######## bus_arbit_rr ########
File: config.mk
export PLATFORM = sky130hd
export DESIGN_NAME = bus_arbit_rr
export DESIGN_NICKNAME = d
export VERILOG_FILES = /design/src/rtl/bus_pkg.sv /design/src/rtl/rr_pick.sv /design/src/rtl/bus_arbit_rr.sv
export SDC_FILE = /design/constraint.sdc
export NUM_CORES = 1
export LEC_CHECK = 0
export CAP_MARGIN = 20
export CORE_AREA = 2 2 39 41
export DETAILED_ROUTE_END_ITERATION = 7
export DIE_AREA = 0 0 41 43
export SLEW_MARGIN = 5
export SYNTH_ARGS = -nofsm -noshare
export SYNTH_HDL_FRONTEND = slang
export SYNTH_SLANG_ARGS = --single-unit
export TNS_END_PERCENT = 100
File: constraint.sdc
create_clock -name clk -period 2.6 [get_ports clk]
set_clock_uncertainty 0.1 [all_clocks]
set_input_delay 0.52 -clock clk [delete_from_list [all_inputs] [get_ports clk]]
set_output_delay 0.52 -clock clk [all_outputs]
set_load 0.1 [all_outputs]
File: src/rtl/bus_pkg.sv
// Shared constants and helpers for the round-robin bus arbiter.
package bus_pkg;

  localparam int N_MST_DEF = 4;
  localparam int ID_W_DEF  = $clog2(N_MST_DEF);
  localparam int PARK_ID   = 0;

  // PARK: owner has dropped req, OWN: owner is still requesting.
  typedef enum logic {
    PARK = 1'b0,
    OWN  = 1'b1
  } arb_state_e;

  function automatic logic [2:0] onehot_to_idx(input logic [7:0] oh);
    onehot_to_idx = '0;
    for (int i = 0; i < 8; i++) begin
      if (oh[i]) onehot_to_idx = 3'(i);
    end
  endfunction

endpackage

File: src/rtl/rr_pick.sv
// Combinational rotate scan: first requester after the current owner, wrapping, owner excluded.
module rr_pick #(
  parameter int N_MST = 4,
  parameter int ID_W  = 2
) (
  input  logic [N_MST-1:0] req,
  input  logic [ID_W-1:0]  owner_id,
  output logic             found,
  output logic [ID_W-1:0]  next_id
);

  int              pos;
  logic [ID_W-1:0] sel;

  // Scan from the far end so the closest requester after the owner overwrites the rest.
  always_comb begin
    found   = 1'b0;
    next_id = owner_id;
    pos     = 0;
    sel     = '0;
    for (int k = N_MST - 1; k >= 1; k--) begin
      pos = (int'(owner_id) + k) % N_MST;
      sel = ID_W'(pos);
      if (req[sel]) begin
        found   = 1'b1;
        next_id = sel;
      end
    end
  end

endmodule

File: src/rtl/bus_arbit_rr.sv
// N-master round-robin arbiter with a registered one-hot grant parked on master 0.
// Optional hold limit enabled by defining ARB_HOLD_LIMIT_EN.
module bus_arbit_rr
  import bus_pkg::*;
#(
  parameter int N_MST = N_MST_DEF,
  parameter int ID_W  = (N_MST > 1) ? $clog2(N_MST) : 1
`ifdef ARB_HOLD_LIMIT_EN
  ,
  parameter int MAX_HOLD = 16
`endif
) (
  input  logic             clk,
  input  logic             reset,
  input  logic [N_MST-1:0] req,
  output logic [N_MST-1:0] grant,
  output logic [ID_W-1:0]  owner_id,
  output logic             arb_switch
);

  // Handshake: req[i] is a level held for the whole transfer; master i may drive
  // the bus only in cycles where grant[i] and req[i] are both high.

  arb_state_e       state;
  logic             found;
  logic [ID_W-1:0]  next_id;
  logic [ID_W-1:0]  nxt_owner;
  logic [N_MST-1:0] nxt_grant;
`ifdef ARB_HOLD_LIMIT_EN
  logic [7:0]       hold_cnt;
  logic [7:0]       hold_nxt;
`endif

  assign owner_id = ID_W'(onehot_to_idx(8'(grant)));

  rr_pick #(
    .N_MST (N_MST),
    .ID_W  (ID_W)
  ) u_pick (
    .req      (req),
    .owner_id (owner_id),
    .found    (found),
    .next_id  (next_id)
  );

  always_comb begin
    nxt_owner = owner_id;
    state     = req[owner_id] ? OWN : PARK;
`ifdef ARB_HOLD_LIMIT_EN
    hold_nxt  = '0;
`endif
    unique case (state)
      OWN: begin
`ifdef ARB_HOLD_LIMIT_EN
        // At the limit, hand over only if someone else waits; otherwise saturate.
        if (hold_cnt == 8'(MAX_HOLD - 1)) begin
          if (found) nxt_owner = next_id;
          else       hold_nxt  = hold_cnt;
        end else begin
          hold_nxt = hold_cnt + 8'd1;
        end
`else
        nxt_owner = owner_id;
`endif
      end
      PARK:    nxt_owner = found ? next_id : ID_W'(PARK_ID);
      default: nxt_owner = ID_W'(PARK_ID);
    endcase
    nxt_grant            = '0;
    nxt_grant[nxt_owner] = 1'b1;
  end

  always_ff @(posedge clk) begin
    if (reset) begin
      grant      <= N_MST'(1);
      arb_switch <= 1'b0;
`ifdef ARB_HOLD_LIMIT_EN
      hold_cnt   <= '0;
`endif
    end else begin
      grant      <= nxt_grant;
      arb_switch <= (nxt_grant != grant);
`ifdef ARB_HOLD_LIMIT_EN
      hold_cnt   <= hold_nxt;
`endif
    end
  end

endmodule
Figure 1. Metal 3 (bus_arbit_rr).
The bar under the picture is 10 µm long.
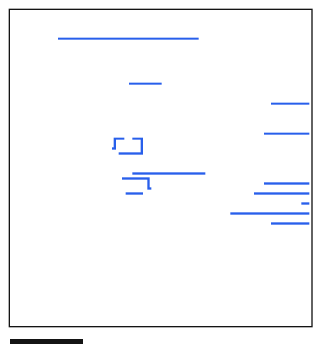
13 nets have wire on it. The layer holds 7.4% of the routed length. The wires run mostly horizontal.

==> out/qor.txt <==
status: complete, no violations
hold_ws: 0.505 ns
Switching Share: 56.9%
Top delay family on crit path: AND-OR/OR-AND gates
CP startpoint: req[0]
antenna cells: 0
routed wire length: 1.20 mm
Max IR drop VDD: 0.483 mV
Setup WS post-layout: 0.308 ns
met3 WL: 88 µm
CTS sink cnt: 5
clock root buffer: clkbuf_4
leading registers by flop count: grant x4, arb_switch x1
clk cell area share: 4.38%
Synth Area in XOR/XNOR: 0%
Figure 2. Cell placement (bus_arbit_rr).
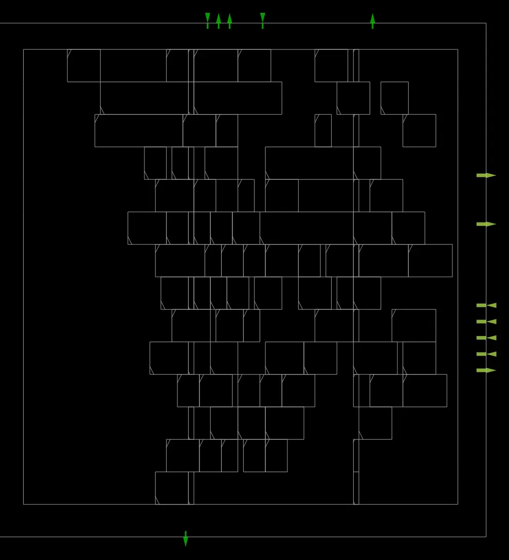
Tap Count: 16
Filler cells: 134

[per-stage QoR]
| stage | util, % | instances |
|---|---|---|
| CTS | 43.4 | 93 |
| global placement | 41.5 | 89 |
| floorplan | - | 59 |
| finish | 43.4 | 93 |
| global route | 43.4 | 93 |
| detailed placement | 41.5 | 89 |
[cell families after synthesis]
group	after synthesis
buffers and inverters	6
AOI/OAI and AO/OA	29
DFF	5
and+or+nand+nor	19
[worst register-to-register path: stages (launching register included)]
cell	delay (ns)
dfxtp_1	0.37
nor2_1	0.37
o21ai_0	0.15
a32oi_1	0.36
nor2_1	0.12
o311ai_0	0.34
o32ai_1	0.12

######## interleaver_prime_sequencer ########
**src/rtl/interleaver_prime_sequencer.sv**
```systemverilog
// Block interleaver: fills N symbols, then drains them in prime-stride order.
// Forward permutes on read, reverse permutes on write; one register bank.
module interleaver_prime_sequencer #(
  parameter int BITS = 8,
  parameter int N    = 10,
  parameter int P    = 3
) (
  input  logic            clk,
  input  logic            rst_n,
  input  logic            mode,
  input  logic            in_valid,
  output logic            in_ready,
  input  logic [BITS-1:0] in_data,
  output logic            out_valid,
  input  logic            out_ready,
  output logic [BITS-1:0] out_data,
  output logic            out_last,
  output logic            busy
);

  localparam int AW = $clog2(N) + 1;
  localparam int IW = $clog2(N);

  localparam logic [IW-1:0] LAST = IW'(N - 1);
  localparam logic [IW-1:0] ONE  = IW'(1);
  localparam logic [AW-1:0] STEP = AW'(P);
  localparam logic [AW-1:0] SIZE = AW'(N);

  typedef enum logic {
    FILL,
    DRAIN
  } state_t;

  state_t          state;
  logic [IW-1:0]   fill_cnt;
  logic [IW-1:0]   out_cnt;
  logic [IW-1:0]   wr_addr;
  logic [IW-1:0]   rd_addr;
  logic            mode_q;
  logic [BITS-1:0] mem [N];

  logic            in_fire;
  logic            out_fire;
  logic            wr_mode;
  logic [IW-1:0]   wr_next;
  logic [IW-1:0]   rd_next;

  // One extra bit of headroom so a+P never wraps before the compare.
  function automatic logic [IW-1:0] perm_next(
    input logic [IW-1:0] a
  );
    logic [AW-1:0] s;
    s = {1'b0, a} + STEP;
    if (s >= SIZE) s = s - SIZE;
    return s[IW-1:0];
  endfunction

  function automatic logic [IW-1:0] seq_next(
    input logic [IW-1:0] a
  );
    return (a == LAST) ? '0 : a + ONE;
  endfunction

  assign in_ready  = rst_n && (state == FILL);
  assign out_valid = rst_n && (state == DRAIN);
  assign out_last  = out_valid && (out_cnt == LAST);
  assign busy      = rst_n &&
                     ((state == DRAIN) || (fill_cnt != '0));

  assign in_fire  = in_valid && in_ready;
  assign out_fire = out_valid && out_ready;

  // Beat 0 steers by the live mode, since the latch loads on that edge.
  assign wr_mode = (fill_cnt == '0) ? mode : mode_q;
  assign wr_next = wr_mode ? perm_next(wr_addr)
                           : seq_next(wr_addr);
  assign rd_next = mode_q ? seq_next(rd_addr)
                          : perm_next(rd_addr);

  assign out_data = mem[rd_addr];

  always_ff @(posedge clk) begin
    if (in_fire) mem[wr_addr] <= in_data;
  end

  always_ff @(posedge clk) begin
    if (!rst_n) begin
      state    <= FILL;
      fill_cnt <= '0;
      out_cnt  <= '0;
      wr_addr  <= '0;
      rd_addr  <= '0;
      mode_q   <= 1'b0;
    end else begin
      unique case (state)
        FILL: begin
          if (in_fire) begin
            if (fill_cnt == '0) mode_q <= mode;
            if (fill_cnt == LAST) begin
              state    <= DRAIN;
              fill_cnt <= '0;
              wr_addr  <= '0;
            end else begin
              fill_cnt <= fill_cnt + ONE;
              wr_addr  <= wr_next;
            end
          end
        end
        DRAIN: begin
          if (out_fire) begin
            if (out_cnt == LAST) begin
              state   <= FILL;
              out_cnt <= '0;
              rd_addr <= '0;
            end else begin
              out_cnt <= out_cnt + ONE;
              rd_addr <= rd_next;
            end
          end
        end
      endcase
    end
  end

endmodule

```
**config.mk**
```make
export PLATFORM = sky130hd
export DESIGN_NAME = interleaver_prime_sequencer
export DESIGN_NICKNAME = d
export VERILOG_FILES = /design/src/rtl/interleaver_prime_sequencer.sv
export SDC_FILE = /design/constraint.sdc
export NUM_CORES = 1
export LEC_CHECK = 0
export ABC_AREA = 1
export CORE_ASPECT_RATIO = 0.7
export CORE_MARGIN = 2
export CORE_UTILIZATION = 64
export DETAILED_ROUTE_END_ITERATION = 8
export GPL_TIMING_DRIVEN = 0
export MAX_ROUTING_LAYER = met4
export PLACE_DENSITY = 0.85
export SLEW_MARGIN = 5
export SYNTH_ARGS = -nofsm -noshare
export SYNTH_HDL_FRONTEND = slang
export SYNTH_SLANG_ARGS = --single-unit
export TNS_END_PERCENT = 30
```
**constraint.sdc**
```tcl
create_clock -name clk -period 3.8 [get_ports clk]
set_input_delay 0.76 -clock clk [delete_from_list [all_inputs] [get_ports clk]]
set_output_delay 0.76 -clock clk [all_outputs]
set_load 0.01 [all_outputs]
```
Figure 3. Wiring by layer (interleaver_prime_sequencer).
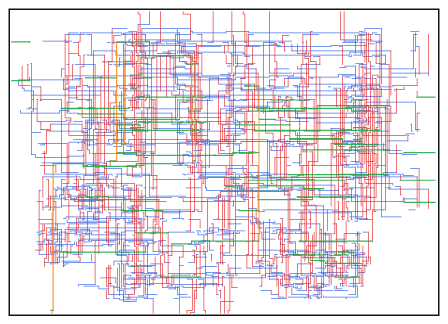
met4: shown in orange, wire length 169 µm. met1: shown in blue, wire length 3940 µm. met2: shown in red, wire length 4240 µm. met3: shown in green, wire length 777 µm.

Figure 4. Layout detail (interleaver_prime_sequencer).
Region (33, 2) to (73, 42) µm. Cells in grey, sequential cells in the stronger grey; small squares are vias.
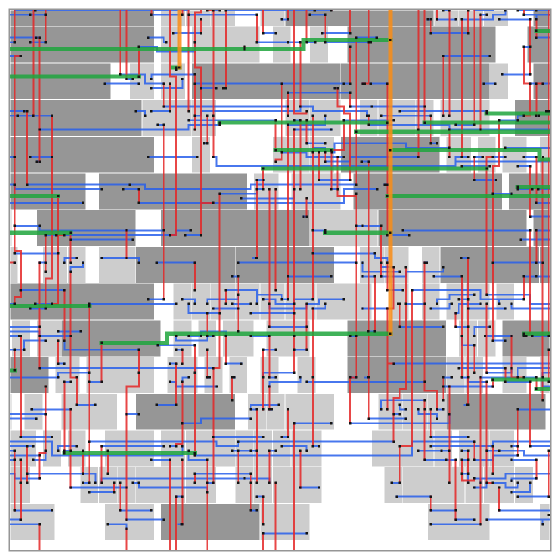
met2: shown in red. met3: shown in green. met4: shown in orange. met1: shown in blue.
126 logic cells have their middle in the window. Netlist names of flops here include mem (12), out_cnt (4), rd_addr (2). Sequential cells in the window: 24. Most frequent: inv_1 (18), nand2_1 (16).

Figure 5. Clock wires, drivers and flops (interleaver_prime_sequencer).
The bar under the picture is 20 µm long.
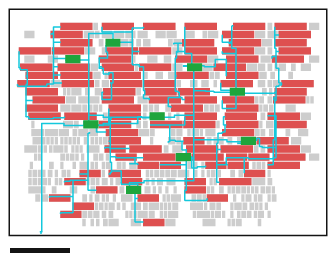
flip-flops: shown in red, count 102. cells driving clock nets: shown in green, count 9. clock wires: shown in cyan, length 977 µm.
There are 10 routed clock nets.

==> out/qor.txt <==
final core occ: 75.1%
crit path cell chain: buf_2 > inv_1 > clkbuf_1 > o21ai_0 > o211ai_1 > o21ai_0 > clkdlybuf4s50_1
crit path capture: out_data[3]
Hold Path Origin: out_cnt[2]
post_cts resized: 0
worst setup path class: register to output pin
Final Total Pwr: 1.93 mW
Worst Hold Depth: 2
MUX area fraction: 5.24%
status: complete, no violations
Post-synth ARST share: 0%
Seq. pwr: 1.22 mW
relative max-transition margin: 11.1%
Syn Inst Count: 427
CTS tree: built
worst-margin pin slew: 1.32 ns
Top delay family on crit path: buffers and inverters
Final nets: 485
post-place setup slack: 0.391 ns
Adder Share, Synth: 2.73%
Psw: 0.435 mW
Lkg Pwr: 1.80 nW
top power group: registers
drt via density: 5.84
clock root buffer: clkbuf_8
Top class by area: registers
Routed Antenna Nets: 0
most used cell, CP: o21ai_0
Crit path depth: 7
Commonest Layout Cell: edfxtp_1
top post-synthesis cells by count: edfxtp_1 (80), nand2_1 (56), inv_1 (53)
clkbuf count: 9
top logic cells by instance count in the layout: edfxtp_1 (80), nand2_1 (56), inv_1 (53), o21ai_0 (45), a21oi_1 (31)
Main area contributors: edfxtp_1 (52%), dfxtp_1 (9.6%), mux2i_1 (5.2%)
==> metal layers <==
layer | up-vias | global-route usage, % | wire [µm]
li1 | 1574 | - | -
met1 | 1546 | 34.3 | 3940
met2 | 133 | 39.2 | 4240
met3 | 19 | 5.45 | 776
met4 | 0 | 9.78 | 169
met5 | - | - | 0
==> per-stage QoR <==
stage	hold slack, ns	instances
6_report	0.506	560
5_1_grt	0.565	560
4_1_cts	0.516	560
3_5_place_dp	0.494	545
3_3_place_gp	0.486	545
2_1_floorplan	0.467	427

######## multicycle_ctrl_flat ########
**src/rtl/multicycle_ctrl_if.sv**
```systemverilog
// multicycle_ctrl_if: shared memory-port handshake between the sequencer and memory
interface multicycle_ctrl_if;
  logic mem_req;
  logic mem_we;
  logic mem_ifetch;
  logic mem_ready;
  modport master (output mem_req, mem_we, mem_ifetch, input mem_ready);
  modport slave (input mem_req, mem_we, mem_ifetch, output mem_ready);
endinterface

```
**src/rtl/multicycle_ctrl.sv**
```systemverilog
// multicycle_ctrl: FETCH/DECODE/EXEC/MEM/WB sequencer with a watchdog on the shared memory port
module multicycle_ctrl #(
  parameter int TIMEOUT = 255,
  parameter int TW = 8,
  parameter int CNT_W = 32
) (
  input  logic             clk,
  input  logic             rst,
  multicycle_ctrl_if.master mem,
  input  logic [6:0]       opcode,
  input  logic             s_mem_read,
  input  logic             s_mem_write,
  input  logic             s_reg_write,
  input  logic             s_branch,
  input  logic [1:0]       s_pc_sel,
  input  logic             branch_taken,
  output logic             ir_we,
  output logic             mdr_we,
  output logic             pc_we,
  output logic [1:0]       pc_sel,
  output logic             reg_we,
  output logic             halt,
  output logic [1:0]       err,
  output logic             instr_retired,
  output logic [CNT_W-1:0] retired_cnt,
  output logic [2:0]       state
);
  localparam logic [2:0] FETCH = 3'd0, DECODE = 3'd1, EXEC = 3'd2, MEM = 3'd3, WB = 3'd4, HALT = 3'd5;
  localparam logic [TW-1:0] WD_LAST = TW'(TIMEOUT - 1);
  logic [2:0] nxt;
  logic [TW-1:0] wd;
  logic rst_q, go, legal, sys, ill, expire;
  // strobes stay quiet during the reset cycle and the one right after it
  assign go = !rst && !rst_q;
  assign legal = opcode[6:2] inside {5'b01100, 5'b00100, 5'b00000, 5'b01000, 5'b11000,
                                     5'b11011, 5'b11001, 5'b01101, 5'b00101};
  assign sys = opcode[6:2] == 5'b11100;
  assign ill = opcode[1:0] != 2'b11 || !(legal || sys);
  // ready arriving in the last allowed cycle completes the access rather than trapping
  assign expire = mem.mem_req && !mem.mem_ready && wd == WD_LAST;
  // state register
  always_ff @(posedge clk) begin
    state <= rst ? FETCH : nxt;
  end
  // next-state logic; only FETCH and MEM look at mem_ready
  always_comb begin
    nxt = state;
    case (state)
      FETCH:   nxt = mem.mem_req && mem.mem_ready ? DECODE : expire ? HALT : FETCH;
      DECODE:  nxt = ill || sys ? HALT : EXEC;
      EXEC:    nxt = s_mem_read || s_mem_write ? MEM : WB;
      MEM:     nxt = mem.mem_req && mem.mem_ready ? WB : expire ? HALT : MEM;
      WB:      nxt = FETCH;
      default: nxt = HALT;
    endcase
  end
  // output decode from registered state; ir_we/mdr_we additionally follow mem_ready
  always_comb begin
    mem.mem_req = go && (state == FETCH || state == MEM);
    mem.mem_ifetch = go && state == FETCH;
    mem.mem_we = go && state == MEM && s_mem_write;
    ir_we = go && state == FETCH && mem.mem_ready;
    mdr_we = go && state == MEM && s_mem_read && mem.mem_ready;
    pc_we = go && state == WB;
    reg_we = pc_we && s_reg_write;
    instr_retired = pc_we;
    pc_sel = !pc_we ? 2'b00 : s_branch ? {1'b0, branch_taken} : s_pc_sel;
    halt = state == HALT;
  end
  // watchdog, trap cause and retired-instruction counter
  always_ff @(posedge clk) begin
    rst_q <= rst;
    if (rst) begin
      wd <= '0;
      err <= 2'b00;
      retired_cnt <= '0;
    end else begin
      wd <= mem.mem_req && !mem.mem_ready ? wd + 1'b1 : '0;
      if (state == DECODE && ill) err <= 2'b01;
      else if (expire) err <= 2'b10;
      if (instr_retired) retired_cnt <= retired_cnt + 1'b1;
    end
  end
endmodule

```
**src/flat_wrapper.sv**
```systemverilog
// flat-port wrapper written by rule: the top's interface ports become plain ports
module multicycle_ctrl_flat 
#(
  parameter int TIMEOUT = 255,
  parameter int TW = 8,
  parameter int CNT_W = 32
)
  (clk, rst, opcode, s_mem_read, s_mem_write, s_reg_write, s_branch, s_pc_sel, branch_taken, ir_we, mdr_we, pc_we, pc_sel, reg_we, halt, err, instr_retired, retired_cnt, state, mem_mem_req, mem_mem_we, mem_mem_ifetch, mem_mem_ready);
  multicycle_ctrl_if mem_i ();
  input  logic clk;
  input  logic rst;
  input  logic [6:0] opcode;
  input  logic s_mem_read;
  input  logic s_mem_write;
  input  logic s_reg_write;
  input  logic s_branch;
  input  logic [1:0] s_pc_sel;
  input  logic branch_taken;
  output logic ir_we;
  output logic mdr_we;
  output logic pc_we;
  output logic [1:0] pc_sel;
  output logic reg_we;
  output logic halt;
  output logic [1:0] err;
  output logic instr_retired;
  output logic [CNT_W-1:0] retired_cnt;
  output logic [2:0] state;
  output wire logic [$bits(mem_i.mem_req)-1:0] mem_mem_req;
  output wire logic [$bits(mem_i.mem_we)-1:0] mem_mem_we;
  output wire logic [$bits(mem_i.mem_ifetch)-1:0] mem_mem_ifetch;
  input wire logic [$bits(mem_i.mem_ready)-1:0] mem_mem_ready;
  assign mem_mem_req = mem_i.mem_req;
  assign mem_mem_we = mem_i.mem_we;
  assign mem_mem_ifetch = mem_i.mem_ifetch;
  assign mem_i.mem_ready = mem_mem_ready;
  multicycle_ctrl #(.TIMEOUT(TIMEOUT), .TW(TW), .CNT_W(CNT_W)) u_core (.clk(clk), .rst(rst), .mem(mem_i), .opcode(opcode), .s_mem_read(s_mem_read), .s_mem_write(s_mem_write), .s_reg_write(s_reg_write), .s_branch(s_branch), .s_pc_sel(s_pc_sel), .branch_taken(branch_taken), .ir_we(ir_we), .mdr_we(mdr_we), .pc_we(pc_we), .pc_sel(pc_sel), .reg_we(reg_we), .halt(halt), .err(err), .instr_retired(instr_retired), .retired_cnt(retired_cnt), .state(state));
endmodule
```
**config.mk**
```make
export PLATFORM = sky130hd
export DESIGN_NAME = multicycle_ctrl_flat
export DESIGN_NICKNAME = d
export VERILOG_FILES = /design/src/rtl/multicycle_ctrl_if.sv /design/src/rtl/multicycle_ctrl.sv /design/src/flat_wrapper.sv
export SDC_FILE = /design/constraint.sdc
export NUM_CORES = 1
export LEC_CHECK = 0
export CORE_ASPECT_RATIO = 1.25
export CORE_UTILIZATION = 24
export CTS_CLUSTER_DIAMETER = 30
export DETAILED_ROUTE_END_ITERATION = 8
export GPL_TIMING_DRIVEN = 0
export PLACE_DENSITY = 0.52
export SLEW_MARGIN = 15
export SYNTH_ARGS = -nofsm -noshare
export SYNTH_HDL_FRONTEND = slang
export SYNTH_SLANG_ARGS = --single-unit
export TNS_END_PERCENT = 30
```
**constraint.sdc**
```tcl
create_clock -name clk -period 2.9 [get_ports clk]
set_input_delay 0.58 -clock clk [delete_from_list [all_inputs] [get_ports clk]]
set_output_delay 0.58 -clock clk [all_outputs]
set_load 0.005 [all_outputs]
```
Figure 6. Layout detail (multicycle_ctrl_flat).
Region (26, 14) to (66, 54) µm. Cells in grey, sequential cells in the stronger grey; small squares are vias.
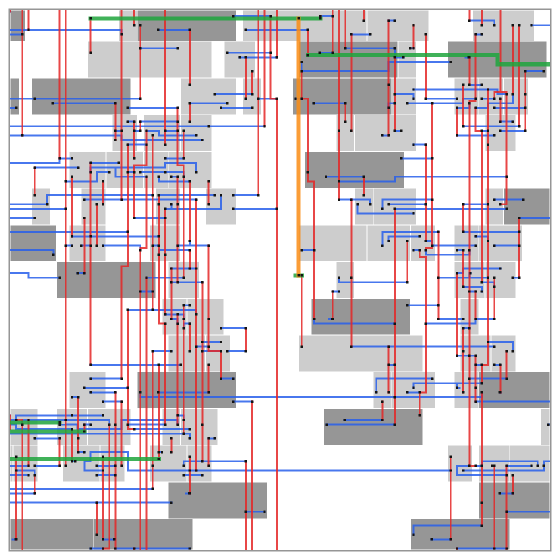
met1: shown in blue. met3: shown in green. met4: shown in orange. met2: shown in red.
Netlist names of flops here include u_core.retired_cnt (7), u_core.wd (7), u_core.err (2). Sequential cells in the window: 16. Most frequent: dfxtp_1 (16), a21oi_1 (9), nand3_1 (7). 82 logic cells have their middle in the window.

Figure 7. Metal 3 (multicycle_ctrl_flat).
The bar under the picture is 20 µm long.
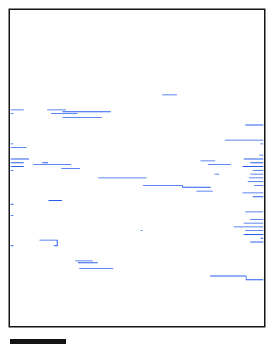
The wires run mostly horizontal. The layer carries 340 µm of wire.

==> out/qor.txt <==
area delta synth->final: 40.8%
post-CTS setup buffers: 2
status: complete, no violations
delay of the slowest cell on the worst path: 0.57 ns
Final Total Pwr: 1.31 mW
Hold EP: u_core.wd[0]
Main synth FF type: dfxtp_1
Clock Path Buffers: 2
Max IR drop VDD: 0.210 mV
RSZ-0062 raised after global routing: no
required time at the worst-slack endpoint: 2.32 ns
crit path capture: mem_mem_req
row count: 40
share of cells above drive strength 1: 7.10%
critical-path maximum fanout: 10
combinational power: 0.0955 mW
post-place setup slack: -0.340 ns
post-layout min period: 2.75 ns
initial antenna violation count: 0
Setup WS post-layout: 0.155 ns
post_cts resized: 8
Post-synth ARST share: 0%
[kinds of logic after synthesis]
family,Yosys count,share of synthesized area (%)
buf+inv,26,4.32
compound gates,63,15.6
xor+xnor,11,4.01
fa+ha+maj,3,1.56
mux,4,1.82
flops,46,38.3
simple gates,139,34.4
[state kept, by name, summed over array words and instances (netlist names)]
register            flops
u_core.state            3
u_core.rst_q            1
u_core.retired_cnt     32
u_core.wd               8
u_core.err              2
[layer usage]
layer  track usage, %  wire length [µm]
met2             24.1              3550
met1             17.0              3040
met4             4.23                51
met5                0                 0
met3             2.60               339

######## synapse_mac ########
### src/rtl/synapse_mac.sv
// synapse_mac: weighted spike accumulator feeding a neuron's membrane input.
// A start request latches the spike vector, then one weight per cycle is
// conditionally added into a saturating accumulator; the final sum is
// presented with a one-cycle out_valid pulse.
// Optional feature macro: SYNAPSE_MAC_INHIB_EN (signed weights, clamp at 0).
module synapse_mac #(
  parameter int unsigned NUM_IN       = 16,
  parameter int unsigned DATA_WIDTH   = 8,
  parameter int unsigned WEIGHT_WIDTH = 8,
  parameter int unsigned MAX_VAL      = 100
) (
  input  logic                      clk,
  input  logic                      rst,
  input  logic                      wr_en,
  input  logic [$clog2(NUM_IN)-1:0] wr_addr,
  input  logic [WEIGHT_WIDTH-1:0]   wr_data,
  input  logic                      in_start,
  input  logic [NUM_IN-1:0]         in_spikes,
  output logic                      busy,
  output logic                      out_valid,
  output logic [DATA_WIDTH-1:0]     out_mac_sum
);

  localparam int unsigned IDX_W = $clog2(NUM_IN);
  localparam int unsigned DW    = DATA_WIDTH;
  localparam int unsigned WW    = WEIGHT_WIDTH;
  // Two bits of headroom: one for carry, one for sign in the inhibitory build.
  localparam int unsigned SUM_W = ((DW > WW) ? DW : WW) + 2;
  localparam logic [IDX_W-1:0] LAST_IDX = IDX_W'(NUM_IN - 1);

  typedef enum logic [1:0] {
    S_IDLE  = 2'd0,
    S_ACCUM = 2'd1,
    S_DONE  = 2'd2
  } state_e;

  state_e state_q, state_d;

  logic [WW-1:0]     weight_q [NUM_IN];
  logic [NUM_IN-1:0] spikes_q, spikes_d;
  logic [DW-1:0]     acc_q, acc_d;
  logic [IDX_W-1:0]  idx_q, idx_d;
  logic              busy_q, busy_d;
  logic              valid_q, valid_d;
  logic [DW-1:0]     sum_q, sum_d;

  logic [WW-1:0]     w_cur;
  logic [DW-1:0]     acc_add;
`ifdef SYNAPSE_MAC_INHIB_EN
  logic signed [SUM_W-1:0] sum_s;
`else
  logic [SUM_W-1:0]        sum_u;
`endif

  assign busy        = busy_q;
  assign out_valid   = valid_q;
  assign out_mac_sum = sum_q;

  // Weight store: writable in every state, cleared by reset.
  always_ff @(posedge clk) begin
    if (rst) begin
      for (int i = 0; i < int'(NUM_IN); i++) begin
        weight_q[i] <= '0;
      end
    end else if (wr_en) begin
      weight_q[wr_addr] <= wr_data;
    end
  end

  // Saturating conditional add of the current weight (reads pre-write contents).
  always_comb begin
    w_cur   = weight_q[idx_q];
    acc_add = acc_q;
`ifdef SYNAPSE_MAC_INHIB_EN
    sum_s = $signed(SUM_W'(acc_q)) + $signed({{(SUM_W-WW){w_cur[WW-1]}}, w_cur});
    if (spikes_q[idx_q]) begin
      if (sum_s < $signed(SUM_W'(0))) begin
        acc_add = '0;
      end else if (sum_s >= $signed(SUM_W'(MAX_VAL))) begin
        acc_add = DW'(MAX_VAL);
      end else begin
        acc_add = DW'(sum_s);
      end
    end
`else
    sum_u = SUM_W'(acc_q) + SUM_W'(w_cur);
    if (spikes_q[idx_q]) begin
      if (sum_u >= SUM_W'(MAX_VAL)) begin
        acc_add = DW'(MAX_VAL);
      end else begin
        acc_add = DW'(sum_u);
      end
    end
`endif
  end

  // State register.
  always_ff @(posedge clk) begin
    if (rst) begin
      state_q <= S_IDLE;
    end else begin
      state_q <= state_d;
    end
  end

  // Next-state logic; unused encodings fall back to idle.
  always_comb begin
    state_d = S_IDLE;
    case (state_q)
      S_IDLE:  state_d = in_start ? S_ACCUM : S_IDLE;
      S_ACCUM: state_d = (idx_q == LAST_IDX) ? S_DONE : S_ACCUM;
      S_DONE:  state_d = S_IDLE;
      default: state_d = S_IDLE;
    endcase
  end

  // Datapath and registered-output next values.
  always_comb begin
    spikes_d = spikes_q;
    acc_d    = acc_q;
    idx_d    = idx_q;
    sum_d    = sum_q;
    busy_d   = (state_d == S_ACCUM);
    valid_d  = (state_d == S_DONE);
    case (state_q)
      S_IDLE: begin
        if (in_start) begin
          spikes_d = in_spikes;
          acc_d    = '0;
          idx_d    = '0;
        end
      end
      S_ACCUM: begin
        acc_d = acc_add;
        idx_d = idx_q + IDX_W'(1);
        if (idx_q == LAST_IDX) begin
          sum_d = acc_add;
        end
      end
      default: begin
      end
    endcase
  end

  // Datapath and output registers.
  always_ff @(posedge clk) begin
    if (rst) begin
      spikes_q <= '0;
      acc_q    <= '0;
      idx_q    <= '0;
      busy_q   <= 1'b0;
      valid_q  <= 1'b0;
      sum_q    <= '0;
    end else begin
      spikes_q <= spikes_d;
      acc_q    <= acc_d;
      idx_q    <= idx_d;
      busy_q   <= busy_d;
      valid_q  <= valid_d;
      sum_q    <= sum_d;
    end
  end

endmodule

### config.mk
export PLATFORM = sky130hd
export DESIGN_NAME = synapse_mac
export DESIGN_NICKNAME = d
export VERILOG_FILES = /design/src/rtl/synapse_mac.sv
export SDC_FILE = /design/constraint.sdc
export NUM_CORES = 1
export LEC_CHECK = 0
export ABC_AREA = 1
export CORE_MARGIN = 4
export CORE_UTILIZATION = 45
export CTS_CLUSTER_SIZE = 24
export DETAILED_ROUTE_END_ITERATION = 8
export GPL_TIMING_DRIVEN = 0
export HOLD_SLACK_MARGIN = 0.08
export PLACE_DENSITY = 0.69
export SYNTH_ARGS = -nofsm -noshare
export SYNTH_HDL_FRONTEND = slang
export SYNTH_SLANG_ARGS = --single-unit
### constraint.sdc
create_clock -name clk -period 6.51 [get_ports clk]
set_input_delay 0.651 -clock clk [delete_from_list [all_inputs] [get_ports clk]]
set_output_delay 0.651 -clock clk [all_outputs]
set_load 0.05 [all_outputs]
Figure 8. Metal 3 (synapse_mac).
The bar under the picture is 50 µm long.
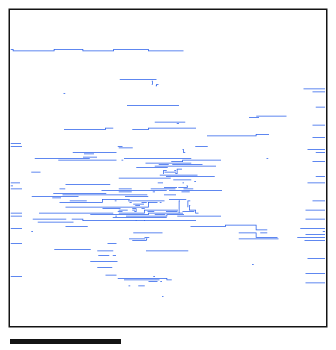
The longest straight run is 37.7 µm. The layer holds 8.1% of the routed length. 110 nets have wire on it. The wires run mostly horizontal. The layer carries 1620 µm of wire.

==> out/qor.txt <==
# IOs: 42
first-pass GRT wire length: 31.3 mm
delay of the slowest cell on the worst path: 0.50 ns
Cell Area, Synth: 8060 µm²
synth warn: 0
DR top layer: met4
Slew Limit Fails: 0
Final Total Pwr: 2.56 mW
Main area contributors: edfxtp_1 (48%), dfxtp_1 (11%), nor2_1 (8.3%)
met1 Use GR: 25.4%
post_cts resized: 0
routed wire length: 20.0 mm
CTS sink cnt: 172
Die W: 142 µm
tool warning count: 26
CTS Hold Bufs: 0
DRC errors left: 0
pwr dens: 275 nW/µm²
chip height: 142 µm
Lkg Pwr: 3.60 nW
Seq. pwr: 1.25 mW
status: complete, no violations
1st-pass router iterations: 5
CORE AREA: 17400 µm²
row count: 48
crit path capture: acc_q[0]
Most flops, register: weight_q
Main synth FF type: edfxtp_1
number of CTS-inserted buffers: 17
GRT Max-Usage Layer: met2
Figure 9. Layout detail (synapse_mac).
Region (51, 23) to (91, 63) µm. Cells in grey, sequential cells in the stronger grey; small squares are vias.
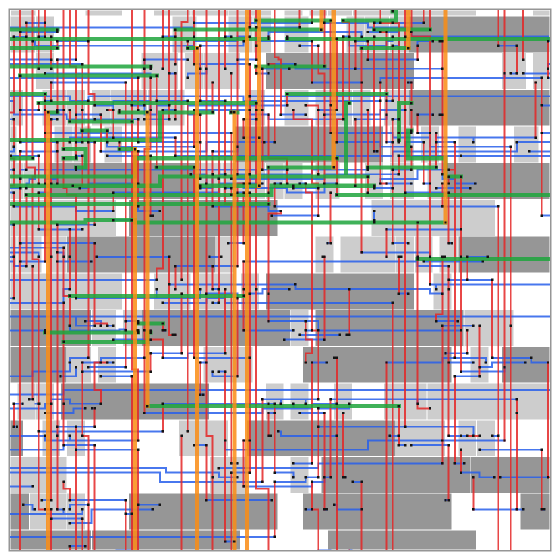
met4: shown in orange. met3: shown in green. met1: shown in blue. met2: shown in red.
108 logic cells have their middle in the window. Sequential cells in the window: 23. Netlist names of flops here include weight_q (23). Most frequent: nor2_1 (24), edfxtp_1 (23), clkbuf_1 (11).

[worst max-delay path: cells and delay by family, from the launching register on]
family,cells,cell delay [ns]
AOI/OAI and AO/OA,6,1.00
and+or+nand+nor,9,0.95
buffers and inverters,3,0.83
adders and majority gates,1,0.35
DFF,1,0.32
[placed cells by master (no fill, tap or decap), types with 17 or more instances in the layout]
cell type	instances
clkdlybuf4s50_1	40
nor2_1	178
nand2_1	114
nand3_1	34
clkbuf_16	17
inv_1	71
dfxtp_1	44
o21ai_0	64
a21oi_1	46
edfxtp_1	128
o211ai_1	32
mux2i_1	32
clkbuf_1	31

######## acc_time_ctrl_v2_core ########
Figure 10. Metal 3 (acc_time_ctrl_v2_core).
The bar under the picture is 100 µm long.
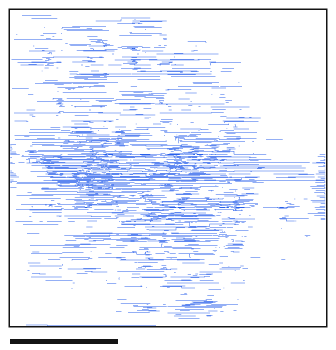
Figure 11. Cell placement (acc_time_ctrl_v2_core).
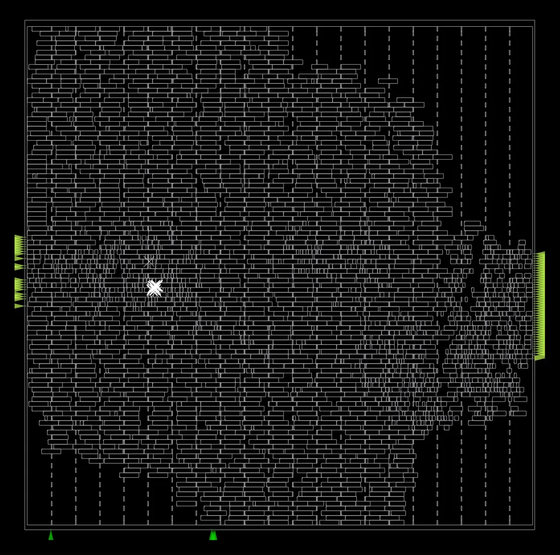
<file path="src/rtl/acc_time_ctrl_v2_core.sv">
// Delay-and-stretch stage for the ACC result flag: replays the gated result level
// max(D,2) clocks later and stretches each pulse by H clocks, edges queued in a FIFO.

// Generic show-ahead FIFO: rd_dat presents the head whenever rd_vld is high.
// Latency: an entry written on one edge is visible on rd_dat after that edge.
// Backpressure: writes while full are ignored; the writer gates on level.
module acc_edge_fifo #(
  parameter int W     = 8,
  parameter int DEPTH = 32
) (
  input  logic                   clk_i,
  input  logic                   rst_i,
  input  logic                   wr_vld,
  input  logic [W-1:0]           wr_dat,
  input  logic                   rd_rdy,
  output logic                   rd_vld,
  output logic [W-1:0]           rd_dat,
  output logic [$clog2(DEPTH):0] level
);
  localparam int AW = $clog2(DEPTH);
  localparam logic [AW:0] PTR_ONE  = {{AW{1'b0}}, 1'b1};
  localparam logic [AW:0] FULL_LVL = {1'b1, {AW{1'b0}}};

  logic [W-1:0] mem [DEPTH];
  logic [AW:0]  wr_ptr;
  logic [AW:0]  rd_ptr;
  logic         wr_en;
  logic         rd_en;

  assign level  = wr_ptr - rd_ptr;
  assign rd_vld = (level != '0);
  assign wr_en  = wr_vld && (level != FULL_LVL);
  assign rd_en  = rd_rdy && rd_vld;
  assign rd_dat = mem[rd_ptr[AW-1:0]];

  always_ff @(posedge clk_i) begin
    if (rst_i) begin
      wr_ptr <= '0;
      rd_ptr <= '0;
    end else begin
      if (wr_en) wr_ptr <= wr_ptr + PTR_ONE;
      if (rd_en) rd_ptr <= rd_ptr + PTR_ONE;
    end
  end

  always_ff @(posedge clk_i) begin
    if (wr_en) mem[wr_ptr[AW-1:0]] <= wr_dat;
  end
endmodule

// Delays the gated ACC result by max(D,2) clocks and holds each pulse H clocks longer.
// Latency: input rise sampled at edge k shows on filter_acc_flag_o at edge k+Deff+1.
// Backpressure: none upstream; a pulse that cannot fit in the edge FIFO is dropped whole.
module acc_time_ctrl_v2_core #(
  parameter int EDGE_FIFO_DEPTH = 32,
  parameter int CNT_W           = 32
) (
  input  logic             clk_i,
  input  logic             rst_i,
  input  logic             filter_unit_flag_i,
  input  logic             filter_acc_result_i,
  input  logic [CNT_W-1:0] acc_delay_i,
  input  logic [CNT_W-1:0] acc_hold_i,
  output logic             filter_acc_flag_o
);
  localparam int AW = $clog2(EDGE_FIFO_DEPTH);
  // A rise is only accepted while two slots remain, so its fall always fits.
  localparam logic [AW:0]      RISE_ROOM = {1'b0, {AW{1'b1}}};
  localparam logic [CNT_W-1:0] MIN_DLY   = {{(CNT_W-2){1'b0}}, 2'b10};
  localparam logic [CNT_W-1:0] CNT_ONE   = {{(CNT_W-1){1'b0}}, 1'b1};

  logic             e_q;
  logic             e_q_d;
  logic             drop_pend;
  logic             dly;
  logic             dly_nx;
  logic [CNT_W-1:0] tnow;
  logic [CNT_W-1:0] hold_cnt;
  logic [CNT_W-1:0] hold_nx;
  logic [CNT_W-1:0] d_eff;
  logic [CNT_W-1:0] slack;
  logic             edge_det;
  logic             rise_ok;
  logic             push;
  logic             pop;
  logic [CNT_W:0]   push_dat;
  logic [CNT_W:0]   head_dat;
  logic             head_vld;
  logic             head_pol;
  logic [CNT_W-1:0] head_tgt;
  logic [AW:0]      level;

  assign edge_det = e_q ^ e_q_d;
  assign rise_ok  = (level < RISE_ROOM);
  assign push     = edge_det && (e_q ? rise_ok : !drop_pend);
  assign d_eff    = (acc_delay_i < MIN_DLY) ? MIN_DLY : acc_delay_i;
  assign push_dat = {e_q, tnow + d_eff};

  assign head_pol = head_dat[CNT_W];
  assign head_tgt = head_dat[CNT_W-1:0];
  // Wrap-safe "tnow has reached target": sign bit of the modular difference.
  assign slack    = tnow - head_tgt;
  assign pop      = head_vld && !slack[CNT_W-1];

  acc_edge_fifo #(
    .W     (CNT_W + 1),
    .DEPTH (EDGE_FIFO_DEPTH)
  ) u_edge_fifo (
    .clk_i  (clk_i),
    .rst_i  (rst_i),
    .wr_vld (push),
    .wr_dat (push_dat),
    .rd_rdy (pop),
    .rd_vld (head_vld),
    .rd_dat (head_dat),
    .level  (level)
  );

  always_comb begin
    dly_nx  = dly;
    hold_nx = hold_cnt;
    if (pop) begin
      dly_nx  = head_pol;
      hold_nx = head_pol ? '0 : acc_hold_i;
    end else if ((hold_cnt != '0) && !dly) begin
      hold_nx = hold_cnt - CNT_ONE;
    end
  end

  always_ff @(posedge clk_i) begin
    if (rst_i) begin
      e_q               <= 1'b0;
      e_q_d             <= 1'b0;
      drop_pend         <= 1'b0;
      tnow              <= '0;
      dly               <= 1'b0;
      hold_cnt          <= '0;
      filter_acc_flag_o <= 1'b0;
    end else begin
      e_q               <= filter_acc_result_i & filter_unit_flag_i;
      e_q_d             <= e_q;
      tnow              <= tnow + CNT_ONE;
      dly               <= dly_nx;
      hold_cnt          <= hold_nx;
      // Registered from next-state values so the output adds no extra clock.
      filter_acc_flag_o <= dly_nx | (hold_nx != '0);
      if (edge_det) begin
        if (e_q && !rise_ok) drop_pend <= 1'b1;
        else if (!e_q)       drop_pend <= 1'b0;
      end
    end
  end
endmodule

</file>
<file path="config.mk">
export PLATFORM = sky130hd
export DESIGN_NAME = acc_time_ctrl_v2_core
export DESIGN_NICKNAME = d
export VERILOG_FILES = /design/src/rtl/acc_time_ctrl_v2_core.sv
export SDC_FILE = /design/constraint.sdc
export NUM_CORES = 1
export LEC_CHECK = 0
export CORE_UTILIZATION = 56
export DETAILED_ROUTE_END_ITERATION = 6
export PLACE_DENSITY = 0.86
export SYNTH_ARGS = -nofsm -noshare
export SYNTH_HDL_FRONTEND = slang
export SYNTH_SLANG_ARGS = --single-unit
</file>
<file path="constraint.sdc">
create_clock -name clk_i -period 5.9 [get_ports clk_i]
set_input_delay 1.18 -clock clk_i [delete_from_list [all_inputs] [get_ports clk_i]]
set_output_delay 1.18 -clock clk_i [all_outputs]
set_load 0.05 [all_outputs]
</file>
==> out/qor.txt <==
GR Layer Usage met2: 47.4%
post-place setup slack: -0.170 ns
pwr dens: 395 nW/µm²
Max IR drop VDD: 0.321 mV
Post-synth EDFFs: 1056
DRC errors left: 53
Routed Antenna Nets: 0
Logic family by area: multiplexers
status: finished, violations left
GRT Max-Usage Layer: met2
reg2reg end: u_edge_fifo.rd_ptr[5]
synth warn: 0
crit path cell chain: buf_4 > mux4_2 > mux4_2 > mux2i_1 > ha_1 > nand4_1 > nor2_1 > a221oi_1 > o21ai_0 > a211o_1 > o21ai_0 > nand3_2 > buf_4 > or4_1 > a21oi_1
Netlist cell types: 68
worst setup path class: register to register
failing checks: DRC
number of logic gates: 1158
post-layout min period: 5.88 ns
register area share after synthesis: 71.0%
Commonest Layout Cell: edfxtp_1
Post-synth ARST share: 0%
Top delay family on crit path: AND-OR/OR-AND gates
initial antenna violation count: 6
YS chip area: 47100 µm²
largest net degree at the start of global routing: 86
metal2 WL: 60.5 mm
CORE AREA: 82600 µm²
routed vias: 26818
number of flip-flops in the largest register: 1056
Clock Path Buffers: 3
aggregate global routing overflow: 0
CTS sink cnt: 1142
Dominant cell area share: 67.4%
met3 WL: 17.8 mm
MUX area fraction: 17.0%
Notes on Figure 10 above:
The layer holds 14% of the routed length. The longest straight run is 193 µm. The wires run mostly horizontal. 622 nets have wire on it.

Notes on Figure 11 above:
row count: 105
fin cells: 3781
sequential cell count: 1142
flop share of the area: 62.4%

## power by group
part / internal [mW] / leakage (nW) / switching, mW
clock network: 3.99 / 1.75 / 3.08
registers: 9.03 / 10.2 / 0.172
logic: 2.37 / 5.07 / 2.52
total: 15.4 / 17.0 / 5.77
## through the flow
stage	total power, mW	TNS [ns]	std cells
2_1_floorplan	12.9	0	2465
3_3_place_gp	14.0	0	3576
3_5_place_dp	14.2	-7.44	3576
4_1_cts	21.2	0	3776
5_1_grt	21.8	0	3779
6_report	21.2	0	3781

######## exec_writeback_unit_flat ########
Figure 12. Wiring by layer (exec_writeback_unit_flat).
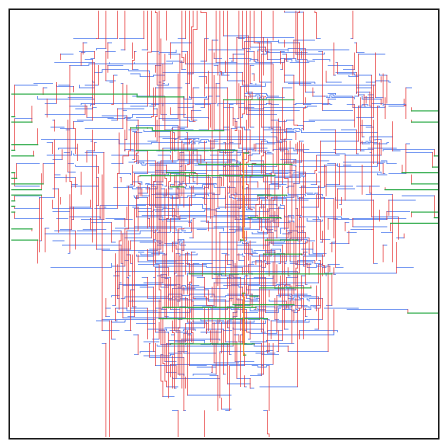
Figure 13. Clock wires, drivers and flops (exec_writeback_unit_flat).
The bar under the picture is 20 µm long.
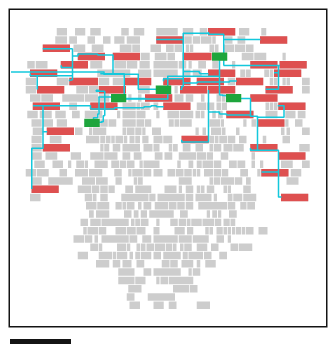
### src/rtl/exec_writeback_unit_pkg.sv
// Shared definitions for the execute/writeback stage: widths, opcodes,
// FSM state encoding and the single-cycle ALU evaluation function.
package exec_pkg;

  localparam int DATA_W   = 8;
  localparam int ADDR_W   = 3;
  localparam int MUL_ITER = 8;

  localparam logic [2:0] OP_ADD = 3'b000;
  localparam logic [2:0] OP_SUB = 3'b001;
  localparam logic [2:0] OP_AND = 3'b010;
  localparam logic [2:0] OP_OR  = 3'b011;
  localparam logic [2:0] OP_XOR = 3'b100;
  localparam logic [2:0] OP_SLT = 3'b101;
  localparam logic [2:0] OP_SHL = 3'b110;
  localparam logic [2:0] OP_MUL = 3'b111;

  typedef enum logic [1:0] {
    ST_IDLE = 2'd0,
    ST_EXEC = 2'd1,
    ST_MUL  = 2'd2,
    ST_WB   = 2'd3
  } state_t;

  // Returns {carry, result} for every op except MUL (MUL yields zeros here).
  function automatic logic [DATA_W:0] alu_eval(input logic [2:0] op,
                                               input logic [DATA_W-1:0] a,
                                               input logic [DATA_W-1:0] b);
    logic [DATA_W:0]     w_sum;
    logic [2*DATA_W-1:0] w_shl;
    logic [DATA_W-1:0]   w_res;
    logic                w_cy;
    w_sum = '0;
    w_shl = '0;
    w_res = '0;
    w_cy  = 1'b0;
    case (op)
      OP_ADD: begin
        w_sum = {1'b0, a} + {1'b0, b};
        w_res = w_sum[DATA_W-1:0];
        w_cy  = w_sum[DATA_W];
      end
      OP_SUB: begin
        // Bit DATA_W of the widened difference is the unsigned borrow.
        w_sum = {1'b0, a} - {1'b0, b};
        w_res = w_sum[DATA_W-1:0];
        w_cy  = w_sum[DATA_W];
      end
      OP_AND: w_res = a & b;
      OP_OR:  w_res = a | b;
      OP_XOR: w_res = a ^ b;
      OP_SLT: w_res = {{(DATA_W-1){1'b0}}, ($signed(a) < $signed(b))};
      OP_SHL: begin
        // Widen first so the bits pushed out of the byte can be OR-reduced.
        w_shl = {{DATA_W{1'b0}}, a} << b[2:0];
        w_res = w_shl[DATA_W-1:0];
        w_cy  = |w_shl[2*DATA_W-1:DATA_W];
      end
      default: ;
    endcase
    return {w_cy, w_res};
  endfunction

endpackage

### src/rtl/exec_writeback_unit_if.sv
// Instruction channel into the execute/writeback stage.
// Handshake: the producer holds in_valid and the instruction fields stable;
// a transfer happens on the rising edge where in_valid && in_ready are both 1.
interface exec_writeback_unit_if;
  import exec_pkg::*;

  logic              in_valid;
  logic              in_ready;
  logic [2:0]        op;
  logic [ADDR_W-1:0] rs1;
  logic [ADDR_W-1:0] rs2;
  logic [ADDR_W-1:0] rd;
  logic [DATA_W-1:0] imm;
  logic              use_imm;

  modport master (output in_valid, op, rs1, rs2, rd, imm, use_imm,
                  input  in_ready);
  modport slave  (input  in_valid, op, rs1, rs2, rd, imm, use_imm,
                  output in_ready);
endinterface

### src/rtl/exec_writeback_unit_mul_iter.sv
// Iterative shift-add multiplier: one multiplier bit per cycle, MUL_ITER cycles.
// o_done is high in the last iteration cycle and o_product is valid with it.
module mul_iter
  import exec_pkg::*;
(
  input  logic                clk,
  input  logic                rst,
  input  logic                i_start,
  input  logic [DATA_W-1:0]   i_a,
  input  logic [DATA_W-1:0]   i_b,
  output logic                o_done,
  output logic [2*DATA_W-1:0] o_product
);

  localparam int               CNT_W   = $clog2(MUL_ITER);
  localparam logic [CNT_W-1:0] LP_LAST = CNT_W'(MUL_ITER - 1);

  logic [2*DATA_W-1:0] r_acc;
  logic [2*DATA_W-1:0] r_mcand;
  logic [DATA_W-1:0]   r_mplier;
  logic [CNT_W-1:0]    r_cnt;
  logic                r_busy;
  logic [2*DATA_W-1:0] w_acc_next;

  // Accumulate the shifted multiplicand when the current multiplier bit is set.
  always_comb begin
    w_acc_next = r_acc + (r_mplier[0] ? r_mcand : '0);
  end

  assign o_done    = r_busy && (r_cnt == LP_LAST);
  assign o_product = w_acc_next;

  // Load operands on start, then step one bit per cycle until the last one.
  always_ff @(posedge clk or negedge rst) begin
    if (!rst) begin
      r_acc    <= '0;
      r_mcand  <= '0;
      r_mplier <= '0;
      r_cnt    <= '0;
      r_busy   <= 1'b0;
    end else if (i_start) begin
      r_acc    <= '0;
      r_mcand  <= {{DATA_W{1'b0}}, i_a};
      r_mplier <= i_b;
      r_cnt    <= '0;
      r_busy   <= 1'b1;
    end else if (r_busy) begin
      r_acc    <= w_acc_next;
      r_mcand  <= r_mcand << 1;
      r_mplier <= r_mplier >> 1;
      r_cnt    <= r_cnt + 1'b1;
      if (o_done) r_busy <= 1'b0;
    end
  end

endmodule

### src/rtl/exec_writeback_unit.sv
// Execute/writeback stage behind the 8x8 register file.
// IDLE -> EXEC -> (MUL) -> WB -> IDLE; ALU ops write back two cycles after
// accept, MUL ten. Optional macro EXEC_MUL_EN adds the iterative multiplier;
// without it op 111 retires as a NOP (no write, flags untouched).
module exec_writeback_unit
  import exec_pkg::*;
(
  input  logic                  clk,
  input  logic                  rst,
  exec_writeback_unit_if.slave  instr,
  output logic [ADDR_W-1:0]     ra1,
  output logic [ADDR_W-1:0]     ra2,
  input  logic [DATA_W-1:0]     rd1,
  input  logic [DATA_W-1:0]     rd2,
  output logic [ADDR_W-1:0]     wa3,
  output logic [DATA_W-1:0]     wd3,
  output logic                  we3,
  output logic                  busy,
  output logic                  flag_zero,
  output logic                  flag_carry,
  output state_t                o_dbg_state
);

  state_t            r_state;
  logic [2:0]        r_op;
  logic [ADDR_W-1:0] r_rd;
  logic [DATA_W-1:0] r_imm;
  logic              r_use_imm;
  logic [ADDR_W-1:0] r_ra1;
  logic [ADDR_W-1:0] r_ra2;
  logic              r_in_ready;
  logic              r_busy;
  logic              r_we3;
  logic [ADDR_W-1:0] r_wa3;
  logic [DATA_W-1:0] r_wd3;
  logic              r_zero;
  logic              r_carry;

  logic [DATA_W-1:0] w_b;
  logic [DATA_W:0]   w_alu;
  logic              w_is_mul;
  logic              w_fire;
  logic [DATA_W-1:0] w_res;
  logic              w_cy;

  assign w_b      = r_use_imm ? r_imm : rd2;
  assign w_alu    = alu_eval(r_op, rd1, w_b);
  assign w_is_mul = (r_op == OP_MUL);

`ifdef EXEC_MUL_EN
  logic                w_mul_start;
  logic                w_mul_done;
  logic [2*DATA_W-1:0] w_mul_product;

  assign w_mul_start = (r_state == ST_EXEC) && w_is_mul;

  mul_iter u_mul_iter (
    .clk       (clk),
    .rst       (rst),
    .i_start   (w_mul_start),
    .i_a       (rd1),
    .i_b       (w_b),
    .o_done    (w_mul_done),
    .o_product (w_mul_product)
  );
`endif

  // Select what retires on this edge: the ALU result out of EXEC, or the
  // finished product out of MUL. A disabled MUL never fires (NOP).
  always_comb begin
    w_fire = 1'b0;
    w_res  = w_alu[DATA_W-1:0];
    w_cy   = w_alu[DATA_W];
    if ((r_state == ST_EXEC) && !w_is_mul) w_fire = 1'b1;
`ifdef EXEC_MUL_EN
    if ((r_state == ST_MUL) && w_mul_done) begin
      w_fire = 1'b1;
      w_res  = w_mul_product[DATA_W-1:0];
      w_cy   = |w_mul_product[2*DATA_W-1:DATA_W];
    end
`endif
  end

  // Main FSM with registered handshake, read-address and writeback outputs.
  always_ff @(posedge clk or negedge rst) begin
    if (!rst) begin
      r_state    <= ST_IDLE;
      r_op       <= OP_ADD;
      r_rd       <= '0;
      r_imm      <= '0;
      r_use_imm  <= 1'b0;
      r_ra1      <= '0;
      r_ra2      <= '0;
      r_in_ready <= 1'b1;
      r_busy     <= 1'b0;
      r_we3      <= 1'b0;
      r_wa3      <= '0;
      r_wd3      <= '0;
      r_zero     <= 1'b0;
      r_carry    <= 1'b0;
    end else begin
      case (r_state)
        ST_IDLE: begin
          if (instr.in_valid && r_in_ready) begin
            r_op       <= instr.op;
            r_rd       <= instr.rd;
            r_imm      <= instr.imm;
            r_use_imm  <= instr.use_imm;
            r_ra1      <= instr.rs1;
            r_ra2      <= instr.rs2;
            r_in_ready <= 1'b0;
            r_busy     <= 1'b1;
            r_state    <= ST_EXEC;
          end
        end
        ST_EXEC: begin
`ifdef EXEC_MUL_EN
          r_state <= w_is_mul ? ST_MUL : ST_WB;
`else
          r_state <= ST_WB;
`endif
        end
`ifdef EXEC_MUL_EN
        ST_MUL: begin
          if (w_mul_done) r_state <= ST_WB;
        end
`endif
        ST_WB: begin
          r_we3      <= 1'b0;
          r_in_ready <= 1'b1;
          r_busy     <= 1'b0;
          r_state    <= ST_IDLE;
        end
        default: begin
          r_in_ready <= 1'b1;
          r_busy     <= 1'b0;
          r_state    <= ST_IDLE;
        end
      endcase
      // Writeback registers load on the edge entering WB; r0 is never written.
      if (w_fire) begin
        r_we3   <= (r_rd != '0);
        r_wa3   <= r_rd;
        r_wd3   <= w_res;
        r_zero  <= (w_res == '0);
        r_carry <= w_cy;
      end
    end
  end

  assign instr.in_ready = r_in_ready;
  assign busy           = r_busy;
  assign ra1            = r_ra1;
  assign ra2            = r_ra2;
  assign we3            = r_we3;
  assign wa3            = r_wa3;
  assign wd3            = r_wd3;
  assign flag_zero      = r_zero;
  assign flag_carry     = r_carry;
  assign o_dbg_state    = r_state;

endmodule

### src/flat_wrapper.sv
// flat-port wrapper written by rule: the top's interface ports become plain ports
module exec_writeback_unit_flat import exec_pkg::*;
  (clk, rst, ra1, ra2, rd1, rd2, wa3, wd3, we3, busy, flag_zero, flag_carry, o_dbg_state, instr_in_valid, instr_op, instr_rs1, instr_rs2, instr_rd, instr_imm, instr_use_imm, instr_in_ready);
  exec_writeback_unit_if instr_i ();
  input  logic clk;
  input  logic rst;
  output logic [ADDR_W-1:0] ra1;
  output logic [ADDR_W-1:0] ra2;
  input  logic [DATA_W-1:0] rd1;
  input  logic [DATA_W-1:0] rd2;
  output logic [ADDR_W-1:0] wa3;
  output logic [DATA_W-1:0] wd3;
  output logic we3;
  output logic busy;
  output logic flag_zero;
  output logic flag_carry;
  output state_t o_dbg_state;
  input wire logic [$bits(instr_i.in_valid)-1:0] instr_in_valid;
  input wire logic [$bits(instr_i.op)-1:0] instr_op;
  input wire logic [$bits(instr_i.rs1)-1:0] instr_rs1;
  input wire logic [$bits(instr_i.rs2)-1:0] instr_rs2;
  input wire logic [$bits(instr_i.rd)-1:0] instr_rd;
  input wire logic [$bits(instr_i.imm)-1:0] instr_imm;
  input wire logic [$bits(instr_i.use_imm)-1:0] instr_use_imm;
  output wire logic [$bits(instr_i.in_ready)-1:0] instr_in_ready;
  assign instr_i.in_valid = instr_in_valid;
  assign instr_i.op = instr_op;
  assign instr_i.rs1 = instr_rs1;
  assign instr_i.rs2 = instr_rs2;
  assign instr_i.rd = instr_rd;
  assign instr_i.imm = instr_imm;
  assign instr_i.use_imm = instr_use_imm;
  assign instr_in_ready = instr_i.in_ready;
  exec_writeback_unit u_core (.clk(clk), .rst(rst), .instr(instr_i), .ra1(ra1), .ra2(ra2), .rd1(rd1), .rd2(rd2), .wa3(wa3), .wd3(wd3), .we3(we3), .busy(busy), .flag_zero(flag_zero), .flag_carry(flag_carry), .o_dbg_state(o_dbg_state));
endmodule
### config.mk
export PLATFORM = sky130hd
export DESIGN_NAME = exec_writeback_unit_flat
export DESIGN_NICKNAME = d
export VERILOG_FILES = /design/src/rtl/exec_writeback_unit_pkg.sv /design/src/rtl/exec_writeback_unit_if.sv /design/src/rtl/exec_writeback_unit_mul_iter.sv /design/src/rtl/exec_writeback_unit.sv /design/src/flat_wrapper.sv
export SDC_FILE = /design/constraint.sdc
export NUM_CORES = 1
export LEC_CHECK = 0
export ABC_CLOCK_PERIOD_IN_PS = 2900
export CORE_MARGIN = 5
export CORE_UTILIZATION = 35
export CTS_CLUSTER_DIAMETER = 40
export DETAILED_ROUTE_END_ITERATION = 6
export PLACE_DENSITY = 0.63
export SKIP_LAST_GASP = 1
export SYNTH_ARGS = -nofsm -noshare
export SYNTH_HDL_FRONTEND = slang
export SYNTH_SLANG_ARGS = --single-unit
### constraint.sdc
create_clock -name clk -period 2.9 [get_ports clk]
set_input_delay 0.725 -clock clk [delete_from_list [all_inputs] [get_ports clk]]
set_output_delay 0.725 -clock clk [all_outputs]
set_load 0.1 [all_outputs]
==> out/qor.txt <==
startpoint types: input pin
Post-synth ARST share: 100%
WL/cell: 16.5 µm
chip height: 104 µm
flop share of the area: 21.1%
Setup WS post-layout: -0.0189 ns
relative max-transition margin: 40.6%
CTS tree: built
GR Layer Usage met2: 29.3%
number of logic gates: 248
routed wire length: 9.42 mm
met3 WL: 460 µm
most numerous cell in the Yosys netlist: nand2_1
failing checks: setup timing
critical-path maximum fanout: 3
status: finished, violations left
Worst Path Buf+Inv: 3
routability cong.: 0.982
setup violators final: 1
About Figure 12:
met3: shown in green, wire length 460 µm. met4: shown in orange, wire length 36.0 µm. met2: shown in red, wire length 4790 µm. met1: shown in blue, wire length 4140 µm.

About Figure 13:
cells driving clock nets: shown in green, count 5. clock wires: shown in cyan, length 554 µm. flip-flops: shown in red, count 39.
There are 6 routed clock nets.

[final timing paths]
| kind | endpoint | cells past startpoint |
|---|---|---|
| max reg2reg | u_core.flag_zero | 12 |
| min reg2reg | u_core.busy | 1 |
| max | u_core.flag_zero | 12 |
| min | u_core.busy | 1 |
| min in group asynchronous | u_core.r_rd[2] | 1 |
| max in group asynchronous | u_core.r_use_imm | 1 |
[sequential cells by signal, indices dropped and copies added (netlist names), 2 cells and up]
register / flops
u_core.ra1: 3
u_core.r_imm: 8
u_core.r_rd: 3
u_core.o_dbg_state: 2
u_core.wa3: 3
u_core.ra2: 3
u_core.r_op: 3
u_core.wd3: 8

######## iq_filter_sched ########
Figure 14. Wiring by layer (iq_filter_sched).
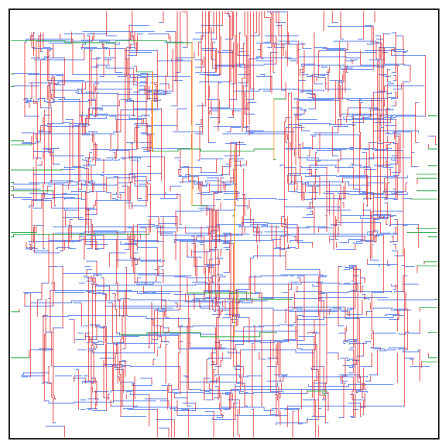
Figure 15. Layout detail (iq_filter_sched).
Region (50, 22) to (90, 62) µm. Cells in grey, sequential cells in the stronger grey; small squares are vias.
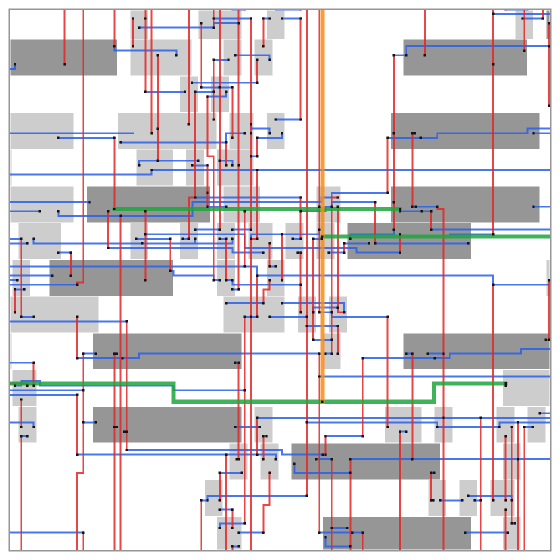
### src/rtl/iq_demod_pkg.sv
// Shared types for the I/Q demodulator datapath: sample, I/Q pair and scheduler state.
// Latency: n/a (types and constants only).
// Backpressure: n/a.
package iq_demod_pkg;

    localparam int W = 5;

    typedef logic signed [W-1:0] sample_t;

    typedef struct packed {
        sample_t i;
        sample_t q;
    } iq_pair_t;

    typedef enum logic [1:0] {IDLE, RUN, FLUSH} sched_state_t;

endpackage

### src/rtl/iq_pair_fifo.sv
// Synchronous FIFO of I/Q pairs, DEPTH entries, wrap-bit binary pointers.
// Latency: a pair written at edge k is visible on rd_dat after edge k; pop is show-ahead.
// Backpressure: full is exported; caller must not push while full (same-cycle pop does not relieve full).
// Ports: clk/resetn; push + wr_dat write side; pop + rd_dat read side; full, empty, level status.
module iq_pair_fifo
    import iq_demod_pkg::*;
#(
    parameter int DEPTH = 4
) (
    input  logic                     clk,
    input  logic                     resetn,
    input  logic                     push,
    input  iq_pair_t                 wr_dat,
    input  logic                     pop,
    output iq_pair_t                 rd_dat,
    output logic                     full,
    output logic                     empty,
    output logic [$clog2(DEPTH):0]   level
);

    localparam int AW = $clog2(DEPTH);

    iq_pair_t       mem [DEPTH];
    logic [AW:0]    wptr;
    logic [AW:0]    rptr;

    // Extra MSB distinguishes full from empty when the index bits match.
    assign full   = (wptr[AW] != rptr[AW]) && (wptr[AW-1:0] == rptr[AW-1:0]);
    assign empty  = (wptr == rptr);
    assign level  = wptr - rptr;
    assign rd_dat = mem[rptr[AW-1:0]];

    always_ff @(posedge clk or negedge resetn) begin
        if (!resetn) begin
            wptr <= '0;
            rptr <= '0;
        end else begin
            if (push) wptr <= wptr + 1'b1;
            if (pop)  rptr <= rptr + 1'b1;
        end
    end

    // Storage needs no reset: contents are only read between the pointers.
    always_ff @(posedge clk) begin
        if (push) mem[wptr[AW-1:0]] <= wr_dat;
    end

endmodule

### src/rtl/iq_filter_sched.sv
// Buffers I/Q pairs, issues them to both channel filters on an ACTIVE-of-PERIOD cadence, re-pairs filter outputs.
// Latency: push -> f_in_valid >= 2 cycles (write edge, then pop edge); filter outputs -> m_valid 1 cycle.
// Backpressure: s_ready = !full of the input FIFO; no backpressure from the filters or the output side.
// Ports: clk/resetn; enable run request; s_valid/s_ready/s_i/s_q input pairs; f_in_valid/f_data_i/f_data_q
//        to filters; f_out_valid_i/_q, f_out_i/_q from filters; m_valid/m_i/m_q paired output;
//        sync_err sticky misalignment flag; drop_cnt and urun_cnt saturating counters.
module iq_filter_sched
    import iq_demod_pkg::*;
#(
    parameter int PERIOD = 5,
    parameter int ACTIVE = 4,
    parameter int DEPTH  = 4,
    parameter int CW     = 16
) (
    input  logic                clk,
    input  logic                resetn,
    input  logic                enable,
    input  logic                s_valid,
    output logic                s_ready,
    input  logic signed [W-1:0] s_i,
    input  logic signed [W-1:0] s_q,
    output logic                f_in_valid,
    output logic signed [W-1:0] f_data_i,
    output logic signed [W-1:0] f_data_q,
    input  logic                f_out_valid_i,
    input  logic                f_out_valid_q,
    input  logic signed [W-1:0] f_out_i,
    input  logic signed [W-1:0] f_out_q,
    output logic                m_valid,
    output logic signed [W-1:0] m_i,
    output logic signed [W-1:0] m_q,
    output logic                sync_err,
    output logic [CW-1:0]       drop_cnt,
    output logic [CW-1:0]       urun_cnt
);

    localparam int AW = $clog2(DEPTH);
    localparam int SW = (PERIOD > 1) ? $clog2(PERIOD) : 1;
    localparam logic [SW-1:0] SLOT_LAST = SW'(PERIOD - 1);
    localparam logic [SW:0]   ACT_LIM   = (SW + 1)'(ACTIVE);

    sched_state_t   state;
    logic [SW-1:0]  slot;
    logic [SW-1:0]  slot_inc;
    logic           active;
    logic           push;
    logic           pop;
    logic           full;
    logic           empty;
    logic           empty_after;
    logic [AW:0]    level;
    iq_pair_t       wr_dat;
    iq_pair_t       rd_dat;

    assign wr_dat.i = s_i;
    assign wr_dat.q = s_q;
    assign s_ready  = !full;
    assign push     = s_valid && !full;
    assign active   = ({1'b0, slot} < ACT_LIM);
    assign slot_inc = (slot == SLOT_LAST) ? '0 : slot + 1'b1;
    assign pop      = ((state == RUN) || (state == FLUSH)) && active && !empty;

    // FIFO occupancy after this edge is zero: nothing left and nothing arriving.
    assign empty_after = (empty && !push) || ((level == (AW + 1)'(1)) && pop && !push);

    iq_pair_fifo #(.DEPTH(DEPTH)) u_fifo (
        .clk    (clk),
        .resetn (resetn),
        .push   (push),
        .wr_dat (wr_dat),
        .pop    (pop),
        .rd_dat (rd_dat),
        .full   (full),
        .empty  (empty),
        .level  (level)
    );

    // Scheduler FSM together with the cadence counter, which is pinned to 0 whenever IDLE.
    always_ff @(posedge clk or negedge resetn) begin
        if (!resetn) begin
            state <= IDLE;
            slot  <= '0;
        end else begin
            case (state)
                IDLE: begin
                    slot <= '0;
                    if (enable) state <= RUN;
                end
                RUN: begin
                    if (!enable && empty) begin
                        state <= IDLE;
                        slot  <= '0;
                    end else begin
                        if (!enable) state <= FLUSH;
                        slot <= slot_inc;
                    end
                end
                FLUSH: begin
                    if (enable) begin
                        state <= RUN;
                        slot  <= slot_inc;
                    end else if (empty_after) begin
                        state <= IDLE;
                        slot  <= '0;
                    end else begin
                        slot <= slot_inc;
                    end
                end
                default: begin
                    state <= IDLE;
                    slot  <= '0;
                end
            endcase
        end
    end

    // Issue register: data holds its last value between issues.
    always_ff @(posedge clk or negedge resetn) begin
        if (!resetn) begin
            f_in_valid <= 1'b0;
            f_data_i   <= '0;
            f_data_q   <= '0;
            urun_cnt   <= '0;
        end else begin
            f_in_valid <= pop;
            if (pop) begin
                f_data_i <= rd_dat.i;
                f_data_q <= rd_dat.q;
            end
            // Starvation only counts while running; a drain in FLUSH is expected to run dry.
            if ((state == RUN) && active && empty && (urun_cnt != '1))
                urun_cnt <= urun_cnt + 1'b1;
        end
    end

    // Output re-pairing: a lone valid from one filter is a misalignment and its sample is dropped.
    always_ff @(posedge clk or negedge resetn) begin
        if (!resetn) begin
            m_valid  <= 1'b0;
            m_i      <= '0;
            m_q      <= '0;
            sync_err <= 1'b0;
            drop_cnt <= '0;
        end else begin
            if (f_out_valid_i && f_out_valid_q) begin
                m_valid <= 1'b1;
                m_i     <= f_out_i;
                m_q     <= f_out_q;
            end else begin
                m_valid <= 1'b0;
                if (f_out_valid_i ^ f_out_valid_q) begin
                    sync_err <= 1'b1;
                    if (drop_cnt != '1) drop_cnt <= drop_cnt + 1'b1;
                end
            end
        end
    end

endmodule
### config.mk
export PLATFORM = sky130hd
export DESIGN_NAME = iq_filter_sched
export DESIGN_NICKNAME = d
export VERILOG_FILES = /design/src/rtl/iq_demod_pkg.sv /design/src/rtl/iq_pair_fifo.sv /design/src/rtl/iq_filter_sched.sv
export SDC_FILE = /design/constraint.sdc
export NUM_CORES = 1
export LEC_CHECK = 0
export ABC_AREA = 1
export CELL_PAD_IN_SITES_DETAIL_PLACEMENT = 1
export CELL_PAD_IN_SITES_GLOBAL_PLACEMENT = 2
export CORE_MARGIN = 2
export CORE_UTILIZATION = 29
export DETAILED_ROUTE_END_ITERATION = 16
export PLACE_DENSITY_LB_ADDON = 0.05
export REMOVE_ABC_BUFFERS = 1
export SLEW_MARGIN = 40
export SYNTH_ARGS = -nofsm -noshare
export SYNTH_HDL_FRONTEND = slang
export SYNTH_HIERARCHICAL = 1
export SYNTH_SLANG_ARGS = --single-unit
### constraint.sdc
create_clock -name clk -period 2 [get_ports clk]
set_input_delay 0.3 -clock clk [delete_from_list [all_inputs] [get_ports clk]]
set_output_delay 0.3 -clock clk [all_outputs]
set_load 0.005 [all_outputs]
==> out/qor.txt <==
worst-margin pin slew: 0.469 ns
CTS tree: built
critical-path maximum fanout: 10
reg2reg end: u_fifo/mem[3][7]
RR Startpoint: u_fifo/rptr[1]
Power Clock: 1.67 mW
routed wire length: 13.6 mm
tool warning count: 33
CP startpoint: u_fifo/rptr[1]
maximum capacitance violations: 0
fmax: 0.545 GHz
Netlist cell types: 34
port bufs: 81
post-layout min period: 1.84 ns
clock-pin transition on the worst setup and hold timing paths: 0.07 ns
yosys aoi share: 1.90%
Critical Path End Type: register
Latency at later pin: 0.35 ns
status: complete, no violations
Top delay family on crit path: buffers and inverters
final core occ: 37.9%
CTS H-tree depth: 3
number of non-clock inverters in the layout: 87
sequential fraction of design power: 37.5%
Clock power frac: 19.3%
Lkg Pwr: 3.16 nW
hold_ws: 0.466 ns
startpoint types: register
Worst Hold Depth: 1
Chip Area: 19500 µm²
number of CTS-inserted buffers: 9
delay of the slowest cell on the worst path: 0.38 ns
pwr dens: 1270 nW/µm²
post-CTS setup buffers: 0
clkbuf count: 12
Dominant cell area share: 31.0%
drt via density: 4.38
Clock Path Buffers: 2
RSZ-0062 raised after global routing: no
## Picture notes: Figure 14
met3: shown in green, wire length 407 µm. met1: shown in blue, wire length 6210 µm. met4: shown in orange, wire length 159 µm. met2: shown in red, wire length 6800 µm.

## Picture notes: Figure 15
met3: shown in green. met1: shown in blue. met4: shown in orange. met2: shown in red.
Netlist names of flops here include u_fifo/mem (7), u_fifo/rptr (2), u_fifo/wptr (2). Most frequent: nand2_1 (16), inv_1 (13), edfxtp_1 (7). Sequential cells in the window: 12. 62 logic cells have their middle in the window.

## registers in the layout, summed over array words and instances, names as in the netlist, 2 cells and up
signal and flops:
drop_cnt 16, f_data_i 5, f_data_q 5, m_i 5, m_q 5, slot 3, state 2, u_fifo/mem 40
u_fifo/rptr 3, u_fifo/wptr 3, urun_cnt 16
## metal layers
| layer | track usage (%) | share of wire, % | vias to the layer above |
|---|---|---|---|
| met3 | 3.37 | 3.0 | 11 |
| met2 | 26.1 | 50 | 47 |
| met5 | 0 | 0 | - |
| li1 | - | - | 2081 |
| met1 | 18.4 | 46 | 2000 |
| met4 | 4.15 | 1.2 | 0 |

######## alu_issue_queue ########
Figure 16. Metal 3 (alu_issue_queue).
The bar under the picture is 20 µm long.
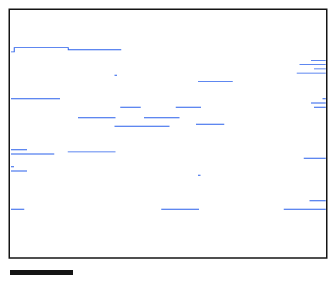
Figure 17. Cell placement (alu_issue_queue).
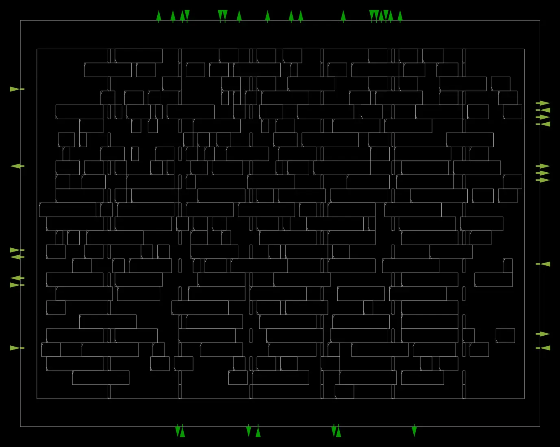
`src/rtl/alu_issue_queue.sv`:
```
// Issue queue in front of the combinational 2-bit ALU. Requests wait in a FIFO and issue one per cycle.
// Each ALU result is captured into a registered slot, tagged with the sequence number of its op.
module alu_issue_queue #(
    parameter int DEPTH = 4,
    parameter int TAG_W = 4
) (
    input  logic                       clk,
    input  logic                       rst_n,
    input  logic                       flush,
    input  logic                       in_valid,
    output logic                       in_ready,
    input  logic [1:0]                 in_a,
    input  logic [1:0]                 in_b,
    input  logic [2:0]                 in_sel,
    output logic [1:0]                 alu_a,
    output logic [1:0]                 alu_b,
    output logic [2:0]                 alu_sel,
    input  logic [4:0]                 alu_out,
    output logic                       res_valid,
    input  logic                       res_ready,
    output logic [4:0]                 res_data,
    output logic [TAG_W-1:0]           res_tag,
    output logic [$clog2(DEPTH):0]     level,
    output logic                       busy,
    output logic [1:0]                 dbg_state
);
    localparam int PW = $clog2(DEPTH);
    localparam int LW = PW + 1;

    typedef enum logic [1:0] {
        IDLE  = 2'd0,
        RUN   = 2'd1,
        STALL = 2'd2
    } state_t;

    typedef struct packed {
        logic [1:0]       a;
        logic [1:0]       b;
        logic [2:0]       sel;
        logic [TAG_W-1:0] tag;
    } entry_t;

    // valid/ready: a transfer happens on a rising edge where valid & ready are both high.
    // The producer holds its payload until then; ready never waits on valid.
    entry_t           mem [DEPTH];
    entry_t           head;
    logic [PW-1:0]    wr_ptr;
    logic [PW-1:0]    rd_ptr;
    logic [TAG_W-1:0] tag_cnt;
    logic [LW-1:0]    level_n;
    logic             res_valid_n;
    logic             push;
    logic             pop;
    logic             not_empty;
    state_t           state;

    assign not_empty = (level != '0);
    assign head      = mem[rd_ptr];
    // No full bypass: a pop in the same cycle never opens a slot for a push.
    assign in_ready  = (level < LW'(DEPTH)) & ~flush;
    assign push      = in_valid & in_ready;
    assign pop       = not_empty & (~res_valid | res_ready) & ~flush;

    assign alu_a     = not_empty ? head.a   : 2'b00;
    assign alu_b     = not_empty ? head.b   : 2'b00;
    assign alu_sel   = not_empty ? head.sel : 3'b000;
    assign busy      = not_empty | res_valid;
    assign dbg_state = state;

    always_comb begin
        level_n     = level;
        res_valid_n = res_valid;
        if (flush) begin
            level_n     = '0;
            res_valid_n = 1'b0;
        end else begin
            level_n = level + {{(LW-1){1'b0}}, push} - {{(LW-1){1'b0}}, pop};
            if (pop)
                res_valid_n = 1'b1;
            else if (res_valid & res_ready)
                res_valid_n = 1'b0;
        end
    end

    always_ff @(posedge clk) begin
        if (push)
            mem[wr_ptr] <= '{a: in_a, b: in_b, sel: in_sel, tag: tag_cnt};
    end

    always_ff @(posedge clk or negedge rst_n) begin
        if (!rst_n) begin
            wr_ptr    <= '0;
            rd_ptr    <= '0;
            level     <= '0;
            tag_cnt   <= '0;
            res_valid <= 1'b0;
            res_data  <= '0;
            res_tag   <= '0;
            state     <= IDLE;
        end else begin
            level     <= level_n;
            res_valid <= res_valid_n;
            if (push)
                tag_cnt <= tag_cnt + 1'b1;
            if (flush) begin
                wr_ptr <= '0;
                rd_ptr <= '0;
            end else begin
                if (push)
                    wr_ptr <= wr_ptr + 1'b1;
                if (pop) begin
                    rd_ptr   <= rd_ptr + 1'b1;
                    res_data <= alu_out;
                    res_tag  <= head.tag;
                end
            end
            // STALL marks a held result with ops still waiting behind it.
            if (level_n == '0 && !res_valid_n)
                state <= IDLE;
            else if (res_valid_n && level_n != '0 && res_valid && !res_ready && !flush)
                state <= STALL;
            else
                state <= RUN;
        end
    end
endmodule
```
`config.mk`:
```
export PLATFORM = sky130hd
export DESIGN_NAME = alu_issue_queue
export DESIGN_NICKNAME = d
export VERILOG_FILES = /design/src/rtl/alu_issue_queue.sv
export SDC_FILE = /design/constraint.sdc
export NUM_CORES = 1
export LEC_CHECK = 0
export CAP_MARGIN = 5
export CELL_PAD_IN_SITES_DETAIL_PLACEMENT = 1
export CELL_PAD_IN_SITES_GLOBAL_PLACEMENT = 2
export CORE_AREA = 3 3 98 76
export CTS_BUF_LIST = sky130_fd_sc_hd__clkbuf_16
export DETAILED_ROUTE_END_ITERATION = 8
export DIE_AREA = 0 0 101 79
export GPL_TIMING_DRIVEN = 0
export HOLD_SLACK_MARGIN = 0.02
export PLACE_DENSITY_LB_ADDON = 0.15
export SLEW_MARGIN = 20
export SYNTH_ARGS = -nofsm -noshare
export SYNTH_HDL_FRONTEND = slang
export SYNTH_SLANG_ARGS = --single-unit
```
`constraint.sdc`:
```
create_clock -name clk -period 6.53 [get_ports clk]
set_input_delay 0.653 -clock clk [delete_from_list [all_inputs] [get_ports clk]]
set_output_delay 0.653 -clock clk [all_outputs]
set_load 0.02 [all_outputs]
```
==> out/qor.txt <==
gr usage total: 15.0%
Lkg Pwr: 1.29 nW
Data buffer area share: 12.5%
number of logic gates: 72
Synth Area in XOR/XNOR: 2.10%
post-route cell area: 3530 µm²
final core occ: 54.9%
status: complete, no violations
synth warn: 0
CTS tree: built
first-pass GRT wire length: 8.77 mm
RR Startpoint: level[2]
DR top layer: met4
post-layout min period: 3.31 ns
hold_ws: 0.323 ns
CTS sink cnt: 67
1st-pass router iterations: 4
startpoint types: input pin
Post-Synthesis Net Count: 176
port bufs: 40
## Picture notes: Figure 16
20 nets have wire on it. The longest straight run is 17.2 µm. The layer holds 4.4% of the routed length. The layer carries 239 µm of wire.

## Picture notes: Figure 17
Filler cells: 591
row count: 25

layout by cell type (no fill, tap or decap), types with 2 or more instances in the layout:
cell type / instances
nor2b_1: 11
buf_2: 2
inv_1: 6
and2_1: 4
mux2_2: 10
clkbuf_1: 2
nor2_1: 4
ha_1: 7
a21oi_1: 4
inv_6: 2
clkbuf_16: 9
o31ai_1: 2
nand2b_1: 2
edfxtp_1: 44
xnor2_1: 3
clkdlybuf4s50_1: 39
nand2_1: 2
mux4_2: 11
dfrtp_1: 23

######## unidad_control_if ########
<file path="src/rtl/proc_vec_pkg.sv">
// Shared definitions for the vector processor control path: FSM states,
// algorithm indices, instruction field layout and the END opcode.
package proc_vec_pkg;

    // Sequencer states
    typedef enum logic [2:0] {
        ST_IDLE,
        ST_LOAD,
        ST_WAIT,
        ST_RUN,
        ST_DONE
    } estado_t;

    // Algorithm indices as seen on the command interface
    localparam logic [2:0] ALG_XOR_ENC   = 3'd0;
    localparam logic [2:0] ALG_XOR_DEC   = 3'd1;
    localparam logic [2:0] ALG_SHIFT_ENC = 3'd2;
    localparam logic [2:0] ALG_SHIFT_DEC = 3'd3;
    localparam logic [2:0] ALG_CIRC_ENC  = 3'd4;
    localparam logic [2:0] ALG_CIRC_DEC  = 3'd5;
    localparam logic [2:0] ALG_ADD_ENC   = 3'd6;
    localparam logic [2:0] ALG_ADD_DEC   = 3'd7;

    // Instruction word layout: [13:10] opcode, [9:7] vd, [6:4] vs, [3:0] imm
    localparam int INSTR_W = 14;
    localparam int OPC_W   = 4;
    localparam int REG_W   = 3;
    localparam int IMM_W   = 4;
    localparam int OPC_LSB = 10;
    localparam int VD_LSB  = 7;
    localparam int VS_LSB  = 4;
    localparam int IMM_LSB = 0;

    // Opcode that terminates an algorithm
    localparam logic [OPC_W-1:0] OP_END = 4'hF;

endpackage

</file>
<file path="src/rtl/decod_instr.sv">
// Combinational instruction field split. Fields are forced to zero unless
// the word is an issued, non-END instruction.
module decod_instr
    import proc_vec_pkg::*;
#(
    parameter logic [3:0] OP_END = proc_vec_pkg::OP_END
) (
    input  logic               en,
    input  logic [INSTR_W-1:0] instruccion,
    output logic               instr_valid,
    output logic [OPC_W-1:0]   opcode,
    output logic [REG_W-1:0]   vd,
    output logic [REG_W-1:0]   vs,
    output logic [IMM_W-1:0]   imm
);

    logic [OPC_W-1:0] opcode_raw;

    assign opcode_raw = instruccion[OPC_LSB +: OPC_W];

    // Qualify the word and gate every field with the valid flag
    always_comb begin
        // NOTE: every output gets a default first so no path leaves it unassigned (no latch).
        instr_valid = en && (opcode_raw != OP_END);
        opcode      = '0;
        vd          = '0;
        vs          = '0;
        imm         = '0;
        if (instr_valid) begin
            opcode = opcode_raw;
            vd     = instruccion[VD_LSB  +: REG_W];
            vs     = instruccion[VS_LSB  +: REG_W];
            imm    = instruccion[IMM_LSB +: IMM_W];
        end
    end

endmodule

</file>
<file path="src/rtl/unidad_control_if.sv">
// Sequencing controller behind the fetch stage: selects an algorithm's ROM
// start address, waits out the ROM read latency, then issues instructions
// until END or the watchdog limit.
module unidad_control_if
    import proc_vec_pkg::*;
#(
    parameter int         MAX_LEN = 32,
    parameter logic [3:0] OP_END  = proc_vec_pkg::OP_END
) (
    input  logic               clk,
    input  logic               rst,
    input  logic               start,
    input  logic [2:0]         algoritmo,
    input  logic [INSTR_W-1:0] instruccion,
    output logic [2:0]         sel_dir,
    output logic               sel_pc,
    output logic               instr_valid,
    output logic [OPC_W-1:0]   opcode,
    output logic [REG_W-1:0]   vd,
    output logic [REG_W-1:0]   vs,
    output logic [IMM_W-1:0]   imm,
    output logic               busy,
    output logic               done,
    output logic               error
);

    localparam logic [5:0] CNT_LAST = 6'(MAX_LEN - 1);

    estado_t    state;
    logic [2:0] alg_reg;
    logic [5:0] cnt;
    logic       run_en;

    // Moore decode of the state register
    assign run_en  = (state == ST_RUN);
    assign sel_pc  = (state == ST_IDLE) || (state == ST_LOAD) || (state == ST_DONE);
    assign busy    = (state == ST_LOAD) || (state == ST_WAIT) || (state == ST_RUN);
    assign done    = (state == ST_DONE);
    assign sel_dir = alg_reg;

    decod_instr #(
        .OP_END (OP_END)
    ) u_decod (
        .en          (run_en),
        .instruccion (instruccion),
        .instr_valid (instr_valid),
        .opcode      (opcode),
        .vd          (vd),
        .vs          (vs),
        .imm         (imm)
    );

    // Sequencer FSM with algorithm latch, issue counter and watchdog flag
    always_ff @(posedge clk or posedge rst) begin
        // NOTE: state registers use non-blocking assignments so every flop samples pre-edge values.
        if (rst) begin
            state   <= ST_IDLE;
            alg_reg <= '0;
            cnt     <= '0;
            error   <= 1'b0;
        end else begin
            case (state)
                ST_IDLE: begin
                    if (start) begin
                        alg_reg <= algoritmo;
                        error   <= 1'b0;
                        cnt     <= '0;
                        state   <= ST_LOAD;
                    end
                end
                ST_LOAD: state <= ST_WAIT;
                ST_WAIT: state <= ST_RUN;
                ST_RUN: begin
                    if (!instr_valid) begin
                        // END opcode reached
                        state <= ST_DONE;
                    end else if (cnt == CNT_LAST) begin
                        // Watchdog: last allowed instruction issued this cycle
                        error <= 1'b1;
                        state <= ST_DONE;
                    end else begin
                        cnt <= cnt + 6'd1;
                    end
                end
                ST_DONE: state <= ST_IDLE;
                default: state <= ST_IDLE;
            endcase
        end
    end

endmodule

</file>
<file path="config.mk">
export PLATFORM = sky130hd
export DESIGN_NAME = unidad_control_if
export DESIGN_NICKNAME = d
export VERILOG_FILES = /design/src/rtl/proc_vec_pkg.sv /design/src/rtl/decod_instr.sv /design/src/rtl/unidad_control_if.sv
export SDC_FILE = /design/constraint.sdc
export NUM_CORES = 1
export LEC_CHECK = 0
export ABC_AREA = 1
export CORE_ASPECT_RATIO = 0.6
export CORE_MARGIN = 1
export CORE_UTILIZATION = 35
export CTS_CLUSTER_DIAMETER = 150
export DETAILED_ROUTE_END_ITERATION = 8
export PLACE_DENSITY = 0.84
export SLEW_MARGIN = 20
export SYNTH_ARGS = -nofsm -noshare
export SYNTH_HDL_FRONTEND = slang
export SYNTH_SLANG_ARGS = --single-unit
</file>
<file path="constraint.sdc">
create_clock -name clk -period 1.19 [get_ports clk]
set_clock_uncertainty 0.05 [all_clocks]
set_input_delay 0.238 -clock clk [delete_from_list [all_inputs] [get_ports clk]]
set_output_delay 0.238 -clock clk [all_outputs]
set_load 0.01 [all_outputs]
</file>
Figure 18. Clock wires, drivers and flops (unidad_control_if).
The bar under the picture is 20 µm long.
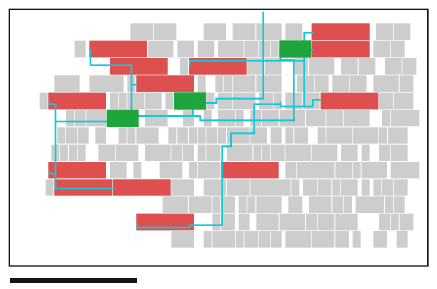
clock wires: shown in cyan, length 213 µm. flip-flops: shown in red, count 13. cells driving clock nets: shown in green, count 3.
There are 4 routed clock nets.

==> out/qor.txt <==
status: finished, violations left
failing checks: setup timing
Post-Route Setup TNS: -12.80 ns
initial drt markers: 63
# IOs: 42
hold_ws: 0.254 ns
post-synthesis cell count from yosys: 121
setup slack, reg-to-reg: -0.44 ns
fmax: 0.584 GHz
CORE AREA: 2230 µm²
Main area contributors: dfrtp_1 (38%), nand2_1 (13%), nor2_1 (11%)
Psw: 1.61 mW
1st-pass router iterations: 5
Commonest Layout Cell: buf_4
maximum capacitance violations: 0
yosys aoi share: 8.11%
area delta synth->final: 93.5%
crit path capture: vs[0]
gr usage total: 25.0%
Data buffer area share: 35.6%
Flop area: 325 µm²
synth warn: 0
largest net degree at the start of global routing: 14
dpl cells: 209
Cell Area, Synth: 848 µm²
vias in the first global route: 994
Latency at later pin: 0.25 ns
tool warning count: 29
Netlist cell types: 22
DPL Wire Length: 2.15 mm
Setup WS post-layout: -0.523 ns
setup violators final: 31
[registers in the layout, indices dropped and copies added (netlist names)]
name / cells
state: 3
error: 1
sel_dir: 3
cnt: 6
[critical path: stages (launching register included)]
cell and delay (ns):
dfrtp_1 0.37, nand2_2 0.08, nor2_4 0.14, inv_4 0.05
nor2_4 0.18, inv_6 0.08, nor2_2 0.11, buf_2 0.16
[logic make-up (layout without fill, tap and decap cells)]
logic type      Yosys count  in the layout
compound gates           12             12
xor+xnor                  1              1
fa+ha+maj                 1              1
buf+inv                  23             97
flops                    13             13
mux                       3              3
simple gates             68             68

######## ps2_kbd_fifo ########
Figure 19. Cell placement (ps2_kbd_fifo).
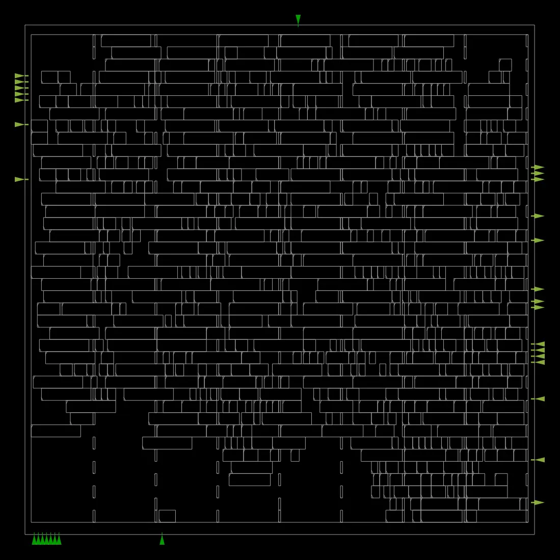
Figure 20. Clock wires, drivers and flops (ps2_kbd_fifo).
The bar under the picture is 20 µm long.
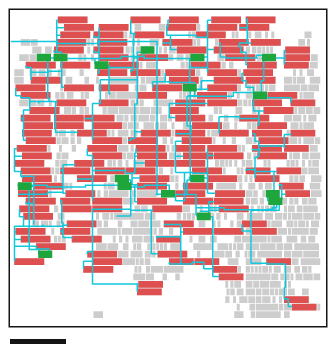
Figure 21. Wiring by layer (ps2_kbd_fifo).
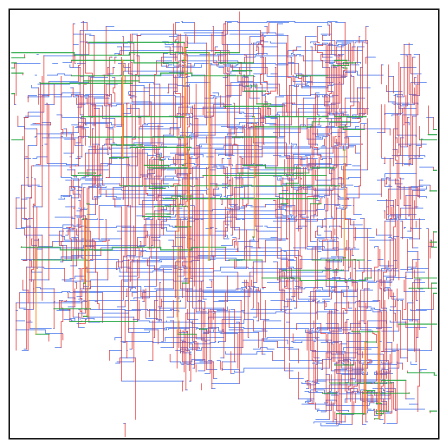
===== config.mk =====
export PLATFORM = sky130hd
export DESIGN_NAME = ps2_kbd_fifo
export DESIGN_NICKNAME = d
export VERILOG_FILES = /design/src/rtl/ps2_pkg.sv /design/src/rtl/ps2_fifo_mem.sv /design/src/rtl/ps2_kbd_fifo.sv
export SDC_FILE = /design/constraint.sdc
export NUM_CORES = 1
export LEC_CHECK = 0
export ABC_AREA = 1
export CAP_MARGIN = 10
export CORE_MARGIN = 1
export CORE_UTILIZATION = 54
export CTS_BUF_LIST = sky130_fd_sc_hd__clkbuf_2 sky130_fd_sc_hd__clkbuf_4 sky130_fd_sc_hd__clkbuf_8
export CTS_CLUSTER_SIZE = 8
export DETAILED_ROUTE_END_ITERATION = 8
export PLACE_DENSITY = 0.75
export SYNTH_ARGS = -nofsm -noshare
export SYNTH_HDL_FRONTEND = slang
export SYNTH_SLANG_ARGS = --single-unit
export TNS_END_PERCENT = 20

===== constraint.sdc =====
create_clock -name clk -period 2.03 [get_ports clk]
set_clock_uncertainty 0.2 [all_clocks]
set_input_delay 0.609 -clock clk [delete_from_list [all_inputs] [get_ports clk]]
set_output_delay 0.609 -clock clk [all_outputs]
set_load 0.03 [all_outputs]

===== src/rtl/ps2_pkg.sv =====
// ---------------------------------------------------------------------------
// ps2_pkg
// Shared definitions for the PS/2 keyboard receive FIFO: bus register
// offsets, status/control bit positions, the value returned by a read of an
// empty FIFO, and a small bus-cycle decoder used by the top level.
// ---------------------------------------------------------------------------
package ps2_pkg;

  // Register offsets (addr input)
  localparam logic REG_STAT = 1'b0;
  localparam logic REG_DATA = 1'b1;

  // Status register bit indices
  localparam int ST_NEMPTY = 0;
  localparam int ST_FULL   = 1;
  localparam int ST_OVFL   = 2;
  localparam int ST_IRQEN  = 3;

  // Control register bit indices
  localparam int CR_FLUSH = 0;
  localparam int CR_IRQEN = 1;

  localparam logic [7:0] EMPTY_READ = 8'h00;

  // Kind of bus access presented this cycle. Data-register writes have no
  // effect and decode to idle.
  typedef enum logic [1:0] {
    BUS_IDLE,
    BUS_RD_STAT,
    BUS_RD_DATA,
    BUS_WR_CTRL
  } bus_op_e;

  function automatic bus_op_e decode_bus(input logic cs, input logic we,
                                         input logic addr);
    if (!cs) return BUS_IDLE;
    if (!we) return (addr == REG_DATA) ? BUS_RD_DATA : BUS_RD_STAT;
    return (addr == REG_STAT) ? BUS_WR_CTRL : BUS_IDLE;
  endfunction

endpackage


===== src/rtl/ps2_fifo_mem.sv =====
// ---------------------------------------------------------------------------
// ps2_fifo_mem
// Simple dual-port storage for the keyboard FIFO: synchronous write port,
// registered read port with read enable (maps onto an iCE40 EBR, or LUT RAM
// for small AW). Read and write of the same address in one cycle return the
// old contents.
// Ports:
//   clk            clock
//   we/waddr/wdata write port
//   re/raddr       read request; rdata updates on the following edge only
//   rdata          registered read data (holds between reads)
// ---------------------------------------------------------------------------
module ps2_fifo_mem #(
  parameter int AW = 4,
  parameter int DW = 8
) (
  input  logic          clk,
  input  logic          we,
  input  logic [AW-1:0] waddr,
  input  logic [DW-1:0] wdata,
  input  logic          re,
  input  logic [AW-1:0] raddr,
  output logic [DW-1:0] rdata
);

  localparam int DEPTH = 1 << AW;

  logic [DW-1:0] mem [DEPTH];
  logic [DW-1:0] rdata_q;

  // NOTE: the array and its output register are deliberately not reset; a
  // reset would prevent block-RAM inference, and the contents are
  // don't-care until written.
  always_ff @(posedge clk) begin
    if (we) mem[waddr] <= wdata;
    if (re) rdata_q <= mem[raddr];
  end

  assign rdata = rdata_q;

endmodule


===== src/rtl/ps2_kbd_fifo.sv =====
// ---------------------------------------------------------------------------
// ps2_kbd_fifo
// Receive FIFO between the PS/2 keyboard decoder and the 6502 bus. Decoded
// bytes are pushed on wr_valid; the CPU reads them through a two-register
// peripheral (0 = status/control, 1 = data). Overflow is sticky until a
// flush (control bit 0) or reset.
// Optional feature macro: PS2_KBD_FIFO_IRQ_EN -- adds the irq_en control bit
// and a registered level interrupt irq = irq_en & !empty. Without it irq is
// tied low and status bit 3 reads 0.
// Ports:
//   clk, rst_n         clock, asynchronous active-low reset
//   cs, we, addr, din  bus access (we=1 write, addr selects register)
//   dout               bus read data, one-cycle read latency, holds otherwise
//   wr_valid, wr_data  decoder byte stream (1-cycle valid pulses)
//   irq                active-high level interrupt
// ---------------------------------------------------------------------------
module ps2_kbd_fifo
  import ps2_pkg::*;
#(
  parameter int AW = 4,
  parameter int DW = 8
) (
  input  logic          clk,
  input  logic          rst_n,
  input  logic          cs,
  input  logic          we,
  input  logic          addr,
  input  logic [7:0]    din,
  output logic [7:0]    dout,
  input  logic          wr_valid,
  input  logic [DW-1:0] wr_data,
  output logic          irq
);

  localparam int            DEPTH_I = 1 << AW;
  localparam logic [AW:0]   DEPTH   = DEPTH_I[AW:0];
  localparam logic [AW:0]   CNT_ONE = 1;
  localparam logic [AW-1:0] PTR_ONE = 1;

  logic [AW-1:0] wp_q, wp_d, rp_q, rp_d;
  logic [AW:0]   count_q, count_d;
  logic          ovfl_q, ovfl_d;
  logic [7:0]    dout_q, dout_d;
  logic          mem_pend_q, mem_pend_d;   // last access popped; dout comes from RAM
  logic [DW-1:0] mem_rdata;
  logic [7:0]    mem_rdata8;
  logic          empty, full, flush, push, pop;
  logic          irq_en_bit;
  logic          unused_din;
  logic [7:0]    status;
  bus_op_e       bus_op;

  assign bus_op = decode_bus(cs, we, addr);
  assign empty  = (count_q == '0);
  assign full   = (count_q == DEPTH);
  assign flush  = (bus_op == BUS_WR_CTRL) && din[CR_FLUSH];
  assign pop    = (bus_op == BUS_RD_DATA) && !empty;
  // A pop in the same cycle frees the slot, so a full FIFO still accepts.
  assign push   = wr_valid && !flush && (!full || pop);

  ps2_fifo_mem #(.AW(AW), .DW(DW)) u_mem (
    .clk   (clk),
    .we    (push),
    .waddr (wp_q),
    .wdata (wr_data),
    .re    (pop),
    .raddr (rp_q),
    .rdata (mem_rdata)
  );

  assign mem_rdata8 = 8'(mem_rdata);

  always_comb begin
    status             = '0;
    status[ST_NEMPTY]  = !empty;
    status[ST_FULL]    = full;
    status[ST_OVFL]    = ovfl_q;
    status[ST_IRQEN]   = irq_en_bit;
  end

  // NOTE: every variable gets a default at the top of the block so no path
  // leaves it unassigned, which would otherwise infer a latch.
  always_comb begin
    wp_d       = wp_q;
    rp_d       = rp_q;
    count_d    = count_q;
    ovfl_d     = ovfl_q;
    dout_d     = dout;
    mem_pend_d = 1'b0;

    if (flush) begin
      wp_d    = '0;
      rp_d    = '0;
      count_d = '0;
      ovfl_d  = 1'b0;
    end else begin
      if (push) wp_d = wp_q + PTR_ONE;
      if (pop)  rp_d = rp_q + PTR_ONE;
      case ({push, pop})
        2'b10:   count_d = count_q + CNT_ONE;
        2'b01:   count_d = count_q - CNT_ONE;
        default: count_d = count_q;
      endcase
      if (wr_valid && full && !pop) ovfl_d = 1'b1;
    end

    // Popped data appears straight from the RAM output register next
    // cycle; it is copied into dout_q afterwards so it keeps holding.
    case (bus_op)
      BUS_RD_STAT: dout_d = status;
      BUS_RD_DATA: begin
        if (pop) mem_pend_d = 1'b1;
        else     dout_d     = EMPTY_READ;
      end
      default: ;
    endcase
  end

  assign dout = mem_pend_q ? mem_rdata8 : dout_q;

  // NOTE: sequential state uses non-blocking assignments so every flop
  // samples the pre-edge values regardless of statement order.
  always_ff @(posedge clk or negedge rst_n) begin
    if (!rst_n) begin
      wp_q       <= '0;
      rp_q       <= '0;
      count_q    <= '0;
      ovfl_q     <= 1'b0;
      dout_q     <= '0;
      mem_pend_q <= 1'b0;
    end else begin
      wp_q       <= wp_d;
      rp_q       <= rp_d;
      count_q    <= count_d;
      ovfl_q     <= ovfl_d;
      dout_q     <= dout_d;
      mem_pend_q <= mem_pend_d;
    end
  end

`ifdef PS2_KBD_FIFO_IRQ_EN
  logic irq_en_q, irq_en_d, irq_q, irq_d;

  always_comb begin
    irq_en_d = irq_en_q;
    if (bus_op == BUS_WR_CTRL) irq_en_d = din[CR_IRQEN];
    irq_d = irq_en_q && !empty;
  end

  always_ff @(posedge clk or negedge rst_n) begin
    if (!rst_n) begin
      irq_en_q <= 1'b0;
      irq_q    <= 1'b0;
    end else begin
      irq_en_q <= irq_en_d;
      irq_q    <= irq_d;
    end
  end

  assign irq        = irq_q;
  assign irq_en_bit = irq_en_q;
  assign unused_din = ^din[7:2];
`else
  assign irq        = 1'b0;
  assign irq_en_bit = 1'b0;
  assign unused_din = ^{din[7:2], din[CR_IRQEN]};
`endif

endmodule

==> out/qor.txt <==
Simple Share, Synth: 14.4%
chip height: 114 µm
yosys aoi share: 10.3%
area delta synth->final: 26.0%
DR top layer: met4
synth warn: 0
cell type with the largest total area: edfxtp_1
Final Hold Violation Tally: 0
largest net degree at the start of global routing: 43
Filler cells: 818
CTS Hold Bufs: 0
row count: 40
CP startpoint: mem_pend_q
top power group: registers
post-layout min period: 2.21 ns
critical-path maximum fanout: 6
Tcrit/Tclk final: 109%
post-place setup slack: -1.17 ns
sequential fraction of design power: 40.1%
hold_ws: 0.321 ns
failing checks: setup timing
Post-synth EDFFs: 136
clock-pin transition on the worst setup and hold timing paths: 0.08 ns
Flop area: 4660 µm²
final core occ: 70.4%
drt via density: 5.59
DPL Wire Length: 9.62 mm
# IOs: 31
Critical Path End Type: output pin
setup violators final: 117
first-pass GRT wire length: 23.7 mm
placement-stage cell area: 7740 µm²
Setup WS post-layout: -0.183 ns
Chip Area: 12900 µm²
status: finished, violations left
antenna cells: 0
About Figure 19:
sequential cell count: 159
flop share of the area: 54.9%
Tap Count: 168
CORE AREA: 12100 µm²
fin cells: 846

About Figure 20:
clock wires: shown in cyan, length 1630 µm. cells driving clock nets: shown in green, count 17. flip-flops: shown in red, count 159.
There are 18 routed clock nets.

About Figure 21:
met4: shown in orange, wire length 356 µm. met1: shown in blue, wire length 5930 µm. met3: shown in green, wire length 992 µm. met2: shown in red, wire length 7780 µm.

-- final cells by class --
cell class	instances	share of cell area [%]
clock buffers	21	3.11
clock inverters	9	1.12
inverters	28	1.53
multi-input cells	365	25.8
flip-flops and latches	159	54.9
well taps	168	2.48
repair buffers	96	11.1
-- routing by layer --
metal,up-vias,global-route usage [%]
li1,2200,-
met1,2306,30.6
met2,194,42.9
met3,25,5.63
met4,0,11.5
met5,-,0
-- critical path, stage by stage, from the launching register on --
cell,delay [ns]
dfrtp_1,0.38
inv_2,0.08
or2_4,0.24
o21ai_2,0.07
inv_1,0.07
buf_6,0.14

######## iram_arbiter ########
### src/rtl/iram_arbiter.sv
// ----------------------------------------------------------------------------
// iram_arbiter
//
// Purpose:
//   Shares the single-port bytecode instruction RAM between the JIT decoder
//   front end (opcode/parameter fetches) and the host loader (image writes
//   and read-back). One RAM access is granted per cycle, read data is routed
//   back to whichever requester issued the read, and the decoder stall
//   (o_waiting) is generated here.
//
// Ports:
//   i_clk          system clock, rising edge
//   i_reset        asynchronous reset, active low
//   i_dec_req      decoder read request, held until o_dec_gnt
//   i_dec_adr      decoder read address
//   o_dec_gnt      decoder access issued this cycle (combinational)
//   o_dec_data     decoder read data, registered, held until next o_dec_valid
//   o_dec_valid    one-cycle pulse, o_dec_data updated
//   o_waiting      decoder stall
//   i_ld_req       loader request
//   i_ld_we        loader write (1) / read (0)
//   i_ld_lock      loader requests burst ownership
//   i_ld_adr       loader address
//   i_ld_wdata     loader write data
//   o_ld_gnt       loader access issued this cycle (combinational)
//   o_ld_rdata     loader read data, registered
//   o_ld_valid     one-cycle pulse, o_ld_rdata updated
//   o_ram_en       iram enable
//   o_ram_we       iram write enable
//   o_ram_adr      iram address
//   o_ram_wdata    iram write data
//   i_ram_rdata    iram read data, valid RD_LAT cycles after the enabled read
// ----------------------------------------------------------------------------
module iram_arbiter #(
    parameter int ADR_W     = 16,
    parameter int RD_LAT    = 1,
    parameter int MAX_BURST = 8
) (
    input  logic             i_clk,
    input  logic             i_reset,
    // decoder port
    input  logic             i_dec_req,
    input  logic [ADR_W-1:0] i_dec_adr,
    output logic             o_dec_gnt,
    output logic [7:0]       o_dec_data,
    output logic             o_dec_valid,
    output logic             o_waiting,
    // loader port
    input  logic             i_ld_req,
    input  logic             i_ld_we,
    input  logic             i_ld_lock,
    input  logic [ADR_W-1:0] i_ld_adr,
    input  logic [7:0]       i_ld_wdata,
    output logic             o_ld_gnt,
    output logic [7:0]       o_ld_rdata,
    output logic             o_ld_valid,
    // iram macro
    output logic             o_ram_en,
    output logic             o_ram_we,
    output logic [ADR_W-1:0] o_ram_adr,
    output logic [7:0]       o_ram_wdata,
    input  logic [7:0]       i_ram_rdata
);

    localparam int CNT_W = $clog2(MAX_BURST + 1);
    localparam logic [CNT_W-1:0] BURST_MAX = CNT_W'(MAX_BURST);

    // State records who owned the most recent granted cycle.
    typedef enum logic [1:0] {
        ST_IDLE    = 2'd0,
        ST_DEC_OWN = 2'd1,
        ST_LD_OWN  = 2'd2
    } state_t;

    state_t           r_state;
    state_t           w_state_next;

    logic [CNT_W-1:0] r_burst_cnt;
    logic             r_dec_pending;

    // Read tag pipeline: one {valid, owner} slot per cycle of RAM latency.
    // r_tag_dec=1 marks a decoder read, 0 a loader read.
    logic [RD_LAT-1:0] r_tag_vld;
    logic [RD_LAT-1:0] r_tag_dec;

    logic [7:0]       r_dec_data;
    logic             r_dec_valid;
    logic [7:0]       r_ld_rdata;
    logic             r_ld_valid;

    logic             w_dec_elig;
    logic             w_ld_elig;
    logic             w_lock_hold;
    logic             w_dec_gnt;
    logic             w_ld_gnt;
    logic             w_issue_rd;
    logic             w_ret_dec;
    logic             w_ret_ld;

    // ------------------------------------------------------------------
    // Grant decision
    // ------------------------------------------------------------------
    // The decoder is limited to one outstanding read, so it drops out of
    // arbitration while its previous fetch is still in the RAM pipeline.
    assign w_dec_elig = i_dec_req & ~r_dec_pending;
    assign w_ld_elig  = i_ld_req;

    // A locked loader keeps the RAM under contention only while its burst
    // allowance lasts; once the counter saturates the decoder gets a slot.
    assign w_lock_hold = (r_state == ST_LD_OWN) & i_ld_lock &
                         (r_burst_cnt < BURST_MAX);

    always_comb begin
        w_dec_gnt    = 1'b0;
        w_ld_gnt     = 1'b0;
        w_state_next = ST_IDLE;

        // Gating with the reset input keeps the RAM quiet during reset even
        // though requests may already be asserted.
        if (i_reset) begin
            if (w_dec_elig && !w_ld_elig) begin
                w_dec_gnt = 1'b1;
            end else if (!w_dec_elig && w_ld_elig) begin
                w_ld_gnt = 1'b1;
            end else if (w_dec_elig && w_ld_elig) begin
                if (w_lock_hold) begin
                    w_ld_gnt = 1'b1;
                end else if (r_state == ST_DEC_OWN) begin
                    // alternate away from the last owner
                    w_ld_gnt = 1'b1;
                end else begin
                    // from IDLE or after a loader cycle the decoder wins
                    w_dec_gnt = 1'b1;
                end
            end
        end

        if (w_dec_gnt) begin
            w_state_next = ST_DEC_OWN;
        end else if (w_ld_gnt) begin
            w_state_next = ST_LD_OWN;
        end
    end

    always_ff @(posedge i_clk or negedge i_reset) begin
        if (!i_reset) begin
            r_state <= ST_IDLE;
        end else begin
            r_state <= w_state_next;
        end
    end

    // ------------------------------------------------------------------
    // Burst counter: counts loader grants taken while the decoder is
    // asking for the RAM; any decoder grant or an idle decoder resets it.
    // ------------------------------------------------------------------
    always_ff @(posedge i_clk or negedge i_reset) begin
        if (!i_reset) begin
            r_burst_cnt <= '0;
        end else if (!i_dec_req || w_dec_gnt) begin
            r_burst_cnt <= '0;
        end else if (w_ld_gnt && (r_burst_cnt != BURST_MAX)) begin
            r_burst_cnt <= r_burst_cnt + 1'b1;
        end
    end

    // ------------------------------------------------------------------
    // RAM port mux. Grants are one-hot, so the loader select can take
    // priority without changing behaviour.
    // ------------------------------------------------------------------
    assign o_ram_en    = w_dec_gnt | w_ld_gnt;
    assign o_ram_we    = w_ld_gnt & i_ld_we;
    assign o_ram_adr   = w_ld_gnt  ? i_ld_adr  :
                         w_dec_gnt ? i_dec_adr : '0;
    assign o_ram_wdata = w_ld_gnt  ? i_ld_wdata : 8'h00;

    assign o_dec_gnt   = w_dec_gnt;
    assign o_ld_gnt    = w_ld_gnt;

    // ------------------------------------------------------------------
    // Read tag pipeline and return registers
    // ------------------------------------------------------------------
    // Writes never enter the pipeline, so they produce no valid pulse.
    assign w_issue_rd = w_dec_gnt | (w_ld_gnt & ~i_ld_we);

    // Tag leaving the pipeline lines up with i_ram_rdata for that read.
    assign w_ret_dec  = r_tag_vld[RD_LAT-1] &  r_tag_dec[RD_LAT-1];
    assign w_ret_ld   = r_tag_vld[RD_LAT-1] & ~r_tag_dec[RD_LAT-1];

    always_ff @(posedge i_clk or negedge i_reset) begin
        if (!i_reset) begin
            // Clearing the tags drops every read still in flight.
            r_tag_vld   <= '0;
            r_tag_dec   <= '0;
            r_dec_data  <= 8'h00;
            r_dec_valid <= 1'b0;
            r_ld_rdata  <= 8'h00;
            r_ld_valid  <= 1'b0;
        end else begin
            r_tag_vld[0] <= w_issue_rd;
            r_tag_dec[0] <= w_dec_gnt;
            for (int i = 1; i < RD_LAT; i++) begin
                r_tag_vld[i] <= r_tag_vld[i-1];
                r_tag_dec[i] <= r_tag_dec[i-1];
            end

            r_dec_valid <= w_ret_dec;
            if (w_ret_dec) begin
                r_dec_data <= i_ram_rdata;
            end

            r_ld_valid <= w_ret_ld;
            if (w_ret_ld) begin
                r_ld_rdata <= i_ram_rdata;
            end
        end
    end

    // Pending spans issue up to (not including) the dec_valid cycle, so a
    // decoder that advances on dec_valid can be granted in that same cycle
    // and back-to-back fetches land on alternate cycles.
    always_ff @(posedge i_clk or negedge i_reset) begin
        if (!i_reset) begin
            r_dec_pending <= 1'b0;
        end else if (w_dec_gnt) begin
            r_dec_pending <= 1'b1;
        end else if (w_ret_dec) begin
            r_dec_pending <= 1'b0;
        end
    end

    assign o_dec_data  = r_dec_data;
    assign o_dec_valid = r_dec_valid;
    assign o_ld_rdata  = r_ld_rdata;
    assign o_ld_valid  = r_ld_valid;

    // Stall while the fetch is blocked or still in flight; released in the
    // dec_valid cycle so the decoder consumes o_dec_data there.
    assign o_waiting = i_reset &
                       ((i_dec_req & ~w_dec_gnt) |
                        (r_dec_pending & ~r_dec_valid));

endmodule

### config.mk
export PLATFORM = sky130hd
export DESIGN_NAME = iram_arbiter
export DESIGN_NICKNAME = d
export VERILOG_FILES = /design/src/rtl/iram_arbiter.sv
export SDC_FILE = /design/constraint.sdc
export NUM_CORES = 1
export LEC_CHECK = 0
export CAP_MARGIN = 20
export CORE_AREA = 5 5 73 75
export DETAILED_ROUTE_END_ITERATION = 10
export DIE_AREA = 0 0 78 80
export PLACE_DENSITY = 0.79
export SETUP_SLACK_MARGIN = 0.4
export SLEW_MARGIN = 10
export SYNTH_ARGS = -nofsm -noshare
export SYNTH_HDL_FRONTEND = slang
export SYNTH_SLANG_ARGS = --single-unit
### constraint.sdc
create_clock -name i_clk -period 5 [get_ports i_clk]
set_input_delay 0.5 -clock i_clk [delete_from_list [all_inputs] [get_ports i_clk]]
set_output_delay 0.5 -clock i_clk [all_outputs]
set_load 0.005 [all_outputs]
==> out/qor.txt <==
DR top layer: met4
Hold EP: o_dec_data[1]
hold_ws: 0.511 ns
reg2reg end: r_burst_cnt[2]
clock-pin transition on the worst setup and hold timing paths: 0.09 ns
Post-Route Setup TNS: 0 ns
Clock power frac: 20.0%
Crit-path slowest cell: clkdlybuf4s50_1
register area share after synthesis: 49.0%
row count: 25
top logic cells by instance count in the layout: clkdlybuf4s50_1 (100), dfrtp_1 (26), a22o_1 (16), mux2_2 (16), and2_1 (9)
CTS sink cnt: 26
Netlist cell types: 28
Setup WS post-layout: 1.67 ns
clock root buffer: clkbuf_8
Max IR drop VDD: 0.197 mV
Repair and plain buffers: 101
status: complete, no violations
Cell Area, Synth: 1330 µm²
# IOs: 101
Synth Area in XOR/XNOR: 0%
Comb power frac: 42.1%
DPL Wire Length: 3.23 mm
-- flip-flops by register name, indices dropped and copies added, names as in the netlist --
signal         cells
r_dec_pending      1
r_burst_cnt        4
r_tag_vld          1
o_ld_valid         1
r_state            2
o_dec_valid        1
o_ld_rdata         8
o_dec_data         8
-- power groups by stage --
stage	logic (mW)	registers [mW]	clock network, mW
floorplan	0.116	0.330	0
global placement	0.360	0.326	0
detailed placement	0.366	0.330	0
CTS	0.367	0.326	0.176
global route	0.389	0.335	0.182
finish	0.360	0.323	0.171
Figure 22. Wiring by layer (iram_arbiter).
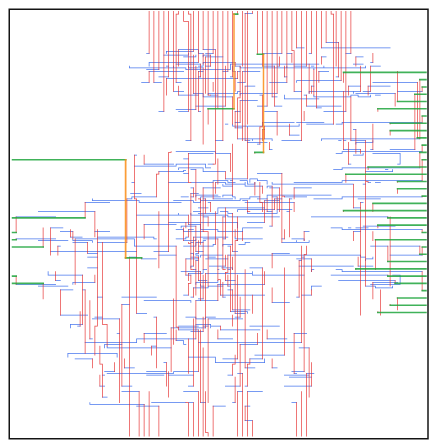
met1: shown in blue, wire length 1650 µm. met4: shown in orange, wire length 54.4 µm. met3: shown in green, wire length 256 µm. met2: shown in red, wire length 2020 µm.

Figure 23. Metal 3 (iram_arbiter).
The bar under the picture is 20 µm long.
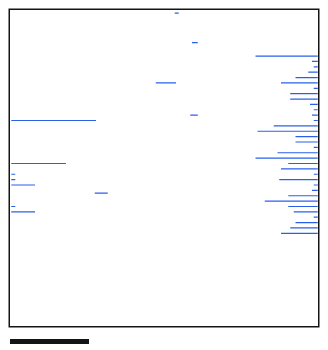
43 nets have wire on it. The layer holds 6.5% of the routed length.


######## axis_channel_arbiter ########
**src/rtl/axis_arb_pkg.sv**
```systemverilog
// axis_channel_arbiter shared types and constants.
// AXIS_ARB_HDR_EN adds a header beat ahead of each packet.
package axis_arb_pkg;

   typedef enum logic [1:0] {
      IDLE,
      HDR,
      BURST
   } arb_state_e;

   localparam logic [15:0] HDR_MAGIC = 16'hA5C0;

endpackage

```
**src/rtl/axis_arb_rr_pick.sv**
```systemverilog
// Round-robin picker: first requester after ptr, wrapping.
// Purely combinational.
module axis_arb_rr_pick
   import axis_arb_pkg::*;
#(
   parameter  int NUM_CH  = 2,
   localparam int CH_BITS = $clog2(NUM_CH)
) (
   input  logic [NUM_CH-1:0]  req_i,
   input  logic [CH_BITS-1:0] ptr_i,
   output logic [CH_BITS-1:0] gnt_idx_o,
   output logic               gnt_any_o
);

   logic [CH_BITS-1:0] idx;

   always_comb begin
      gnt_idx_o = '0;
      gnt_any_o = 1'b0;
      idx       = '0;
      for (int i = 1; i <= NUM_CH; i++) begin
         idx = CH_BITS'((int'(ptr_i) + i) % NUM_CH);
         if (!gnt_any_o && req_i[idx]) begin
            gnt_idx_o = idx;
            gnt_any_o = 1'b1;
         end
      end
   end

endmodule

```
**src/rtl/axis_channel_arbiter.sv**
```systemverilog
// Packet-locked round-robin AXI4-Stream arbiter, one output register.
// AXIS_ARB_HDR_EN prepends a header beat to every packet.
module axis_channel_arbiter
   import axis_arb_pkg::*;
#(
   parameter  int NUM_CH     = 2,
   parameter  int DATA_WIDTH = 128,
   parameter  int DEST_WIDTH = 32,
   localparam int CH_BITS    = $clog2(NUM_CH)
) (
   input  logic                               clk,
   input  logic                               resetn,
   input  logic [NUM_CH-1:0]                  ch_valid,
   output logic [NUM_CH-1:0]                  ch_ready,
   input  logic [NUM_CH-1:0][DATA_WIDTH-1:0]  ch_data,
   input  logic [NUM_CH-1:0]                  ch_last,
   output logic [DATA_WIDTH-1:0]              stream_tdata,
   output logic                               stream_tvalid,
   input  logic                               stream_tready,
   output logic                               stream_tlast,
   output logic [DEST_WIDTH-1:0]              stream_tdest,
   output logic [DATA_WIDTH/8-1:0]            stream_tkeep,
   output logic [CH_BITS-1:0]                 grant_id,
   output logic                               busy
);

   arb_state_e          state_q;
   logic [CH_BITS-1:0]  ptr_q;
   logic [CH_BITS-1:0]  grant_q;
   logic [DATA_WIDTH-1:0] tdata_q;
   logic                tvalid_q;
   logic                tlast_q;
   logic [DEST_WIDTH-1:0] tdest_q;

   logic                out_free;
   logic                beat_xfer;
   logic [CH_BITS-1:0]  pick_idx;
   logic                pick_any;

   axis_arb_rr_pick #(
      .NUM_CH (NUM_CH)
   ) u_pick (
      .req_i     (ch_valid),
      .ptr_i     (ptr_q),
      .gnt_idx_o (pick_idx),
      .gnt_any_o (pick_any)
   );

   assign out_free  = ~tvalid_q | stream_tready;
   assign beat_xfer = (state_q == BURST) & out_free & ch_valid[grant_q];
   assign ch_ready  = (state_q == BURST && out_free) ?
                      NUM_CH'(1) << grant_q : '0;

`ifdef AXIS_ARB_HDR_EN
   logic [DATA_WIDTH-1:0] hdr_beat;

   always_comb begin
      hdr_beat       = '0;
      hdr_beat[23:0] = {HDR_MAGIC, 8'(grant_q)};
   end
`endif

   always_ff @(posedge clk or negedge resetn) begin
      if (!resetn) begin
         state_q  <= IDLE;
         ptr_q    <= CH_BITS'(NUM_CH - 1);
         grant_q  <= '0;
         tdata_q  <= '0;
         tvalid_q <= 1'b0;
         tlast_q  <= 1'b0;
         tdest_q  <= '0;
      end else begin
         // a load below overrides this drain
         if (stream_tready) tvalid_q <= 1'b0;
         case (state_q)
            IDLE: begin
               if (pick_any) begin
                  grant_q <= pick_idx;
`ifdef AXIS_ARB_HDR_EN
                  state_q <= HDR;
`else
                  state_q <= BURST;
`endif
               end
            end
`ifdef AXIS_ARB_HDR_EN
            HDR: begin
               if (out_free) begin
                  tdata_q  <= hdr_beat;
                  tlast_q  <= 1'b0;
                  tdest_q  <= DEST_WIDTH'(grant_q);
                  tvalid_q <= 1'b1;
                  state_q  <= BURST;
               end
            end
`endif
            BURST: begin
               if (beat_xfer) begin
                  tdata_q  <= ch_data[grant_q];
                  tlast_q  <= ch_last[grant_q];
                  tdest_q  <= DEST_WIDTH'(grant_q);
                  tvalid_q <= 1'b1;
                  if (ch_last[grant_q]) begin
                     ptr_q   <= grant_q;
                     state_q <= IDLE;
                  end
               end
            end
            default: state_q <= IDLE;
         endcase
      end
   end

   assign stream_tdata  = tdata_q;
   assign stream_tvalid = tvalid_q;
   assign stream_tlast  = tlast_q;
   assign stream_tdest  = tdest_q;
   assign stream_tkeep  = '1;
   assign grant_id      = grant_q;
   assign busy          = (state_q != IDLE);

endmodule

```
**config.mk**
```make
export PLATFORM = sky130hd
export DESIGN_NAME = axis_channel_arbiter
export DESIGN_NICKNAME = d
export VERILOG_FILES = /design/src/rtl/axis_arb_pkg.sv /design/src/rtl/axis_arb_rr_pick.sv /design/src/rtl/axis_channel_arbiter.sv
export SDC_FILE = /design/constraint.sdc
export NUM_CORES = 1
export LEC_CHECK = 0
export CORE_AREA = 2 2 173 175
export DETAILED_ROUTE_END_ITERATION = 8
export DIE_AREA = 0 0 175 177
export HOLD_SLACK_MARGIN = 0.03
export PLACE_DENSITY = 0.64
export SETUP_SLACK_MARGIN = 0.2
export SYNTH_ARGS = -nofsm -noshare
export SYNTH_HDL_FRONTEND = slang
export SYNTH_SLANG_ARGS = --single-unit
```
**constraint.sdc**
```tcl
create_clock -name clk -period 2.4 [get_ports clk]
set_clock_uncertainty 0.05 [all_clocks]
set_input_delay 0.48 -clock clk [delete_from_list [all_inputs] [get_ports clk]]
set_output_delay 0.48 -clock clk [all_outputs]
set_load 0.005 [all_outputs]
```
Figure 24. Layout detail (axis_channel_arbiter).
Region (68, 33) to (108, 73) µm. Cells in grey, sequential cells in the stronger grey; small squares are vias.
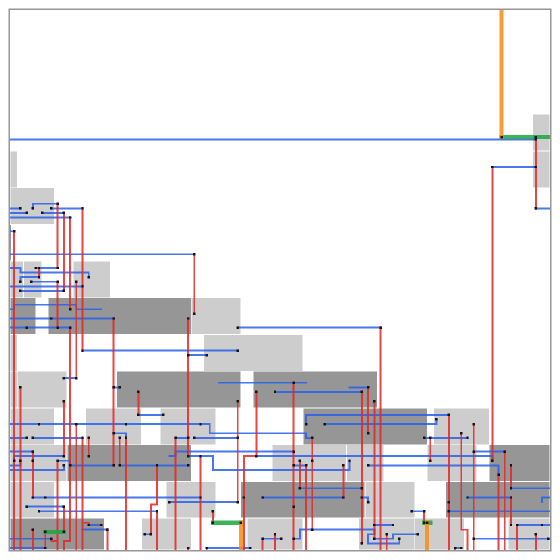
met2: shown in red. met4: shown in orange. met1: shown in blue. met3: shown in green.
Netlist names of flops here include stream_tdata (7), grant_id (1). Most frequent: mux2_1 (7), clkdlybuf4s50_1 (7), dfrtp_1 (7). 31 logic cells have their middle in the window. Sequential cells in the window: 8.

==> out/qor.txt <==
status: complete, no violations
Commonest Layout Cell: clkdlybuf4s50_1
Main area contributors: dfrtp_1 (47%), mux2_2 (25%), mux2_1 (13%)
metal2 WL: 10.6 mm
Clock Path Buffers: 2
tool warning count: 26
clock root buffer: clkbuf_16
Logic family by area: multiplexers
area delta synth->final: 68.7%
worst setup path class: register to output pin
Tcrit/Tclk final: 85.0%
vias in the first global route: 5355
Top delay family on crit path: flip-flops
Crit-path slowest cell: dfrtp_4
GRT Max-Usage Layer: met2
[report_power, final]
group          internal, mW  leakage, nW  switching [mW]
sequential             3.46         1.56           0.642
clock                  1.63        0.294            1.05
combinational          4.48         2.98            2.32
[final timing paths]
path	endpoint	depth (start not counted)	start	slack, ns
min in group asynchronous	stream_tdata[72]	2	resetn	0.51
min reg2reg	stream_tdata[31]	1	stream_tdata[31]	0.44
max	grant_id	1	grant_id	0.36
min	stream_tdata[31]	1	stream_tdata[31]	0.44
max reg2reg	stream_tdata[52]	4	grant_id	0.37
max in group asynchronous	ptr_q	3	resetn	1.12

######## if_fetch_flat ########
Figure 25. Layout detail (if_fetch_flat).
Region (49, 22) to (89, 62) µm. Cells in grey, sequential cells in the stronger grey; small squares are vias.
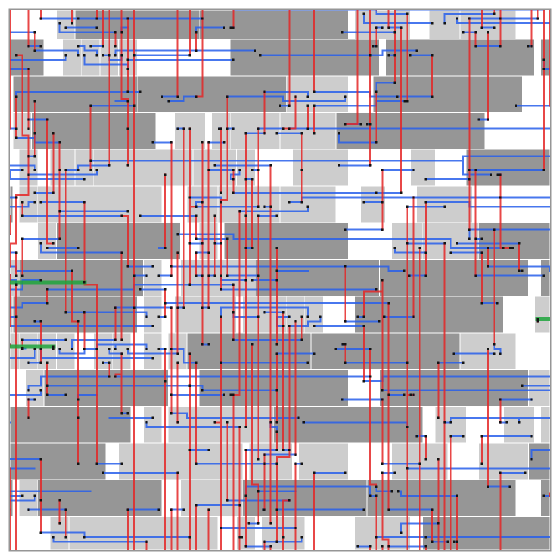
$ cat src/rtl/if_fetch_pkg.sv
`default_nettype none
// ============================================================================
// Module   : if_fetch_pkg
// Purpose  : Shared constants, defaults and FSM encoding for the
//            instruction-fetch stage (if_fetch, if_fetch_if, if_buf).
// Contents : ADDR_W/DATA_W defaults, ZeroWord, RESET_PC default,
//            INST_STEP, fetch_state_t.
// Revision : 1.0 - initial release
// ============================================================================
package if_fetch_pkg;

  localparam int          ADDR_W_DEFAULT   = 32;
  localparam int          DATA_W_DEFAULT   = 32;
  localparam logic [31:0] ZeroWord         = 32'h0000_0000;
  localparam logic [31:0] RESET_PC_DEFAULT = 32'h0000_0000;
  localparam logic [31:0] INST_STEP        = 32'd4;

  typedef enum logic [1:0] {
    ST_IDLE     = 2'd0,
    ST_FETCH    = 2'd1,
    ST_REDIRECT = 2'd2
  } fetch_state_t;

endpackage
`default_nettype wire

$ cat src/rtl/if_fetch_if.sv
`default_nettype none
// ============================================================================
// Module   : if_fetch_if
// Purpose  : Bundle of the fetch stage's ROM request, ROM response,
//            redirect/hold control and decode-side handshake signals.
// Modports : master - the fetch stage (drives pc_*, inst_*_o)
//            slave  - the surrounding ROM / execute / decode environment
// Macro    : IF_MISALIGN_CHECK_EN adds misalign_o.
// Revision : 1.0 - initial release
// ============================================================================
interface if_fetch_if
  import if_fetch_pkg::*;
#(
  parameter int ADDR_W = ADDR_W_DEFAULT,
  parameter int DATA_W = DATA_W_DEFAULT
) ();

  logic [ADDR_W-1:0] pc_o;
  logic              pc_send_valid_o;
  logic              pc_receive_ready_i;
  logic [DATA_W-1:0] inst_data_i;
  logic              inst_valid_i;
  logic              jump_en_i;
  logic [ADDR_W-1:0] jump_addr_i;
  logic              hold_i;
  logic [DATA_W-1:0] inst_o;
  logic [ADDR_W-1:0] inst_addr_o;
  logic              inst_valid_o;
  logic              inst_ready_i;
`ifdef IF_MISALIGN_CHECK_EN
  logic              misalign_o;
`endif

  modport master (
    output pc_o, pc_send_valid_o,
    input  pc_receive_ready_i, inst_data_i, inst_valid_i,
    input  jump_en_i, jump_addr_i, hold_i,
    output inst_o, inst_addr_o, inst_valid_o,
    input  inst_ready_i
`ifdef IF_MISALIGN_CHECK_EN
    , output misalign_o
`endif
  );

  modport slave (
    input  pc_o, pc_send_valid_o,
    output pc_receive_ready_i, inst_data_i, inst_valid_i,
    output jump_en_i, jump_addr_i, hold_i,
    input  inst_o, inst_addr_o, inst_valid_o,
    output inst_ready_i
`ifdef IF_MISALIGN_CHECK_EN
    , input misalign_o
`endif
  );

endinterface
`default_nettype wire

$ cat src/rtl/if_fetch_buf.sv
`default_nettype none
// ============================================================================
// Module   : if_buf
// Purpose  : Prefetch FIFO of {addr, data} pairs with fall-through head,
//            occupancy count and synchronous flush.
// Ports    : clk, rst (async, active-high), flush, push/push_addr/push_data,
//            pop, head_addr/head_data, empty, count.
// Revision : 1.0 - initial release
// ============================================================================
module if_buf
  import if_fetch_pkg::*;
#(
  parameter int ADDR_W    = ADDR_W_DEFAULT,
  parameter int DATA_W    = DATA_W_DEFAULT,
  parameter int BUF_DEPTH = 2,
  localparam int PTR_W    = $clog2(BUF_DEPTH),
  localparam int CNT_W    = PTR_W + 1
) (
  input  wire logic              clk,
  input  wire logic              rst,
  input  wire logic              flush,
  input  wire logic              push,
  input  wire logic [ADDR_W-1:0] push_addr,
  input  wire logic [DATA_W-1:0] push_data,
  input  wire logic              pop,
  output logic      [ADDR_W-1:0] head_addr,
  output logic      [DATA_W-1:0] head_data,
  output logic                   empty,
  output logic      [CNT_W-1:0]  count
);

  localparam logic [CNT_W-1:0] c_depth = CNT_W'(BUF_DEPTH);

  logic [ADDR_W+DATA_W-1:0] r_mem [BUF_DEPTH];
  logic [PTR_W-1:0]         r_wr_ptr;
  logic [PTR_W-1:0]         r_rd_ptr;
  logic [CNT_W-1:0]         r_count;
  logic                     w_full;
  logic                     w_do_pop;
  logic                     w_do_push;

  assign w_full    = (r_count == c_depth);
  assign empty     = (r_count == '0);
  assign count     = r_count;
  assign w_do_pop  = pop && !empty;
  // A push into a full FIFO is only accepted when a pop frees the slot.
  assign w_do_push = push && (!w_full || w_do_pop);

  assign {head_addr, head_data} = r_mem[r_rd_ptr];

  always_ff @(posedge clk) begin
    if (w_do_push && !flush) begin
      r_mem[r_wr_ptr] <= {push_addr, push_data};
    end
  end

  // Pointers wrap naturally because BUF_DEPTH is a power of two.
  always_ff @(posedge clk or posedge rst) begin
    if (rst) begin
      r_wr_ptr <= '0;
      r_rd_ptr <= '0;
      r_count  <= '0;
    end else if (flush) begin
      r_wr_ptr <= '0;
      r_rd_ptr <= '0;
      r_count  <= '0;
    end else begin
      if (w_do_push) r_wr_ptr <= r_wr_ptr + 1'b1;
      if (w_do_pop)  r_rd_ptr <= r_rd_ptr + 1'b1;
      r_count <= r_count + CNT_W'(w_do_push) - CNT_W'(w_do_pop);
    end
  end

`ifndef SYNTHESIS
  a_no_overflow: assert property (@(posedge clk) disable iff (rst)
    !(push && !flush && w_full && !w_do_pop));
`endif

endmodule
`default_nettype wire

$ cat src/rtl/if_fetch.sv
`default_nettype none
// ============================================================================
// Module   : if_fetch
// Purpose  : Instruction-fetch stage. Owns the PC, issues sequential fetch
//            requests to a registered ROM (data returns one cycle after
//            acceptance), buffers responses in if_buf and hands
//            {instruction, PC} pairs to decode. Handles execute redirects.
// Ports    : clk, rst (async, active-high), bus (if_fetch_if.master):
//            ROM request pc_o/pc_send_valid_o/pc_receive_ready_i,
//            ROM response inst_data_i/inst_valid_i, control jump_en_i/
//            jump_addr_i/hold_i, decode inst_o/inst_addr_o/inst_valid_o/
//            inst_ready_i.
// Macro    : IF_MISALIGN_CHECK_EN - flags jump targets with addr[1:0]!=0 on
//            misalign_o and keeps the PC instead of redirecting.
// Revision : 1.0 - initial release
// ============================================================================
module if_fetch
  import if_fetch_pkg::*;
#(
  parameter int                ADDR_W    = ADDR_W_DEFAULT,
  parameter int                DATA_W    = DATA_W_DEFAULT,
  parameter logic [ADDR_W-1:0] RESET_PC  = ADDR_W'(RESET_PC_DEFAULT),
  parameter int                BUF_DEPTH = 2
) (
  input wire logic    clk,
  input wire logic    rst,
  if_fetch_if.master  bus
);

  localparam int             CNT_W   = $clog2(BUF_DEPTH) + 1;
  localparam logic [CNT_W:0] c_depth = (CNT_W+1)'(BUF_DEPTH);

  fetch_state_t      r_state;
  fetch_state_t      w_state_nxt;
  logic [ADDR_W-1:0] r_pc;
  logic [ADDR_W-1:0] r_inflight_pc;
  logic              r_inflight;
  logic              w_jump;
  logic              w_misalign;
  logic              w_issue;
  logic              w_accept;
  logic              w_push;
  logic              w_pop;
  logic              w_empty;
  logic [CNT_W-1:0]  w_count;
  logic [CNT_W:0]    w_credit_used;
  logic [ADDR_W-1:0] w_head_addr;
  logic [DATA_W-1:0] w_head_data;

  // Redirects are ignored during the single post-reset IDLE cycle.
  assign w_jump = bus.jump_en_i && (r_state != ST_IDLE);

`ifdef IF_MISALIGN_CHECK_EN
  logic r_misalign;
  assign w_misalign = w_jump && (bus.jump_addr_i[1:0] != 2'b00);
  assign bus.misalign_o = r_misalign;

  always_ff @(posedge clk or posedge rst) begin
    if (rst) r_misalign <= 1'b0;
    else     r_misalign <= w_misalign;
  end
`else
  assign w_misalign = 1'b0;
`endif

  assign w_pop  = !w_empty && bus.inst_ready_i;
  assign w_push = r_inflight && bus.inst_valid_i;

  // Credits: buffered entries plus the outstanding response, less the entry
  // decode takes this cycle. Counting the pop lets a depth-2 buffer sustain
  // one instruction per cycle while still never overflowing.
  assign w_credit_used = {1'b0, w_count} + {{CNT_W{1'b0}}, r_inflight}
                       - {{CNT_W{1'b0}}, w_pop};

  assign w_issue  = (r_state == ST_FETCH) && !w_jump && !bus.hold_i
                  && (w_credit_used < c_depth);
  assign w_accept = w_issue && bus.pc_receive_ready_i;

  assign bus.pc_o            = r_pc;
  assign bus.pc_send_valid_o = w_issue;
  assign bus.inst_valid_o    = !w_empty;
  assign bus.inst_o          = w_empty ? DATA_W'(ZeroWord) : w_head_data;
  assign bus.inst_addr_o     = w_empty ? ADDR_W'(ZeroWord) : w_head_addr;

  always_ff @(posedge clk or posedge rst) begin
    if (rst) r_state <= ST_IDLE;
    else     r_state <= w_state_nxt;
  end

  always_comb begin
    w_state_nxt = r_state;
    case (r_state)
      ST_IDLE:     w_state_nxt = ST_FETCH;
      ST_FETCH:    if (w_jump) w_state_nxt = ST_REDIRECT;
      ST_REDIRECT: w_state_nxt = w_jump ? ST_REDIRECT : ST_FETCH;
      default:     w_state_nxt = ST_IDLE;
    endcase
  end

  // A jump drops the outstanding response by clearing the in-flight flag;
  // no request is issued in the jump cycle, so nothing else can return.
  always_ff @(posedge clk or posedge rst) begin
    if (rst) begin
      r_pc          <= RESET_PC;
      r_inflight    <= 1'b0;
      r_inflight_pc <= '0;
    end else if (w_jump) begin
      r_inflight <= 1'b0;
      if (!w_misalign) r_pc <= bus.jump_addr_i;
    end else if (w_accept) begin
      r_inflight    <= 1'b1;
      r_inflight_pc <= r_pc;
      r_pc          <= r_pc + ADDR_W'(INST_STEP);
    end else begin
      r_inflight <= 1'b0;
    end
  end

  if_buf #(
    .ADDR_W    (ADDR_W),
    .DATA_W    (DATA_W),
    .BUF_DEPTH (BUF_DEPTH)
  ) u_buf (
    .clk       (clk),
    .rst       (rst),
    .flush     (w_jump),
    .push      (w_push),
    .push_addr (r_inflight_pc),
    .push_data (bus.inst_data_i),
    .pop       (w_pop),
    .head_addr (w_head_addr),
    .head_data (w_head_data),
    .empty     (w_empty),
    .count     (w_count)
  );

endmodule
`default_nettype wire

$ cat src/flat_wrapper.sv
// flat-port wrapper written by rule: the top's interface ports become plain ports
module if_fetch_flat import if_fetch_pkg::*;
#(
  parameter int                ADDR_W    = ADDR_W_DEFAULT,
  parameter int                DATA_W    = DATA_W_DEFAULT,
  parameter logic [ADDR_W-1:0] RESET_PC  = ADDR_W'(RESET_PC_DEFAULT),
  parameter int                BUF_DEPTH = 2
)
  (clk, rst, bus_pc_o, bus_pc_send_valid_o, bus_pc_receive_ready_i, bus_inst_data_i, bus_inst_valid_i, bus_jump_en_i, bus_jump_addr_i, bus_hold_i, bus_inst_o, bus_inst_addr_o, bus_inst_valid_o, bus_inst_ready_i);
  if_fetch_if #(.ADDR_W(ADDR_W), .DATA_W(DATA_W)) bus_i ();
  input wire logic clk;
  input wire logic rst;
  output wire logic [$bits(bus_i.pc_o)-1:0] bus_pc_o;
  output wire logic [$bits(bus_i.pc_send_valid_o)-1:0] bus_pc_send_valid_o;
  input wire logic [$bits(bus_i.pc_receive_ready_i)-1:0] bus_pc_receive_ready_i;
  input wire logic [$bits(bus_i.inst_data_i)-1:0] bus_inst_data_i;
  input wire logic [$bits(bus_i.inst_valid_i)-1:0] bus_inst_valid_i;
  input wire logic [$bits(bus_i.jump_en_i)-1:0] bus_jump_en_i;
  input wire logic [$bits(bus_i.jump_addr_i)-1:0] bus_jump_addr_i;
  input wire logic [$bits(bus_i.hold_i)-1:0] bus_hold_i;
  output wire logic [$bits(bus_i.inst_o)-1:0] bus_inst_o;
  output wire logic [$bits(bus_i.inst_addr_o)-1:0] bus_inst_addr_o;
  output wire logic [$bits(bus_i.inst_valid_o)-1:0] bus_inst_valid_o;
  input wire logic [$bits(bus_i.inst_ready_i)-1:0] bus_inst_ready_i;
  assign bus_pc_o = bus_i.pc_o;
  assign bus_pc_send_valid_o = bus_i.pc_send_valid_o;
  assign bus_i.pc_receive_ready_i = bus_pc_receive_ready_i;
  assign bus_i.inst_data_i = bus_inst_data_i;
  assign bus_i.inst_valid_i = bus_inst_valid_i;
  assign bus_i.jump_en_i = bus_jump_en_i;
  assign bus_i.jump_addr_i = bus_jump_addr_i;
  assign bus_i.hold_i = bus_hold_i;
  assign bus_inst_o = bus_i.inst_o;
  assign bus_inst_addr_o = bus_i.inst_addr_o;
  assign bus_inst_valid_o = bus_i.inst_valid_o;
  assign bus_i.inst_ready_i = bus_inst_ready_i;
  if_fetch #(.ADDR_W(ADDR_W), .DATA_W(DATA_W), .RESET_PC(RESET_PC), .BUF_DEPTH(BUF_DEPTH)) u_core (.clk(clk), .rst(rst), .bus(bus_i));
endmodule
$ cat config.mk
export PLATFORM = sky130hd
export DESIGN_NAME = if_fetch_flat
export DESIGN_NICKNAME = d
export VERILOG_FILES = /design/src/rtl/if_fetch_pkg.sv /design/src/rtl/if_fetch_if.sv /design/src/rtl/if_fetch_buf.sv /design/src/rtl/if_fetch.sv /design/src/flat_wrapper.sv
export SDC_FILE = /design/constraint.sdc
export NUM_CORES = 1
export LEC_CHECK = 0
export CORE_MARGIN = 5
export CORE_UTILIZATION = 52
export DETAILED_ROUTE_END_ITERATION = 12
export GPL_TIMING_DRIVEN = 0
export PLACE_DENSITY = 0.8
export SYNTH_ARGS = -nofsm -noshare
export SYNTH_HDL_FRONTEND = slang
export SYNTH_HIERARCHICAL = 1
export SYNTH_SLANG_ARGS = --single-unit
$ cat constraint.sdc
create_clock -name clk -period 9.58 [get_ports clk]
set_input_delay 0.958 -clock clk [delete_from_list [all_inputs] [get_ports clk]]
set_output_delay 0.958 -clock clk [all_outputs]
set_load 0.01 [all_outputs]
==> out/qor.txt <==
initial antenna violation count: 0
Top delay family on crit path: buffers and inverters
fmax: 0.209 GHz
Seq. pwr: 1.27 mW
post-route cell area: 11400 µm²
Crit path depth: 9
Data buffer area share: 17.6%
Critical Path End Type: output pin
met3 WL: 1.23 mm
RSZ-0062 raised after global routing: no
Setup WS post-layout: 4.79 ns
crit path cell chain: nor2_1 > clkbuf_1 > nor2b_1 > ha_1 > nand2b_1 > fa_1 > xnor2_1 > and3_1 > clkdlybuf4s50_1
DR top layer: met4
Die W: 139 µm
pwr dens: 232 nW/µm²
GRT Max-Usage Layer: met2
Post-Route Setup TNS: 0 ns
Lkg Pwr: 4.35 nW
status: complete, no violations
crit path capture: bus_pc_send_valid_o
Final Hold Violation Tally: 0
Power Clock: 0.711 mW
sequential cell count: 199
gr usage total: 21.2%
top post-synthesis cells by count: edfxtp_1 (128), nand2_1 (127), dfrtp_1 (71)
metal2 WL: 9.87 mm
CP startpoint: u_core/u_buf/count[1]
dpl cells: 1072
final core occ: 69.0%
## Picture notes: Figure 25
met2: shown in red. met1: shown in blue. met3: shown in green.
94 logic cells have their middle in the window. Most frequent: nand2_1 (21), edfxtp_1 (15), dfrtp_1 (14). Sequential cells in the window: 29. Netlist names of flops here include u_core/u_buf/r_mem (15), u_core/r_inflight_pc (9), u_core/u_buf/count (2).

==> logic make-up (layout without fill, tap and decap cells) <==
family,after synthesis,count (layout),share of synthesized area [%]
and+or+nand+nor,282,282,16.9
DFF,199,199,65.1
muxes,68,68,8.87
AOI/OAI and AO/OA,64,64,5.19
buffers and inverters,46,259,2.43
xor gates and xnor gates,7,7,0.710
adders and majority gates,5,5,0.811

######## rtc_mux_bus_xfer ########
===== config.mk =====
export PLATFORM = sky130hd
export DESIGN_NAME = rtc_mux_bus_xfer
export DESIGN_NICKNAME = d
export VERILOG_FILES = /design/src/rtl/rtc_mux_bus_xfer_pkg.sv /design/src/rtl/rtc_mux_bus_xfer_phase_timer.sv /design/src/rtl/rtc_mux_bus_xfer.sv
export SDC_FILE = /design/constraint.sdc
export NUM_CORES = 1
export LEC_CHECK = 0
export ABC_AREA = 1
export CAP_MARGIN = 10
export CORE_MARGIN = 8
export CORE_UTILIZATION = 48
export DETAILED_ROUTE_END_ITERATION = 8
export GPL_TIMING_DRIVEN = 0
export PLACE_DENSITY = 0.79
export SYNTH_ARGS = -nofsm -noshare
export SYNTH_HDL_FRONTEND = slang
export SYNTH_HIERARCHICAL = 1
export SYNTH_SLANG_ARGS = --single-unit

===== constraint.sdc =====
create_clock -name clk -period 2.57 [get_ports clk]
set_input_delay 0.514 -clock clk [delete_from_list [all_inputs] [get_ports clk]]
set_output_delay 0.514 -clock clk [all_outputs]
set_load 0.01 [all_outputs]

===== src/rtl/rtc_mux_bus_xfer_pkg.sv =====
// rtc_bus_pkg: shared types and default timing for the multiplexed
// address/data RTC bus transfer engine (V3023 class part).
//   state_t        - transfer engine state encoding
//   DEF_T_*        - default phase widths in clk cycles (100 MHz clock)
//   total_latency  - accept-edge to done-cycle distance for a timing set
package rtc_bus_pkg;

  typedef enum logic [2:0] {
    S_IDLE,
    S_ADS,
    S_ADDR,
    S_AHLD,
    S_GAP,
    S_DATA,
    S_DHLD
  } state_t;

  // V3023 minimum timings rounded up to whole 10 ns cycles.
  localparam int DEF_T_ADS    = 2;
  localparam int DEF_T_ADDR   = 6;
  localparam int DEF_T_AH     = 2;
  localparam int DEF_T_GAP    = 10;
  localparam int DEF_T_DATA   = 8;
  localparam int DEF_T_SAMPLE = 6;
  localparam int DEF_T_DH     = 2;

  function automatic int total_latency(input int t_ads, input int t_addr,
                                       input int t_ah, input int t_gap,
                                       input int t_data, input int t_dh);
    return t_ads + t_addr + t_ah + t_gap + t_data + t_dh;
  endfunction

endpackage


===== src/rtl/rtc_mux_bus_xfer_phase_timer.sv =====
// rtc_phase_timer: phase counter for the transfer engine.
//   clk, reset  - clock, synchronous active-high reset
//   i_state     - current engine state; selects the phase length
//   i_clear     - engine is changing state on this edge
//   o_cnt       - cycles spent so far in the current state (0-based)
//   o_expire    - last cycle of the current timed state
module rtc_phase_timer
  import rtc_bus_pkg::*;
#(
  parameter int T_ADS  = DEF_T_ADS,
  parameter int T_ADDR = DEF_T_ADDR,
  parameter int T_AH   = DEF_T_AH,
  parameter int T_GAP  = DEF_T_GAP,
  parameter int T_DATA = DEF_T_DATA,
  parameter int T_DH   = DEF_T_DH,
  parameter int CNT_W  = 5
) (
  input  logic             clk,
  input  logic             reset,
  input  state_t           i_state,
  input  logic             i_clear,
  output logic [CNT_W-1:0] o_cnt,
  output logic             o_expire
);

  logic [CNT_W-1:0] r_cnt;
  logic [CNT_W-1:0] w_last;

  always_comb begin
    w_last = '0;
    case (i_state)
      S_ADS:   w_last = CNT_W'(T_ADS - 1);
      S_ADDR:  w_last = CNT_W'(T_ADDR - 1);
      S_AHLD:  w_last = CNT_W'(T_AH - 1);
      S_GAP:   w_last = CNT_W'(T_GAP - 1);
      S_DATA:  w_last = CNT_W'(T_DATA - 1);
      S_DHLD:  w_last = CNT_W'(T_DH - 1);
      default: w_last = '0;
    endcase
  end

  assign o_expire = (i_state != S_IDLE) && (r_cnt == w_last);
  assign o_cnt    = r_cnt;

  // Held at zero while idle so the first timed state always starts at 0.
  always_ff @(posedge clk) begin
    if (reset || i_clear || (i_state == S_IDLE)) r_cnt <= '0;
    else                                         r_cnt <= r_cnt + CNT_W'(1);
  end

endmodule


===== src/rtl/rtc_mux_bus_xfer.sv =====
// rtc_mux_bus_xfer: one complete multiplexed-bus access per request
// (address phase, then read or write data phase), all outputs registered.
//   clk, reset               - clock, synchronous active-high reset
//   req, rd_nwr, addr, wdata - host request; fields latched on acceptance
//   ready, done              - engine idle / one-cycle end-of-access pulse
//   rdata                    - captured read data, held until next capture
//   ad_n, cs_n, rd_n, wr_n   - active-low bus strobes
//   bus_out, bus_oe, bus_in  - pad tri-state buffer interface
module rtc_mux_bus_xfer
  import rtc_bus_pkg::*;
#(
  parameter int DATA_W   = 8,
  parameter int T_ADS    = DEF_T_ADS,
  parameter int T_ADDR   = DEF_T_ADDR,
  parameter int T_AH     = DEF_T_AH,
  parameter int T_GAP    = DEF_T_GAP,
  parameter int T_DATA   = DEF_T_DATA,
  parameter int T_SAMPLE = DEF_T_SAMPLE,
  parameter int T_DH     = DEF_T_DH,
  parameter int CNT_W    = 5
) (
  input  logic              clk,
  input  logic              reset,
  input  logic              req,
  input  logic              rd_nwr,
  input  logic [DATA_W-1:0] addr,
  input  logic [DATA_W-1:0] wdata,
  output logic              ready,
  output logic              done,
  output logic [DATA_W-1:0] rdata,
  output logic              ad_n,
  output logic              cs_n,
  output logic              rd_n,
  output logic              wr_n,
  output logic [DATA_W-1:0] bus_out,
  output logic              bus_oe,
  input  logic [DATA_W-1:0] bus_in
);

  localparam int  CNT_MAX  = 1 << CNT_W;
  localparam bit  BAD_TIME = (T_ADS < 1) || (T_ADDR < 1) || (T_AH < 1) ||
                             (T_GAP < 1) || (T_DATA < 1) || (T_DH < 1) ||
                             (T_SAMPLE < 1) || (T_SAMPLE > T_DATA);
  localparam bit  BAD_CNT  = (T_ADS > CNT_MAX) || (T_ADDR > CNT_MAX) ||
                             (T_AH > CNT_MAX) || (T_GAP > CNT_MAX) ||
                             (T_DATA > CNT_MAX) || (T_DH > CNT_MAX);

  if (BAD_TIME) begin : g_bad_timing
    $error("rtc_mux_bus_xfer: every T_* must be >= 1 and 1 <= T_SAMPLE <= T_DATA");
  end
  if (BAD_CNT) begin : g_bad_cnt_w
    $error("rtc_mux_bus_xfer: CNT_W too narrow for the phase widths");
  end

  state_t            r_state, w_next;
  logic              r_ready, r_done, r_ad_n, r_cs_n, r_rd_n, r_wr_n, r_bus_oe;
  logic              w_ready, w_done, w_ad_n, w_cs_n, w_rd_n, w_wr_n, w_bus_oe;
  logic [DATA_W-1:0] r_bus_out, r_rdata, w_bus_out, w_rdata;
  logic              r_rd;
  logic [DATA_W-1:0] r_addr, r_wdata;
  logic              w_latch;
  logic [CNT_W-1:0]  w_cnt;
  logic              w_expire;

  rtc_phase_timer #(
    .T_ADS (T_ADS),
    .T_ADDR(T_ADDR),
    .T_AH  (T_AH),
    .T_GAP (T_GAP),
    .T_DATA(T_DATA),
    .T_DH  (T_DH),
    .CNT_W (CNT_W)
  ) u_timer (
    .clk     (clk),
    .reset   (reset),
    .i_state (r_state),
    .i_clear (w_next != r_state),
    .o_cnt   (w_cnt),
    .o_expire(w_expire)
  );

  // Next-state and next-output values; every output is taken from a
  // register, so each strobe edge is scheduled one state early.
  always_comb begin
    w_next    = r_state;
    w_ready   = r_ready;
    w_done    = 1'b0;
    w_ad_n    = r_ad_n;
    w_cs_n    = r_cs_n;
    w_rd_n    = r_rd_n;
    w_wr_n    = r_wr_n;
    w_bus_oe  = r_bus_oe;
    w_bus_out = r_bus_out;
    w_rdata   = r_rdata;
    w_latch   = 1'b0;
    case (r_state)
      S_IDLE: if (req) begin
        w_latch   = 1'b1;
        w_ready   = 1'b0;
        w_ad_n    = 1'b0;
        w_bus_oe  = 1'b1;
        w_bus_out = addr;
        w_next    = S_ADS;
      end
      S_ADS: if (w_expire) begin
        w_cs_n = 1'b0;
        w_wr_n = 1'b0;
        w_next = S_ADDR;
      end
      S_ADDR: if (w_expire) begin
        w_cs_n = 1'b1;
        w_wr_n = 1'b1;
        w_next = S_AHLD;
      end
      S_AHLD: if (w_expire) begin
        w_ad_n = 1'b1;
        // Reads release the bus here so it is turned around well before cs_n.
        if (r_rd) begin
          w_bus_oe = 1'b0;
        end else begin
          w_bus_oe  = 1'b1;
          w_bus_out = r_wdata;
        end
        w_next = S_GAP;
      end
      S_GAP: if (w_expire) begin
        w_cs_n = 1'b0;
        if (r_rd) w_rd_n = 1'b0;
        else      w_wr_n = 1'b0;
        w_next = S_DATA;
      end
      S_DATA: begin
        if (r_rd && (w_cnt == CNT_W'(T_SAMPLE - 1))) w_rdata = bus_in;
        if (w_expire) begin
          w_cs_n = 1'b1;
          w_rd_n = 1'b1;
          w_wr_n = 1'b1;
          w_next = S_DHLD;
        end
      end
      S_DHLD: if (w_expire) begin
        w_bus_oe = 1'b0;
        w_done   = 1'b1;
        w_ready  = 1'b1;
        w_next   = S_IDLE;
      end
      default: w_next = S_IDLE;
    endcase
  end

  always_ff @(posedge clk) begin
    if (reset) begin
      r_state   <= S_IDLE;
      r_ready   <= 1'b1;
      r_done    <= 1'b0;
      r_ad_n    <= 1'b1;
      r_cs_n    <= 1'b1;
      r_rd_n    <= 1'b1;
      r_wr_n    <= 1'b1;
      r_bus_oe  <= 1'b0;
      r_bus_out <= '0;
      r_rdata   <= '0;
    end else begin
      r_state   <= w_next;
      r_ready   <= w_ready;
      r_done    <= w_done;
      r_ad_n    <= w_ad_n;
      r_cs_n    <= w_cs_n;
      r_rd_n    <= w_rd_n;
      r_wr_n    <= w_wr_n;
      r_bus_oe  <= w_bus_oe;
      r_bus_out <= w_bus_out;
      r_rdata   <= w_rdata;
    end
  end

  // Request fields are only meaningful after acceptance; no reset needed.
  always_ff @(posedge clk) begin
    if (w_latch) begin
      r_rd    <= rd_nwr;
      r_addr  <= addr;
      r_wdata <= wdata;
    end
  end

  assign ready   = r_ready;
  assign done    = r_done;
  assign rdata   = r_rdata;
  assign ad_n    = r_ad_n;
  assign cs_n    = r_cs_n;
  assign rd_n    = r_rd_n;
  assign wr_n    = r_wr_n;
  assign bus_oe  = r_bus_oe;
  assign bus_out = r_bus_out;

endmodule


Figure 26. Metal 3 (rtc_mux_bus_xfer).
The bar under the picture is 20 µm long.
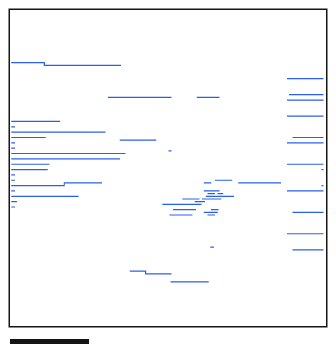
The longest straight run is 28.8 µm. 47 nets have wire on it. The layer holds 8.7% of the routed length. The layer carries 408 µm of wire.

Figure 27. Clock wires, drivers and flops (rtc_mux_bus_xfer).
The bar under the picture is 20 µm long.
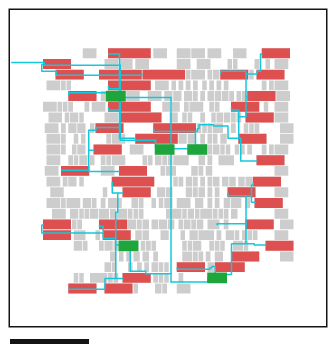
flip-flops: shown in red, count 40. cells driving clock nets: shown in green, count 5. clock wires: shown in cyan, length 497 µm.
Position of the flops: widely spread.

==> out/qor.txt <==
status: complete, no violations
post-layout min period: 2.27 ns
Main area contributors: dfxtp_1 (31%), edfxtp_1 (14%), nand2_1 (13%)
row count: 23
Top class by area: multi-input combinational cells
Dominant cell area share: 31.2%
# IOs: 51
Seq. pwr: 0.737 mW
final core occ: 66.2%
pwr dens: 583 nW/µm²
CP startpoint: r_state[0]
Simple Share, Synth: 41.3%
delay of the slowest cell on the worst path: 0.48 ns
Max IR drop VDD: 0.289 mV
post-CTS setup buffers: 0
Post-synth ARST share: 0%
top post-synthesis cells by count: nand2_1 (69), nor2_1 (50), inv_1 (36)
largest net degree at the start of global routing: 15
clk_skew: 0.00882 ns
logic share of the area: 34.4%
MUX area fraction: 0%
Final nets: 366
chip height: 80.4 µm
cell type with the largest total area: dfxtp_1
Power Clock: 0.426 mW
Int Pwr: 1.07 mW
Worst Path Buf+Inv: 2
number of non-clock inverters in the layout: 38
synth warn: 6
Adder Share, Synth: 0.629%
Final Total Pwr: 1.54 mW
Latency at later pin: 0.30 ns
reg2reg end: u_timer/o_cnt[2]
gr usage total: 14.7%
Setup WS post-layout: 0.299 ns
Data buffer area share: 20.7%
top power group: registers
## timing repair
action | in CTS | in global routing
setup endpoints to repair | 2 | 5
hold buffers | 0 | 0
resized | 1 | 1
## per-layer routing
layer / up-vias / global-route usage, % / share of wire [%]
met5: - / 0 / 0
met4: 0 / 7.09 / 2.0
met3: 12 / 5.92 / 8.7
met2: 66 / 23.6 / 45
met1: 837 / 16.6 / 44
li1: 1012 / - / -

######## wb_arbiter ########
Figure 28. Metal 3 (wb_arbiter).
The bar under the picture is 20 µm long.
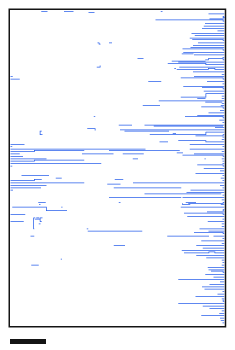
Figure 29. Layout detail (wb_arbiter).
Region (40, 33) to (80, 73) µm. Cells in grey, sequential cells in the stronger grey; small squares are vias.
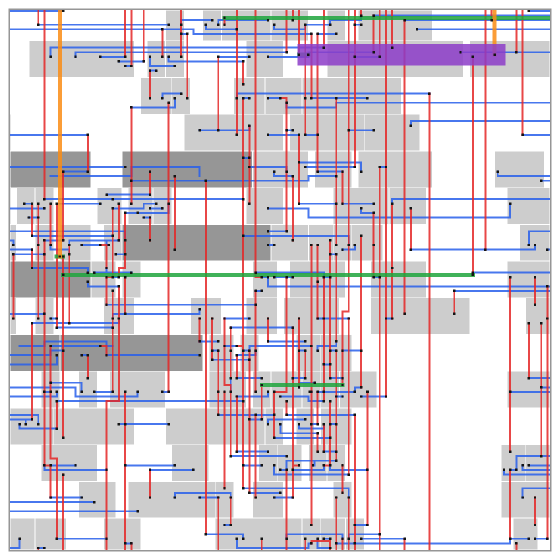
Figure 30. Cell placement (wb_arbiter).
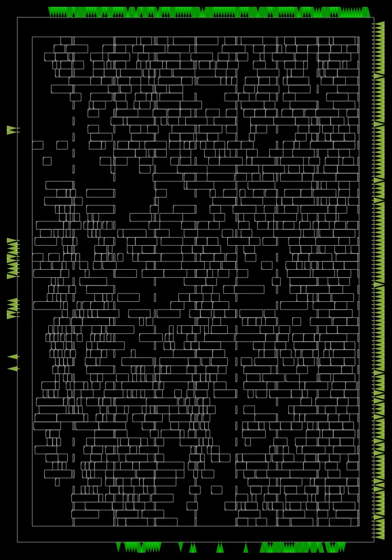
### config.mk
export PLATFORM = sky130hd
export DESIGN_NAME = wb_arbiter
export DESIGN_NICKNAME = d
export VERILOG_FILES = /design/src/rtl/wb_arbiter.sv
export SDC_FILE = /design/constraint.sdc
export NUM_CORES = 1
export LEC_CHECK = 0
export ABC_AREA = 1
export ABC_CLOCK_PERIOD_IN_PS = 1900
export CAP_MARGIN = 20
export CELL_PAD_IN_SITES_DETAIL_PLACEMENT = 0
export CELL_PAD_IN_SITES_GLOBAL_PLACEMENT = 1
export CORE_AREA = 5 5 116 173
export DETAILED_ROUTE_END_ITERATION = 6
export DIE_AREA = 0 0 121 178
export PLACE_DENSITY_LB_ADDON = 0.1
export SKIP_CTS_REPAIR_TIMING = 1
export SLEW_MARGIN = 30
export SYNTH_ARGS = -nofsm -noshare
export SYNTH_HDL_FRONTEND = slang
export SYNTH_SLANG_ARGS = --single-unit
### constraint.sdc
create_clock -name wb_clk_i -period 1.9 [get_ports wb_clk_i]
set_input_delay 0.19 -clock wb_clk_i [delete_from_list [all_inputs] [get_ports wb_clk_i]]
set_output_delay 0.19 -clock wb_clk_i [all_outputs]
set_load 0.1 [all_outputs]
### src/rtl/wb_arbiter.sv
// Round-robin Wishbone arbiter: several masters share one slave port,
// with a registered one-hot grant and a watchdog that aborts hung slave cycles.
module wb_arbiter #(
    parameter int NUM_MASTERS    = 4,
    parameter int BUS_DATA_WIDTH = 32,
    parameter int BUS_ADDR_WIDTH = 8,
    parameter int TIMEOUT_CYCLES = 255
) (
    input  logic                                    wb_clk_i,
    input  logic                                    wb_rst_n_i,
    input  logic [NUM_MASTERS-1:0]                  wbm_cyc_i,
    input  logic [NUM_MASTERS-1:0]                  wbm_stb_i,
    input  logic [NUM_MASTERS-1:0]                  wbm_we_i,
    input  logic [NUM_MASTERS*BUS_DATA_WIDTH/8-1:0] wbm_sel_i,
    input  logic [NUM_MASTERS*BUS_ADDR_WIDTH-1:0]   wbm_adr_i,
    input  logic [NUM_MASTERS*BUS_DATA_WIDTH-1:0]   wbm_dat_i,
    output logic [BUS_DATA_WIDTH-1:0]               wbm_dat_o,
    output logic [NUM_MASTERS-1:0]                  wbm_ack_o,
    output logic [NUM_MASTERS-1:0]                  wbm_err_o,
    output logic                                    wbs_cyc_o,
    output logic                                    wbs_stb_o,
    output logic                                    wbs_we_o,
    output logic [BUS_DATA_WIDTH/8-1:0]             wbs_sel_o,
    output logic [BUS_ADDR_WIDTH-1:0]               wbs_adr_o,
    output logic [BUS_DATA_WIDTH-1:0]               wbs_dat_o,
    input  logic [BUS_DATA_WIDTH-1:0]               wbs_dat_i,
    input  logic                                    wbs_ack_i,
    input  logic                                    wbs_err_i,
    output logic [NUM_MASTERS-1:0]                  gnt_o,
    output logic                                    timeout_o
);

    localparam int unsigned NM    = NUM_MASTERS;
    localparam int          SEL_W = BUS_DATA_WIDTH / 8;
    localparam int          IDX_W = (NUM_MASTERS > 1) ? $clog2(NUM_MASTERS) : 1;
    localparam bit          WD_EN = (TIMEOUT_CYCLES != 0);
    localparam logic [15:0] WD_LAST = 16'(TIMEOUT_CYCLES - 1);

    typedef enum logic [1:0] {
        IDLE,
        BUSY,
        ABORT
    } state_e;

    state_e                 state_q, state_d;
    logic [NUM_MASTERS-1:0] gnt_q, gnt_d;
    logic [IDX_W-1:0]       last_q, last_d;
    logic [15:0]            cnt_q, cnt_d;
    logic                   timeout_q, timeout_d;

    logic                   owned, busy, abort;
    logic                   m_cyc, m_stb, stall, rearb;
    logic                   arb_found;
    logic [IDX_W-1:0]       arb_idx, cand;

    // While a grant is held, last_q is the owner's index.
    assign owned = |gnt_q;
    assign busy  = (state_q == BUSY);
    assign abort = (state_q == ABORT);
    assign m_cyc = owned & wbm_cyc_i[last_q];
    assign m_stb = owned & wbm_stb_i[last_q];

    assign wbs_cyc_o = busy & m_cyc;
    assign wbs_stb_o = busy & m_stb;
    assign wbs_we_o  = owned & wbm_we_i[last_q];
    assign wbs_sel_o = owned ? wbm_sel_i[last_q*SEL_W +: SEL_W] : '0;
    assign wbs_adr_o = owned ? wbm_adr_i[last_q*BUS_ADDR_WIDTH +: BUS_ADDR_WIDTH] : '0;
    assign wbs_dat_o = owned ? wbm_dat_i[last_q*BUS_DATA_WIDTH +: BUS_DATA_WIDTH] : '0;

    assign wbm_ack_o = busy ? (gnt_q & {NUM_MASTERS{wbs_ack_i}}) : '0;
    assign wbm_err_o = abort ? gnt_q :
                       busy  ? (gnt_q & {NUM_MASTERS{wbs_err_i}}) : '0;
    assign wbm_dat_o = owned ? wbs_dat_i : '0;

    assign gnt_o     = gnt_q;
    assign timeout_o = timeout_q;

    assign stall = wbs_stb_o & ~wbs_ack_i & ~wbs_err_i;

    // Search last+1, last+2, ... so the previous owner is considered last.
    always_comb begin
        arb_found = 1'b0;
        arb_idx   = last_q;
        cand      = last_q;
        for (int unsigned i = 1; i <= NM; i++) begin
            cand = IDX_W'((32'(last_q) + i) % NM);
            if (!arb_found && wbm_cyc_i[cand]) begin
                arb_found = 1'b1;
                arb_idx   = cand;
            end
        end
    end

    always_comb begin
        state_d   = state_q;
        gnt_d     = gnt_q;
        last_d    = last_q;
        cnt_d     = cnt_q;
        timeout_d = 1'b0;
        rearb     = 1'b0;

        unique case (state_q)
            IDLE: rearb = 1'b1;
            BUSY: begin
                if (!m_cyc) begin
                    rearb = 1'b1;
                end else if (WD_EN && stall) begin
                    if (cnt_q == WD_LAST) begin
                        state_d   = ABORT;
                        timeout_d = 1'b1;
                        cnt_d     = '0;
                    end else begin
                        cnt_d = cnt_q + 16'd1;
                    end
                end else begin
                    cnt_d = '0;
                end
            end
            ABORT: begin
                if (!m_stb) begin
                    if (m_cyc) begin
                        state_d = BUSY;
                        cnt_d   = '0;
                    end else begin
                        rearb = 1'b1;
                    end
                end
            end
            default: rearb = 1'b1;
        endcase

        if (rearb) begin
            cnt_d = '0;
            gnt_d = '0;
            if (arb_found) begin
                state_d        = BUSY;
                gnt_d[arb_idx] = 1'b1;
                last_d         = arb_idx;
            end else begin
                state_d = IDLE;
            end
        end
    end

    always_ff @(posedge wb_clk_i or negedge wb_rst_n_i) begin
        if (!wb_rst_n_i) begin
            state_q   <= IDLE;
            gnt_q     <= '0;
            last_q    <= IDX_W'(NM - 1);
            cnt_q     <= '0;
            timeout_q <= 1'b0;
        end else begin
            state_q   <= state_d;
            gnt_q     <= gnt_d;
            last_q    <= last_d;
            cnt_q     <= cnt_d;
            timeout_q <= timeout_d;
        end
    end

endmodule

==> out/qor.txt <==
status: finished, violations left
post-place setup slack: -0.318 ns
routed wire length: 28.0 mm
logic area: 3790 µm²
aggregate global routing overflow: 0
Repair and plain buffers: 399
worst-margin pin slew: 0.362 ns
DR top layer: met5
RSZ-0062 raised after global routing: yes
Dominant cell area share: 18.5%
Tcrit/Tclk final: 116%
area delta synth->final: 201%
Synth Area in XOR/XNOR: 1.53%
cell type with the largest total area: nand3_1
Top class by area: non-clock buffers
Simple Share, Synth: 44.3%
Tap Count: 252
Hold Path Class: input pin to async pin
setup violators final: 79
failing checks: setup timing
clk_skew: 0.00769 ns
Slew Limit Fails: 0
setup slack, reg-to-reg: -0.13 ns
Worst EP arrival: 2.01 ns
number of CTS-inserted buffers: 3
flop share of the area: 6.24%
clk cell area share: 0.797%
Routed Antenna Nets: 0
Setup WS post-layout: -0.300 ns
WL/cell: 23.5 µm
largest net degree at the start of global routing: 46
Logic family by area: simple AND/OR/NAND/NOR gates
Main synth FF type: dfrtp_1
Final Hold Violation Tally: 0
YS chip area: 3440 µm²
Chip Area: 21500 µm²
port bufs: 315
About Figure 28:
The layer carries 2460 µm of wire. The wires run mostly horizontal. The longest straight run is 75.7 µm. The layer holds 8.8% of the routed length. 176 nets have wire on it.

About Figure 29:
met3: shown in green. met5: shown in purple. met1: shown in blue. met2: shown in red. met4: shown in orange.
Netlist names of flops here include gnt_o (3), last_q (2). Most frequent: nand2_1 (23), buf_4 (10), nand3_1 (9). Sequential cells in the window: 5. 95 logic cells have their middle in the window.

About Figure 30:
fin cells: 1192
Filler cells: 1636

-- worst max-delay path, stage by stage, from the launching register on --
cell,delay [ns]
dfstp_4,0.63
buf_8,0.12
inv_2,0.05
nand2_4,0.08
inv_8,0.06
buf_4,0.14
buf_6,0.13
a22oi_2,0.19
a31oi_4,0.12
buf_12,0.18
-- per-layer routing --
| metal | vias to the layer above | global-route usage, % |
|---|---|---|
| met5 | - | 0 |
| met4 | 8 | 4.21 |
| met3 | 33 | 6.82 |
| met2 | 227 | 40.0 |
| met1 | 2797 | 24.5 |
| li1 | 2726 | - |

######## id_ex_stage_reg ########
--- config.mk ---
export PLATFORM = sky130hd
export DESIGN_NAME = id_ex_stage_reg
export DESIGN_NICKNAME = d
export VERILOG_FILES = /design/src/rtl/id_ex_stage_reg.sv
export SDC_FILE = /design/constraint.sdc
export NUM_CORES = 1
export LEC_CHECK = 0
export CORE_MARGIN = 10
export CORE_UTILIZATION = 39
export CTS_CLUSTER_DIAMETER = 50
export DETAILED_ROUTE_END_ITERATION = 16
export HOLD_SLACK_MARGIN = 0.03
export PLACE_DENSITY = 0.8
export RECOVER_POWER = 25
export SETUP_SLACK_MARGIN = 0.5
export SYNTH_ARGS = -nofsm -noshare
export SYNTH_HDL_FRONTEND = slang
export SYNTH_SLANG_ARGS = --single-unit
--- constraint.sdc ---
create_clock -name clk -period 3.35 [get_ports clk]
set_input_delay 0.67 -clock clk [delete_from_list [all_inputs] [get_ports clk]]
set_output_delay 0.67 -clock clk [all_outputs]
set_load 0.1 [all_outputs]
--- src/rtl/id_ex_stage_reg.sv ---
// ID/EX pipeline register with the load-use / branch-after-load stall unit.
// Resolves the destination register at capture and exposes FSM state for checkers.
module id_ex_stage_reg #(
  parameter int DATA_W      = 32,
  parameter int ALU_OP_W    = 4,
  parameter int BR_LD_STALL = 2
) (
  input  logic                clk,
  input  logic                rst_n,
  input  logic                id_valid,
  input  logic [4:0]          id_rs,
  input  logic [4:0]          id_rt,
  input  logic [4:0]          id_rd,
  input  logic [1:0]          id_reg_dst,
  input  logic                id_uses_rt,
  input  logic                id_is_branch,
  input  logic                id_reg_write,
  input  logic                id_mem_read,
  input  logic                id_mem_write,
  input  logic                id_mem_to_reg,
  input  logic                id_alu_src,
  input  logic [ALU_OP_W-1:0] id_alu_op,
  input  logic [DATA_W-1:0]   id_rdata1,
  input  logic [DATA_W-1:0]   id_rdata2,
  input  logic [DATA_W-1:0]   id_imm,
  input  logic                ext_stall,
  input  logic                flush,
  output logic                ex_valid,
  output logic [4:0]          ex_rs,
  output logic [4:0]          ex_rt,
  output logic [4:0]          ex_rd,
  output logic                ex_reg_write,
  output logic                ex_mem_read,
  output logic                ex_mem_write,
  output logic                ex_mem_to_reg,
  output logic                ex_alu_src,
  output logic [ALU_OP_W-1:0] ex_alu_op,
  output logic [DATA_W-1:0]   ex_rdata1,
  output logic [DATA_W-1:0]   ex_rdata2,
  output logic [DATA_W-1:0]   ex_imm,
  output logic                id_stall,
  output logic                dbg_state,
  output logic [1:0]          dbg_cnt
);

  // Flow control: ID presents an instruction whenever id_valid is high; it is
  // accepted into EX on a clock edge only when id_stall is low and flush is low.
  // ext_stall is the downstream hold: nothing moves (flush still wins).

  typedef enum logic {
    ST_IDLE  = 1'b0,
    ST_STALL = 1'b1
  } state_e;

  typedef struct packed {
    logic                valid;
    logic [4:0]          rs;
    logic [4:0]          rt;
    logic [4:0]          rd;
    logic                reg_write;
    logic                mem_read;
    logic                mem_write;
    logic                mem_to_reg;
    logic                alu_src;
    logic [ALU_OP_W-1:0] alu_op;
    logic [DATA_W-1:0]   rdata1;
    logic [DATA_W-1:0]   rdata2;
    logic [DATA_W-1:0]   imm;
  } slot_t;

  localparam logic [1:0] BR_N = 2'(BR_LD_STALL);

  state_e     state_q;
  logic [1:0] cnt_q;
  slot_t      slot_q;
  slot_t      slot_d;

  logic [4:0] dest;
  logic       cap_reg_write;
  logic       ld_hit;
  logic       hazard_stall;
  logic       bubble;
  logic [1:0] stall_len;

  always_comb begin
    dest = 5'd0;
    case (id_reg_dst)
      2'b00:   dest = id_rt;
      2'b01:   dest = id_rd;
      2'b10:   dest = 5'd31;
      default: dest = 5'd0;
    endcase
  end

  // r0 is never a real destination, so it can never create a hazard.
  assign cap_reg_write = id_reg_write & id_valid & (dest != 5'd0);

  assign ld_hit = slot_q.valid & slot_q.mem_read & slot_q.reg_write & id_valid &
                  ((slot_q.rd == id_rs) | (id_uses_rt & (slot_q.rd == id_rt)));

  assign hazard_stall = (state_q == ST_IDLE) & ld_hit;
  assign bubble       = hazard_stall | (state_q == ST_STALL);
  assign id_stall     = ext_stall | bubble;
  assign stall_len    = id_is_branch ? BR_N : 2'd1;

  always_comb begin
    slot_d = slot_q;
    if (flush) begin
      slot_d = '0;
    end else if (ext_stall) begin
      slot_d = slot_q;
    end else if (bubble) begin
      slot_d = '0;
    end else begin
      slot_d.valid      = id_valid;
      slot_d.rs         = id_rs;
      slot_d.rt         = id_rt;
      slot_d.rd         = cap_reg_write ? dest : 5'd0;
      slot_d.reg_write  = cap_reg_write;
      slot_d.mem_read   = id_mem_read;
      slot_d.mem_write  = id_mem_write;
      slot_d.mem_to_reg = id_mem_to_reg;
      slot_d.alu_src    = id_alu_src;
      slot_d.alu_op     = id_alu_op;
      slot_d.rdata1     = id_rdata1;
      slot_d.rdata2     = id_rdata2;
      slot_d.imm        = id_imm;
    end
  end

  always_ff @(posedge clk or negedge rst_n) begin
    if (!rst_n) begin
      slot_q <= '0;
    end else begin
      slot_q <= slot_d;
    end
  end

  // Hazards are only evaluated in IDLE; STALL just counts down the remaining bubbles.
  always_ff @(posedge clk or negedge rst_n) begin
    if (!rst_n) begin
      state_q <= ST_IDLE;
      cnt_q   <= 2'd0;
    end else if (flush) begin
      state_q <= ST_IDLE;
      cnt_q   <= 2'd0;
    end else if (!ext_stall) begin
      case (state_q)
        ST_IDLE: begin
          if (ld_hit && (stall_len > 2'd1)) begin
            state_q <= ST_STALL;
            cnt_q   <= stall_len - 2'd1;
          end
        end
        ST_STALL: begin
          if (cnt_q <= 2'd1) begin
            state_q <= ST_IDLE;
            cnt_q   <= 2'd0;
          end else begin
            cnt_q <= cnt_q - 2'd1;
          end
        end
        default: begin
          state_q <= ST_IDLE;
          cnt_q   <= 2'd0;
        end
      endcase
    end
  end

  assign ex_valid      = slot_q.valid;
  assign ex_rs         = slot_q.rs;
  assign ex_rt         = slot_q.rt;
  assign ex_rd         = slot_q.rd;
  assign ex_reg_write  = slot_q.reg_write;
  assign ex_mem_read   = slot_q.mem_read;
  assign ex_mem_write  = slot_q.mem_write;
  assign ex_mem_to_reg = slot_q.mem_to_reg;
  assign ex_alu_src    = slot_q.alu_src;
  assign ex_alu_op     = slot_q.alu_op;
  assign ex_rdata1     = slot_q.rdata1;
  assign ex_rdata2     = slot_q.rdata2;
  assign ex_imm        = slot_q.imm;
  assign dbg_state     = (state_q == ST_STALL);
  assign dbg_cnt       = cnt_q;

  a_rw_implies_dest: assert property (@(posedge clk) disable iff (!rst_n)
    slot_q.reg_write |-> (slot_q.valid && (slot_q.rd != 5'd0)));

endmodule
Figure 31. Cell placement (id_ex_stage_reg).
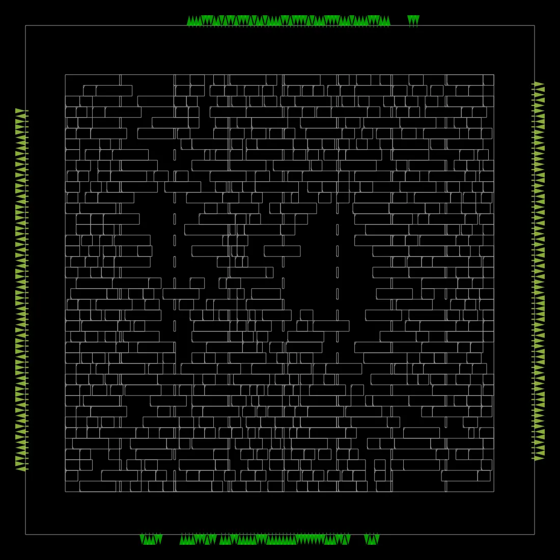
Tap Count: 143
row count: 39
flop share of the area: 40.5%
fin cells: 732

==> out/qor.txt <==
status: complete, no violations
CTS H-tree depth: 4
Comb power frac: 23.8%
Tcrit/Tclk final: 83.2%
number of logic gates: 171
clk_skew: 0.00838 ns
port bufs: 253
area delta synth->final: 63.8%
chip height: 129 µm
tool warning count: 28
initial antenna violation count: 0
Final Hold Violation Tally: 0
number of non-clock inverters in the layout: 4
Final nets: 707
Hold EP: ex_imm[0]
logic area: 1440 µm²
most numerous cell in the Yosys netlist: dfrtp_1
Int Pwr: 3.15 mW
Dominant cell area share: 66.4%
post-CTS setup buffers: 0
Clock power frac: 40.9%
sequential cell count: 124
Main area contributors: dfrtp_1 (66%), a22o_1 (22%), buf_6 (1.4%)
Final Total Pwr: 4.62 mW
Lkg Pwr: 3.69 nW
pwr dens: 604 nW/µm²
routed wire length: 15.8 mm
yosys aoi share: 24.5%
metal2 WL: 7.85 mm
drt via density: 5.27
setup slack, reg-to-reg: 1.31 ns
Commonest Layout Cell: buf_4
clkbuf count: 19
hold_ws: 0.497 ns
top post-synthesis cells by count: dfrtp_1 (124), a22o_1 (120), clkbuf_1 (17)
critical path, stage by stage:
cell and delay (ns):
clkdlybuf4s50_1 0.46, xnor2_1 0.15, nand4_1 0.16, nor4_4 0.05
or4_4 0.43, buf_12 0.18
power by group through the flow:
stage	Combinational [mW]	Sequential (mW)	Clock, mW
2_1_floorplan	0.147	2.24	0
3_3_place_gp	1.10	1.65	0
3_5_place_dp	1.11	1.65	0
4_1_cts	1.11	1.63	1.94
5_1_grt	1.14	1.64	2.01
6_report	1.10	1.63	1.89

######## systolic_conv_seq ########
<file path="src/rtl/systolic_conv_seq.sv">
// rtl/systolic_conv_seq.sv - weight-load / skewed-stream sequencer for a ROWS x COLS systolic array
module systolic_conv_seq #(
    parameter int ROWS  = 32,
    parameter int COLS  = 32,
    parameter int LEN_W = 10
) (
    input  logic                       clk,
    input  logic                       rst,
    input  logic                       start,
    input  logic                       abort,
    input  logic                       stall,
    input  logic [$clog2(ROWS+1)-1:0]  act_rows,
    input  logic [$clog2(COLS+1)-1:0]  act_cols,
    input  logic [LEN_W-1:0]           vec_len,
    output logic                       w_ps,
    output logic [$clog2(ROWS)-1:0]    load_row,
    output logic [ROWS-1:0]            input_en,
    output logic [COLS-1:0]            out_en,
    output logic                       busy,
    output logic                       conv_finish,
    output logic                       cfg_err
);
    localparam int RW  = $clog2(ROWS+1);
    localparam int CW  = $clog2(COLS+1);
    localparam int LRW = $clog2(ROWS);
    localparam int TW  = LEN_W + $clog2(ROWS+COLS) + 1;

    typedef enum logic [1:0] {IDLE, LOAD_W, STREAM, DONE} state_t;

    state_t           state, state_n;
    logic [RW-1:0]    rows_q, rows_n;
    logic [CW-1:0]    cols_q, cols_n;
    logic [LEN_W-1:0] len_q, len_n;
    logic [LRW-1:0]   cnt, cnt_n;
    logic [TW-1:0]    t, t_n;
    logic             cfg_err_q, cfg_err_n;
    logic [TW-1:0]    t_last;
    logic             cfg_bad;

    assign t_last  = TW'(rows_q) + TW'(cols_q) + TW'(len_q) - TW'(2);
    assign cfg_bad = (act_rows == '0) || (act_rows > RW'(ROWS)) ||
                     (act_cols == '0) || (act_cols > CW'(COLS)) ||
                     (vec_len == '0);

    always_ff @(posedge clk) begin
        if (rst) begin
            state     <= IDLE;
            rows_q    <= '0;
            cols_q    <= '0;
            len_q     <= '0;
            cnt       <= '0;
            t         <= '0;
            cfg_err_q <= 1'b0;
        end else begin
            state     <= state_n;
            rows_q    <= rows_n;
            cols_q    <= cols_n;
            len_q     <= len_n;
            cnt       <= cnt_n;
            t         <= t_n;
            cfg_err_q <= cfg_err_n;
        end
    end

    always_comb begin
        state_n   = state;
        rows_n    = rows_q;
        cols_n    = cols_q;
        len_n     = len_q;
        cnt_n     = '0;
        t_n       = t;
        cfg_err_n = 1'b0;
        case (state)
            IDLE: begin
                t_n = '0;
                if (start) begin
                    rows_n = act_rows;
                    cols_n = act_cols;
                    len_n  = vec_len;
                    if (cfg_bad) cfg_err_n = 1'b1;
                    else         state_n   = LOAD_W;
                end
            end
            LOAD_W: begin
                if (abort) begin
                    state_n = IDLE;
                end else if (RW'(cnt) == rows_q - RW'(1)) begin
                    state_n = STREAM;
                    t_n     = '0;
                end else begin
                    cnt_n = cnt + LRW'(1);
                end
            end
            STREAM: begin
                if (abort) begin
                    state_n = IDLE;
                    t_n     = '0;
                end else if (stall) begin
                    t_n = t;
                end else if (t == t_last) begin
                    state_n = DONE;
                    t_n     = '0;
                end else begin
                    t_n = t + TW'(1);
                end
            end
            DONE: begin
                state_n = IDLE;
            end
            default: state_n = IDLE;
        endcase
    end

    // Row r streams during [r, r+len); column c drains during [rows+c, rows+c+len).
    always_comb begin
        input_en = '0;
        out_en   = '0;
        if (state == STREAM && !stall) begin
            for (int r = 0; r < ROWS; r++) begin
                if (TW'(r) < TW'(rows_q) && t >= TW'(r) && t < TW'(r) + TW'(len_q))
                    input_en[r] = 1'b1;
            end
            for (int c = 0; c < COLS; c++) begin
                if (TW'(c) < TW'(cols_q) && t >= TW'(rows_q) + TW'(c) &&
                    t < TW'(rows_q) + TW'(c) + TW'(len_q))
                    out_en[c] = 1'b1;
            end
        end
    end

    assign w_ps        = (state != STREAM);
    assign load_row    = cnt;
    assign busy        = (state != IDLE);
    assign conv_finish = (state == DONE);
    assign cfg_err     = cfg_err_q;
endmodule

</file>
<file path="config.mk">
export PLATFORM = sky130hd
export DESIGN_NAME = systolic_conv_seq
export DESIGN_NICKNAME = d
export VERILOG_FILES = /design/src/rtl/systolic_conv_seq.sv
export SDC_FILE = /design/constraint.sdc
export NUM_CORES = 1
export LEC_CHECK = 0
export CAP_MARGIN = 0
export CORE_ASPECT_RATIO = 1.2
export CORE_UTILIZATION = 40
export DETAILED_ROUTE_END_ITERATION = 8
export HOLD_SLACK_MARGIN = 0.08
export PLACE_DENSITY = 0.67
export SLEW_MARGIN = 10
export SYNTH_ARGS = -nofsm -noshare
export SYNTH_HDL_FRONTEND = slang
export SYNTH_SLANG_ARGS = --single-unit
</file>
<file path="constraint.sdc">
create_clock -name clk -period 4.9 [get_ports clk]
set_clock_uncertainty 0.05 [all_clocks]
set_input_delay 0.98 -clock clk [delete_from_list [all_inputs] [get_ports clk]]
set_output_delay 0.98 -clock clk [all_outputs]
set_load 0.005 [all_outputs]
</file>
==> out/qor.txt <==
status: finished, violations left
failing checks: setup timing
RSZ-0062 raised after global routing: yes
crit path capture: out_en[16]
metal2 WL: 49.4 mm
tool warning count: 77
1st-pass router iterations: 6
Tcrit/Tclk final: 102%
Routed Antenna Nets: 0
synth warn: 0
Setup WS post-layout: -0.0917 ns
Syn Inst Count: 3606
Netlist cell types: 70
worst setup path class: register to output pin
Clock Path Buffers: 2
Simple Share, Synth: 15.2%
routability cong.: 1.02
logic share of the area: 77.7%
routed vias: 29270
Commonest Layout Cell: ha_1
Hold Path Origin: cols_q[3]
setup violators final: 1
YS chip area: 27500 µm²
DRC errors left: 0
Final Total Pwr: 3.55 mW
CTS tree: built
CTS sink cnt: 47
Critical Path End Type: output pin
CP startpoint: rows_q[0]
area delta synth->final: 23.9%
Slew Limit Fails: 0
post-synthesis cell count from yosys: 3606
Dominant cell area share: 37.1%
-- how the worst min path moves through the flow --
| stage | end | slack (ns) | cells past startpoint |
|---|---|---|---|
| after floorplan | cols_q[3] | 0.41 | 2 |
| after detailed placement | cols_q[3] | 0.44 | 2 |
| final | cols_q[3] | 0.45 | 2 |
| after global routing | cols_q[3] | 0.49 | 2 |
| after CTS | cols_q[3] | 0.45 | 2 |
| after global placement | cols_q[3] | 0.44 | 2 |
-- routing by layer --
metal	track usage [%]	vias to the layer above
met5	0	-
met4	23.0	4
met3	3.74	444
met2	51.1	1311
met1	36.2	13729
li1	-	13782
Figure 32. Clock wires, drivers and flops (systolic_conv_seq).
The bar under the picture is 50 µm long.
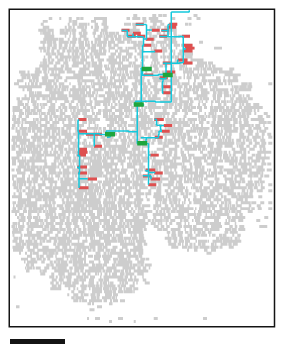
flip-flops: shown in red, count 47. clock wires: shown in cyan, length 754 µm. cells driving clock nets: shown in green, count 5.
There are 6 routed clock nets.

Figure 33. Wiring by layer (systolic_conv_seq).
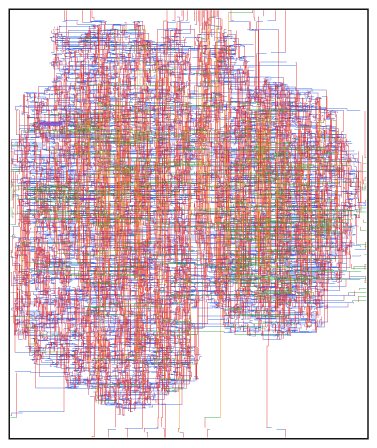
met2: shown in red, wire length 49.4 mm. met5: shown in purple, wire length 23.0 µm. met1: shown in blue, wire length 42.9 mm. met4: shown in orange, wire length 9350 µm. met3: shown in green, wire length 8420 µm.


######## pixel_blend_writer ########
Figure 34. Clock wires, drivers and flops (pixel_blend_writer).
The bar under the picture is 50 µm long.
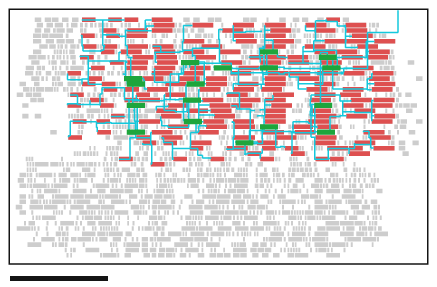
Figure 35. Cell placement (pixel_blend_writer).
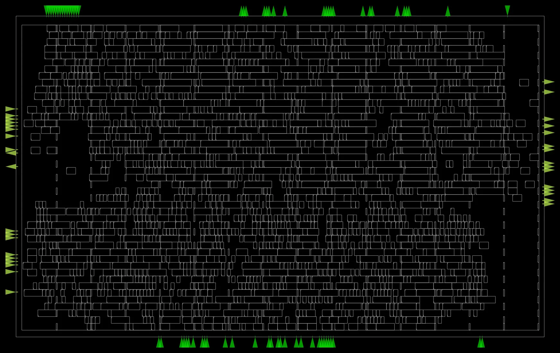
--- src/rtl/pixel_blend_writer.sv ---
// Composites a DVI pixel with its warped CCD counterpart, maps (x,y) to a linear
// frame-buffer address and queues the result for a req/ack write port.
module pixel_blend_writer #(
  parameter int DEPTH = 4,
  parameter int H_RES = 640,
  parameter int V_RES = 480,
  parameter int AW    = 19
) (
  input  logic          clk_25,
  input  logic          rst,
  input  logic          val,
  input  logic [9:0]    sync_x,
  input  logic [9:0]    sync_y,
  input  logic [4:0]    dvi_r,
  input  logic [5:0]    dvi_g,
  input  logic [4:0]    dvi_b,
  input  logic [4:0]    ccd_r,
  input  logic [5:0]    ccd_g,
  input  logic [4:0]    ccd_b,
  input  logic [1:0]    mode,
  input  logic [4:0]    alpha,
  output logic          wr_req,
  output logic [AW-1:0] wr_addr,
  output logic [15:0]   wr_data,
  input  logic          wr_ack,
  output logic          overflow,
  output logic          frame_done
);

  localparam int              PW         = (DEPTH > 1) ? $clog2(DEPTH) : 1;
  localparam logic [31:0]     H_RES_BITS = 32'(H_RES);
  localparam logic [10:0]     H_LIM      = 11'(H_RES);
  localparam logic [10:0]     V_LIM      = 11'(V_RES);
  localparam logic [AW-1:0]   LAST_ADDR  = AW'(H_RES * V_RES - 1);
  localparam logic [PW:0]     FULL_COUNT = (PW + 1)'(DEPTH);

  // ---------------- address: y*H_RES as a sum of shifted copies of y ----------------
  logic [AW-1:0] y_ext;
  logic [AW-1:0] row_terms [AW];
  logic [AW-1:0] pix_addr;

  assign y_ext = AW'(sync_y);

  generate
    for (genvar gi = 0; gi < AW; gi++) begin : g_row_term
      if (H_RES_BITS[gi]) begin : g_set
        assign row_terms[gi] = y_ext << gi;
      end else begin : g_clr
        assign row_terms[gi] = '0;
      end
    end
  endgenerate

  always_comb begin
    pix_addr = AW'(sync_x);
    for (int i = 0; i < AW; i++) begin
      pix_addr = pix_addr + row_terms[i];
    end
  end

  // ---------------- compositing ----------------
  logic [4:0]  a_w;
  logic [4:0]  inv_w;
  logic [8:0]  mix_r;
  logic [9:0]  mix_g;
  logic [8:0]  mix_b;
  logic [15:0] dvi_pix;
  logic [15:0] ccd_pix;
  logic [15:0] blended;
  logic [15:0] pix_data;
  logic        in_range;

  assign a_w     = (alpha > 5'd16) ? 5'd16 : alpha;
  assign inv_w   = 5'd16 - a_w;
  assign mix_r   = 9'(ccd_r) * 9'(a_w) + 9'(dvi_r) * 9'(inv_w);
  assign mix_g   = 10'(ccd_g) * 10'(a_w) + 10'(dvi_g) * 10'(inv_w);
  assign mix_b   = 9'(ccd_b) * 9'(a_w) + 9'(dvi_b) * 9'(inv_w);
  assign blended = {5'(mix_r >> 4), 6'(mix_g >> 4), 5'(mix_b >> 4)};
  assign dvi_pix = {dvi_r, dvi_g, dvi_b};
  assign ccd_pix = {ccd_r, ccd_g, ccd_b};

  always_comb begin
    pix_data = dvi_pix;
    case (mode)
      2'd0:    pix_data = dvi_pix;
      2'd1:    pix_data = ccd_pix;
      2'd2:    pix_data = blended;
      default: pix_data = (ccd_pix == 16'h0000) ? dvi_pix : ccd_pix;
    endcase
  end

  assign in_range = ({1'b0, sync_x} < H_LIM) && ({1'b0, sync_y} < V_LIM);

  // ---------------- stage 1 ----------------
  logic          s1_valid_reg;
  logic [AW-1:0] s1_addr_reg;
  logic [15:0]   s1_data_reg;

  always_ff @(posedge clk_25) begin
    if (rst) begin
      s1_valid_reg <= 1'b0;
      s1_addr_reg  <= '0;
      s1_data_reg  <= '0;
    end else begin
      s1_valid_reg <= val && in_range;
      if (val && in_range) begin
        s1_addr_reg <= pix_addr;
        s1_data_reg <= pix_data;
      end
    end
  end

  // ---------------- write queue ----------------
  logic [AW-1:0] q_addr_reg [DEPTH];
  logic [15:0]   q_data_reg [DEPTH];
  logic [PW-1:0] wr_ptr_reg;
  logic [PW-1:0] rd_ptr_reg;
  logic [PW:0]   count_reg;
  logic [PW:0]   count_next;
  logic          overflow_reg;
  logic          frame_done_reg;
  logic          full;
  logic          pop;
  logic          push_ok;

  assign full    = (count_reg == FULL_COUNT);
  assign pop     = wr_req && wr_ack;
  // A pop frees the slot in the same edge, so a full queue still accepts.
  assign push_ok = s1_valid_reg && (!full || pop);

  always_comb begin
    count_next = count_reg;
    case ({push_ok, pop})
      2'b10:   count_next = count_reg + (PW + 1)'(1);
      2'b01:   count_next = count_reg - (PW + 1)'(1);
      default: count_next = count_reg;
    endcase
  end

  always_ff @(posedge clk_25) begin
    if (rst) begin
      for (int i = 0; i < DEPTH; i++) begin
        q_addr_reg[i] <= '0;
        q_data_reg[i] <= '0;
      end
      wr_ptr_reg     <= '0;
      rd_ptr_reg     <= '0;
      count_reg      <= '0;
      overflow_reg   <= 1'b0;
      frame_done_reg <= 1'b0;
    end else begin
      if (push_ok) begin
        q_addr_reg[wr_ptr_reg] <= s1_addr_reg;
        q_data_reg[wr_ptr_reg] <= s1_data_reg;
        wr_ptr_reg             <= wr_ptr_reg + PW'(1);
      end
      if (pop) begin
        rd_ptr_reg <= rd_ptr_reg + PW'(1);
      end
      if (s1_valid_reg && full && !pop) begin
        overflow_reg <= 1'b1;
      end
      count_reg      <= count_next;
      frame_done_reg <= pop && (wr_addr == LAST_ADDR);
    end
  end

  assign wr_req     = (count_reg != '0);
  assign wr_addr    = q_addr_reg[rd_ptr_reg];
  assign wr_data    = q_data_reg[rd_ptr_reg];
  assign overflow   = overflow_reg;
  assign frame_done = frame_done_reg;

endmodule

--- config.mk ---
export PLATFORM = sky130hd
export DESIGN_NAME = pixel_blend_writer
export DESIGN_NICKNAME = d
export VERILOG_FILES = /design/src/rtl/pixel_blend_writer.sv
export SDC_FILE = /design/constraint.sdc
export NUM_CORES = 1
export LEC_CHECK = 0
export ABC_AREA = 1
export CAP_MARGIN = 15
export CORE_ASPECT_RATIO = 0.6
export CORE_MARGIN = 2
export CORE_UTILIZATION = 53
export DETAILED_ROUTE_END_ITERATION = 12
export PLACE_DENSITY = 0.73
export SETUP_SLACK_MARGIN = 0.3
export SYNTH_ARGS = -nofsm -noshare
export SYNTH_HDL_FRONTEND = slang
export SYNTH_SLANG_ARGS = --single-unit
export TNS_END_PERCENT = 1
--- constraint.sdc ---
create_clock -name clk_25 -period 9.6 [get_ports clk_25]
set_clock_uncertainty 0.15 [all_clocks]
set_input_delay 2.88 -clock clk_25 [delete_from_list [all_inputs] [get_ports clk_25]]
set_output_delay 2.88 -clock clk_25 [all_outputs]
set_load 0.05 [all_outputs]
==> out/qor.txt <==
DPL Wire Length: 27.1 mm
DRC errors left: 0
CORE AREA: 25400 µm²
relative max-transition margin: 18.8%
pwr dens: 193 nW/µm²
CTS sink cnt: 187
status: complete, no violations
area delta synth->final: 14.2%
Max IR drop VDD: 0.119 mV
Lkg Pwr: 7.07 nW
Hold Path Class: register to register
Tap Count: 352
Data buffer area share: 7.28%
YS chip area: 13700 µm²
number of logic gates: 1099
crit path capture: s1_data_reg[14]
fmax: 0.116 GHz
Synth Area in XOR/XNOR: 0.892%
top power group: combinational cells
cell type with the largest total area: edfxtp_1
Syn Inst Count: 1667
worst-margin pin slew: 1.21 ns
Top delay family on crit path: adder cells
logic share of the area: 45.8%
aggregate global routing overflow: 0
post-CTS setup buffers: 0
CTS H-tree depth: 4
Power Clock: 0.666 mW
Simple Share, Synth: 18.8%
Slew Limit Fails: 0
Post-Synthesis Net Count: 1921
1st-pass router iterations: 6
Top class by area: multi-input combinational cells
maximum capacitance violations: 0
reg2reg end: q_data_reg[0][5]
logic area: 7190 µm²
Seq. pwr: 0.918 mW
Cell Area, Synth: 13700 µm²
Hold EP: overflow
vias in the first global route: 10954
Critical Path End Type: register
startpoint types: input pin
synthesized area per cell: 8.24 µm²
clk cell area share: 3.55%
Tcrit/Tclk final: 89.7%
## Picture notes: Figure 34
cells driving clock nets: shown in green, count 17. flip-flops: shown in red, count 187. clock wires: shown in cyan, length 2030 µm.
There are 18 routed clock nets.

## Picture notes: Figure 35
row count: 45
sequential cell count: 187
flop share of the area: 32.8%
Filler cells: 2202

[tightest hold or removal path, delay by kind of cell (launching register included)]
kind | cells | cell delay (ns)
DFF | 1 | 0.32
AOI/OAI and AO/OA | 1 | 0.05
buffers and inverters | 1 | 0.05
[cell usage after synthesis, drive strengths merged, types with 10 or more instances]
master / count
nand4: 15
ha: 99
clkbuf: 48
o21ai: 120
fa: 92
buf: 10
dfxtp: 47
o22ai: 40
nand2: 258
nand3: 37
nor2: 326
edfxtp: 140
a21oi: 59
inv: 318

######## serial_parallel_loader ########
Figure 36. Metal 3 (serial_parallel_loader).
The bar under the picture is 10 µm long.
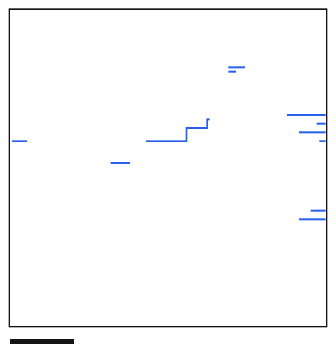
Figure 37. Where the registers sit (serial_parallel_loader).
Other sequential cells in the stronger grey, the rest of the logic in the fainter grey.
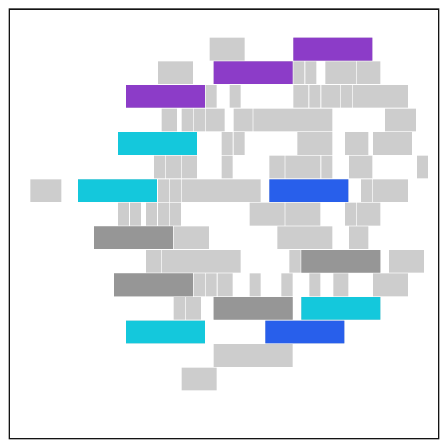
Figure 38. Cell placement (serial_parallel_loader).
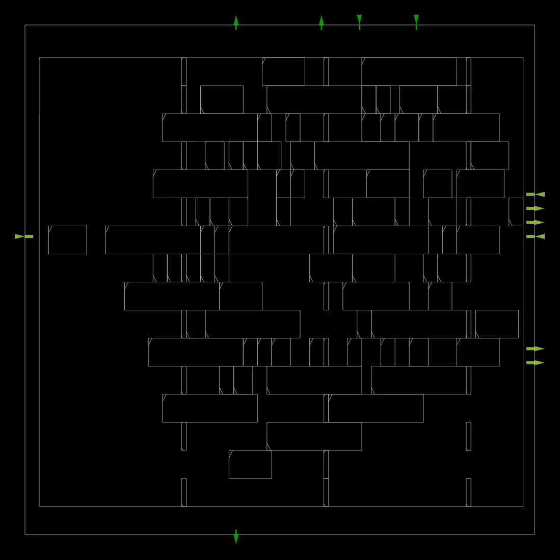
## src/rtl/serial_parallel_loader.sv

```systemverilog
// Serial-to-parallel front end: shifts an MSB-first bit stream into an N-bit word and strobes carga.
// Optional even-parity trailer bit enabled by defining PARITY_CHECK_EN.
//
//   state   | meaning
//   --------+------------------------------------------------------------
//   IDLE    | waiting for inicio
//   SHIFT   | collecting N data bits on habilita
//   PARIDAD | waiting for the parity bit (PARITY_CHECK_EN only)
//   LOAD    | carga high for one cycle, Dato holds the new word
//   ERR     | error high for one cycle, Dato untouched (PARITY_CHECK_EN only)
module serial_parallel_loader #(
  parameter int N  = 4,
  parameter int CW = 3
) (
  input  logic         clk,
  input  logic         reset_async,
  input  logic         inicio,
  input  logic         habilita,
  input  logic         serial_in,
  output logic [N-1:0] Dato,
  output logic         carga,
  output logic         ocupado,
  output logic         error
);

`ifdef PARITY_CHECK_EN
  typedef enum logic [2:0] {
    IDLE    = 3'd0,
    SHIFT   = 3'd1,
    LOAD    = 3'd2,
    PARIDAD = 3'd3,
    ERR     = 3'd4
  } state_t;
`else
  typedef enum logic [1:0] {
    IDLE  = 2'd0,
    SHIFT = 2'd1,
    LOAD  = 2'd2
  } state_t;
`endif

  localparam logic [CW-1:0] LAST = CW'(N - 1);

  state_t         state;
  state_t         next_state;
  logic [N-1:0]   sr;
  logic [N-1:0]   sr_next;
  logic [CW-1:0]  cuenta;
  logic           last_bit;

  assign sr_next  = {sr[N-2:0], serial_in};
  assign last_bit = (state == SHIFT) && habilita && (cuenta == LAST);

`ifdef PARITY_CHECK_EN
  logic parity_ok;
  logic error_q;
  // Even parity: data bits plus the trailer bit must XOR to zero.
  assign parity_ok = ~(^sr ^ serial_in);
`endif

  always_ff @(posedge clk or negedge reset_async) begin
    if (!reset_async) state <= IDLE;
    else              state <= next_state;
  end

  always_comb begin
    next_state = state;
    case (state)
      IDLE:  if (inicio) next_state = SHIFT;
`ifdef PARITY_CHECK_EN
      SHIFT: if (last_bit) next_state = PARIDAD;
      PARIDAD: begin
        if (habilita) next_state = parity_ok ? LOAD : ERR;
      end
      ERR:   next_state = inicio ? SHIFT : IDLE;
`else
      SHIFT: if (last_bit) next_state = LOAD;
`endif
      LOAD:  next_state = inicio ? SHIFT : IDLE;
      default: next_state = IDLE;
    endcase
  end

  always_comb begin
    ocupado = (state == SHIFT);
`ifdef PARITY_CHECK_EN
    if (state == PARIDAD) ocupado = 1'b1;
    error = error_q;
`else
    error = 1'b0;
`endif
  end

  always_ff @(posedge clk or negedge reset_async) begin
    if (!reset_async) begin
      sr     <= '0;
      cuenta <= '0;
      Dato   <= '0;
      carga  <= 1'b0;
`ifdef PARITY_CHECK_EN
      error_q <= 1'b0;
`endif
    end else begin
      carga <= (next_state == LOAD);
`ifdef PARITY_CHECK_EN
      error_q <= (next_state == ERR);
`endif
      if (state != SHIFT && next_state == SHIFT) begin
        cuenta <= '0;
      end else if (state == SHIFT && habilita) begin
        sr     <= sr_next;
        cuenta <= last_bit ? '0 : cuenta + 1'b1;
      end
      if (next_state == LOAD) begin
`ifdef PARITY_CHECK_EN
        // The parity bit is never shifted in, so sr already holds the word.
        Dato <= sr;
`else
        Dato <= sr_next;
`endif
      end
    end
  end

endmodule

```

## config.mk

```make
export PLATFORM = sky130hd
export DESIGN_NAME = serial_parallel_loader
export DESIGN_NICKNAME = d
export VERILOG_FILES = /design/src/rtl/serial_parallel_loader.sv
export SDC_FILE = /design/constraint.sdc
export NUM_CORES = 1
export LEC_CHECK = 0
export ABC_AREA = 1
export CORE_UTILIZATION = 25
export CTS_BUF_LIST = sky130_fd_sc_hd__clkbuf_16
export DETAILED_ROUTE_END_ITERATION = 12
export SETUP_SLACK_MARGIN = 0.2
export SKIP_CTS_REPAIR_TIMING = 1
export SYNTH_ARGS = -nofsm -noshare
export SYNTH_HDL_FRONTEND = slang
export SYNTH_SLANG_ARGS = --single-unit
```

## constraint.sdc

```tcl
create_clock -name clk -period 1.2 [get_ports clk]
set_clock_uncertainty 0.05 [all_clocks]
set_input_delay 0.24 -clock clk [delete_from_list [all_inputs] [get_ports clk]]
set_output_delay 0.24 -clock clk [all_outputs]
set_load 0.02 [all_outputs]
```

==> out/qor.txt <==
status: complete, no violations
drt via density: 4.19
largest net degree at the start of global routing: 14
clk cell area share: 9.17%
Latency at later pin: 0.24 ns
number of logic gates: 39
required time at the worst-slack endpoint: 0.91 ns
sequential fraction of design power: 33.4%
initial antenna violation count: 0
Final Hold Violation Tally: 0
share of cells above drive strength 1: 32.1%
met3 WL: 38 µm
Setup WS post-layout: 0.0415 ns
Clock Path Buffers: 2
DR top layer: met3
Critical Path End Type: output pin
Psw: 0.698 mW
Seq. pwr: 0.707 mW
Synth Area in XOR/XNOR: 0%
CTS sink cnt: 13
gr usage total: 10.1%
Int Pwr: 1.42 mW
Data buffer area share: 18.6%
Routed Antenna Nets: 0
Die W: 49.4 µm
Logic family by area: simple AND/OR/NAND/NOR gates
Tap Count: 27
Post-Synthesis Net Count: 67
Netlist cell types: 12
# IOs: 12
RR Startpoint: state[1]
number of non-clock inverters in the layout: 9
DPL Wire Length: 728 µm
Power Clock: 0.618 mW
reg2reg end: Dato[2]
fmax: 0.863 GHz
number of CTS-inserted buffers: 3
vias in the first global route: 398
GR Layer Usage met2: 14.6%
crit path capture: ocupado
About Figure 36:
The layer carries 38.6 µm of wire. The layer holds 3.6% of the routed length. The longest straight run is 6.20 µm. 11 nets have wire on it. The wires run mostly horizontal.

About Figure 37:
state: shown in blue, sequential cells 2. cuenta: shown in purple, sequential cells 3. Dato: shown in cyan, sequential cells 4.

About Figure 38:
row count: 16
CORE AREA: 2040 µm²
final core occ: 42.8%
flop share of the area: 37.2%
Filler cells: 203

[synthesized netlist by cell type]
cell type | instances | area, µm²
buf_4 | 1 | 7.51
conb_1 | 1 | 3.75
dfrtp_1 | 13 | 325
ha_1 | 1 | 12.5
inv_1 | 9 | 33.8
nand2_1 | 22 | 82.6
nand3_1 | 1 | 5.00
nand3_4 | 1 | 17.5
nand4_1 | 2 | 12.5
nor2_1 | 1 | 3.75
nor2_4 | 2 | 22.5
o21ai_0 | 7 | 35.0
[critical path, stage by stage (launching register included)]
cell and delay, ns:
dfrtp_1 0.37, inv_2 0.06, nand2_2 0.05, inv_2 0.05, buf_6 0.10

######## mac_accumulator ########
[src/rtl/mac_accumulator.sv]
// Signed multiply-accumulate over a length-prefixed dot product.
// A start in IDLE latches the length. Each operand handshake adds a*b to the
// accumulator. The shifted, saturated result is held in DONE until the
// consumer takes it.
module mac_accumulator #(
  parameter int DATA_WIDTH = 8,
  parameter int ACC_WIDTH  = 24,
  parameter int OUT_WIDTH  = 8,
  parameter int SHIFT      = 0,
  parameter int LEN_WIDTH  = 8
) (
  input  logic                         clk,
  input  logic                         rst_n,
  input  logic                         start,
  input  logic [LEN_WIDTH-1:0]         len,
  input  logic                         in_valid,
  output logic                         in_ready,
  input  logic signed [DATA_WIDTH-1:0] a,
  input  logic signed [DATA_WIDTH-1:0] b,
  output logic                         out_valid,
  input  logic                         out_ready,
  output logic signed [OUT_WIDTH-1:0]  out,
  output logic                         sat,
  output logic                         busy
);

  typedef enum logic [1:0] {IDLE, ACCUM, DONE} state_t;

  // Clip bounds expressed at accumulator width so the compare is a plain signed compare.
  localparam logic signed [ACC_WIDTH-1:0] OMAX =
    ACC_WIDTH'((64'sd1 <<< (OUT_WIDTH - 1)) - 64'sd1);
  localparam logic signed [ACC_WIDTH-1:0] OMIN = ~OMAX;

  state_t                       state_q, state_d;
  logic signed [ACC_WIDTH-1:0]  acc_q, acc_d;
  logic [LEN_WIDTH-1:0]         count_q, count_d;
  logic [LEN_WIDTH-1:0]         len_q, len_d;
  logic signed [OUT_WIDTH-1:0]  out_q, out_d;
  logic                         sat_q, sat_d;
  logic                         enter_done;

  logic signed [2*DATA_WIDTH-1:0] prod;
  logic signed [ACC_WIDTH-1:0]    prod_ext;
  logic signed [ACC_WIDTH-1:0]    shifted;

  assign prod     = a * b;
  assign prod_ext = ACC_WIDTH'(prod);
  assign shifted  = acc_d >>> SHIFT;

  // Next-state and datapath: acc/count move only on a handshake in ACCUM.
  always_comb begin
    state_d    = state_q;
    acc_d      = acc_q;
    count_d    = count_q;
    len_d      = len_q;
    enter_done = 1'b0;
    case (state_q)
      IDLE: begin
        if (start) begin
          acc_d   = '0;
          count_d = '0;
          len_d   = len;
          if (len == '0) begin
            state_d    = DONE;
            enter_done = 1'b1;
          end else begin
            state_d = ACCUM;
          end
        end
      end
      ACCUM: begin
        if (in_valid) begin
          acc_d   = acc_q + prod_ext;
          count_d = count_q + LEN_WIDTH'(1);
          if (count_d == len_q) begin
            state_d    = DONE;
            enter_done = 1'b1;
          end
        end
      end
      DONE: begin
        if (out_ready) state_d = IDLE;
      end
      default: state_d = IDLE;
    endcase
  end

  // Result is computed once from the final accumulator and then frozen.
  always_comb begin
    out_d = out_q;
    sat_d = sat_q;
    if (enter_done) begin
      if (shifted > OMAX) begin
        out_d = OMAX[OUT_WIDTH-1:0];
        sat_d = 1'b1;
      end else if (shifted < OMIN) begin
        out_d = OMIN[OUT_WIDTH-1:0];
        sat_d = 1'b1;
      end else begin
        out_d = shifted[OUT_WIDTH-1:0];
        sat_d = 1'b0;
      end
    end
  end

  // State and datapath registers; reset abandons any in-flight operation.
  always_ff @(posedge clk or negedge rst_n) begin
    if (!rst_n) begin
      state_q <= IDLE;
      acc_q   <= '0;
      count_q <= '0;
      len_q   <= '0;
      out_q   <= '0;
      sat_q   <= 1'b0;
    end else begin
      state_q <= state_d;
      acc_q   <= acc_d;
      count_q <= count_d;
      len_q   <= len_d;
      out_q   <= out_d;
      sat_q   <= sat_d;
    end
  end

  assign in_ready  = (state_q == ACCUM);
  assign out_valid = (state_q == DONE);
  assign busy      = (state_q != IDLE);
  assign out       = out_q;
  assign sat       = sat_q;

endmodule

[config.mk]
export PLATFORM = sky130hd
export DESIGN_NAME = mac_accumulator
export DESIGN_NICKNAME = d
export VERILOG_FILES = /design/src/rtl/mac_accumulator.sv
export SDC_FILE = /design/constraint.sdc
export NUM_CORES = 1
export LEC_CHECK = 0
export CAP_MARGIN = 20
export CELL_PAD_IN_SITES_DETAIL_PLACEMENT = 1
export CELL_PAD_IN_SITES_GLOBAL_PLACEMENT = 1
export CORE_ASPECT_RATIO = 1.4
export CORE_UTILIZATION = 40
export CTS_CLUSTER_DIAMETER = 200
export DETAILED_ROUTE_END_ITERATION = 16
export GPL_TIMING_DRIVEN = 0
export MAX_ROUTING_LAYER = met4
export PLACE_DENSITY_LB_ADDON = 0.3
export SLEW_MARGIN = 20
export SYNTH_ARGS = -nofsm -noshare
export SYNTH_HDL_FRONTEND = slang
export SYNTH_SLANG_ARGS = --single-unit
[constraint.sdc]
create_clock -name clk -period 7.4 [get_ports clk]
set_clock_uncertainty 0.15 [all_clocks]
set_input_delay 1.11 -clock clk [delete_from_list [all_inputs] [get_ports clk]]
set_output_delay 1.11 -clock clk [all_outputs]
set_load 0.005 [all_outputs]
Figure 39. Layout detail (mac_accumulator).
Region (36, 27) to (76, 67) µm. Cells in grey, sequential cells in the stronger grey; small squares are vias.
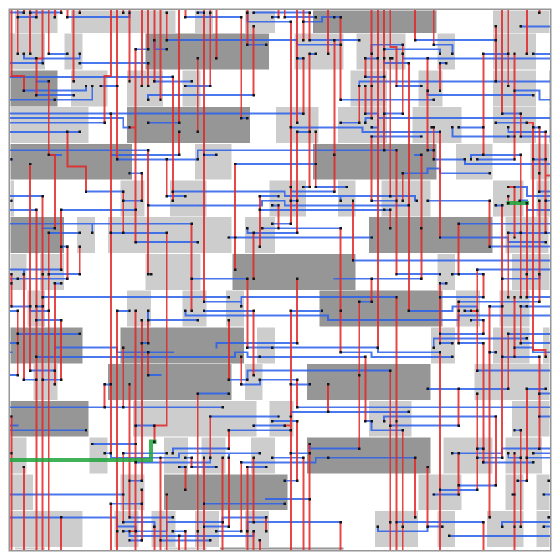
met3: shown in green. met1: shown in blue. met2: shown in red.
Most frequent: dfrtp_1 (15), o21ai_0 (12), nand2_1 (7). Netlist names of flops here include acc_q (10), count_q (3), out (2). 88 logic cells have their middle in the window. Sequential cells in the window: 15.

Figure 40. Wiring by layer (mac_accumulator).
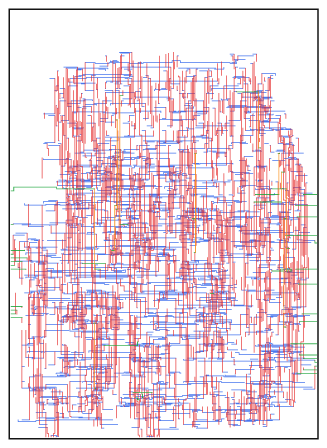
met1: shown in blue, wire length 6620 µm. met2: shown in red, wire length 10100 µm. met3: shown in green, wire length 250 µm. met4: shown in orange, wire length 300 µm.

==> out/qor.txt <==
status: finished, violations left
failing checks: DRC
setup slack, reg-to-reg: 1.22 ns
port bufs: 39
Post-Route Setup TNS: 0 ns
gr usage total: 21.6%
metal2 WL: 10.1 mm
crit path cell chain: clkdlybuf4s50_1 > inv_2 > fa_1 > inv_1 > fa_1 > fa_1 > fa_1 > fa_1 > ha_4 > o211a_4 > o21ai_4 > a21bo_1 > a32o_1 > or4_1 > or4b_1 > nor4_4 > a41oi_4 > o21ai_0 > o21ai_1
Netlist cell types: 74
Hold EP: len_q[0]
cell type with the largest total area: fa_1
largest net degree at the start of global routing: 52
DR top layer: met4
number of logic gates: 515
met3 WL: 249 µm
ys flops: 51
Dominant cell area share: 30.7%
worst setup path class: input pin to register
antenna cells: 0
DRC errors left: 2
Commonest Layout Cell: inv_1
share of cells above drive strength 1: 9.34%
clock-pin transition on the worst setup and hold timing paths: 0.07 ns
Cell Area, Synth: 6780 µm²
clock root buffer: clkbuf_16
post-route cell area: 7750 µm²
initial drt markers: 186
routed wire length: 17.2 mm
relative max-transition margin: 54.6%
post-CTS setup buffers: 3
Figure 41. Clock wires, drivers and flops (mac_accumulator).
The bar under the picture is 20 µm long.
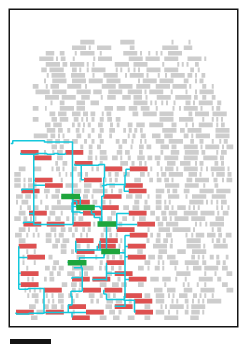
clock wires: shown in cyan, length 663 µm. flip-flops: shown in red, count 51. cells driving clock nets: shown in green, count 5.
There are 6 routed clock nets.

## per-stage QoR
stage | cells | hold slack [ns] | util, % | setup WS, ns
finish | 959 | 0.344 | 47.3 | 0.216
global route | 959 | 0.371 | 47.3 | 0.0155
CTS | 950 | 0.351 | 46.5 | 0.00861
detailed placement | 939 | 0.333 | 45.3 | -1.45
global placement | 939 | 0.330 | 45.3 | -1.28
floorplan | 701 | 0.315 | - | 0.129
## flip-flops by register name, summed over array words and instances, names as in the netlist
name / cells
acc_q: 24
count_q: 8
len_q: 8
out: 8
sat: 1
state_q: 2

######## pc_sequencer ########
Figure 42. Clock wires, drivers and flops (pc_sequencer).
The bar under the picture is 20 µm long.
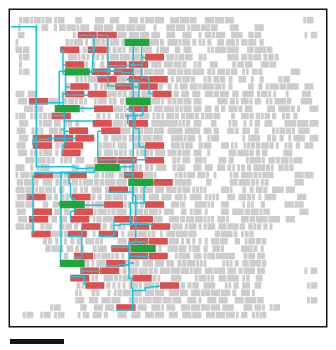
[src/rtl/pc_sequencer_pkg.sv]
// Shared definitions for the PC sequencer: select codes, FSM states, default vector.
package pc_sequencer_pkg;

    localparam logic [1:0] PC_SEL_SEQ    = 2'b00;
    localparam logic [1:0] PC_SEL_JUMP   = 2'b01;
    localparam logic [1:0] PC_SEL_BRANCH = 2'b10;
    localparam logic [1:0] PC_SEL_EXC    = 2'b11;

    localparam logic [31:0] EXC_VECTOR_DEFAULT = 32'h0000_0100;

    typedef enum logic [1:0] {
        StRun,
        StFlush,
        StHandler
    } pc_state_e;

endpackage

[src/rtl/pc_next_calc.sv]
// Combinational next-PC target: sequential, jump (page-relative) or branch (PC-relative).
module pc_next_calc
    import pc_sequencer_pkg::*;
#(
    parameter int unsigned INSTR_BYTES = 2
) (
    input  logic [31:0] pc,
    input  logic [1:0]  to_pc_sel,
    input  logic [31:0] branch_off,
    input  logic [11:0] jump_lo,
    output logic [31:0] pc_plus,
    output logic [31:0] pc_target
);

    always_comb begin
        pc_plus = pc + 32'(INSTR_BYTES);
        case (to_pc_sel)
            PC_SEL_JUMP:   pc_target = {pc_plus[31:12], jump_lo};
            PC_SEL_BRANCH: pc_target = pc_plus + branch_off;
            // The exception code never uses this target; sequential is a harmless filler.
            default:       pc_target = pc_plus;
        endcase
    end

endmodule

[src/rtl/pc_sequencer.sv]
// PC register, next-PC selection and overflow-exception sequencing (RUN/FLUSH/HANDLER).
// Optional retired-advance counter enabled by defining PC_SEQ_INSTRET_EN.
module pc_sequencer
    import pc_sequencer_pkg::*;
#(
    parameter logic [31:0] RESET_PC     = 32'h0000_0000,
    parameter logic [31:0] EXC_VECTOR   = EXC_VECTOR_DEFAULT,
    parameter int unsigned INSTR_BYTES  = 2,
    parameter int unsigned FLUSH_CYCLES = 2
) (
    input  logic        clk,
    input  logic        reset,
    input  logic [1:0]  to_pc_sel,
    input  logic        stall,
    input  logic [31:0] branch_off,
    input  logic [11:0] jump_lo,
    input  logic [31:0] exc_pc,
    input  logic        eret,
    output logic [31:0] pc,
    output logic [31:0] epc,
    output logic        flush,
    output logic        in_exception,
    output logic        double_fault,
    output logic [31:0] instret
);

    localparam logic [3:0] FlushLoad = 4'(FLUSH_CYCLES - 1);

    pc_state_e   state_q, state_d;
    logic [31:0] pc_q, pc_d;
    logic [31:0] epc_q, epc_d;
    logic        flush_q, flush_d;
    logic [3:0]  flush_cnt_q, flush_cnt_d;
    logic        double_fault_q, double_fault_d;

    logic [31:0] pc_plus;
    logic [31:0] pc_target;

    pc_next_calc #(
        .INSTR_BYTES (INSTR_BYTES)
    ) u_pc_next_calc (
        .pc         (pc_q),
        .to_pc_sel  (to_pc_sel),
        .branch_off (branch_off),
        .jump_lo    (jump_lo),
        .pc_plus    (pc_plus),
        .pc_target  (pc_target)
    );

    always_comb begin
        state_d        = state_q;
        pc_d           = pc_q;
        epc_d          = epc_q;
        flush_d        = flush_q;
        flush_cnt_d    = flush_cnt_q;
        double_fault_d = double_fault_q;

        case (state_q)
            StRun: begin
                if (to_pc_sel == PC_SEL_EXC) begin
                    epc_d       = exc_pc;
                    pc_d        = EXC_VECTOR;
                    flush_d     = 1'b1;
                    flush_cnt_d = FlushLoad;
                    state_d     = StFlush;
                end else if (!stall) begin
                    pc_d = pc_target;
                end
            end

            StFlush: begin
                if (flush_cnt_q == 4'd0) begin
                    flush_d = 1'b0;
                    state_d = StHandler;
                end else begin
                    flush_cnt_d = flush_cnt_q - 4'd1;
                end
            end

            StHandler: begin
                // A fault inside the handler beats a simultaneous eret; epc keeps the first fault.
                if (to_pc_sel == PC_SEL_EXC) begin
                    double_fault_d = 1'b1;
                    pc_d           = EXC_VECTOR;
                    flush_d        = 1'b1;
                    flush_cnt_d    = FlushLoad;
                    state_d        = StFlush;
                end else if (eret && !stall) begin
                    pc_d    = epc_q;
                    state_d = StRun;
                end else if (!stall) begin
                    pc_d = pc_target;
                end
            end

            default: begin
                state_d = StRun;
            end
        endcase
    end

    always_ff @(posedge clk) begin
        if (reset) begin
            state_q        <= StRun;
            pc_q           <= RESET_PC;
            epc_q          <= 32'h0;
            flush_q        <= 1'b0;
            flush_cnt_q    <= 4'd0;
            double_fault_q <= 1'b0;
        end else begin
            state_q        <= state_d;
            pc_q           <= pc_d;
            epc_q          <= epc_d;
            flush_q        <= flush_d;
            flush_cnt_q    <= flush_cnt_d;
            double_fault_q <= double_fault_d;
        end
    end

`ifdef PC_SEQ_INSTRET_EN
    logic        advance;
    logic [31:0] instret_q, instret_d;

    // Counts only normal sequential/jump/branch loads, never exception entry or eret.
    always_comb begin
        advance   = !stall && (to_pc_sel != PC_SEL_EXC) &&
                    ((state_q == StRun) || ((state_q == StHandler) && !eret));
        instret_d = advance ? instret_q + 32'd1 : instret_q;
    end

    always_ff @(posedge clk) begin
        if (reset) begin
            instret_q <= 32'h0;
        end else begin
            instret_q <= instret_d;
        end
    end

    assign instret = instret_q;
`else
    assign instret = 32'h0;
`endif

    assign pc           = pc_q;
    assign epc          = epc_q;
    assign flush        = flush_q;
    assign in_exception = (state_q != StRun);
    assign double_fault = double_fault_q;

endmodule

[config.mk]
export PLATFORM = sky130hd
export DESIGN_NAME = pc_sequencer
export DESIGN_NICKNAME = d
export VERILOG_FILES = /design/src/rtl/pc_sequencer_pkg.sv /design/src/rtl/pc_next_calc.sv /design/src/rtl/pc_sequencer.sv
export SDC_FILE = /design/constraint.sdc
export NUM_CORES = 1
export LEC_CHECK = 0
export CAP_MARGIN = 15
export CORE_MARGIN = 1.5
export CORE_UTILIZATION = 49
export CTS_CLUSTER_DIAMETER = 200
export CTS_CLUSTER_SIZE = 40
export DETAILED_ROUTE_END_ITERATION = 10
export GPL_TIMING_DRIVEN = 0
export PLACE_DENSITY = 0.87
export SLEW_MARGIN = 20
export SYNTH_ARGS = -nofsm -noshare
export SYNTH_HDL_FRONTEND = slang
export SYNTH_HIERARCHICAL = 1
export SYNTH_SLANG_ARGS = --single-unit
[constraint.sdc]
create_clock -name clk -period 5 [get_ports clk]
set_clock_uncertainty 0.15 [all_clocks]
set_input_delay 1 -clock clk [delete_from_list [all_inputs] [get_ports clk]]
set_output_delay 1 -clock clk [all_outputs]
set_load 0.03 [all_outputs]
==> out/qor.txt <==
initial antenna violation count: 0
post-place setup slack: 0.293 ns
fp_density: 50.2%
Max IR drop VDD: 0.209 mV
post-layout min period: 4.67 ns
combinational power: 0.555 mW
post_cts resized: 0
Tcrit/Tclk final: 93.5%
Comb power frac: 31.6%
status: complete, no violations
top power group: registers
logic area: 4470 µm²
Crit-path slowest cell: dfxtp_1
Tap Count: 172
Critical Path End Type: register
DRC errors left: 0
Power Clock: 0.566 mW
DPL Wire Length: 15.1 mm
Syn Inst Count: 825
number of non-clock inverters in the layout: 22
area delta synth->final: 32.6%
Flop area: 1440 µm²
clock-pin transition on the worst setup and hold timing paths: 0.05 ns
post-CTS setup buffers: 0
drt via density: 5.57
number of CTS-inserted buffers: 9
number of logic gates: 687
pwr dens: 209 nW/µm²
tool warning count: 34
CP startpoint: pc[3]
CORE AREA: 12600 µm²
Notes on Figure 42 above:
flip-flops: shown in red, count 72. cells driving clock nets: shown in green, count 9. clock wires: shown in cyan, length 874 µm.
There are 10 routed clock nets.

-- layer usage --
metal | up-vias | GRT usage [%] | wire length (µm) | share of wire [%]
met3 | 63 | 3.11 | 1420 | 7.3
met4 | 0 | 16.2 | 806 | 4.2
li1 | 3241 | - | - | -
met1 | 3032 | 36.3 | 7930 | 41
met5 | - | 0 | 0 | 0
met2 | 292 | 47.6 | 9180 | 47
-- registers in the layout, indices dropped and copies added (netlist names) --
signal	cells
pc	32
flush_cnt_q	4
epc	32
double_fault	1
state_q	2
flush	1

######## timer_acc_ctrl ########
Figure 43. Metal 3 (timer_acc_ctrl).
The bar under the picture is 50 µm long.
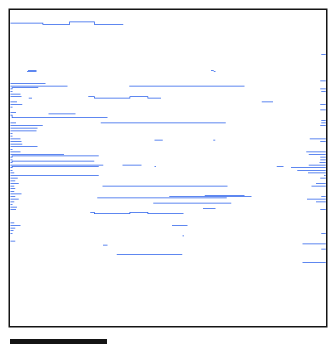
Figure 44. Wiring by layer (timer_acc_ctrl).
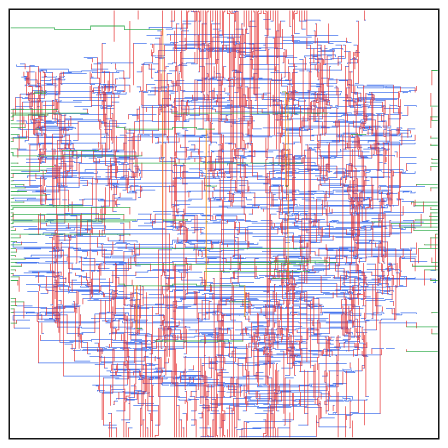
File: src/rtl/timer_pkg.sv
// Shared types and defaults for the timer accumulator controller.
// Holds the controller state encoding and the one-shot/periodic mode bits.
package timer_pkg;

   localparam int W_DEF     = 32;
   localparam int CNT_W_DEF = 16;

   typedef enum logic [1:0] {
      IDLE = 2'd0,
      LOAD = 2'd1,
      RUN  = 2'd2,
      DONE = 2'd3
   } state_t;

   localparam logic MODE_PERIODIC = 1'b1;
   localparam logic MODE_ONESHOT  = 1'b0;

endpackage

File: src/rtl/timer_match_cmp.sv
// Next-value adder, period comparator and remainder subtractor for the accumulator loop.
// The add is carried at W+1 bits so a wrap past 2^W still registers as a match.
module timer_match_cmp #(
   parameter int W = 32
) (
   input  logic [W-1:0] i_acc,
   input  logic [W-1:0] i_step,
   input  logic [W-1:0] i_period,
   output logic         o_match,
   output logic [W-1:0] o_rem
);

   logic [W:0] w_nxt;

   assign w_nxt   = {1'b0, i_acc} + {1'b0, i_step};
   assign o_match = (w_nxt >= {1'b0, i_period});
   // On a match the true remainder is below period, so the low W bits are exact.
   assign o_rem   = w_nxt[W-1:0] - i_period;

endmodule

File: src/rtl/timer_acc_ctrl.sv
// Drives the external accumulator: loads zero on start, adds step each RUN cycle,
// and reloads the remainder whenever the next value reaches the period.
module timer_acc_ctrl
   import timer_pkg::*;
#(
   parameter int W     = W_DEF,
   parameter int CNT_W = CNT_W_DEF
) (
   input  logic             clk,
   input  logic             resetn,
   input  logic             start,
   input  logic             stop,
   input  logic [W-1:0]     cfg_step,
   input  logic [W-1:0]     cfg_period,
   input  logic             cfg_periodic,
   input  logic             irq_clr,
   input  logic [W-1:0]     acc,
   output logic             acc_enable,
   output logic             acc_load,
   output logic [W-1:0]     acc_load_val,
   output logic [W-1:0]     acc_d,
   output logic             running,
   output logic             irq,
   output logic             cfg_err,
   output logic [CNT_W-1:0] match_cnt
);

   state_t           r_state;
   logic [W-1:0]     r_step;
   logic [W-1:0]     r_period;
   logic             r_periodic;
   logic             r_irq;
   logic             r_cfg_err;
   logic [CNT_W-1:0] r_match_cnt;

   logic             w_match;
   logic [W-1:0]     w_rem;
   logic             w_match_evt;
   logic             w_cfg_ok;

   timer_match_cmp #(.W(W)) u_cmp (
      .i_acc    (acc),
      .i_step   (r_step),
      .i_period (r_period),
      .o_match  (w_match),
      .o_rem    (w_rem)
   );

   assign w_match_evt = (r_state == RUN) && w_match;
   assign w_cfg_ok    = (cfg_period != '0) && (cfg_step < cfg_period);

   always_ff @(posedge clk) begin
      if (!resetn) begin
         r_state     <= IDLE;
         r_step      <= '0;
         r_period    <= '0;
         r_periodic  <= MODE_ONESHOT;
         r_irq       <= 1'b0;
         r_cfg_err   <= 1'b0;
         r_match_cnt <= '0;
      end else begin
         // A match counts even when stop arrives in the same cycle.
         if (w_match_evt) begin
            r_irq       <= 1'b1;
            r_match_cnt <= r_match_cnt + 1'b1;
         end else if (irq_clr) begin
            r_irq <= 1'b0;
         end

         if (stop) begin
            r_state <= IDLE;
         end else begin
            case (r_state)
               IDLE, DONE: begin
                  if (start) begin
                     if (w_cfg_ok) begin
                        r_step      <= cfg_step;
                        r_period    <= cfg_period;
                        r_periodic  <= cfg_periodic;
                        r_cfg_err   <= 1'b0;
                        r_match_cnt <= '0;
                        r_state     <= LOAD;
                     end else begin
                        r_cfg_err <= 1'b1;
                     end
                  end
               end
               LOAD: r_state <= RUN;
               RUN: begin
                  if (w_match && (r_periodic == MODE_ONESHOT)) r_state <= DONE;
               end
               default: r_state <= IDLE;
            endcase
         end
      end
   end

   assign acc_enable   = (r_state == RUN);
   assign acc_load     = (r_state == LOAD) || w_match_evt;
   assign acc_load_val = w_match_evt ? w_rem : '0;
   assign acc_d        = r_step;
   assign running      = (r_state == LOAD) || (r_state == RUN);
   assign irq          = r_irq;
   assign cfg_err      = r_cfg_err;
   assign match_cnt    = r_match_cnt;

endmodule

File: config.mk
export PLATFORM = sky130hd
export DESIGN_NAME = timer_acc_ctrl
export DESIGN_NICKNAME = d
export VERILOG_FILES = /design/src/rtl/timer_pkg.sv /design/src/rtl/timer_match_cmp.sv /design/src/rtl/timer_acc_ctrl.sv
export SDC_FILE = /design/constraint.sdc
export NUM_CORES = 1
export LEC_CHECK = 0
export ABC_CLOCK_PERIOD_IN_PS = 11300
export CAP_MARGIN = 20
export CELL_PAD_IN_SITES_DETAIL_PLACEMENT = 1
export CELL_PAD_IN_SITES_GLOBAL_PLACEMENT = 2
export CORE_UTILIZATION = 29
export CTS_CLUSTER_SIZE = 40
export DETAILED_ROUTE_END_ITERATION = 10
export GPL_ROUTABILITY_DRIVEN = 0
export PLACE_DENSITY = 0.8
export SKIP_CTS_REPAIR_TIMING = 1
export SYNTH_ARGS = -nofsm -noshare
export SYNTH_HDL_FRONTEND = slang
export SYNTH_SLANG_ARGS = --single-unit
File: constraint.sdc
create_clock -name clk -period 11.3 [get_ports clk]
set_clock_uncertainty 0.1 [all_clocks]
set_input_delay 2.825 -clock clk [delete_from_list [all_inputs] [get_ports clk]]
set_output_delay 2.825 -clock clk [all_outputs]
set_load 0.1 [all_outputs]
==> out/qor.txt <==
status: complete, no violations
logic share of the area: 51.9%
worst setup path class: input pin to output pin
Synth Area in XOR/XNOR: 6.71%
Worst Path Buf+Inv: 5
Post-Route Setup TNS: 0 ns
Max IR drop VDD: 0.0675 mV
post-place setup slack: 0.00510 ns
Final nets: 1363
setup violators final: 0
delay of the slowest cell on the worst path: 0.48 ns
Psw: 0.490 mW
Crit-path slowest cell: clkdlybuf4s50_1
top power group: combinational cells
Comb power frac: 47.3%
final core occ: 41.8%
area delta synth->final: 40.3%
aggregate global routing overflow: 0
MUX area fraction: 4.63%
metal2 WL: 12.3 mm
CP startpoint: acc[0]
top logic cells by instance count in the layout: nor2_1 (155), clkdlybuf4s50_1 (153), ha_1 (95), a21oi_1 (88)
first-pass GRT wire length: 42.3 mm
RR Startpoint: acc_d[0]
fin cells: 1495
Die W: 164 µm
Netlist cell types: 69
combinational power: 0.557 mW
Adder Share, Synth: 16.9%
worst-margin pin slew: 1.03 ns
number of non-clock inverters in the layout: 86
drt via density: 5.08
Power Clock: 0.298 mW
Setup WS post-layout: 0.235 ns
crit path cell chain: clkdlybuf4s50_1 > ha_2 > inv_1 > fa_1 > nor2b_2 > o31a_1 > nor3_2 > o31ai_2 > buf_4 > a21o_1 > a21oi_1 > xnor2_1 > ha_1 > nand2_1 > nor4_4 > o221ai_2 > o211ai_2 > a31oi_2 > o31a_4 > o41ai_4 > o21ai_2 > buf_12 > a211oi_2 > buf_12
CTS tree: built
Top class by area: multi-input combinational cells
Post-synth ARST share: 0%
About Figure 43:
The layer carries 1300 µm of wire. The longest straight run is 66.7 µm. 102 nets have wire on it.

About Figure 44:
met2: shown in red, wire length 12300 µm. met1: shown in blue, wire length 13500 µm. met4: shown in orange, wire length 267 µm. met3: shown in green, wire length 1300 µm.

Yosys cell counts, drive strengths merged, types with 10 or more instances:
master,n,area (µm²)
xnor2,34,298
inv,85,319
nand2b,13,81.3
o211ai,12,95.1
nand4,17,106
dfxtp,85,1700
o31ai,10,80.1
o21ai,39,195
nor4,14,103
a211oi,12,90.1
mux2i,35,350
a21oi,88,440
nor2,155,582
buf,10,50.0
clkbuf,25,93.8
xor2,24,210
ha,99,1240
a21o,40,300
nand3,15,80.1
nor2b,11,68.8
o21a,13,97.6
nand2,38,143

######## decoder_3_8_hold_seq ########
==> src/rtl/decoder_3_8_hold_seq.sv <==
`default_nettype none
// ============================================================================
// Module   : decoder_3_8_hold_seq
// Brief    : Sequential 3-to-8 decoder. Buffers 3-bit codes from a
//            valid/ready stream in a small FIFO and drives each one as a
//            one-hot pattern held for HOLD_CYCLES clocks, back-to-back.
// Revision : 1.0  initial release
// ============================================================================
module decoder_3_8_hold_seq #(
    parameter int HOLD_CYCLES = 4,   // 1..255
    parameter int FIFO_DEPTH  = 2    // power of 2, >= 2
) (
    input  logic       clk,
    input  logic       rst,
    input  logic       in_valid,
    input  logic [2:0] in_code,
    output logic       in_ready,
    input  logic       en,
    output logic [7:0] out,
    output logic       out_busy,
    output logic [7:0] code_count
);

    localparam int                 c_PTR_W      = $clog2(FIFO_DEPTH);
    localparam int                 c_OCC_W      = $clog2(FIFO_DEPTH + 1);
    localparam logic [c_OCC_W-1:0] c_OCC_FULL   = c_OCC_W'(FIFO_DEPTH);
    localparam logic [7:0]         c_TIMER_LOAD = 8'(HOLD_CYCLES - 1);

    typedef enum logic [0:0] {
        S_IDLE = 1'b0,
        S_HOLD = 1'b1
    } state_t;

    logic [2:0]         r_mem [FIFO_DEPTH];
    logic [c_PTR_W-1:0] r_wr_ptr;
    logic [c_PTR_W-1:0] r_rd_ptr;
    logic [c_OCC_W-1:0] r_occ;

    state_t             r_state;
    logic [7:0]         r_timer;
    logic [7:0]         r_out;
    logic               r_busy;
    logic [7:0]         r_count;

    logic               w_push;
    logic               w_pop;
    logic               w_empty;
    logic               w_full;
    logic               w_slot_free;
    logic [2:0]         w_head;
    logic [7:0]         w_onehot;

    // Ready depends only on registered occupancy, so a same-cycle pop
    // never lets a code slip straight through a full queue.
    assign w_full      = (r_occ == c_OCC_FULL);
    assign w_empty     = (r_occ == '0);
    assign in_ready    = ~w_full;
    assign w_push      = in_valid & ~w_full;

    // A new pattern may load when idle, or on the last clock of a hold.
    assign w_slot_free = (r_state == S_IDLE) || (r_timer == 8'd0);
    assign w_pop       = w_slot_free & ~w_empty & en;
    assign w_head      = r_mem[r_rd_ptr];
    assign w_onehot    = 8'h01 << w_head;

    assign out         = r_out;
    assign out_busy    = r_busy;
    assign code_count  = r_count;

    // Storage array: written on every accepted code, contents need no reset.
    always_ff @(posedge clk) begin
        if (w_push) begin
            r_mem[r_wr_ptr] <= in_code;
        end
    end

    // FIFO pointers and occupancy; pointers wrap naturally at the power-of-2 depth.
    always_ff @(posedge clk or posedge rst) begin
        if (rst) begin
            r_wr_ptr <= '0;
            r_rd_ptr <= '0;
            r_occ    <= '0;
        end else begin
            if (w_push) begin
                r_wr_ptr <= r_wr_ptr + c_PTR_W'(1);
            end
            if (w_pop) begin
                r_rd_ptr <= r_rd_ptr + c_PTR_W'(1);
            end
            if (w_push && !w_pop) begin
                r_occ <= r_occ + c_OCC_W'(1);
            end else if (w_pop && !w_push) begin
                r_occ <= r_occ - c_OCC_W'(1);
            end
        end
    end

    // Output FSM: load a pattern, count down the hold, then reload or go idle.
    always_ff @(posedge clk or posedge rst) begin
        if (rst) begin
            r_state <= S_IDLE;
            r_timer <= 8'd0;
            r_out   <= 8'h00;
            r_busy  <= 1'b0;
            r_count <= 8'd0;
        end else if (w_pop) begin
            // Covers both the first load from IDLE and the gapless reload.
            r_state <= S_HOLD;
            r_timer <= c_TIMER_LOAD;
            r_out   <= w_onehot;
            r_busy  <= 1'b1;
            r_count <= r_count + 8'd1;
        end else if (r_state == S_HOLD) begin
            if (r_timer != 8'd0) begin
                r_timer <= r_timer - 8'd1;
            end else begin
                r_state <= S_IDLE;
                r_out   <= 8'h00;
                r_busy  <= 1'b0;
            end
        end
    end

endmodule
`default_nettype wire

==> config.mk <==
export PLATFORM = sky130hd
export DESIGN_NAME = decoder_3_8_hold_seq
export DESIGN_NICKNAME = d
export VERILOG_FILES = /design/src/rtl/decoder_3_8_hold_seq.sv
export SDC_FILE = /design/constraint.sdc
export NUM_CORES = 1
export LEC_CHECK = 0
export ABC_AREA = 1
export CELL_PAD_IN_SITES_DETAIL_PLACEMENT = 0
export CELL_PAD_IN_SITES_GLOBAL_PLACEMENT = 1
export CORE_MARGIN = 1.5
export CORE_UTILIZATION = 37
export DETAILED_ROUTE_END_ITERATION = 8
export GPL_TIMING_DRIVEN = 0
export PLACE_DENSITY = 0.75
export SYNTH_ARGS = -nofsm -noshare
export SYNTH_HDL_FRONTEND = slang
export SYNTH_SLANG_ARGS = --single-unit
==> constraint.sdc <==
create_clock -name clk -period 2.2 [get_ports clk]
set_clock_uncertainty 0.15 [all_clocks]
set_input_delay 0.22 -clock clk [delete_from_list [all_inputs] [get_ports clk]]
set_output_delay 0.22 -clock clk [all_outputs]
set_load 0.02 [all_outputs]
Figure 45. Cell placement (decoder_3_8_hold_seq).
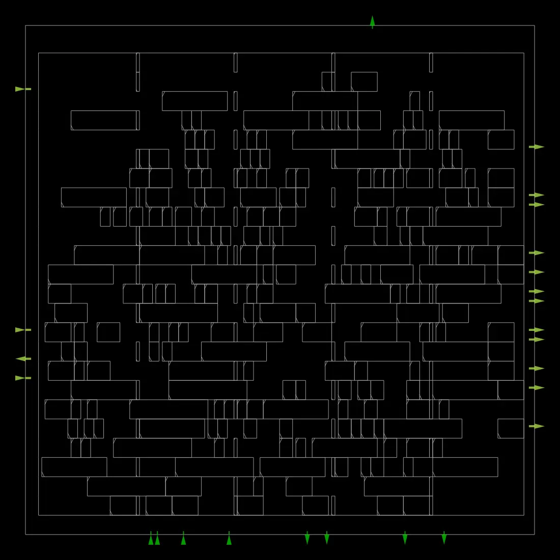
fin cells: 282
CORE AREA: 4470 µm²
sequential cell count: 36

Figure 46. Clock wires, drivers and flops (decoder_3_8_hold_seq).
The bar under the picture is 20 µm long.
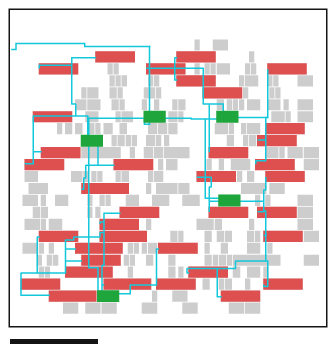
clock wires: shown in cyan, length 495 µm. cells driving clock nets: shown in green, count 5. flip-flops: shown in red, count 36.
There are 6 routed clock nets.

==> out/qor.txt <==
status: complete, no violations
number of non-clock inverters in the layout: 22
first-pass GRT wire length: 5.82 mm
dpl cells: 271
Netlist cell types: 25
Adder Share, Synth: 2.14%
Worst EP arrival: 2.12 ns
Post-Route Setup TNS: 0 ns
met1 Use GR: 18.4%
hold_ws: 0.334 ns
Die W: 71.9 µm
met3 WL: 117 µm
Tcrit/Tclk final: 94.9%
Cell Area, Synth: 1760 µm²
aggregate global routing overflow: 0
number of logic gates: 135
WL/cell: 11.8 µm
# IOs: 25
YS chip area: 1760 µm²
flop share of the area: 42.1%
post-place setup slack: -0.203 ns
metal2 WL: 1.59 mm
Post-synth ARST share: 83.3%
maximum capacitance violations: 0
logic area: 737 µm²
Final nets: 239
top post-synthesis cells by count: nand2_1 (51), dfrtp_1 (30), inv_1 (22), nor2_1 (22), nand3_1 (16)
DRC errors left: 0
met1 WL: 1.55 mm
Post-synth EDFFs: 6
Synth Area in XOR/XNOR: 6.41%
Figure 47. Metal 3 (decoder_3_8_hold_seq).
The bar under the picture is 20 µm long.
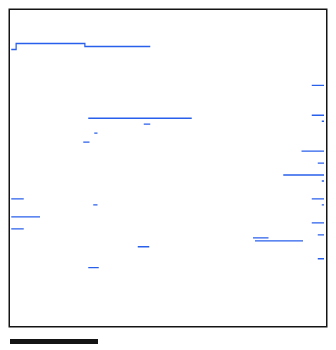
The layer carries 117 µm of wire. The wires run mostly horizontal.

stage by stage:
step           instance area, µm²  util (%)
2_1_floorplan                1760         -
5_1_grt                      2210      49.4
3_5_place_dp                 2060      46.1
6_report                     2210      49.4
3_3_place_gp                 2060      46.1
4_1_cts                      2190      49.0
timing repair:
action,in CTS,in global routing
pin swaps,1,2
setup endpoints to repair,1,1
gates resized,2,3
buffers inserted,1,2
hold buffers,0,0
where the power goes:
part / internal (mW) / switching, mW
Sequential: 0.930 / 0.209
Clock: 0.335 / 0.247
Combinational: 0.552 / 0.682

######## simple_bus_node ########
Figure 48. Layout detail (simple_bus_node).
Region (38, 23) to (78, 63) µm. Cells in grey, sequential cells in the stronger grey; small squares are vias.
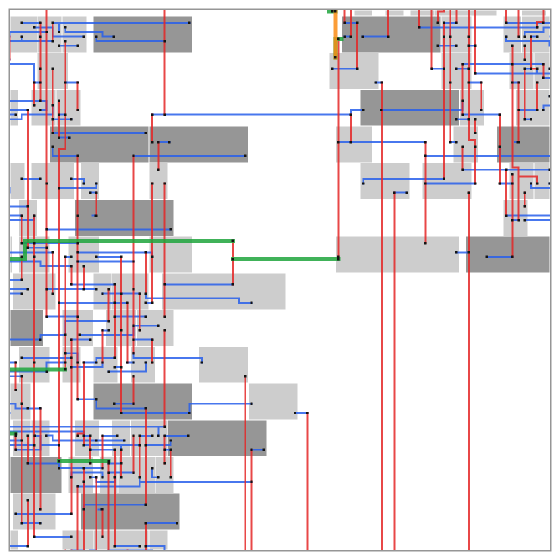
**src/rtl/simple_bus_pkg.sv**
```systemverilog
// Shared types and parameter-derivation helpers for simple_bus_node.
// The derivation functions keep localparam arithmetic in one place for every bus leaf.
package simple_bus_pkg;

   typedef logic [31:0] cnt_t;

   localparam cnt_t CNT_MAX = 32'hFFFF_FFFF;

   function automatic int derive_y(input int x, input int xx);
      return (x * 32'sd2) + xx;
   endfunction

   function automatic int derive_yy(input int xx);
      return 32'sd1000 + xx;
   endfunction

endpackage

```
**src/rtl/sat_counter.sv**
```systemverilog
// 32-bit counter that holds at CNT_MAX instead of wrapping.
// A synchronous clear takes priority over the increment enable.
module sat_counter
   import simple_bus_pkg::*;
(
   input  logic clk,
   input  logic clr,
   input  logic inc,
   output cnt_t cnt
);

   cnt_t cnt_d;
   cnt_t cnt_q;

   always_comb begin
      cnt_d = cnt_q;
      if (clr) begin
         cnt_d = 32'd0;
      end else if (inc && (cnt_q != CNT_MAX)) begin
         cnt_d = cnt_q + 32'd1;
      end else begin
         cnt_d = cnt_q;
      end
   end

   always_ff @(posedge clk) begin
      cnt_q <= cnt_d;
   end

   assign cnt = cnt_q;

endmodule

```
**src/rtl/simple_bus_node.sv**
```systemverilog
// Single-bit bus leaf: registers the bus bit, flags its edges, counts edges and high
// cycles, and exports its own parameter set as constant 32-bit outputs.
module simple_bus_node
   import simple_bus_pkg::*;
#(
   parameter int PARAMETER    = 0,
   parameter int PARAMETER_X  = PARAMETER,
   parameter int PARAMETER_XX = 32'sd1000 + PARAMETER
)(
   input  logic        clk,
   input  logic        rst,
   input  logic        a,
   output logic        a_q,
   output logic        rise,
   output logic        fall,
   output logic [31:0] edge_cnt,
   output logic [31:0] high_cnt,
   output logic        hit_x,
   output logic [31:0] param_o,
   output logic [31:0] param_x_o,
   output logic [31:0] param_xx_o,
   output logic [31:0] param_y_o,
   output logic [31:0] param_yy_o
);

   localparam int   PARAMETER_Y  = derive_y(PARAMETER_X, PARAMETER_XX);
   localparam int   PARAMETER_YY = derive_yy(PARAMETER_XX);
   localparam cnt_t X_THRESHOLD  = cnt_t'(PARAMETER_X);

   logic a_d;
   // a_prev_q is the second pipeline stage (a_q delayed by one more cycle).
   logic a_prev_d;
   logic a_prev_q;

   always_comb begin
      a_d      = a;
      a_prev_d = a_q;
      if (rst) begin
         a_d      = 1'b0;
         a_prev_d = 1'b0;
      end else begin
         a_d      = a;
         a_prev_d = a_q;
      end
   end

   always_ff @(posedge clk) begin
      a_q      <= a_d;
      a_prev_q <= a_prev_d;
   end

   assign rise = a_q & ~a_prev_q;
   assign fall = ~a_q & a_prev_q;

   sat_counter u_edge_cnt (
      .clk (clk),
      .clr (rst),
      .inc (rise),
      .cnt (edge_cnt)
   );

   sat_counter u_high_cnt (
      .clk (clk),
      .clr (rst),
      .inc (a_q),
      .cnt (high_cnt)
   );

   // A zero threshold is met unconditionally, even while the counter is being cleared.
   assign hit_x = (X_THRESHOLD == 32'd0) || (high_cnt >= X_THRESHOLD);

   assign param_o    = 32'(PARAMETER);
   assign param_x_o  = 32'(PARAMETER_X);
   assign param_xx_o = 32'(PARAMETER_XX);
   assign param_y_o  = 32'(PARAMETER_Y);
   assign param_yy_o = 32'(PARAMETER_YY);

endmodule

```
**config.mk**
```make
export PLATFORM = sky130hd
export DESIGN_NAME = simple_bus_node
export DESIGN_NICKNAME = d
export VERILOG_FILES = /design/src/rtl/simple_bus_pkg.sv /design/src/rtl/sat_counter.sv /design/src/rtl/simple_bus_node.sv
export SDC_FILE = /design/constraint.sdc
export NUM_CORES = 1
export LEC_CHECK = 0
export ABC_AREA = 0
export CAP_MARGIN = 30
export CORE_AREA = 10 10 107 133
export CTS_CLUSTER_SIZE = 30
export DETAILED_ROUTE_END_ITERATION = 8
export DIE_AREA = 0 0 117 143
export PLACE_DENSITY = 0.77
export SLEW_MARGIN = 10
export SYNTH_ARGS = -nofsm -noshare
export SYNTH_HDL_FRONTEND = slang
export SYNTH_SLANG_ARGS = --single-unit
export TNS_END_PERCENT = 100
```
**constraint.sdc**
```tcl
create_clock -name clk -period 2.8 [get_ports clk]
set_input_delay 0.28 -clock clk [delete_from_list [all_inputs] [get_ports clk]]
set_output_delay 0.28 -clock clk [all_outputs]
set_load 0.02 [all_outputs]
```
==> out/qor.txt <==
status: complete, no violations
reg2reg end: u_edge_cnt.cnt[6]
sequential cell count: 66
Lkg Pwr: 1.96 nW
Logic family by area: buffers and inverters
startpoint types: register
CORE AREA: 11600 µm²
vias in the first global route: 3356
delay of the slowest cell on the worst path: 0.60 ns
first-pass GRT wire length: 17.0 mm
most numerous cell in the Yosys netlist: buf_4
DPL Wire Length: 8.95 mm
dpl cells: 766
initial drt markers: 145
post-route cell area: 5160 µm²
Simple Share, Synth: 24.9%
port bufs: 69
Top delay family on crit path: simple AND/OR/NAND/NOR gates
setup violators final: 0
Netlist cell types: 53
Final Hold Violation Tally: 0
CTS tree: built
Tcrit/Tclk final: 83.4%
antenna cells: 0
CTS Hold Bufs: 0
Worst Hold Depth: 2
final core occ: 44.6%
logic share of the area: 50.5%
Clock Path Buffers: 2
tool warning count: 26
1st-pass router iterations: 4
Hold Path Origin: u_high_cnt.cnt[31]
routed wire length: 11.5 mm
Crit-path slowest cell: or4_4
Critical Path End Type: register
DRC errors left: 0
post-CTS setup buffers: 0
CP startpoint: u_edge_cnt.cnt[0]
RR Startpoint: u_edge_cnt.cnt[0]
Notes on Figure 48 above:
met1: shown in blue. met2: shown in red. met4: shown in orange. met3: shown in green.
69 logic cells have their middle in the window. Netlist names of flops here include u_high_cnt.cnt (8), u_edge_cnt.cnt (4). Most frequent: dfxtp_1 (12). Sequential cells in the window: 12.

==> power by group <==
group,total [mW],internal (mW),switching (mW)
clock,1.05,0.623,0.431
sequential,0.950,0.944,0.00575
combinational,0.266,0.0222,0.244
==> layer usage <==
layer / up-vias / wire length, µm / GRT usage (%)
met5: - / 0 / 0
met4: 0 / 89 / 3.65
met3: 8 / 1330 / 4.78
met2: 176 / 5620 / 21.4
met1: 1734 / 4470 / 13.9
li1: 1833 / - / -
==> registers in the layout (all words and copies together), names as in the netlist <==
name and flops:
u_edge_cnt.cnt 32, a_q 1, u_high_cnt.cnt 32, a_prev_q 1

######## hack_ctrl ########
Figure 49. Metal 3 (hack_ctrl).
The bar under the picture is 20 µm long.
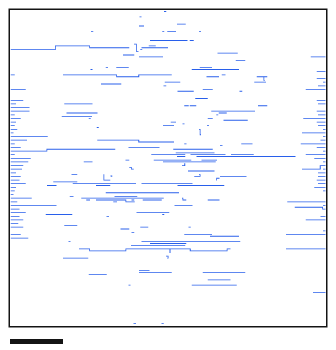
Figure 50. Clock wires, drivers and flops (hack_ctrl).
The bar under the picture is 20 µm long.
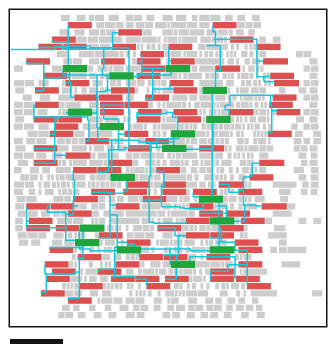
Figure 51. Layout detail (hack_ctrl).
Region (39, 16) to (79, 56) µm. Cells in grey, sequential cells in the stronger grey; small squares are vias.
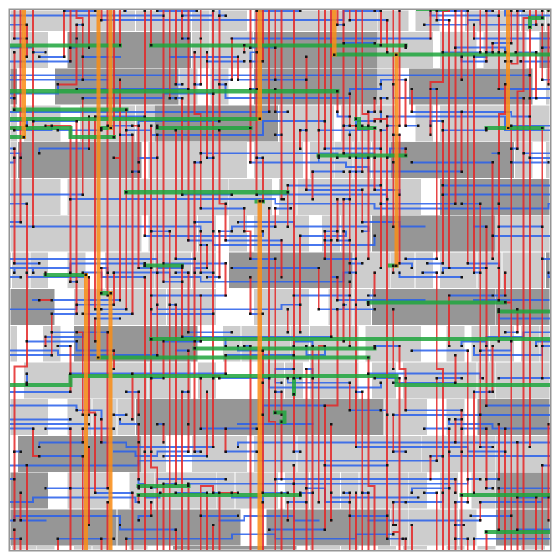
**config.mk**
```make
export PLATFORM = sky130hd
export DESIGN_NAME = hack_ctrl
export DESIGN_NICKNAME = d
export VERILOG_FILES = /design/src/rtl/hack_pkg.sv /design/src/rtl/hack_jump_unit.sv /design/src/rtl/hack_ctrl.sv
export SDC_FILE = /design/constraint.sdc
export NUM_CORES = 1
export LEC_CHECK = 0
export ABC_AREA = 1
export CORE_UTILIZATION = 41
export DETAILED_ROUTE_END_ITERATION = 8
export GPL_TIMING_DRIVEN = 0
export PLACE_DENSITY = 0.76
export SYNTH_ARGS = -nofsm -noshare
export SYNTH_HDL_FRONTEND = slang
export SYNTH_SLANG_ARGS = --single-unit
```
**constraint.sdc**
```tcl
create_clock -name clk -period 1.7 [get_ports clk]
set_clock_uncertainty 0.15 [all_clocks]
set_input_delay 0.17 -clock clk [delete_from_list [all_inputs] [get_ports clk]]
set_output_delay 0.17 -clock clk [all_outputs]
set_load 0.02 [all_outputs]
```
**src/rtl/hack_pkg.sv**
```systemverilog
// Shared state encoding and instruction field positions for the Hack-style sequencer.
package hack_pkg;

  typedef enum logic [1:0] {
    FETCH   = 2'd0,
    READ_M  = 2'd1,
    EXEC    = 2'd2,
    WRITE_M = 2'd3
  } state_e;

  localparam int TYPE_BIT = 15;
  localparam int A_BIT    = 12;
  localparam int COMP_MSB = 11;
  localparam int COMP_LSB = 6;
  localparam int DEST_A   = 5;
  localparam int DEST_D   = 4;
  localparam int DEST_M   = 3;
  localparam int JMP_LT   = 2;
  localparam int JMP_EQ   = 1;
  localparam int JMP_GT   = 0;

endpackage

```
**src/rtl/hack_jump_unit.sv**
```systemverilog
// Jump resolution from the raw ALU result and the instruction's three jump bits.
module hack_jump_unit
  import hack_pkg::*;
(
  input  logic [15:0] alu_out,
  input  logic [2:0]  jbits,
  output logic        jump
);

  logic lt, eq, gt;

  always_comb begin
    lt   = alu_out[15];
    eq   = (alu_out == 16'h0000);
    gt   = !lt && !eq;
    jump = (jbits[JMP_LT] && lt) || (jbits[JMP_EQ] && eq) || (jbits[JMP_GT] && gt);
  end

endmodule

```
**src/rtl/hack_ctrl.sv**
```systemverilog
// Multi-cycle fetch/decode/execute sequencer owning the A, D and PC registers.
//   state   | meaning
//   FETCH   | request instruction at pc, latch it on imem_ack
//   READ_M  | read M from dmem[a_reg]
//   EXEC    | single-cycle register update and jump resolution
//   WRITE_M | write the ALU result to dmem[old a_reg]
module hack_ctrl
  import hack_pkg::*;
#(
  parameter logic [15:0] RESET_PC = 16'h0000
) (
  input  logic        clk,
  input  logic        rst_n,
  output logic        imem_req,
  output logic [15:0] imem_addr,
  input  logic        imem_ack,
  input  logic [15:0] imem_rdata,
  output logic        dmem_req,
  output logic        dmem_we,
  output logic [15:0] dmem_addr,
  output logic [15:0] dmem_wdata,
  input  logic        dmem_ack,
  input  logic [15:0] dmem_rdata,
  output logic [15:0] alu_x,
  output logic [15:0] alu_y,
  output logic        alu_zx,
  output logic        alu_nx,
  output logic        alu_zy,
  output logic        alu_ny,
  output logic        alu_f,
  output logic        alu_no,
  input  logic [15:0] alu_out,
  output logic [15:0] pc,
  output logic [15:0] a_reg,
  output logic [15:0] d_reg,
  output logic        retired
);

  state_e      state_q, state_d;
  logic [15:0] pc_q, pc_d;
  logic [15:0] a_q, a_d;
  logic [15:0] d_q, d_d;
  logic [15:0] instr_q, instr_d;
  logic [15:0] m_q, m_d;
  logic [15:0] result_q, result_d;
  logic [15:0] waddr_q, waddr_d;
  logic        is_c;
  logic        jump;

  assign is_c = instr_q[TYPE_BIT];

  hack_jump_unit u_jump (
    .alu_out (alu_out),
    .jbits   (instr_q[JMP_LT:JMP_GT]),
    .jump    (jump)
  );

  always_ff @(posedge clk or negedge rst_n) begin
    if (!rst_n) begin
      state_q  <= FETCH;
      pc_q     <= RESET_PC;
      a_q      <= 16'h0000;
      d_q      <= 16'h0000;
      instr_q  <= 16'h0000;
      m_q      <= 16'h0000;
      result_q <= 16'h0000;
      waddr_q  <= 16'h0000;
    end else begin
      state_q  <= state_d;
      pc_q     <= pc_d;
      a_q      <= a_d;
      d_q      <= d_d;
      instr_q  <= instr_d;
      m_q      <= m_d;
      result_q <= result_d;
      waddr_q  <= waddr_d;
    end
  end

  always_comb begin
    state_d  = state_q;
    pc_d     = pc_q;
    a_d      = a_q;
    d_d      = d_q;
    instr_d  = instr_q;
    m_d      = m_q;
    result_d = result_q;
    waddr_d  = waddr_q;
    case (state_q)
      FETCH: begin
        if (imem_ack) begin
          instr_d = imem_rdata;
          state_d = (imem_rdata[TYPE_BIT] && imem_rdata[A_BIT]) ? READ_M : EXEC;
        end
      end
      READ_M: begin
        if (dmem_ack) begin
          m_d     = dmem_rdata;
          state_d = EXEC;
        end
      end
      EXEC: begin
        if (!is_c) begin
          a_d     = {1'b0, instr_q[14:0]};
          pc_d    = pc_q + 16'd1;
          state_d = FETCH;
        end else begin
          if (instr_q[DEST_D]) d_d = alu_out;
          if (instr_q[DEST_A]) a_d = alu_out;
          result_d = alu_out;
          // jump target and write address both use A as it was before this update
          waddr_d  = a_q;
          pc_d     = jump ? a_q : pc_q + 16'd1;
          state_d  = instr_q[DEST_M] ? WRITE_M : FETCH;
        end
      end
      WRITE_M: begin
        if (dmem_ack) state_d = FETCH;
      end
      default: state_d = FETCH;
    endcase
  end

  always_comb begin
    // requests are gated by rst_n so they drop the moment reset asserts
    imem_req   = rst_n && (state_q == FETCH);
    imem_addr  = pc_q;
    dmem_req   = rst_n && ((state_q == READ_M) || (state_q == WRITE_M));
    dmem_we    = (state_q == WRITE_M);
    dmem_addr  = (state_q == WRITE_M) ? waddr_q : a_q;
    dmem_wdata = result_q;
    retired    = ((state_q == EXEC) && !(is_c && instr_q[DEST_M])) ||
                 ((state_q == WRITE_M) && dmem_ack);
    {alu_zx, alu_nx, alu_zy, alu_ny, alu_f, alu_no} = instr_q[COMP_MSB:COMP_LSB];
    alu_x      = d_q;
    alu_y      = instr_q[A_BIT] ? m_q : a_q;
    pc         = pc_q;
    a_reg      = a_q;
    d_reg      = d_q;
  end

endmodule

```
==> out/qor.txt <==
RSZ-0062 raised after global routing: yes
antenna cells: 0
Final Hold Violation Tally: 94
required time at the worst-slack endpoint: 1.38 ns
top logic cells by instance count in the layout: nand2_1 (143), dfrtp_1 (104), dlygate4sd2_1 (95), buf_4 (75), buf_6 (55)
gr usage total: 26.5%
yosys aoi share: 11.9%
Reg2Reg Depth: 7
GR Layer Usage met3: 5.55%
Filler cells: 921
setup violators final: 65
tool warning count: 30
CTS Hold Bufs: 5
vias in the first global route: 5307
CTS tree: built
metal2 WL: 9.99 mm
post-layout min period: 1.87 ns
CTS H-tree depth: 4
Crit path depth: 5
hold_ws: -0.132 ns
synth warn: 0
RR Startpoint: state_q[0]
Setup WS post-layout: -0.171 ns
placement-stage cell area: 7710 µm²
status: finished, violations left
CP startpoint: state_q[0]
crit path capture: dmem_addr[4]
routability cong.: 0.881
DR top layer: met4
CORE AREA: 13200 µm²
worst-margin pin slew: 1.01 ns
Slew Limit Fails: 0
clock root buffer: clkbuf_16
# IOs: 190
Die W: 119 µm
Netlist cell types: 32
failing checks: hold timing, setup timing
MUX area fraction: 5.73%
Latency at later pin: 0.41 ns
CTS sink cnt: 114
delay of the slowest cell on the worst path: 0.46 ns
pwr dens: 2310 nW/µm²
Notes on Figure 49 above:
The layer carries 1340 µm of wire. The wires run mostly horizontal. The layer holds 6.7% of the routed length. The longest straight run is 36.8 µm.

Notes on Figure 50 above:
clock wires: shown in cyan, length 1520 µm. cells driving clock nets: shown in green, count 17. flip-flops: shown in red, count 114.
There are 18 routed clock nets.

Notes on Figure 51 above:
met1: shown in blue. met4: shown in orange. met2: shown in red. met3: shown in green.
132 logic cells have their middle in the window. Netlist names of flops here include instr_q (6), alu_x (5), dmem_wdata (5). Sequential cells in the window: 20. Most frequent: nand2_1 (24), dfrtp_1 (20).

-- report_power, final --
part           internal (mW)  switching, mW  leakage [nW]  total [mW]
Combinational           6.01           7.42          3.09        13.4
Clock                   2.10           1.20         0.271        3.30
Sequential              4.11           1.13          1.38        5.24
-- cell type report --
| cell class | instances | share of cell area (%) |
|---|---|---|
| plain buffers | 61 | 5.66 |
| clock buffers | 25 | 5.11 |
| clock inverters | 6 | 0.579 |
| inverters | 54 | 2.32 |
| multi-input cells | 413 | 27.6 |
| flip-flops and latches | 114 | 30.1 |
| well taps | 176 | 2.32 |
| repair buffers | 248 | 26.3 |

######## addmop_opgather ########
**config.mk**
```make
export PLATFORM = sky130hd
export DESIGN_NAME = addmop_opgather
export DESIGN_NICKNAME = d
export VERILOG_FILES = /design/src/rtl/addmop_pkg.sv /design/src/rtl/addmop_opgather_bank.sv /design/src/rtl/addmop_opgather.sv
export SDC_FILE = /design/constraint.sdc
export NUM_CORES = 1
export LEC_CHECK = 0
export CELL_PAD_IN_SITES_DETAIL_PLACEMENT = 1
export CELL_PAD_IN_SITES_GLOBAL_PLACEMENT = 1
export CORE_MARGIN = 4
export CORE_UTILIZATION = 25
export DETAILED_ROUTE_END_ITERATION = 10
export PLACE_DENSITY = 0.58
export SLEW_MARGIN = 30
export SYNTH_ARGS = -nofsm -noshare
export SYNTH_HDL_FRONTEND = slang
export SYNTH_SLANG_ARGS = --single-unit
```
**constraint.sdc**
```tcl
create_clock -name clk_i -period 1.6 [get_ports clk_i]
set_input_delay 0.24 -clock clk_i [delete_from_list [all_inputs] [get_ports clk_i]]
set_output_delay 0.24 -clock clk_i [all_outputs]
set_load 0.01 [all_outputs]
```
**src/rtl/addmop_pkg.sv**
```systemverilog
// addmop_pkg: shared sizing helpers and index types for the AddMop operand
// gatherer. Used by addmop_opgather and addmop_opgather_bank.
package addmop_pkg;

    // Width of a counter that indexes 0..depth-1; never narrower than one bit.
    function automatic int cnt_width(input int depth);
        int w;
        w = $clog2(depth);
        return (w > 1) ? w : 1;
    endfunction

    // Selects one of the two ping-pong banks.
    typedef logic [0:0] bank_idx_t;

    // Slot counter for the default group size; instances with another depth
    // derive their own slot type from cnt_width().
    localparam int DEFAULT_DEPTH = 4;
    typedef logic [cnt_width(DEFAULT_DEPTH)-1:0] slot_t;

endpackage

```
**src/rtl/addmop_opgather_bank.sv**
```systemverilog
// addmop_opgather_bank: one ping-pong bank of the operand gatherer.
// Holds depth words of width bits and a full flag. A clear wipes every word
// back to zero so that a short (early-closed) group reads zero in its
// unfilled slots.
module addmop_opgather_bank
    import addmop_pkg::*;
#(
    parameter int width  = 8,
    parameter int depth  = 4,
    parameter int slot_w = 2
) (
    input  logic                     clk_i,
    input  logic                     rst_i,
    input  logic                     wr_en,
    input  logic [slot_w-1:0]        slot,
    input  logic [width-1:0]         wr_data,
    input  logic                     set_full,
    input  logic                     clear,
    output logic [depth*width-1:0]   vec,
    output logic                     full
);

    logic [width-1:0] words_reg [depth];
    logic             full_reg;

    generate
        for (genvar gi = 0; gi < depth; gi++) begin : g_word
            // Word gi: zeroed on reset or drain, loaded when its slot is written.
            always_ff @(posedge clk_i) begin
                if (rst_i || clear) begin
                    words_reg[gi] <= '0;
                end else if (wr_en && (slot == slot_w'(gi))) begin
                    words_reg[gi] <= wr_data;
                end
            end

            assign vec[gi*width +: width] = words_reg[gi];
        end
    endgenerate

    // Full flag: set when the group closes, cleared when the consumer drains it.
    always_ff @(posedge clk_i) begin
        if (rst_i || clear) begin
            full_reg <= 1'b0;
        end else if (set_full) begin
            full_reg <= 1'b1;
        end
    end

    assign full = full_reg;

endmodule

```
**src/rtl/addmop_opgather.sv**
```systemverilog
// addmop_opgather: streaming operand gatherer feeding the multi-operand adder.
// Packs depth consecutive width-bit operands into the flat vector out_A_o,
// operand k at bits [k*width +: width]. Two banks ping-pong so one group is
// collected while the previous one waits for the consumer.
// Optional feature macro: ADDMOP_OPGATHER_LAST_EN adds in_last_i, which
// closes a group early; the unfilled slots read as zero.
module addmop_opgather
    import addmop_pkg::*;
#(
    parameter int width = 8,
    parameter int depth = 4
) (
    input  logic                   clk_i,
    input  logic                   rst_i,
    input  logic                   in_valid_i,
    output logic                   in_ready_o,
    input  logic [width-1:0]       in_data_i,
`ifdef ADDMOP_OPGATHER_LAST_EN
    input  logic                   in_last_i,
`endif
    output logic                   out_valid_o,
    input  logic                   out_ready_i,
    output logic [depth*width-1:0] out_A_o
);

    localparam int SLOT_W = cnt_width(depth);
    typedef logic [SLOT_W-1:0] slot_idx_t;
    localparam slot_idx_t LAST_SLOT = slot_idx_t'(depth - 1);

    // The downstream compressor cannot take fewer than four operands.
    generate
        if (depth < 4) begin : g_depth_check
            $error("addmop_opgather: depth must be >= 4");
        end
    endgenerate

    bank_idx_t wr_bank_reg, wr_bank_next;
    bank_idx_t rd_bank_reg, rd_bank_next;
    slot_idx_t slot_reg, slot_next;

    logic [1:0]             bank_full;
    logic [depth*width-1:0] bank_vec [2];

    logic accept;
    logic drain;
    logic close;
    logic last_beat;

`ifdef ADDMOP_OPGATHER_LAST_EN
    assign last_beat = in_last_i;
`else
    assign last_beat = 1'b0;
`endif

    // Ready depends only on registered state so the consumer's ready never
    // reaches back into the producer's handshake.
    assign in_ready_o  = !bank_full[wr_bank_reg];
    assign out_valid_o = bank_full[rd_bank_reg];

    assign accept = in_valid_i && in_ready_o;
    assign drain  = out_valid_o && out_ready_i;
    // A group closes on its last slot, or early on a marked last beat.
    assign close  = accept && ((slot_reg == LAST_SLOT) || last_beat);

    // The read bank may hold a partial group while it is also the write bank,
    // so the output is gated rather than relying on the bank being clear.
    assign out_A_o = out_valid_o ? bank_vec[rd_bank_reg] : '0;

    generate
        for (genvar gi = 0; gi < 2; gi++) begin : g_bank
            logic sel_wr;
            logic sel_rd;

            assign sel_wr = (wr_bank_reg == bank_idx_t'(gi));
            assign sel_rd = (rd_bank_reg == bank_idx_t'(gi));

            addmop_opgather_bank #(
                .width  (width),
                .depth  (depth),
                .slot_w (SLOT_W)
            ) u_bank (
                .clk_i    (clk_i),
                .rst_i    (rst_i),
                .wr_en    (accept && sel_wr),
                .slot     (slot_reg),
                .wr_data  (in_data_i),
                .set_full (close && sel_wr),
                .clear    (drain && sel_rd),
                .vec      (bank_vec[gi]),
                .full     (bank_full[gi])
            );
        end
    endgenerate

    // Next-state for the write slot and both bank pointers.
    always_comb begin
        slot_next    = slot_reg;
        wr_bank_next = wr_bank_reg;
        rd_bank_next = rd_bank_reg;

        if (accept) begin
            if (close) begin
                slot_next    = '0;
                wr_bank_next = ~wr_bank_reg;
            end else begin
                slot_next = slot_reg + slot_idx_t'(1);
            end
        end

        if (drain) begin
            rd_bank_next = ~rd_bank_reg;
        end
    end

    // Pointer and slot registers; reset discards any group in flight.
    always_ff @(posedge clk_i) begin
        if (rst_i) begin
            slot_reg    <= '0;
            wr_bank_reg <= '0;
            rd_bank_reg <= '0;
        end else begin
            slot_reg    <= slot_next;
            wr_bank_reg <= wr_bank_next;
            rd_bank_reg <= rd_bank_next;
        end
    end

endmodule

```
Figure 52. Wiring by layer (addmop_opgather).
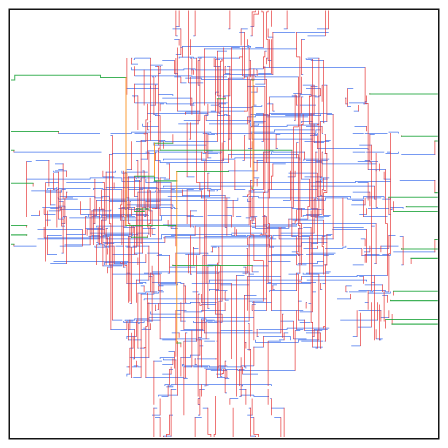
met2: shown in red, wire length 4450 µm. met4: shown in orange, wire length 133 µm. met1: shown in blue, wire length 3810 µm. met3: shown in green, wire length 329 µm.

Figure 53. Cell placement (addmop_opgather).
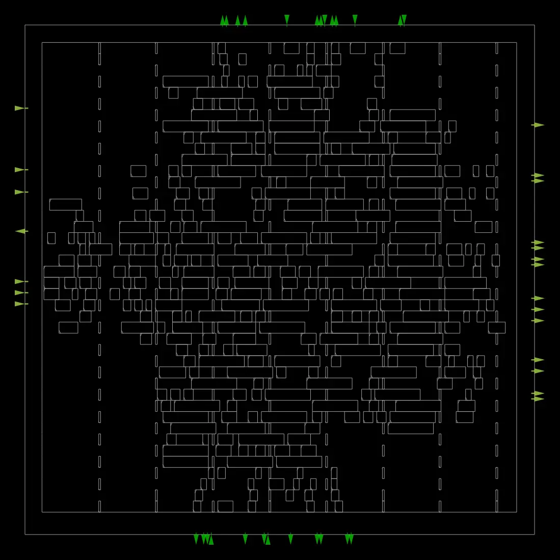
fin cells: 519
CORE AREA: 13200 µm²
final core occ: 35.7%

==> out/qor.txt <==
status: finished, violations left
Hold EP: slot_reg[0]
combinational power: 0.357 mW
Netlist cell types: 34
port bufs: 45
Setup WS post-layout: -0.0895 ns
Clock Path Buffers: 2
top logic cells by instance count in the layout: and2_1 (64), edfxtp_1 (64), buf_2 (30), nor2_1 (25), mux2i_1 (22)
post-CTS setup buffers: 4
top post-synthesis cells by count: and2_1 (64), edfxtp_1 (64), nor2_1 (35)
DPL Wire Length: 5.65 mm
CTS Hold Bufs: 0
Tcrit/Tclk final: 106%
fp_density: 25.5%
synthesized area per cell: 12.9 µm²
post-layout min period: 1.69 ns
Final Total Pwr: 4.62 mW
share of cells above drive strength 1: 36.4%
failing checks: setup timing
setup violators final: 33
ys flops: 70
GR Layer Usage met3: 2.32%
Worst Path Buf+Inv: 3
row count: 42
Hold Path Origin: slot_reg[0]
Final nets: 354
Data buffer area share: 14.6%
Top class by area: registers
reg2reg end: g_bank[0].u_bank.words_reg[2][7]
Figure 54. Metal 3 (addmop_opgather).
The bar under the picture is 20 µm long.
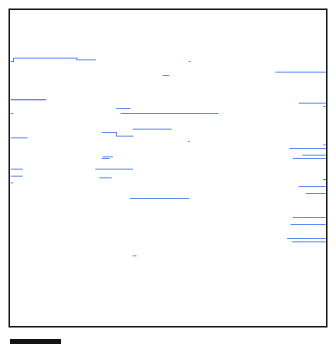
28 nets have wire on it. The longest straight run is 38.2 µm. The layer carries 329 µm of wire. The layer holds 3.8% of the routed length. The wires run mostly horizontal.

## logic make-up after synthesis
logic type      count (synthesis)  synth area share [%]
simple gates                  119                  20.5
flops                          70                  60.8
mux                            34                  10.6
compound gates                 17                  4.02
buf+inv                        17                  2.64
fa+ha+maj                       4                  1.49
## metrics by stage
step | instances | area [µm²] | setup slack, ns
2_1_floorplan | 261 | 3360 | 0.0438
3_3_place_gp | 495 | 4200 | -0.146
3_5_place_dp | 495 | 4200 | -0.165
4_1_cts | 519 | 4600 | -0.170
5_1_grt | 519 | 4710 | -0.145
6_report | 519 | 4710 | -0.0895


==> screenshots <==
Clock wires, drivers and flops.
image #1
The bar under the picture is 50 µm long.
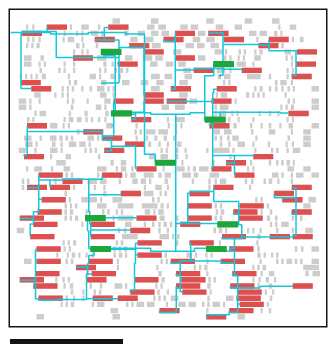
image #2
The bar under the picture is 50 µm long.
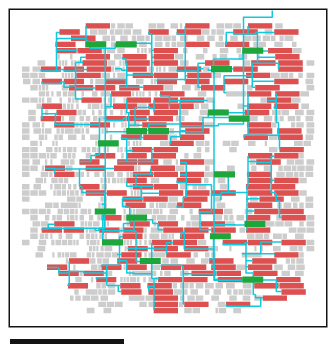
image #3
The bar under the picture is 20 µm long.
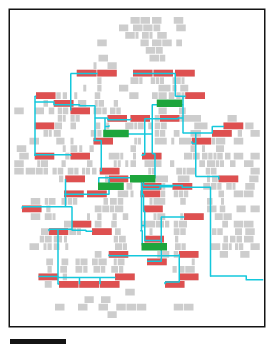
image #4
The bar under the picture is 50 µm long.
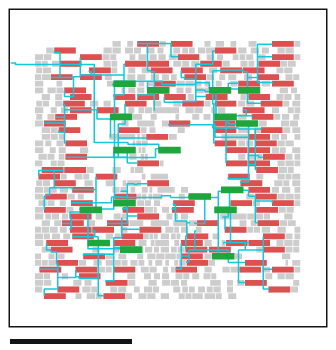
image #5
The bar under the picture is 20 µm long.
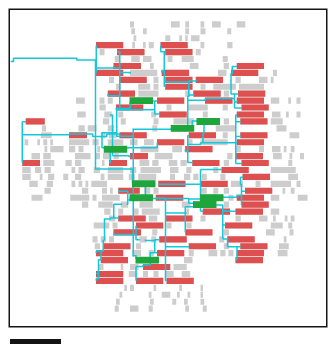
image #6
The bar under the picture is 20 µm long.
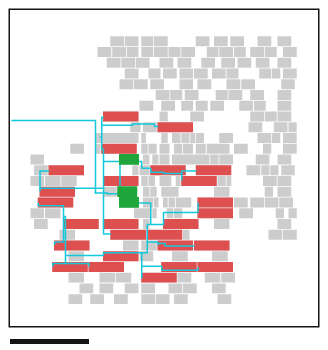
if_fetch_flat -> image #2
iq_filter_sched -> image #1
multicycle_ctrl_flat -> image #3
addmop_opgather -> image #5
iram_arbiter -> image #6
id_ex_stage_reg -> image #4
Of these, smallest die: image #6

Key to image #6:
cells driving clock nets: shown in green, count 3. clock wires: shown in cyan, length 294 µm. flip-flops: shown in red, count 26.
There are 4 routed clock nets.


==> notes/layouts.md <==
Pictures saved along the way, in no particular order.

Cell placement.
(a)
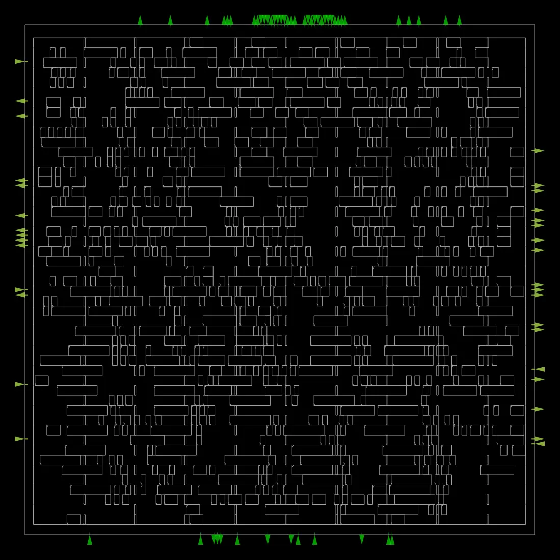
(b)
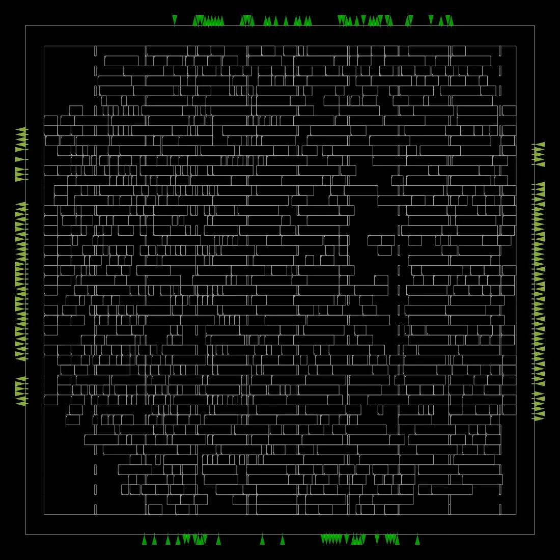
(c)
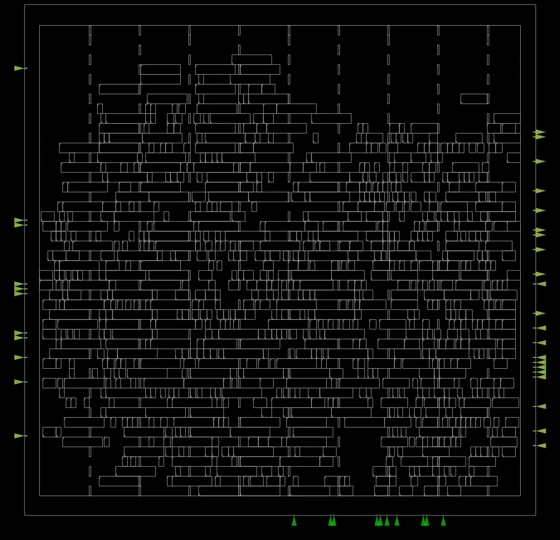
(d)
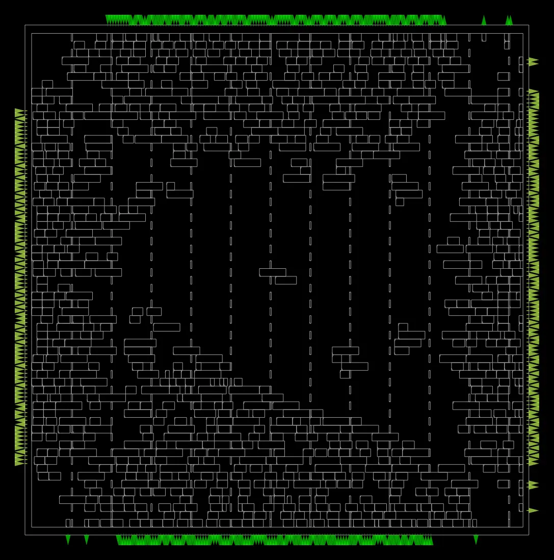
(e)
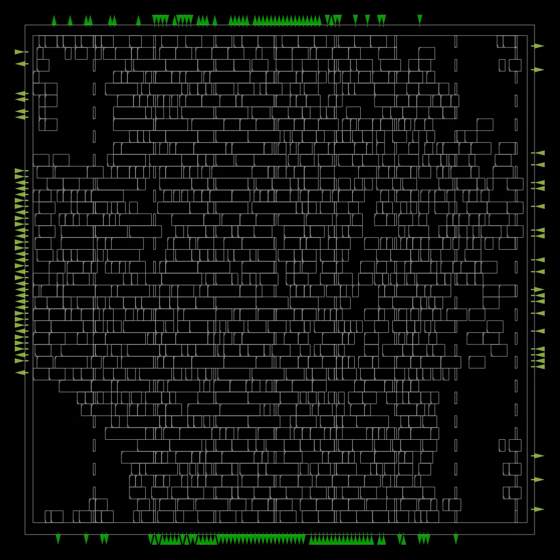
(f)
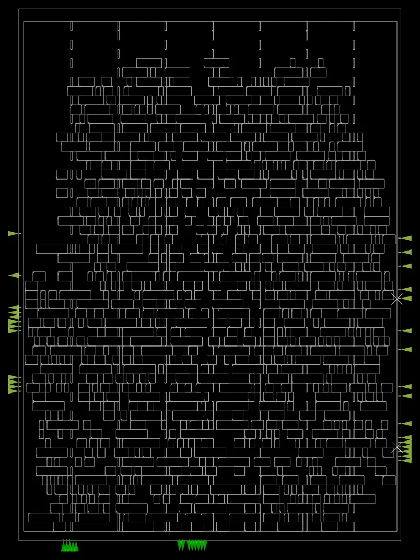
| from | picture |
|---|---|
| synapse_mac | (c) |
| mac_accumulator | (f) |
| if_fetch_flat | (b) |
| iq_filter_sched | (a) |
| axis_channel_arbiter | (d) |
| pc_sequencer | (e) |
The one with the fewest sequential cells is (f).

Power is estimated from default activity; no workload was simulated.
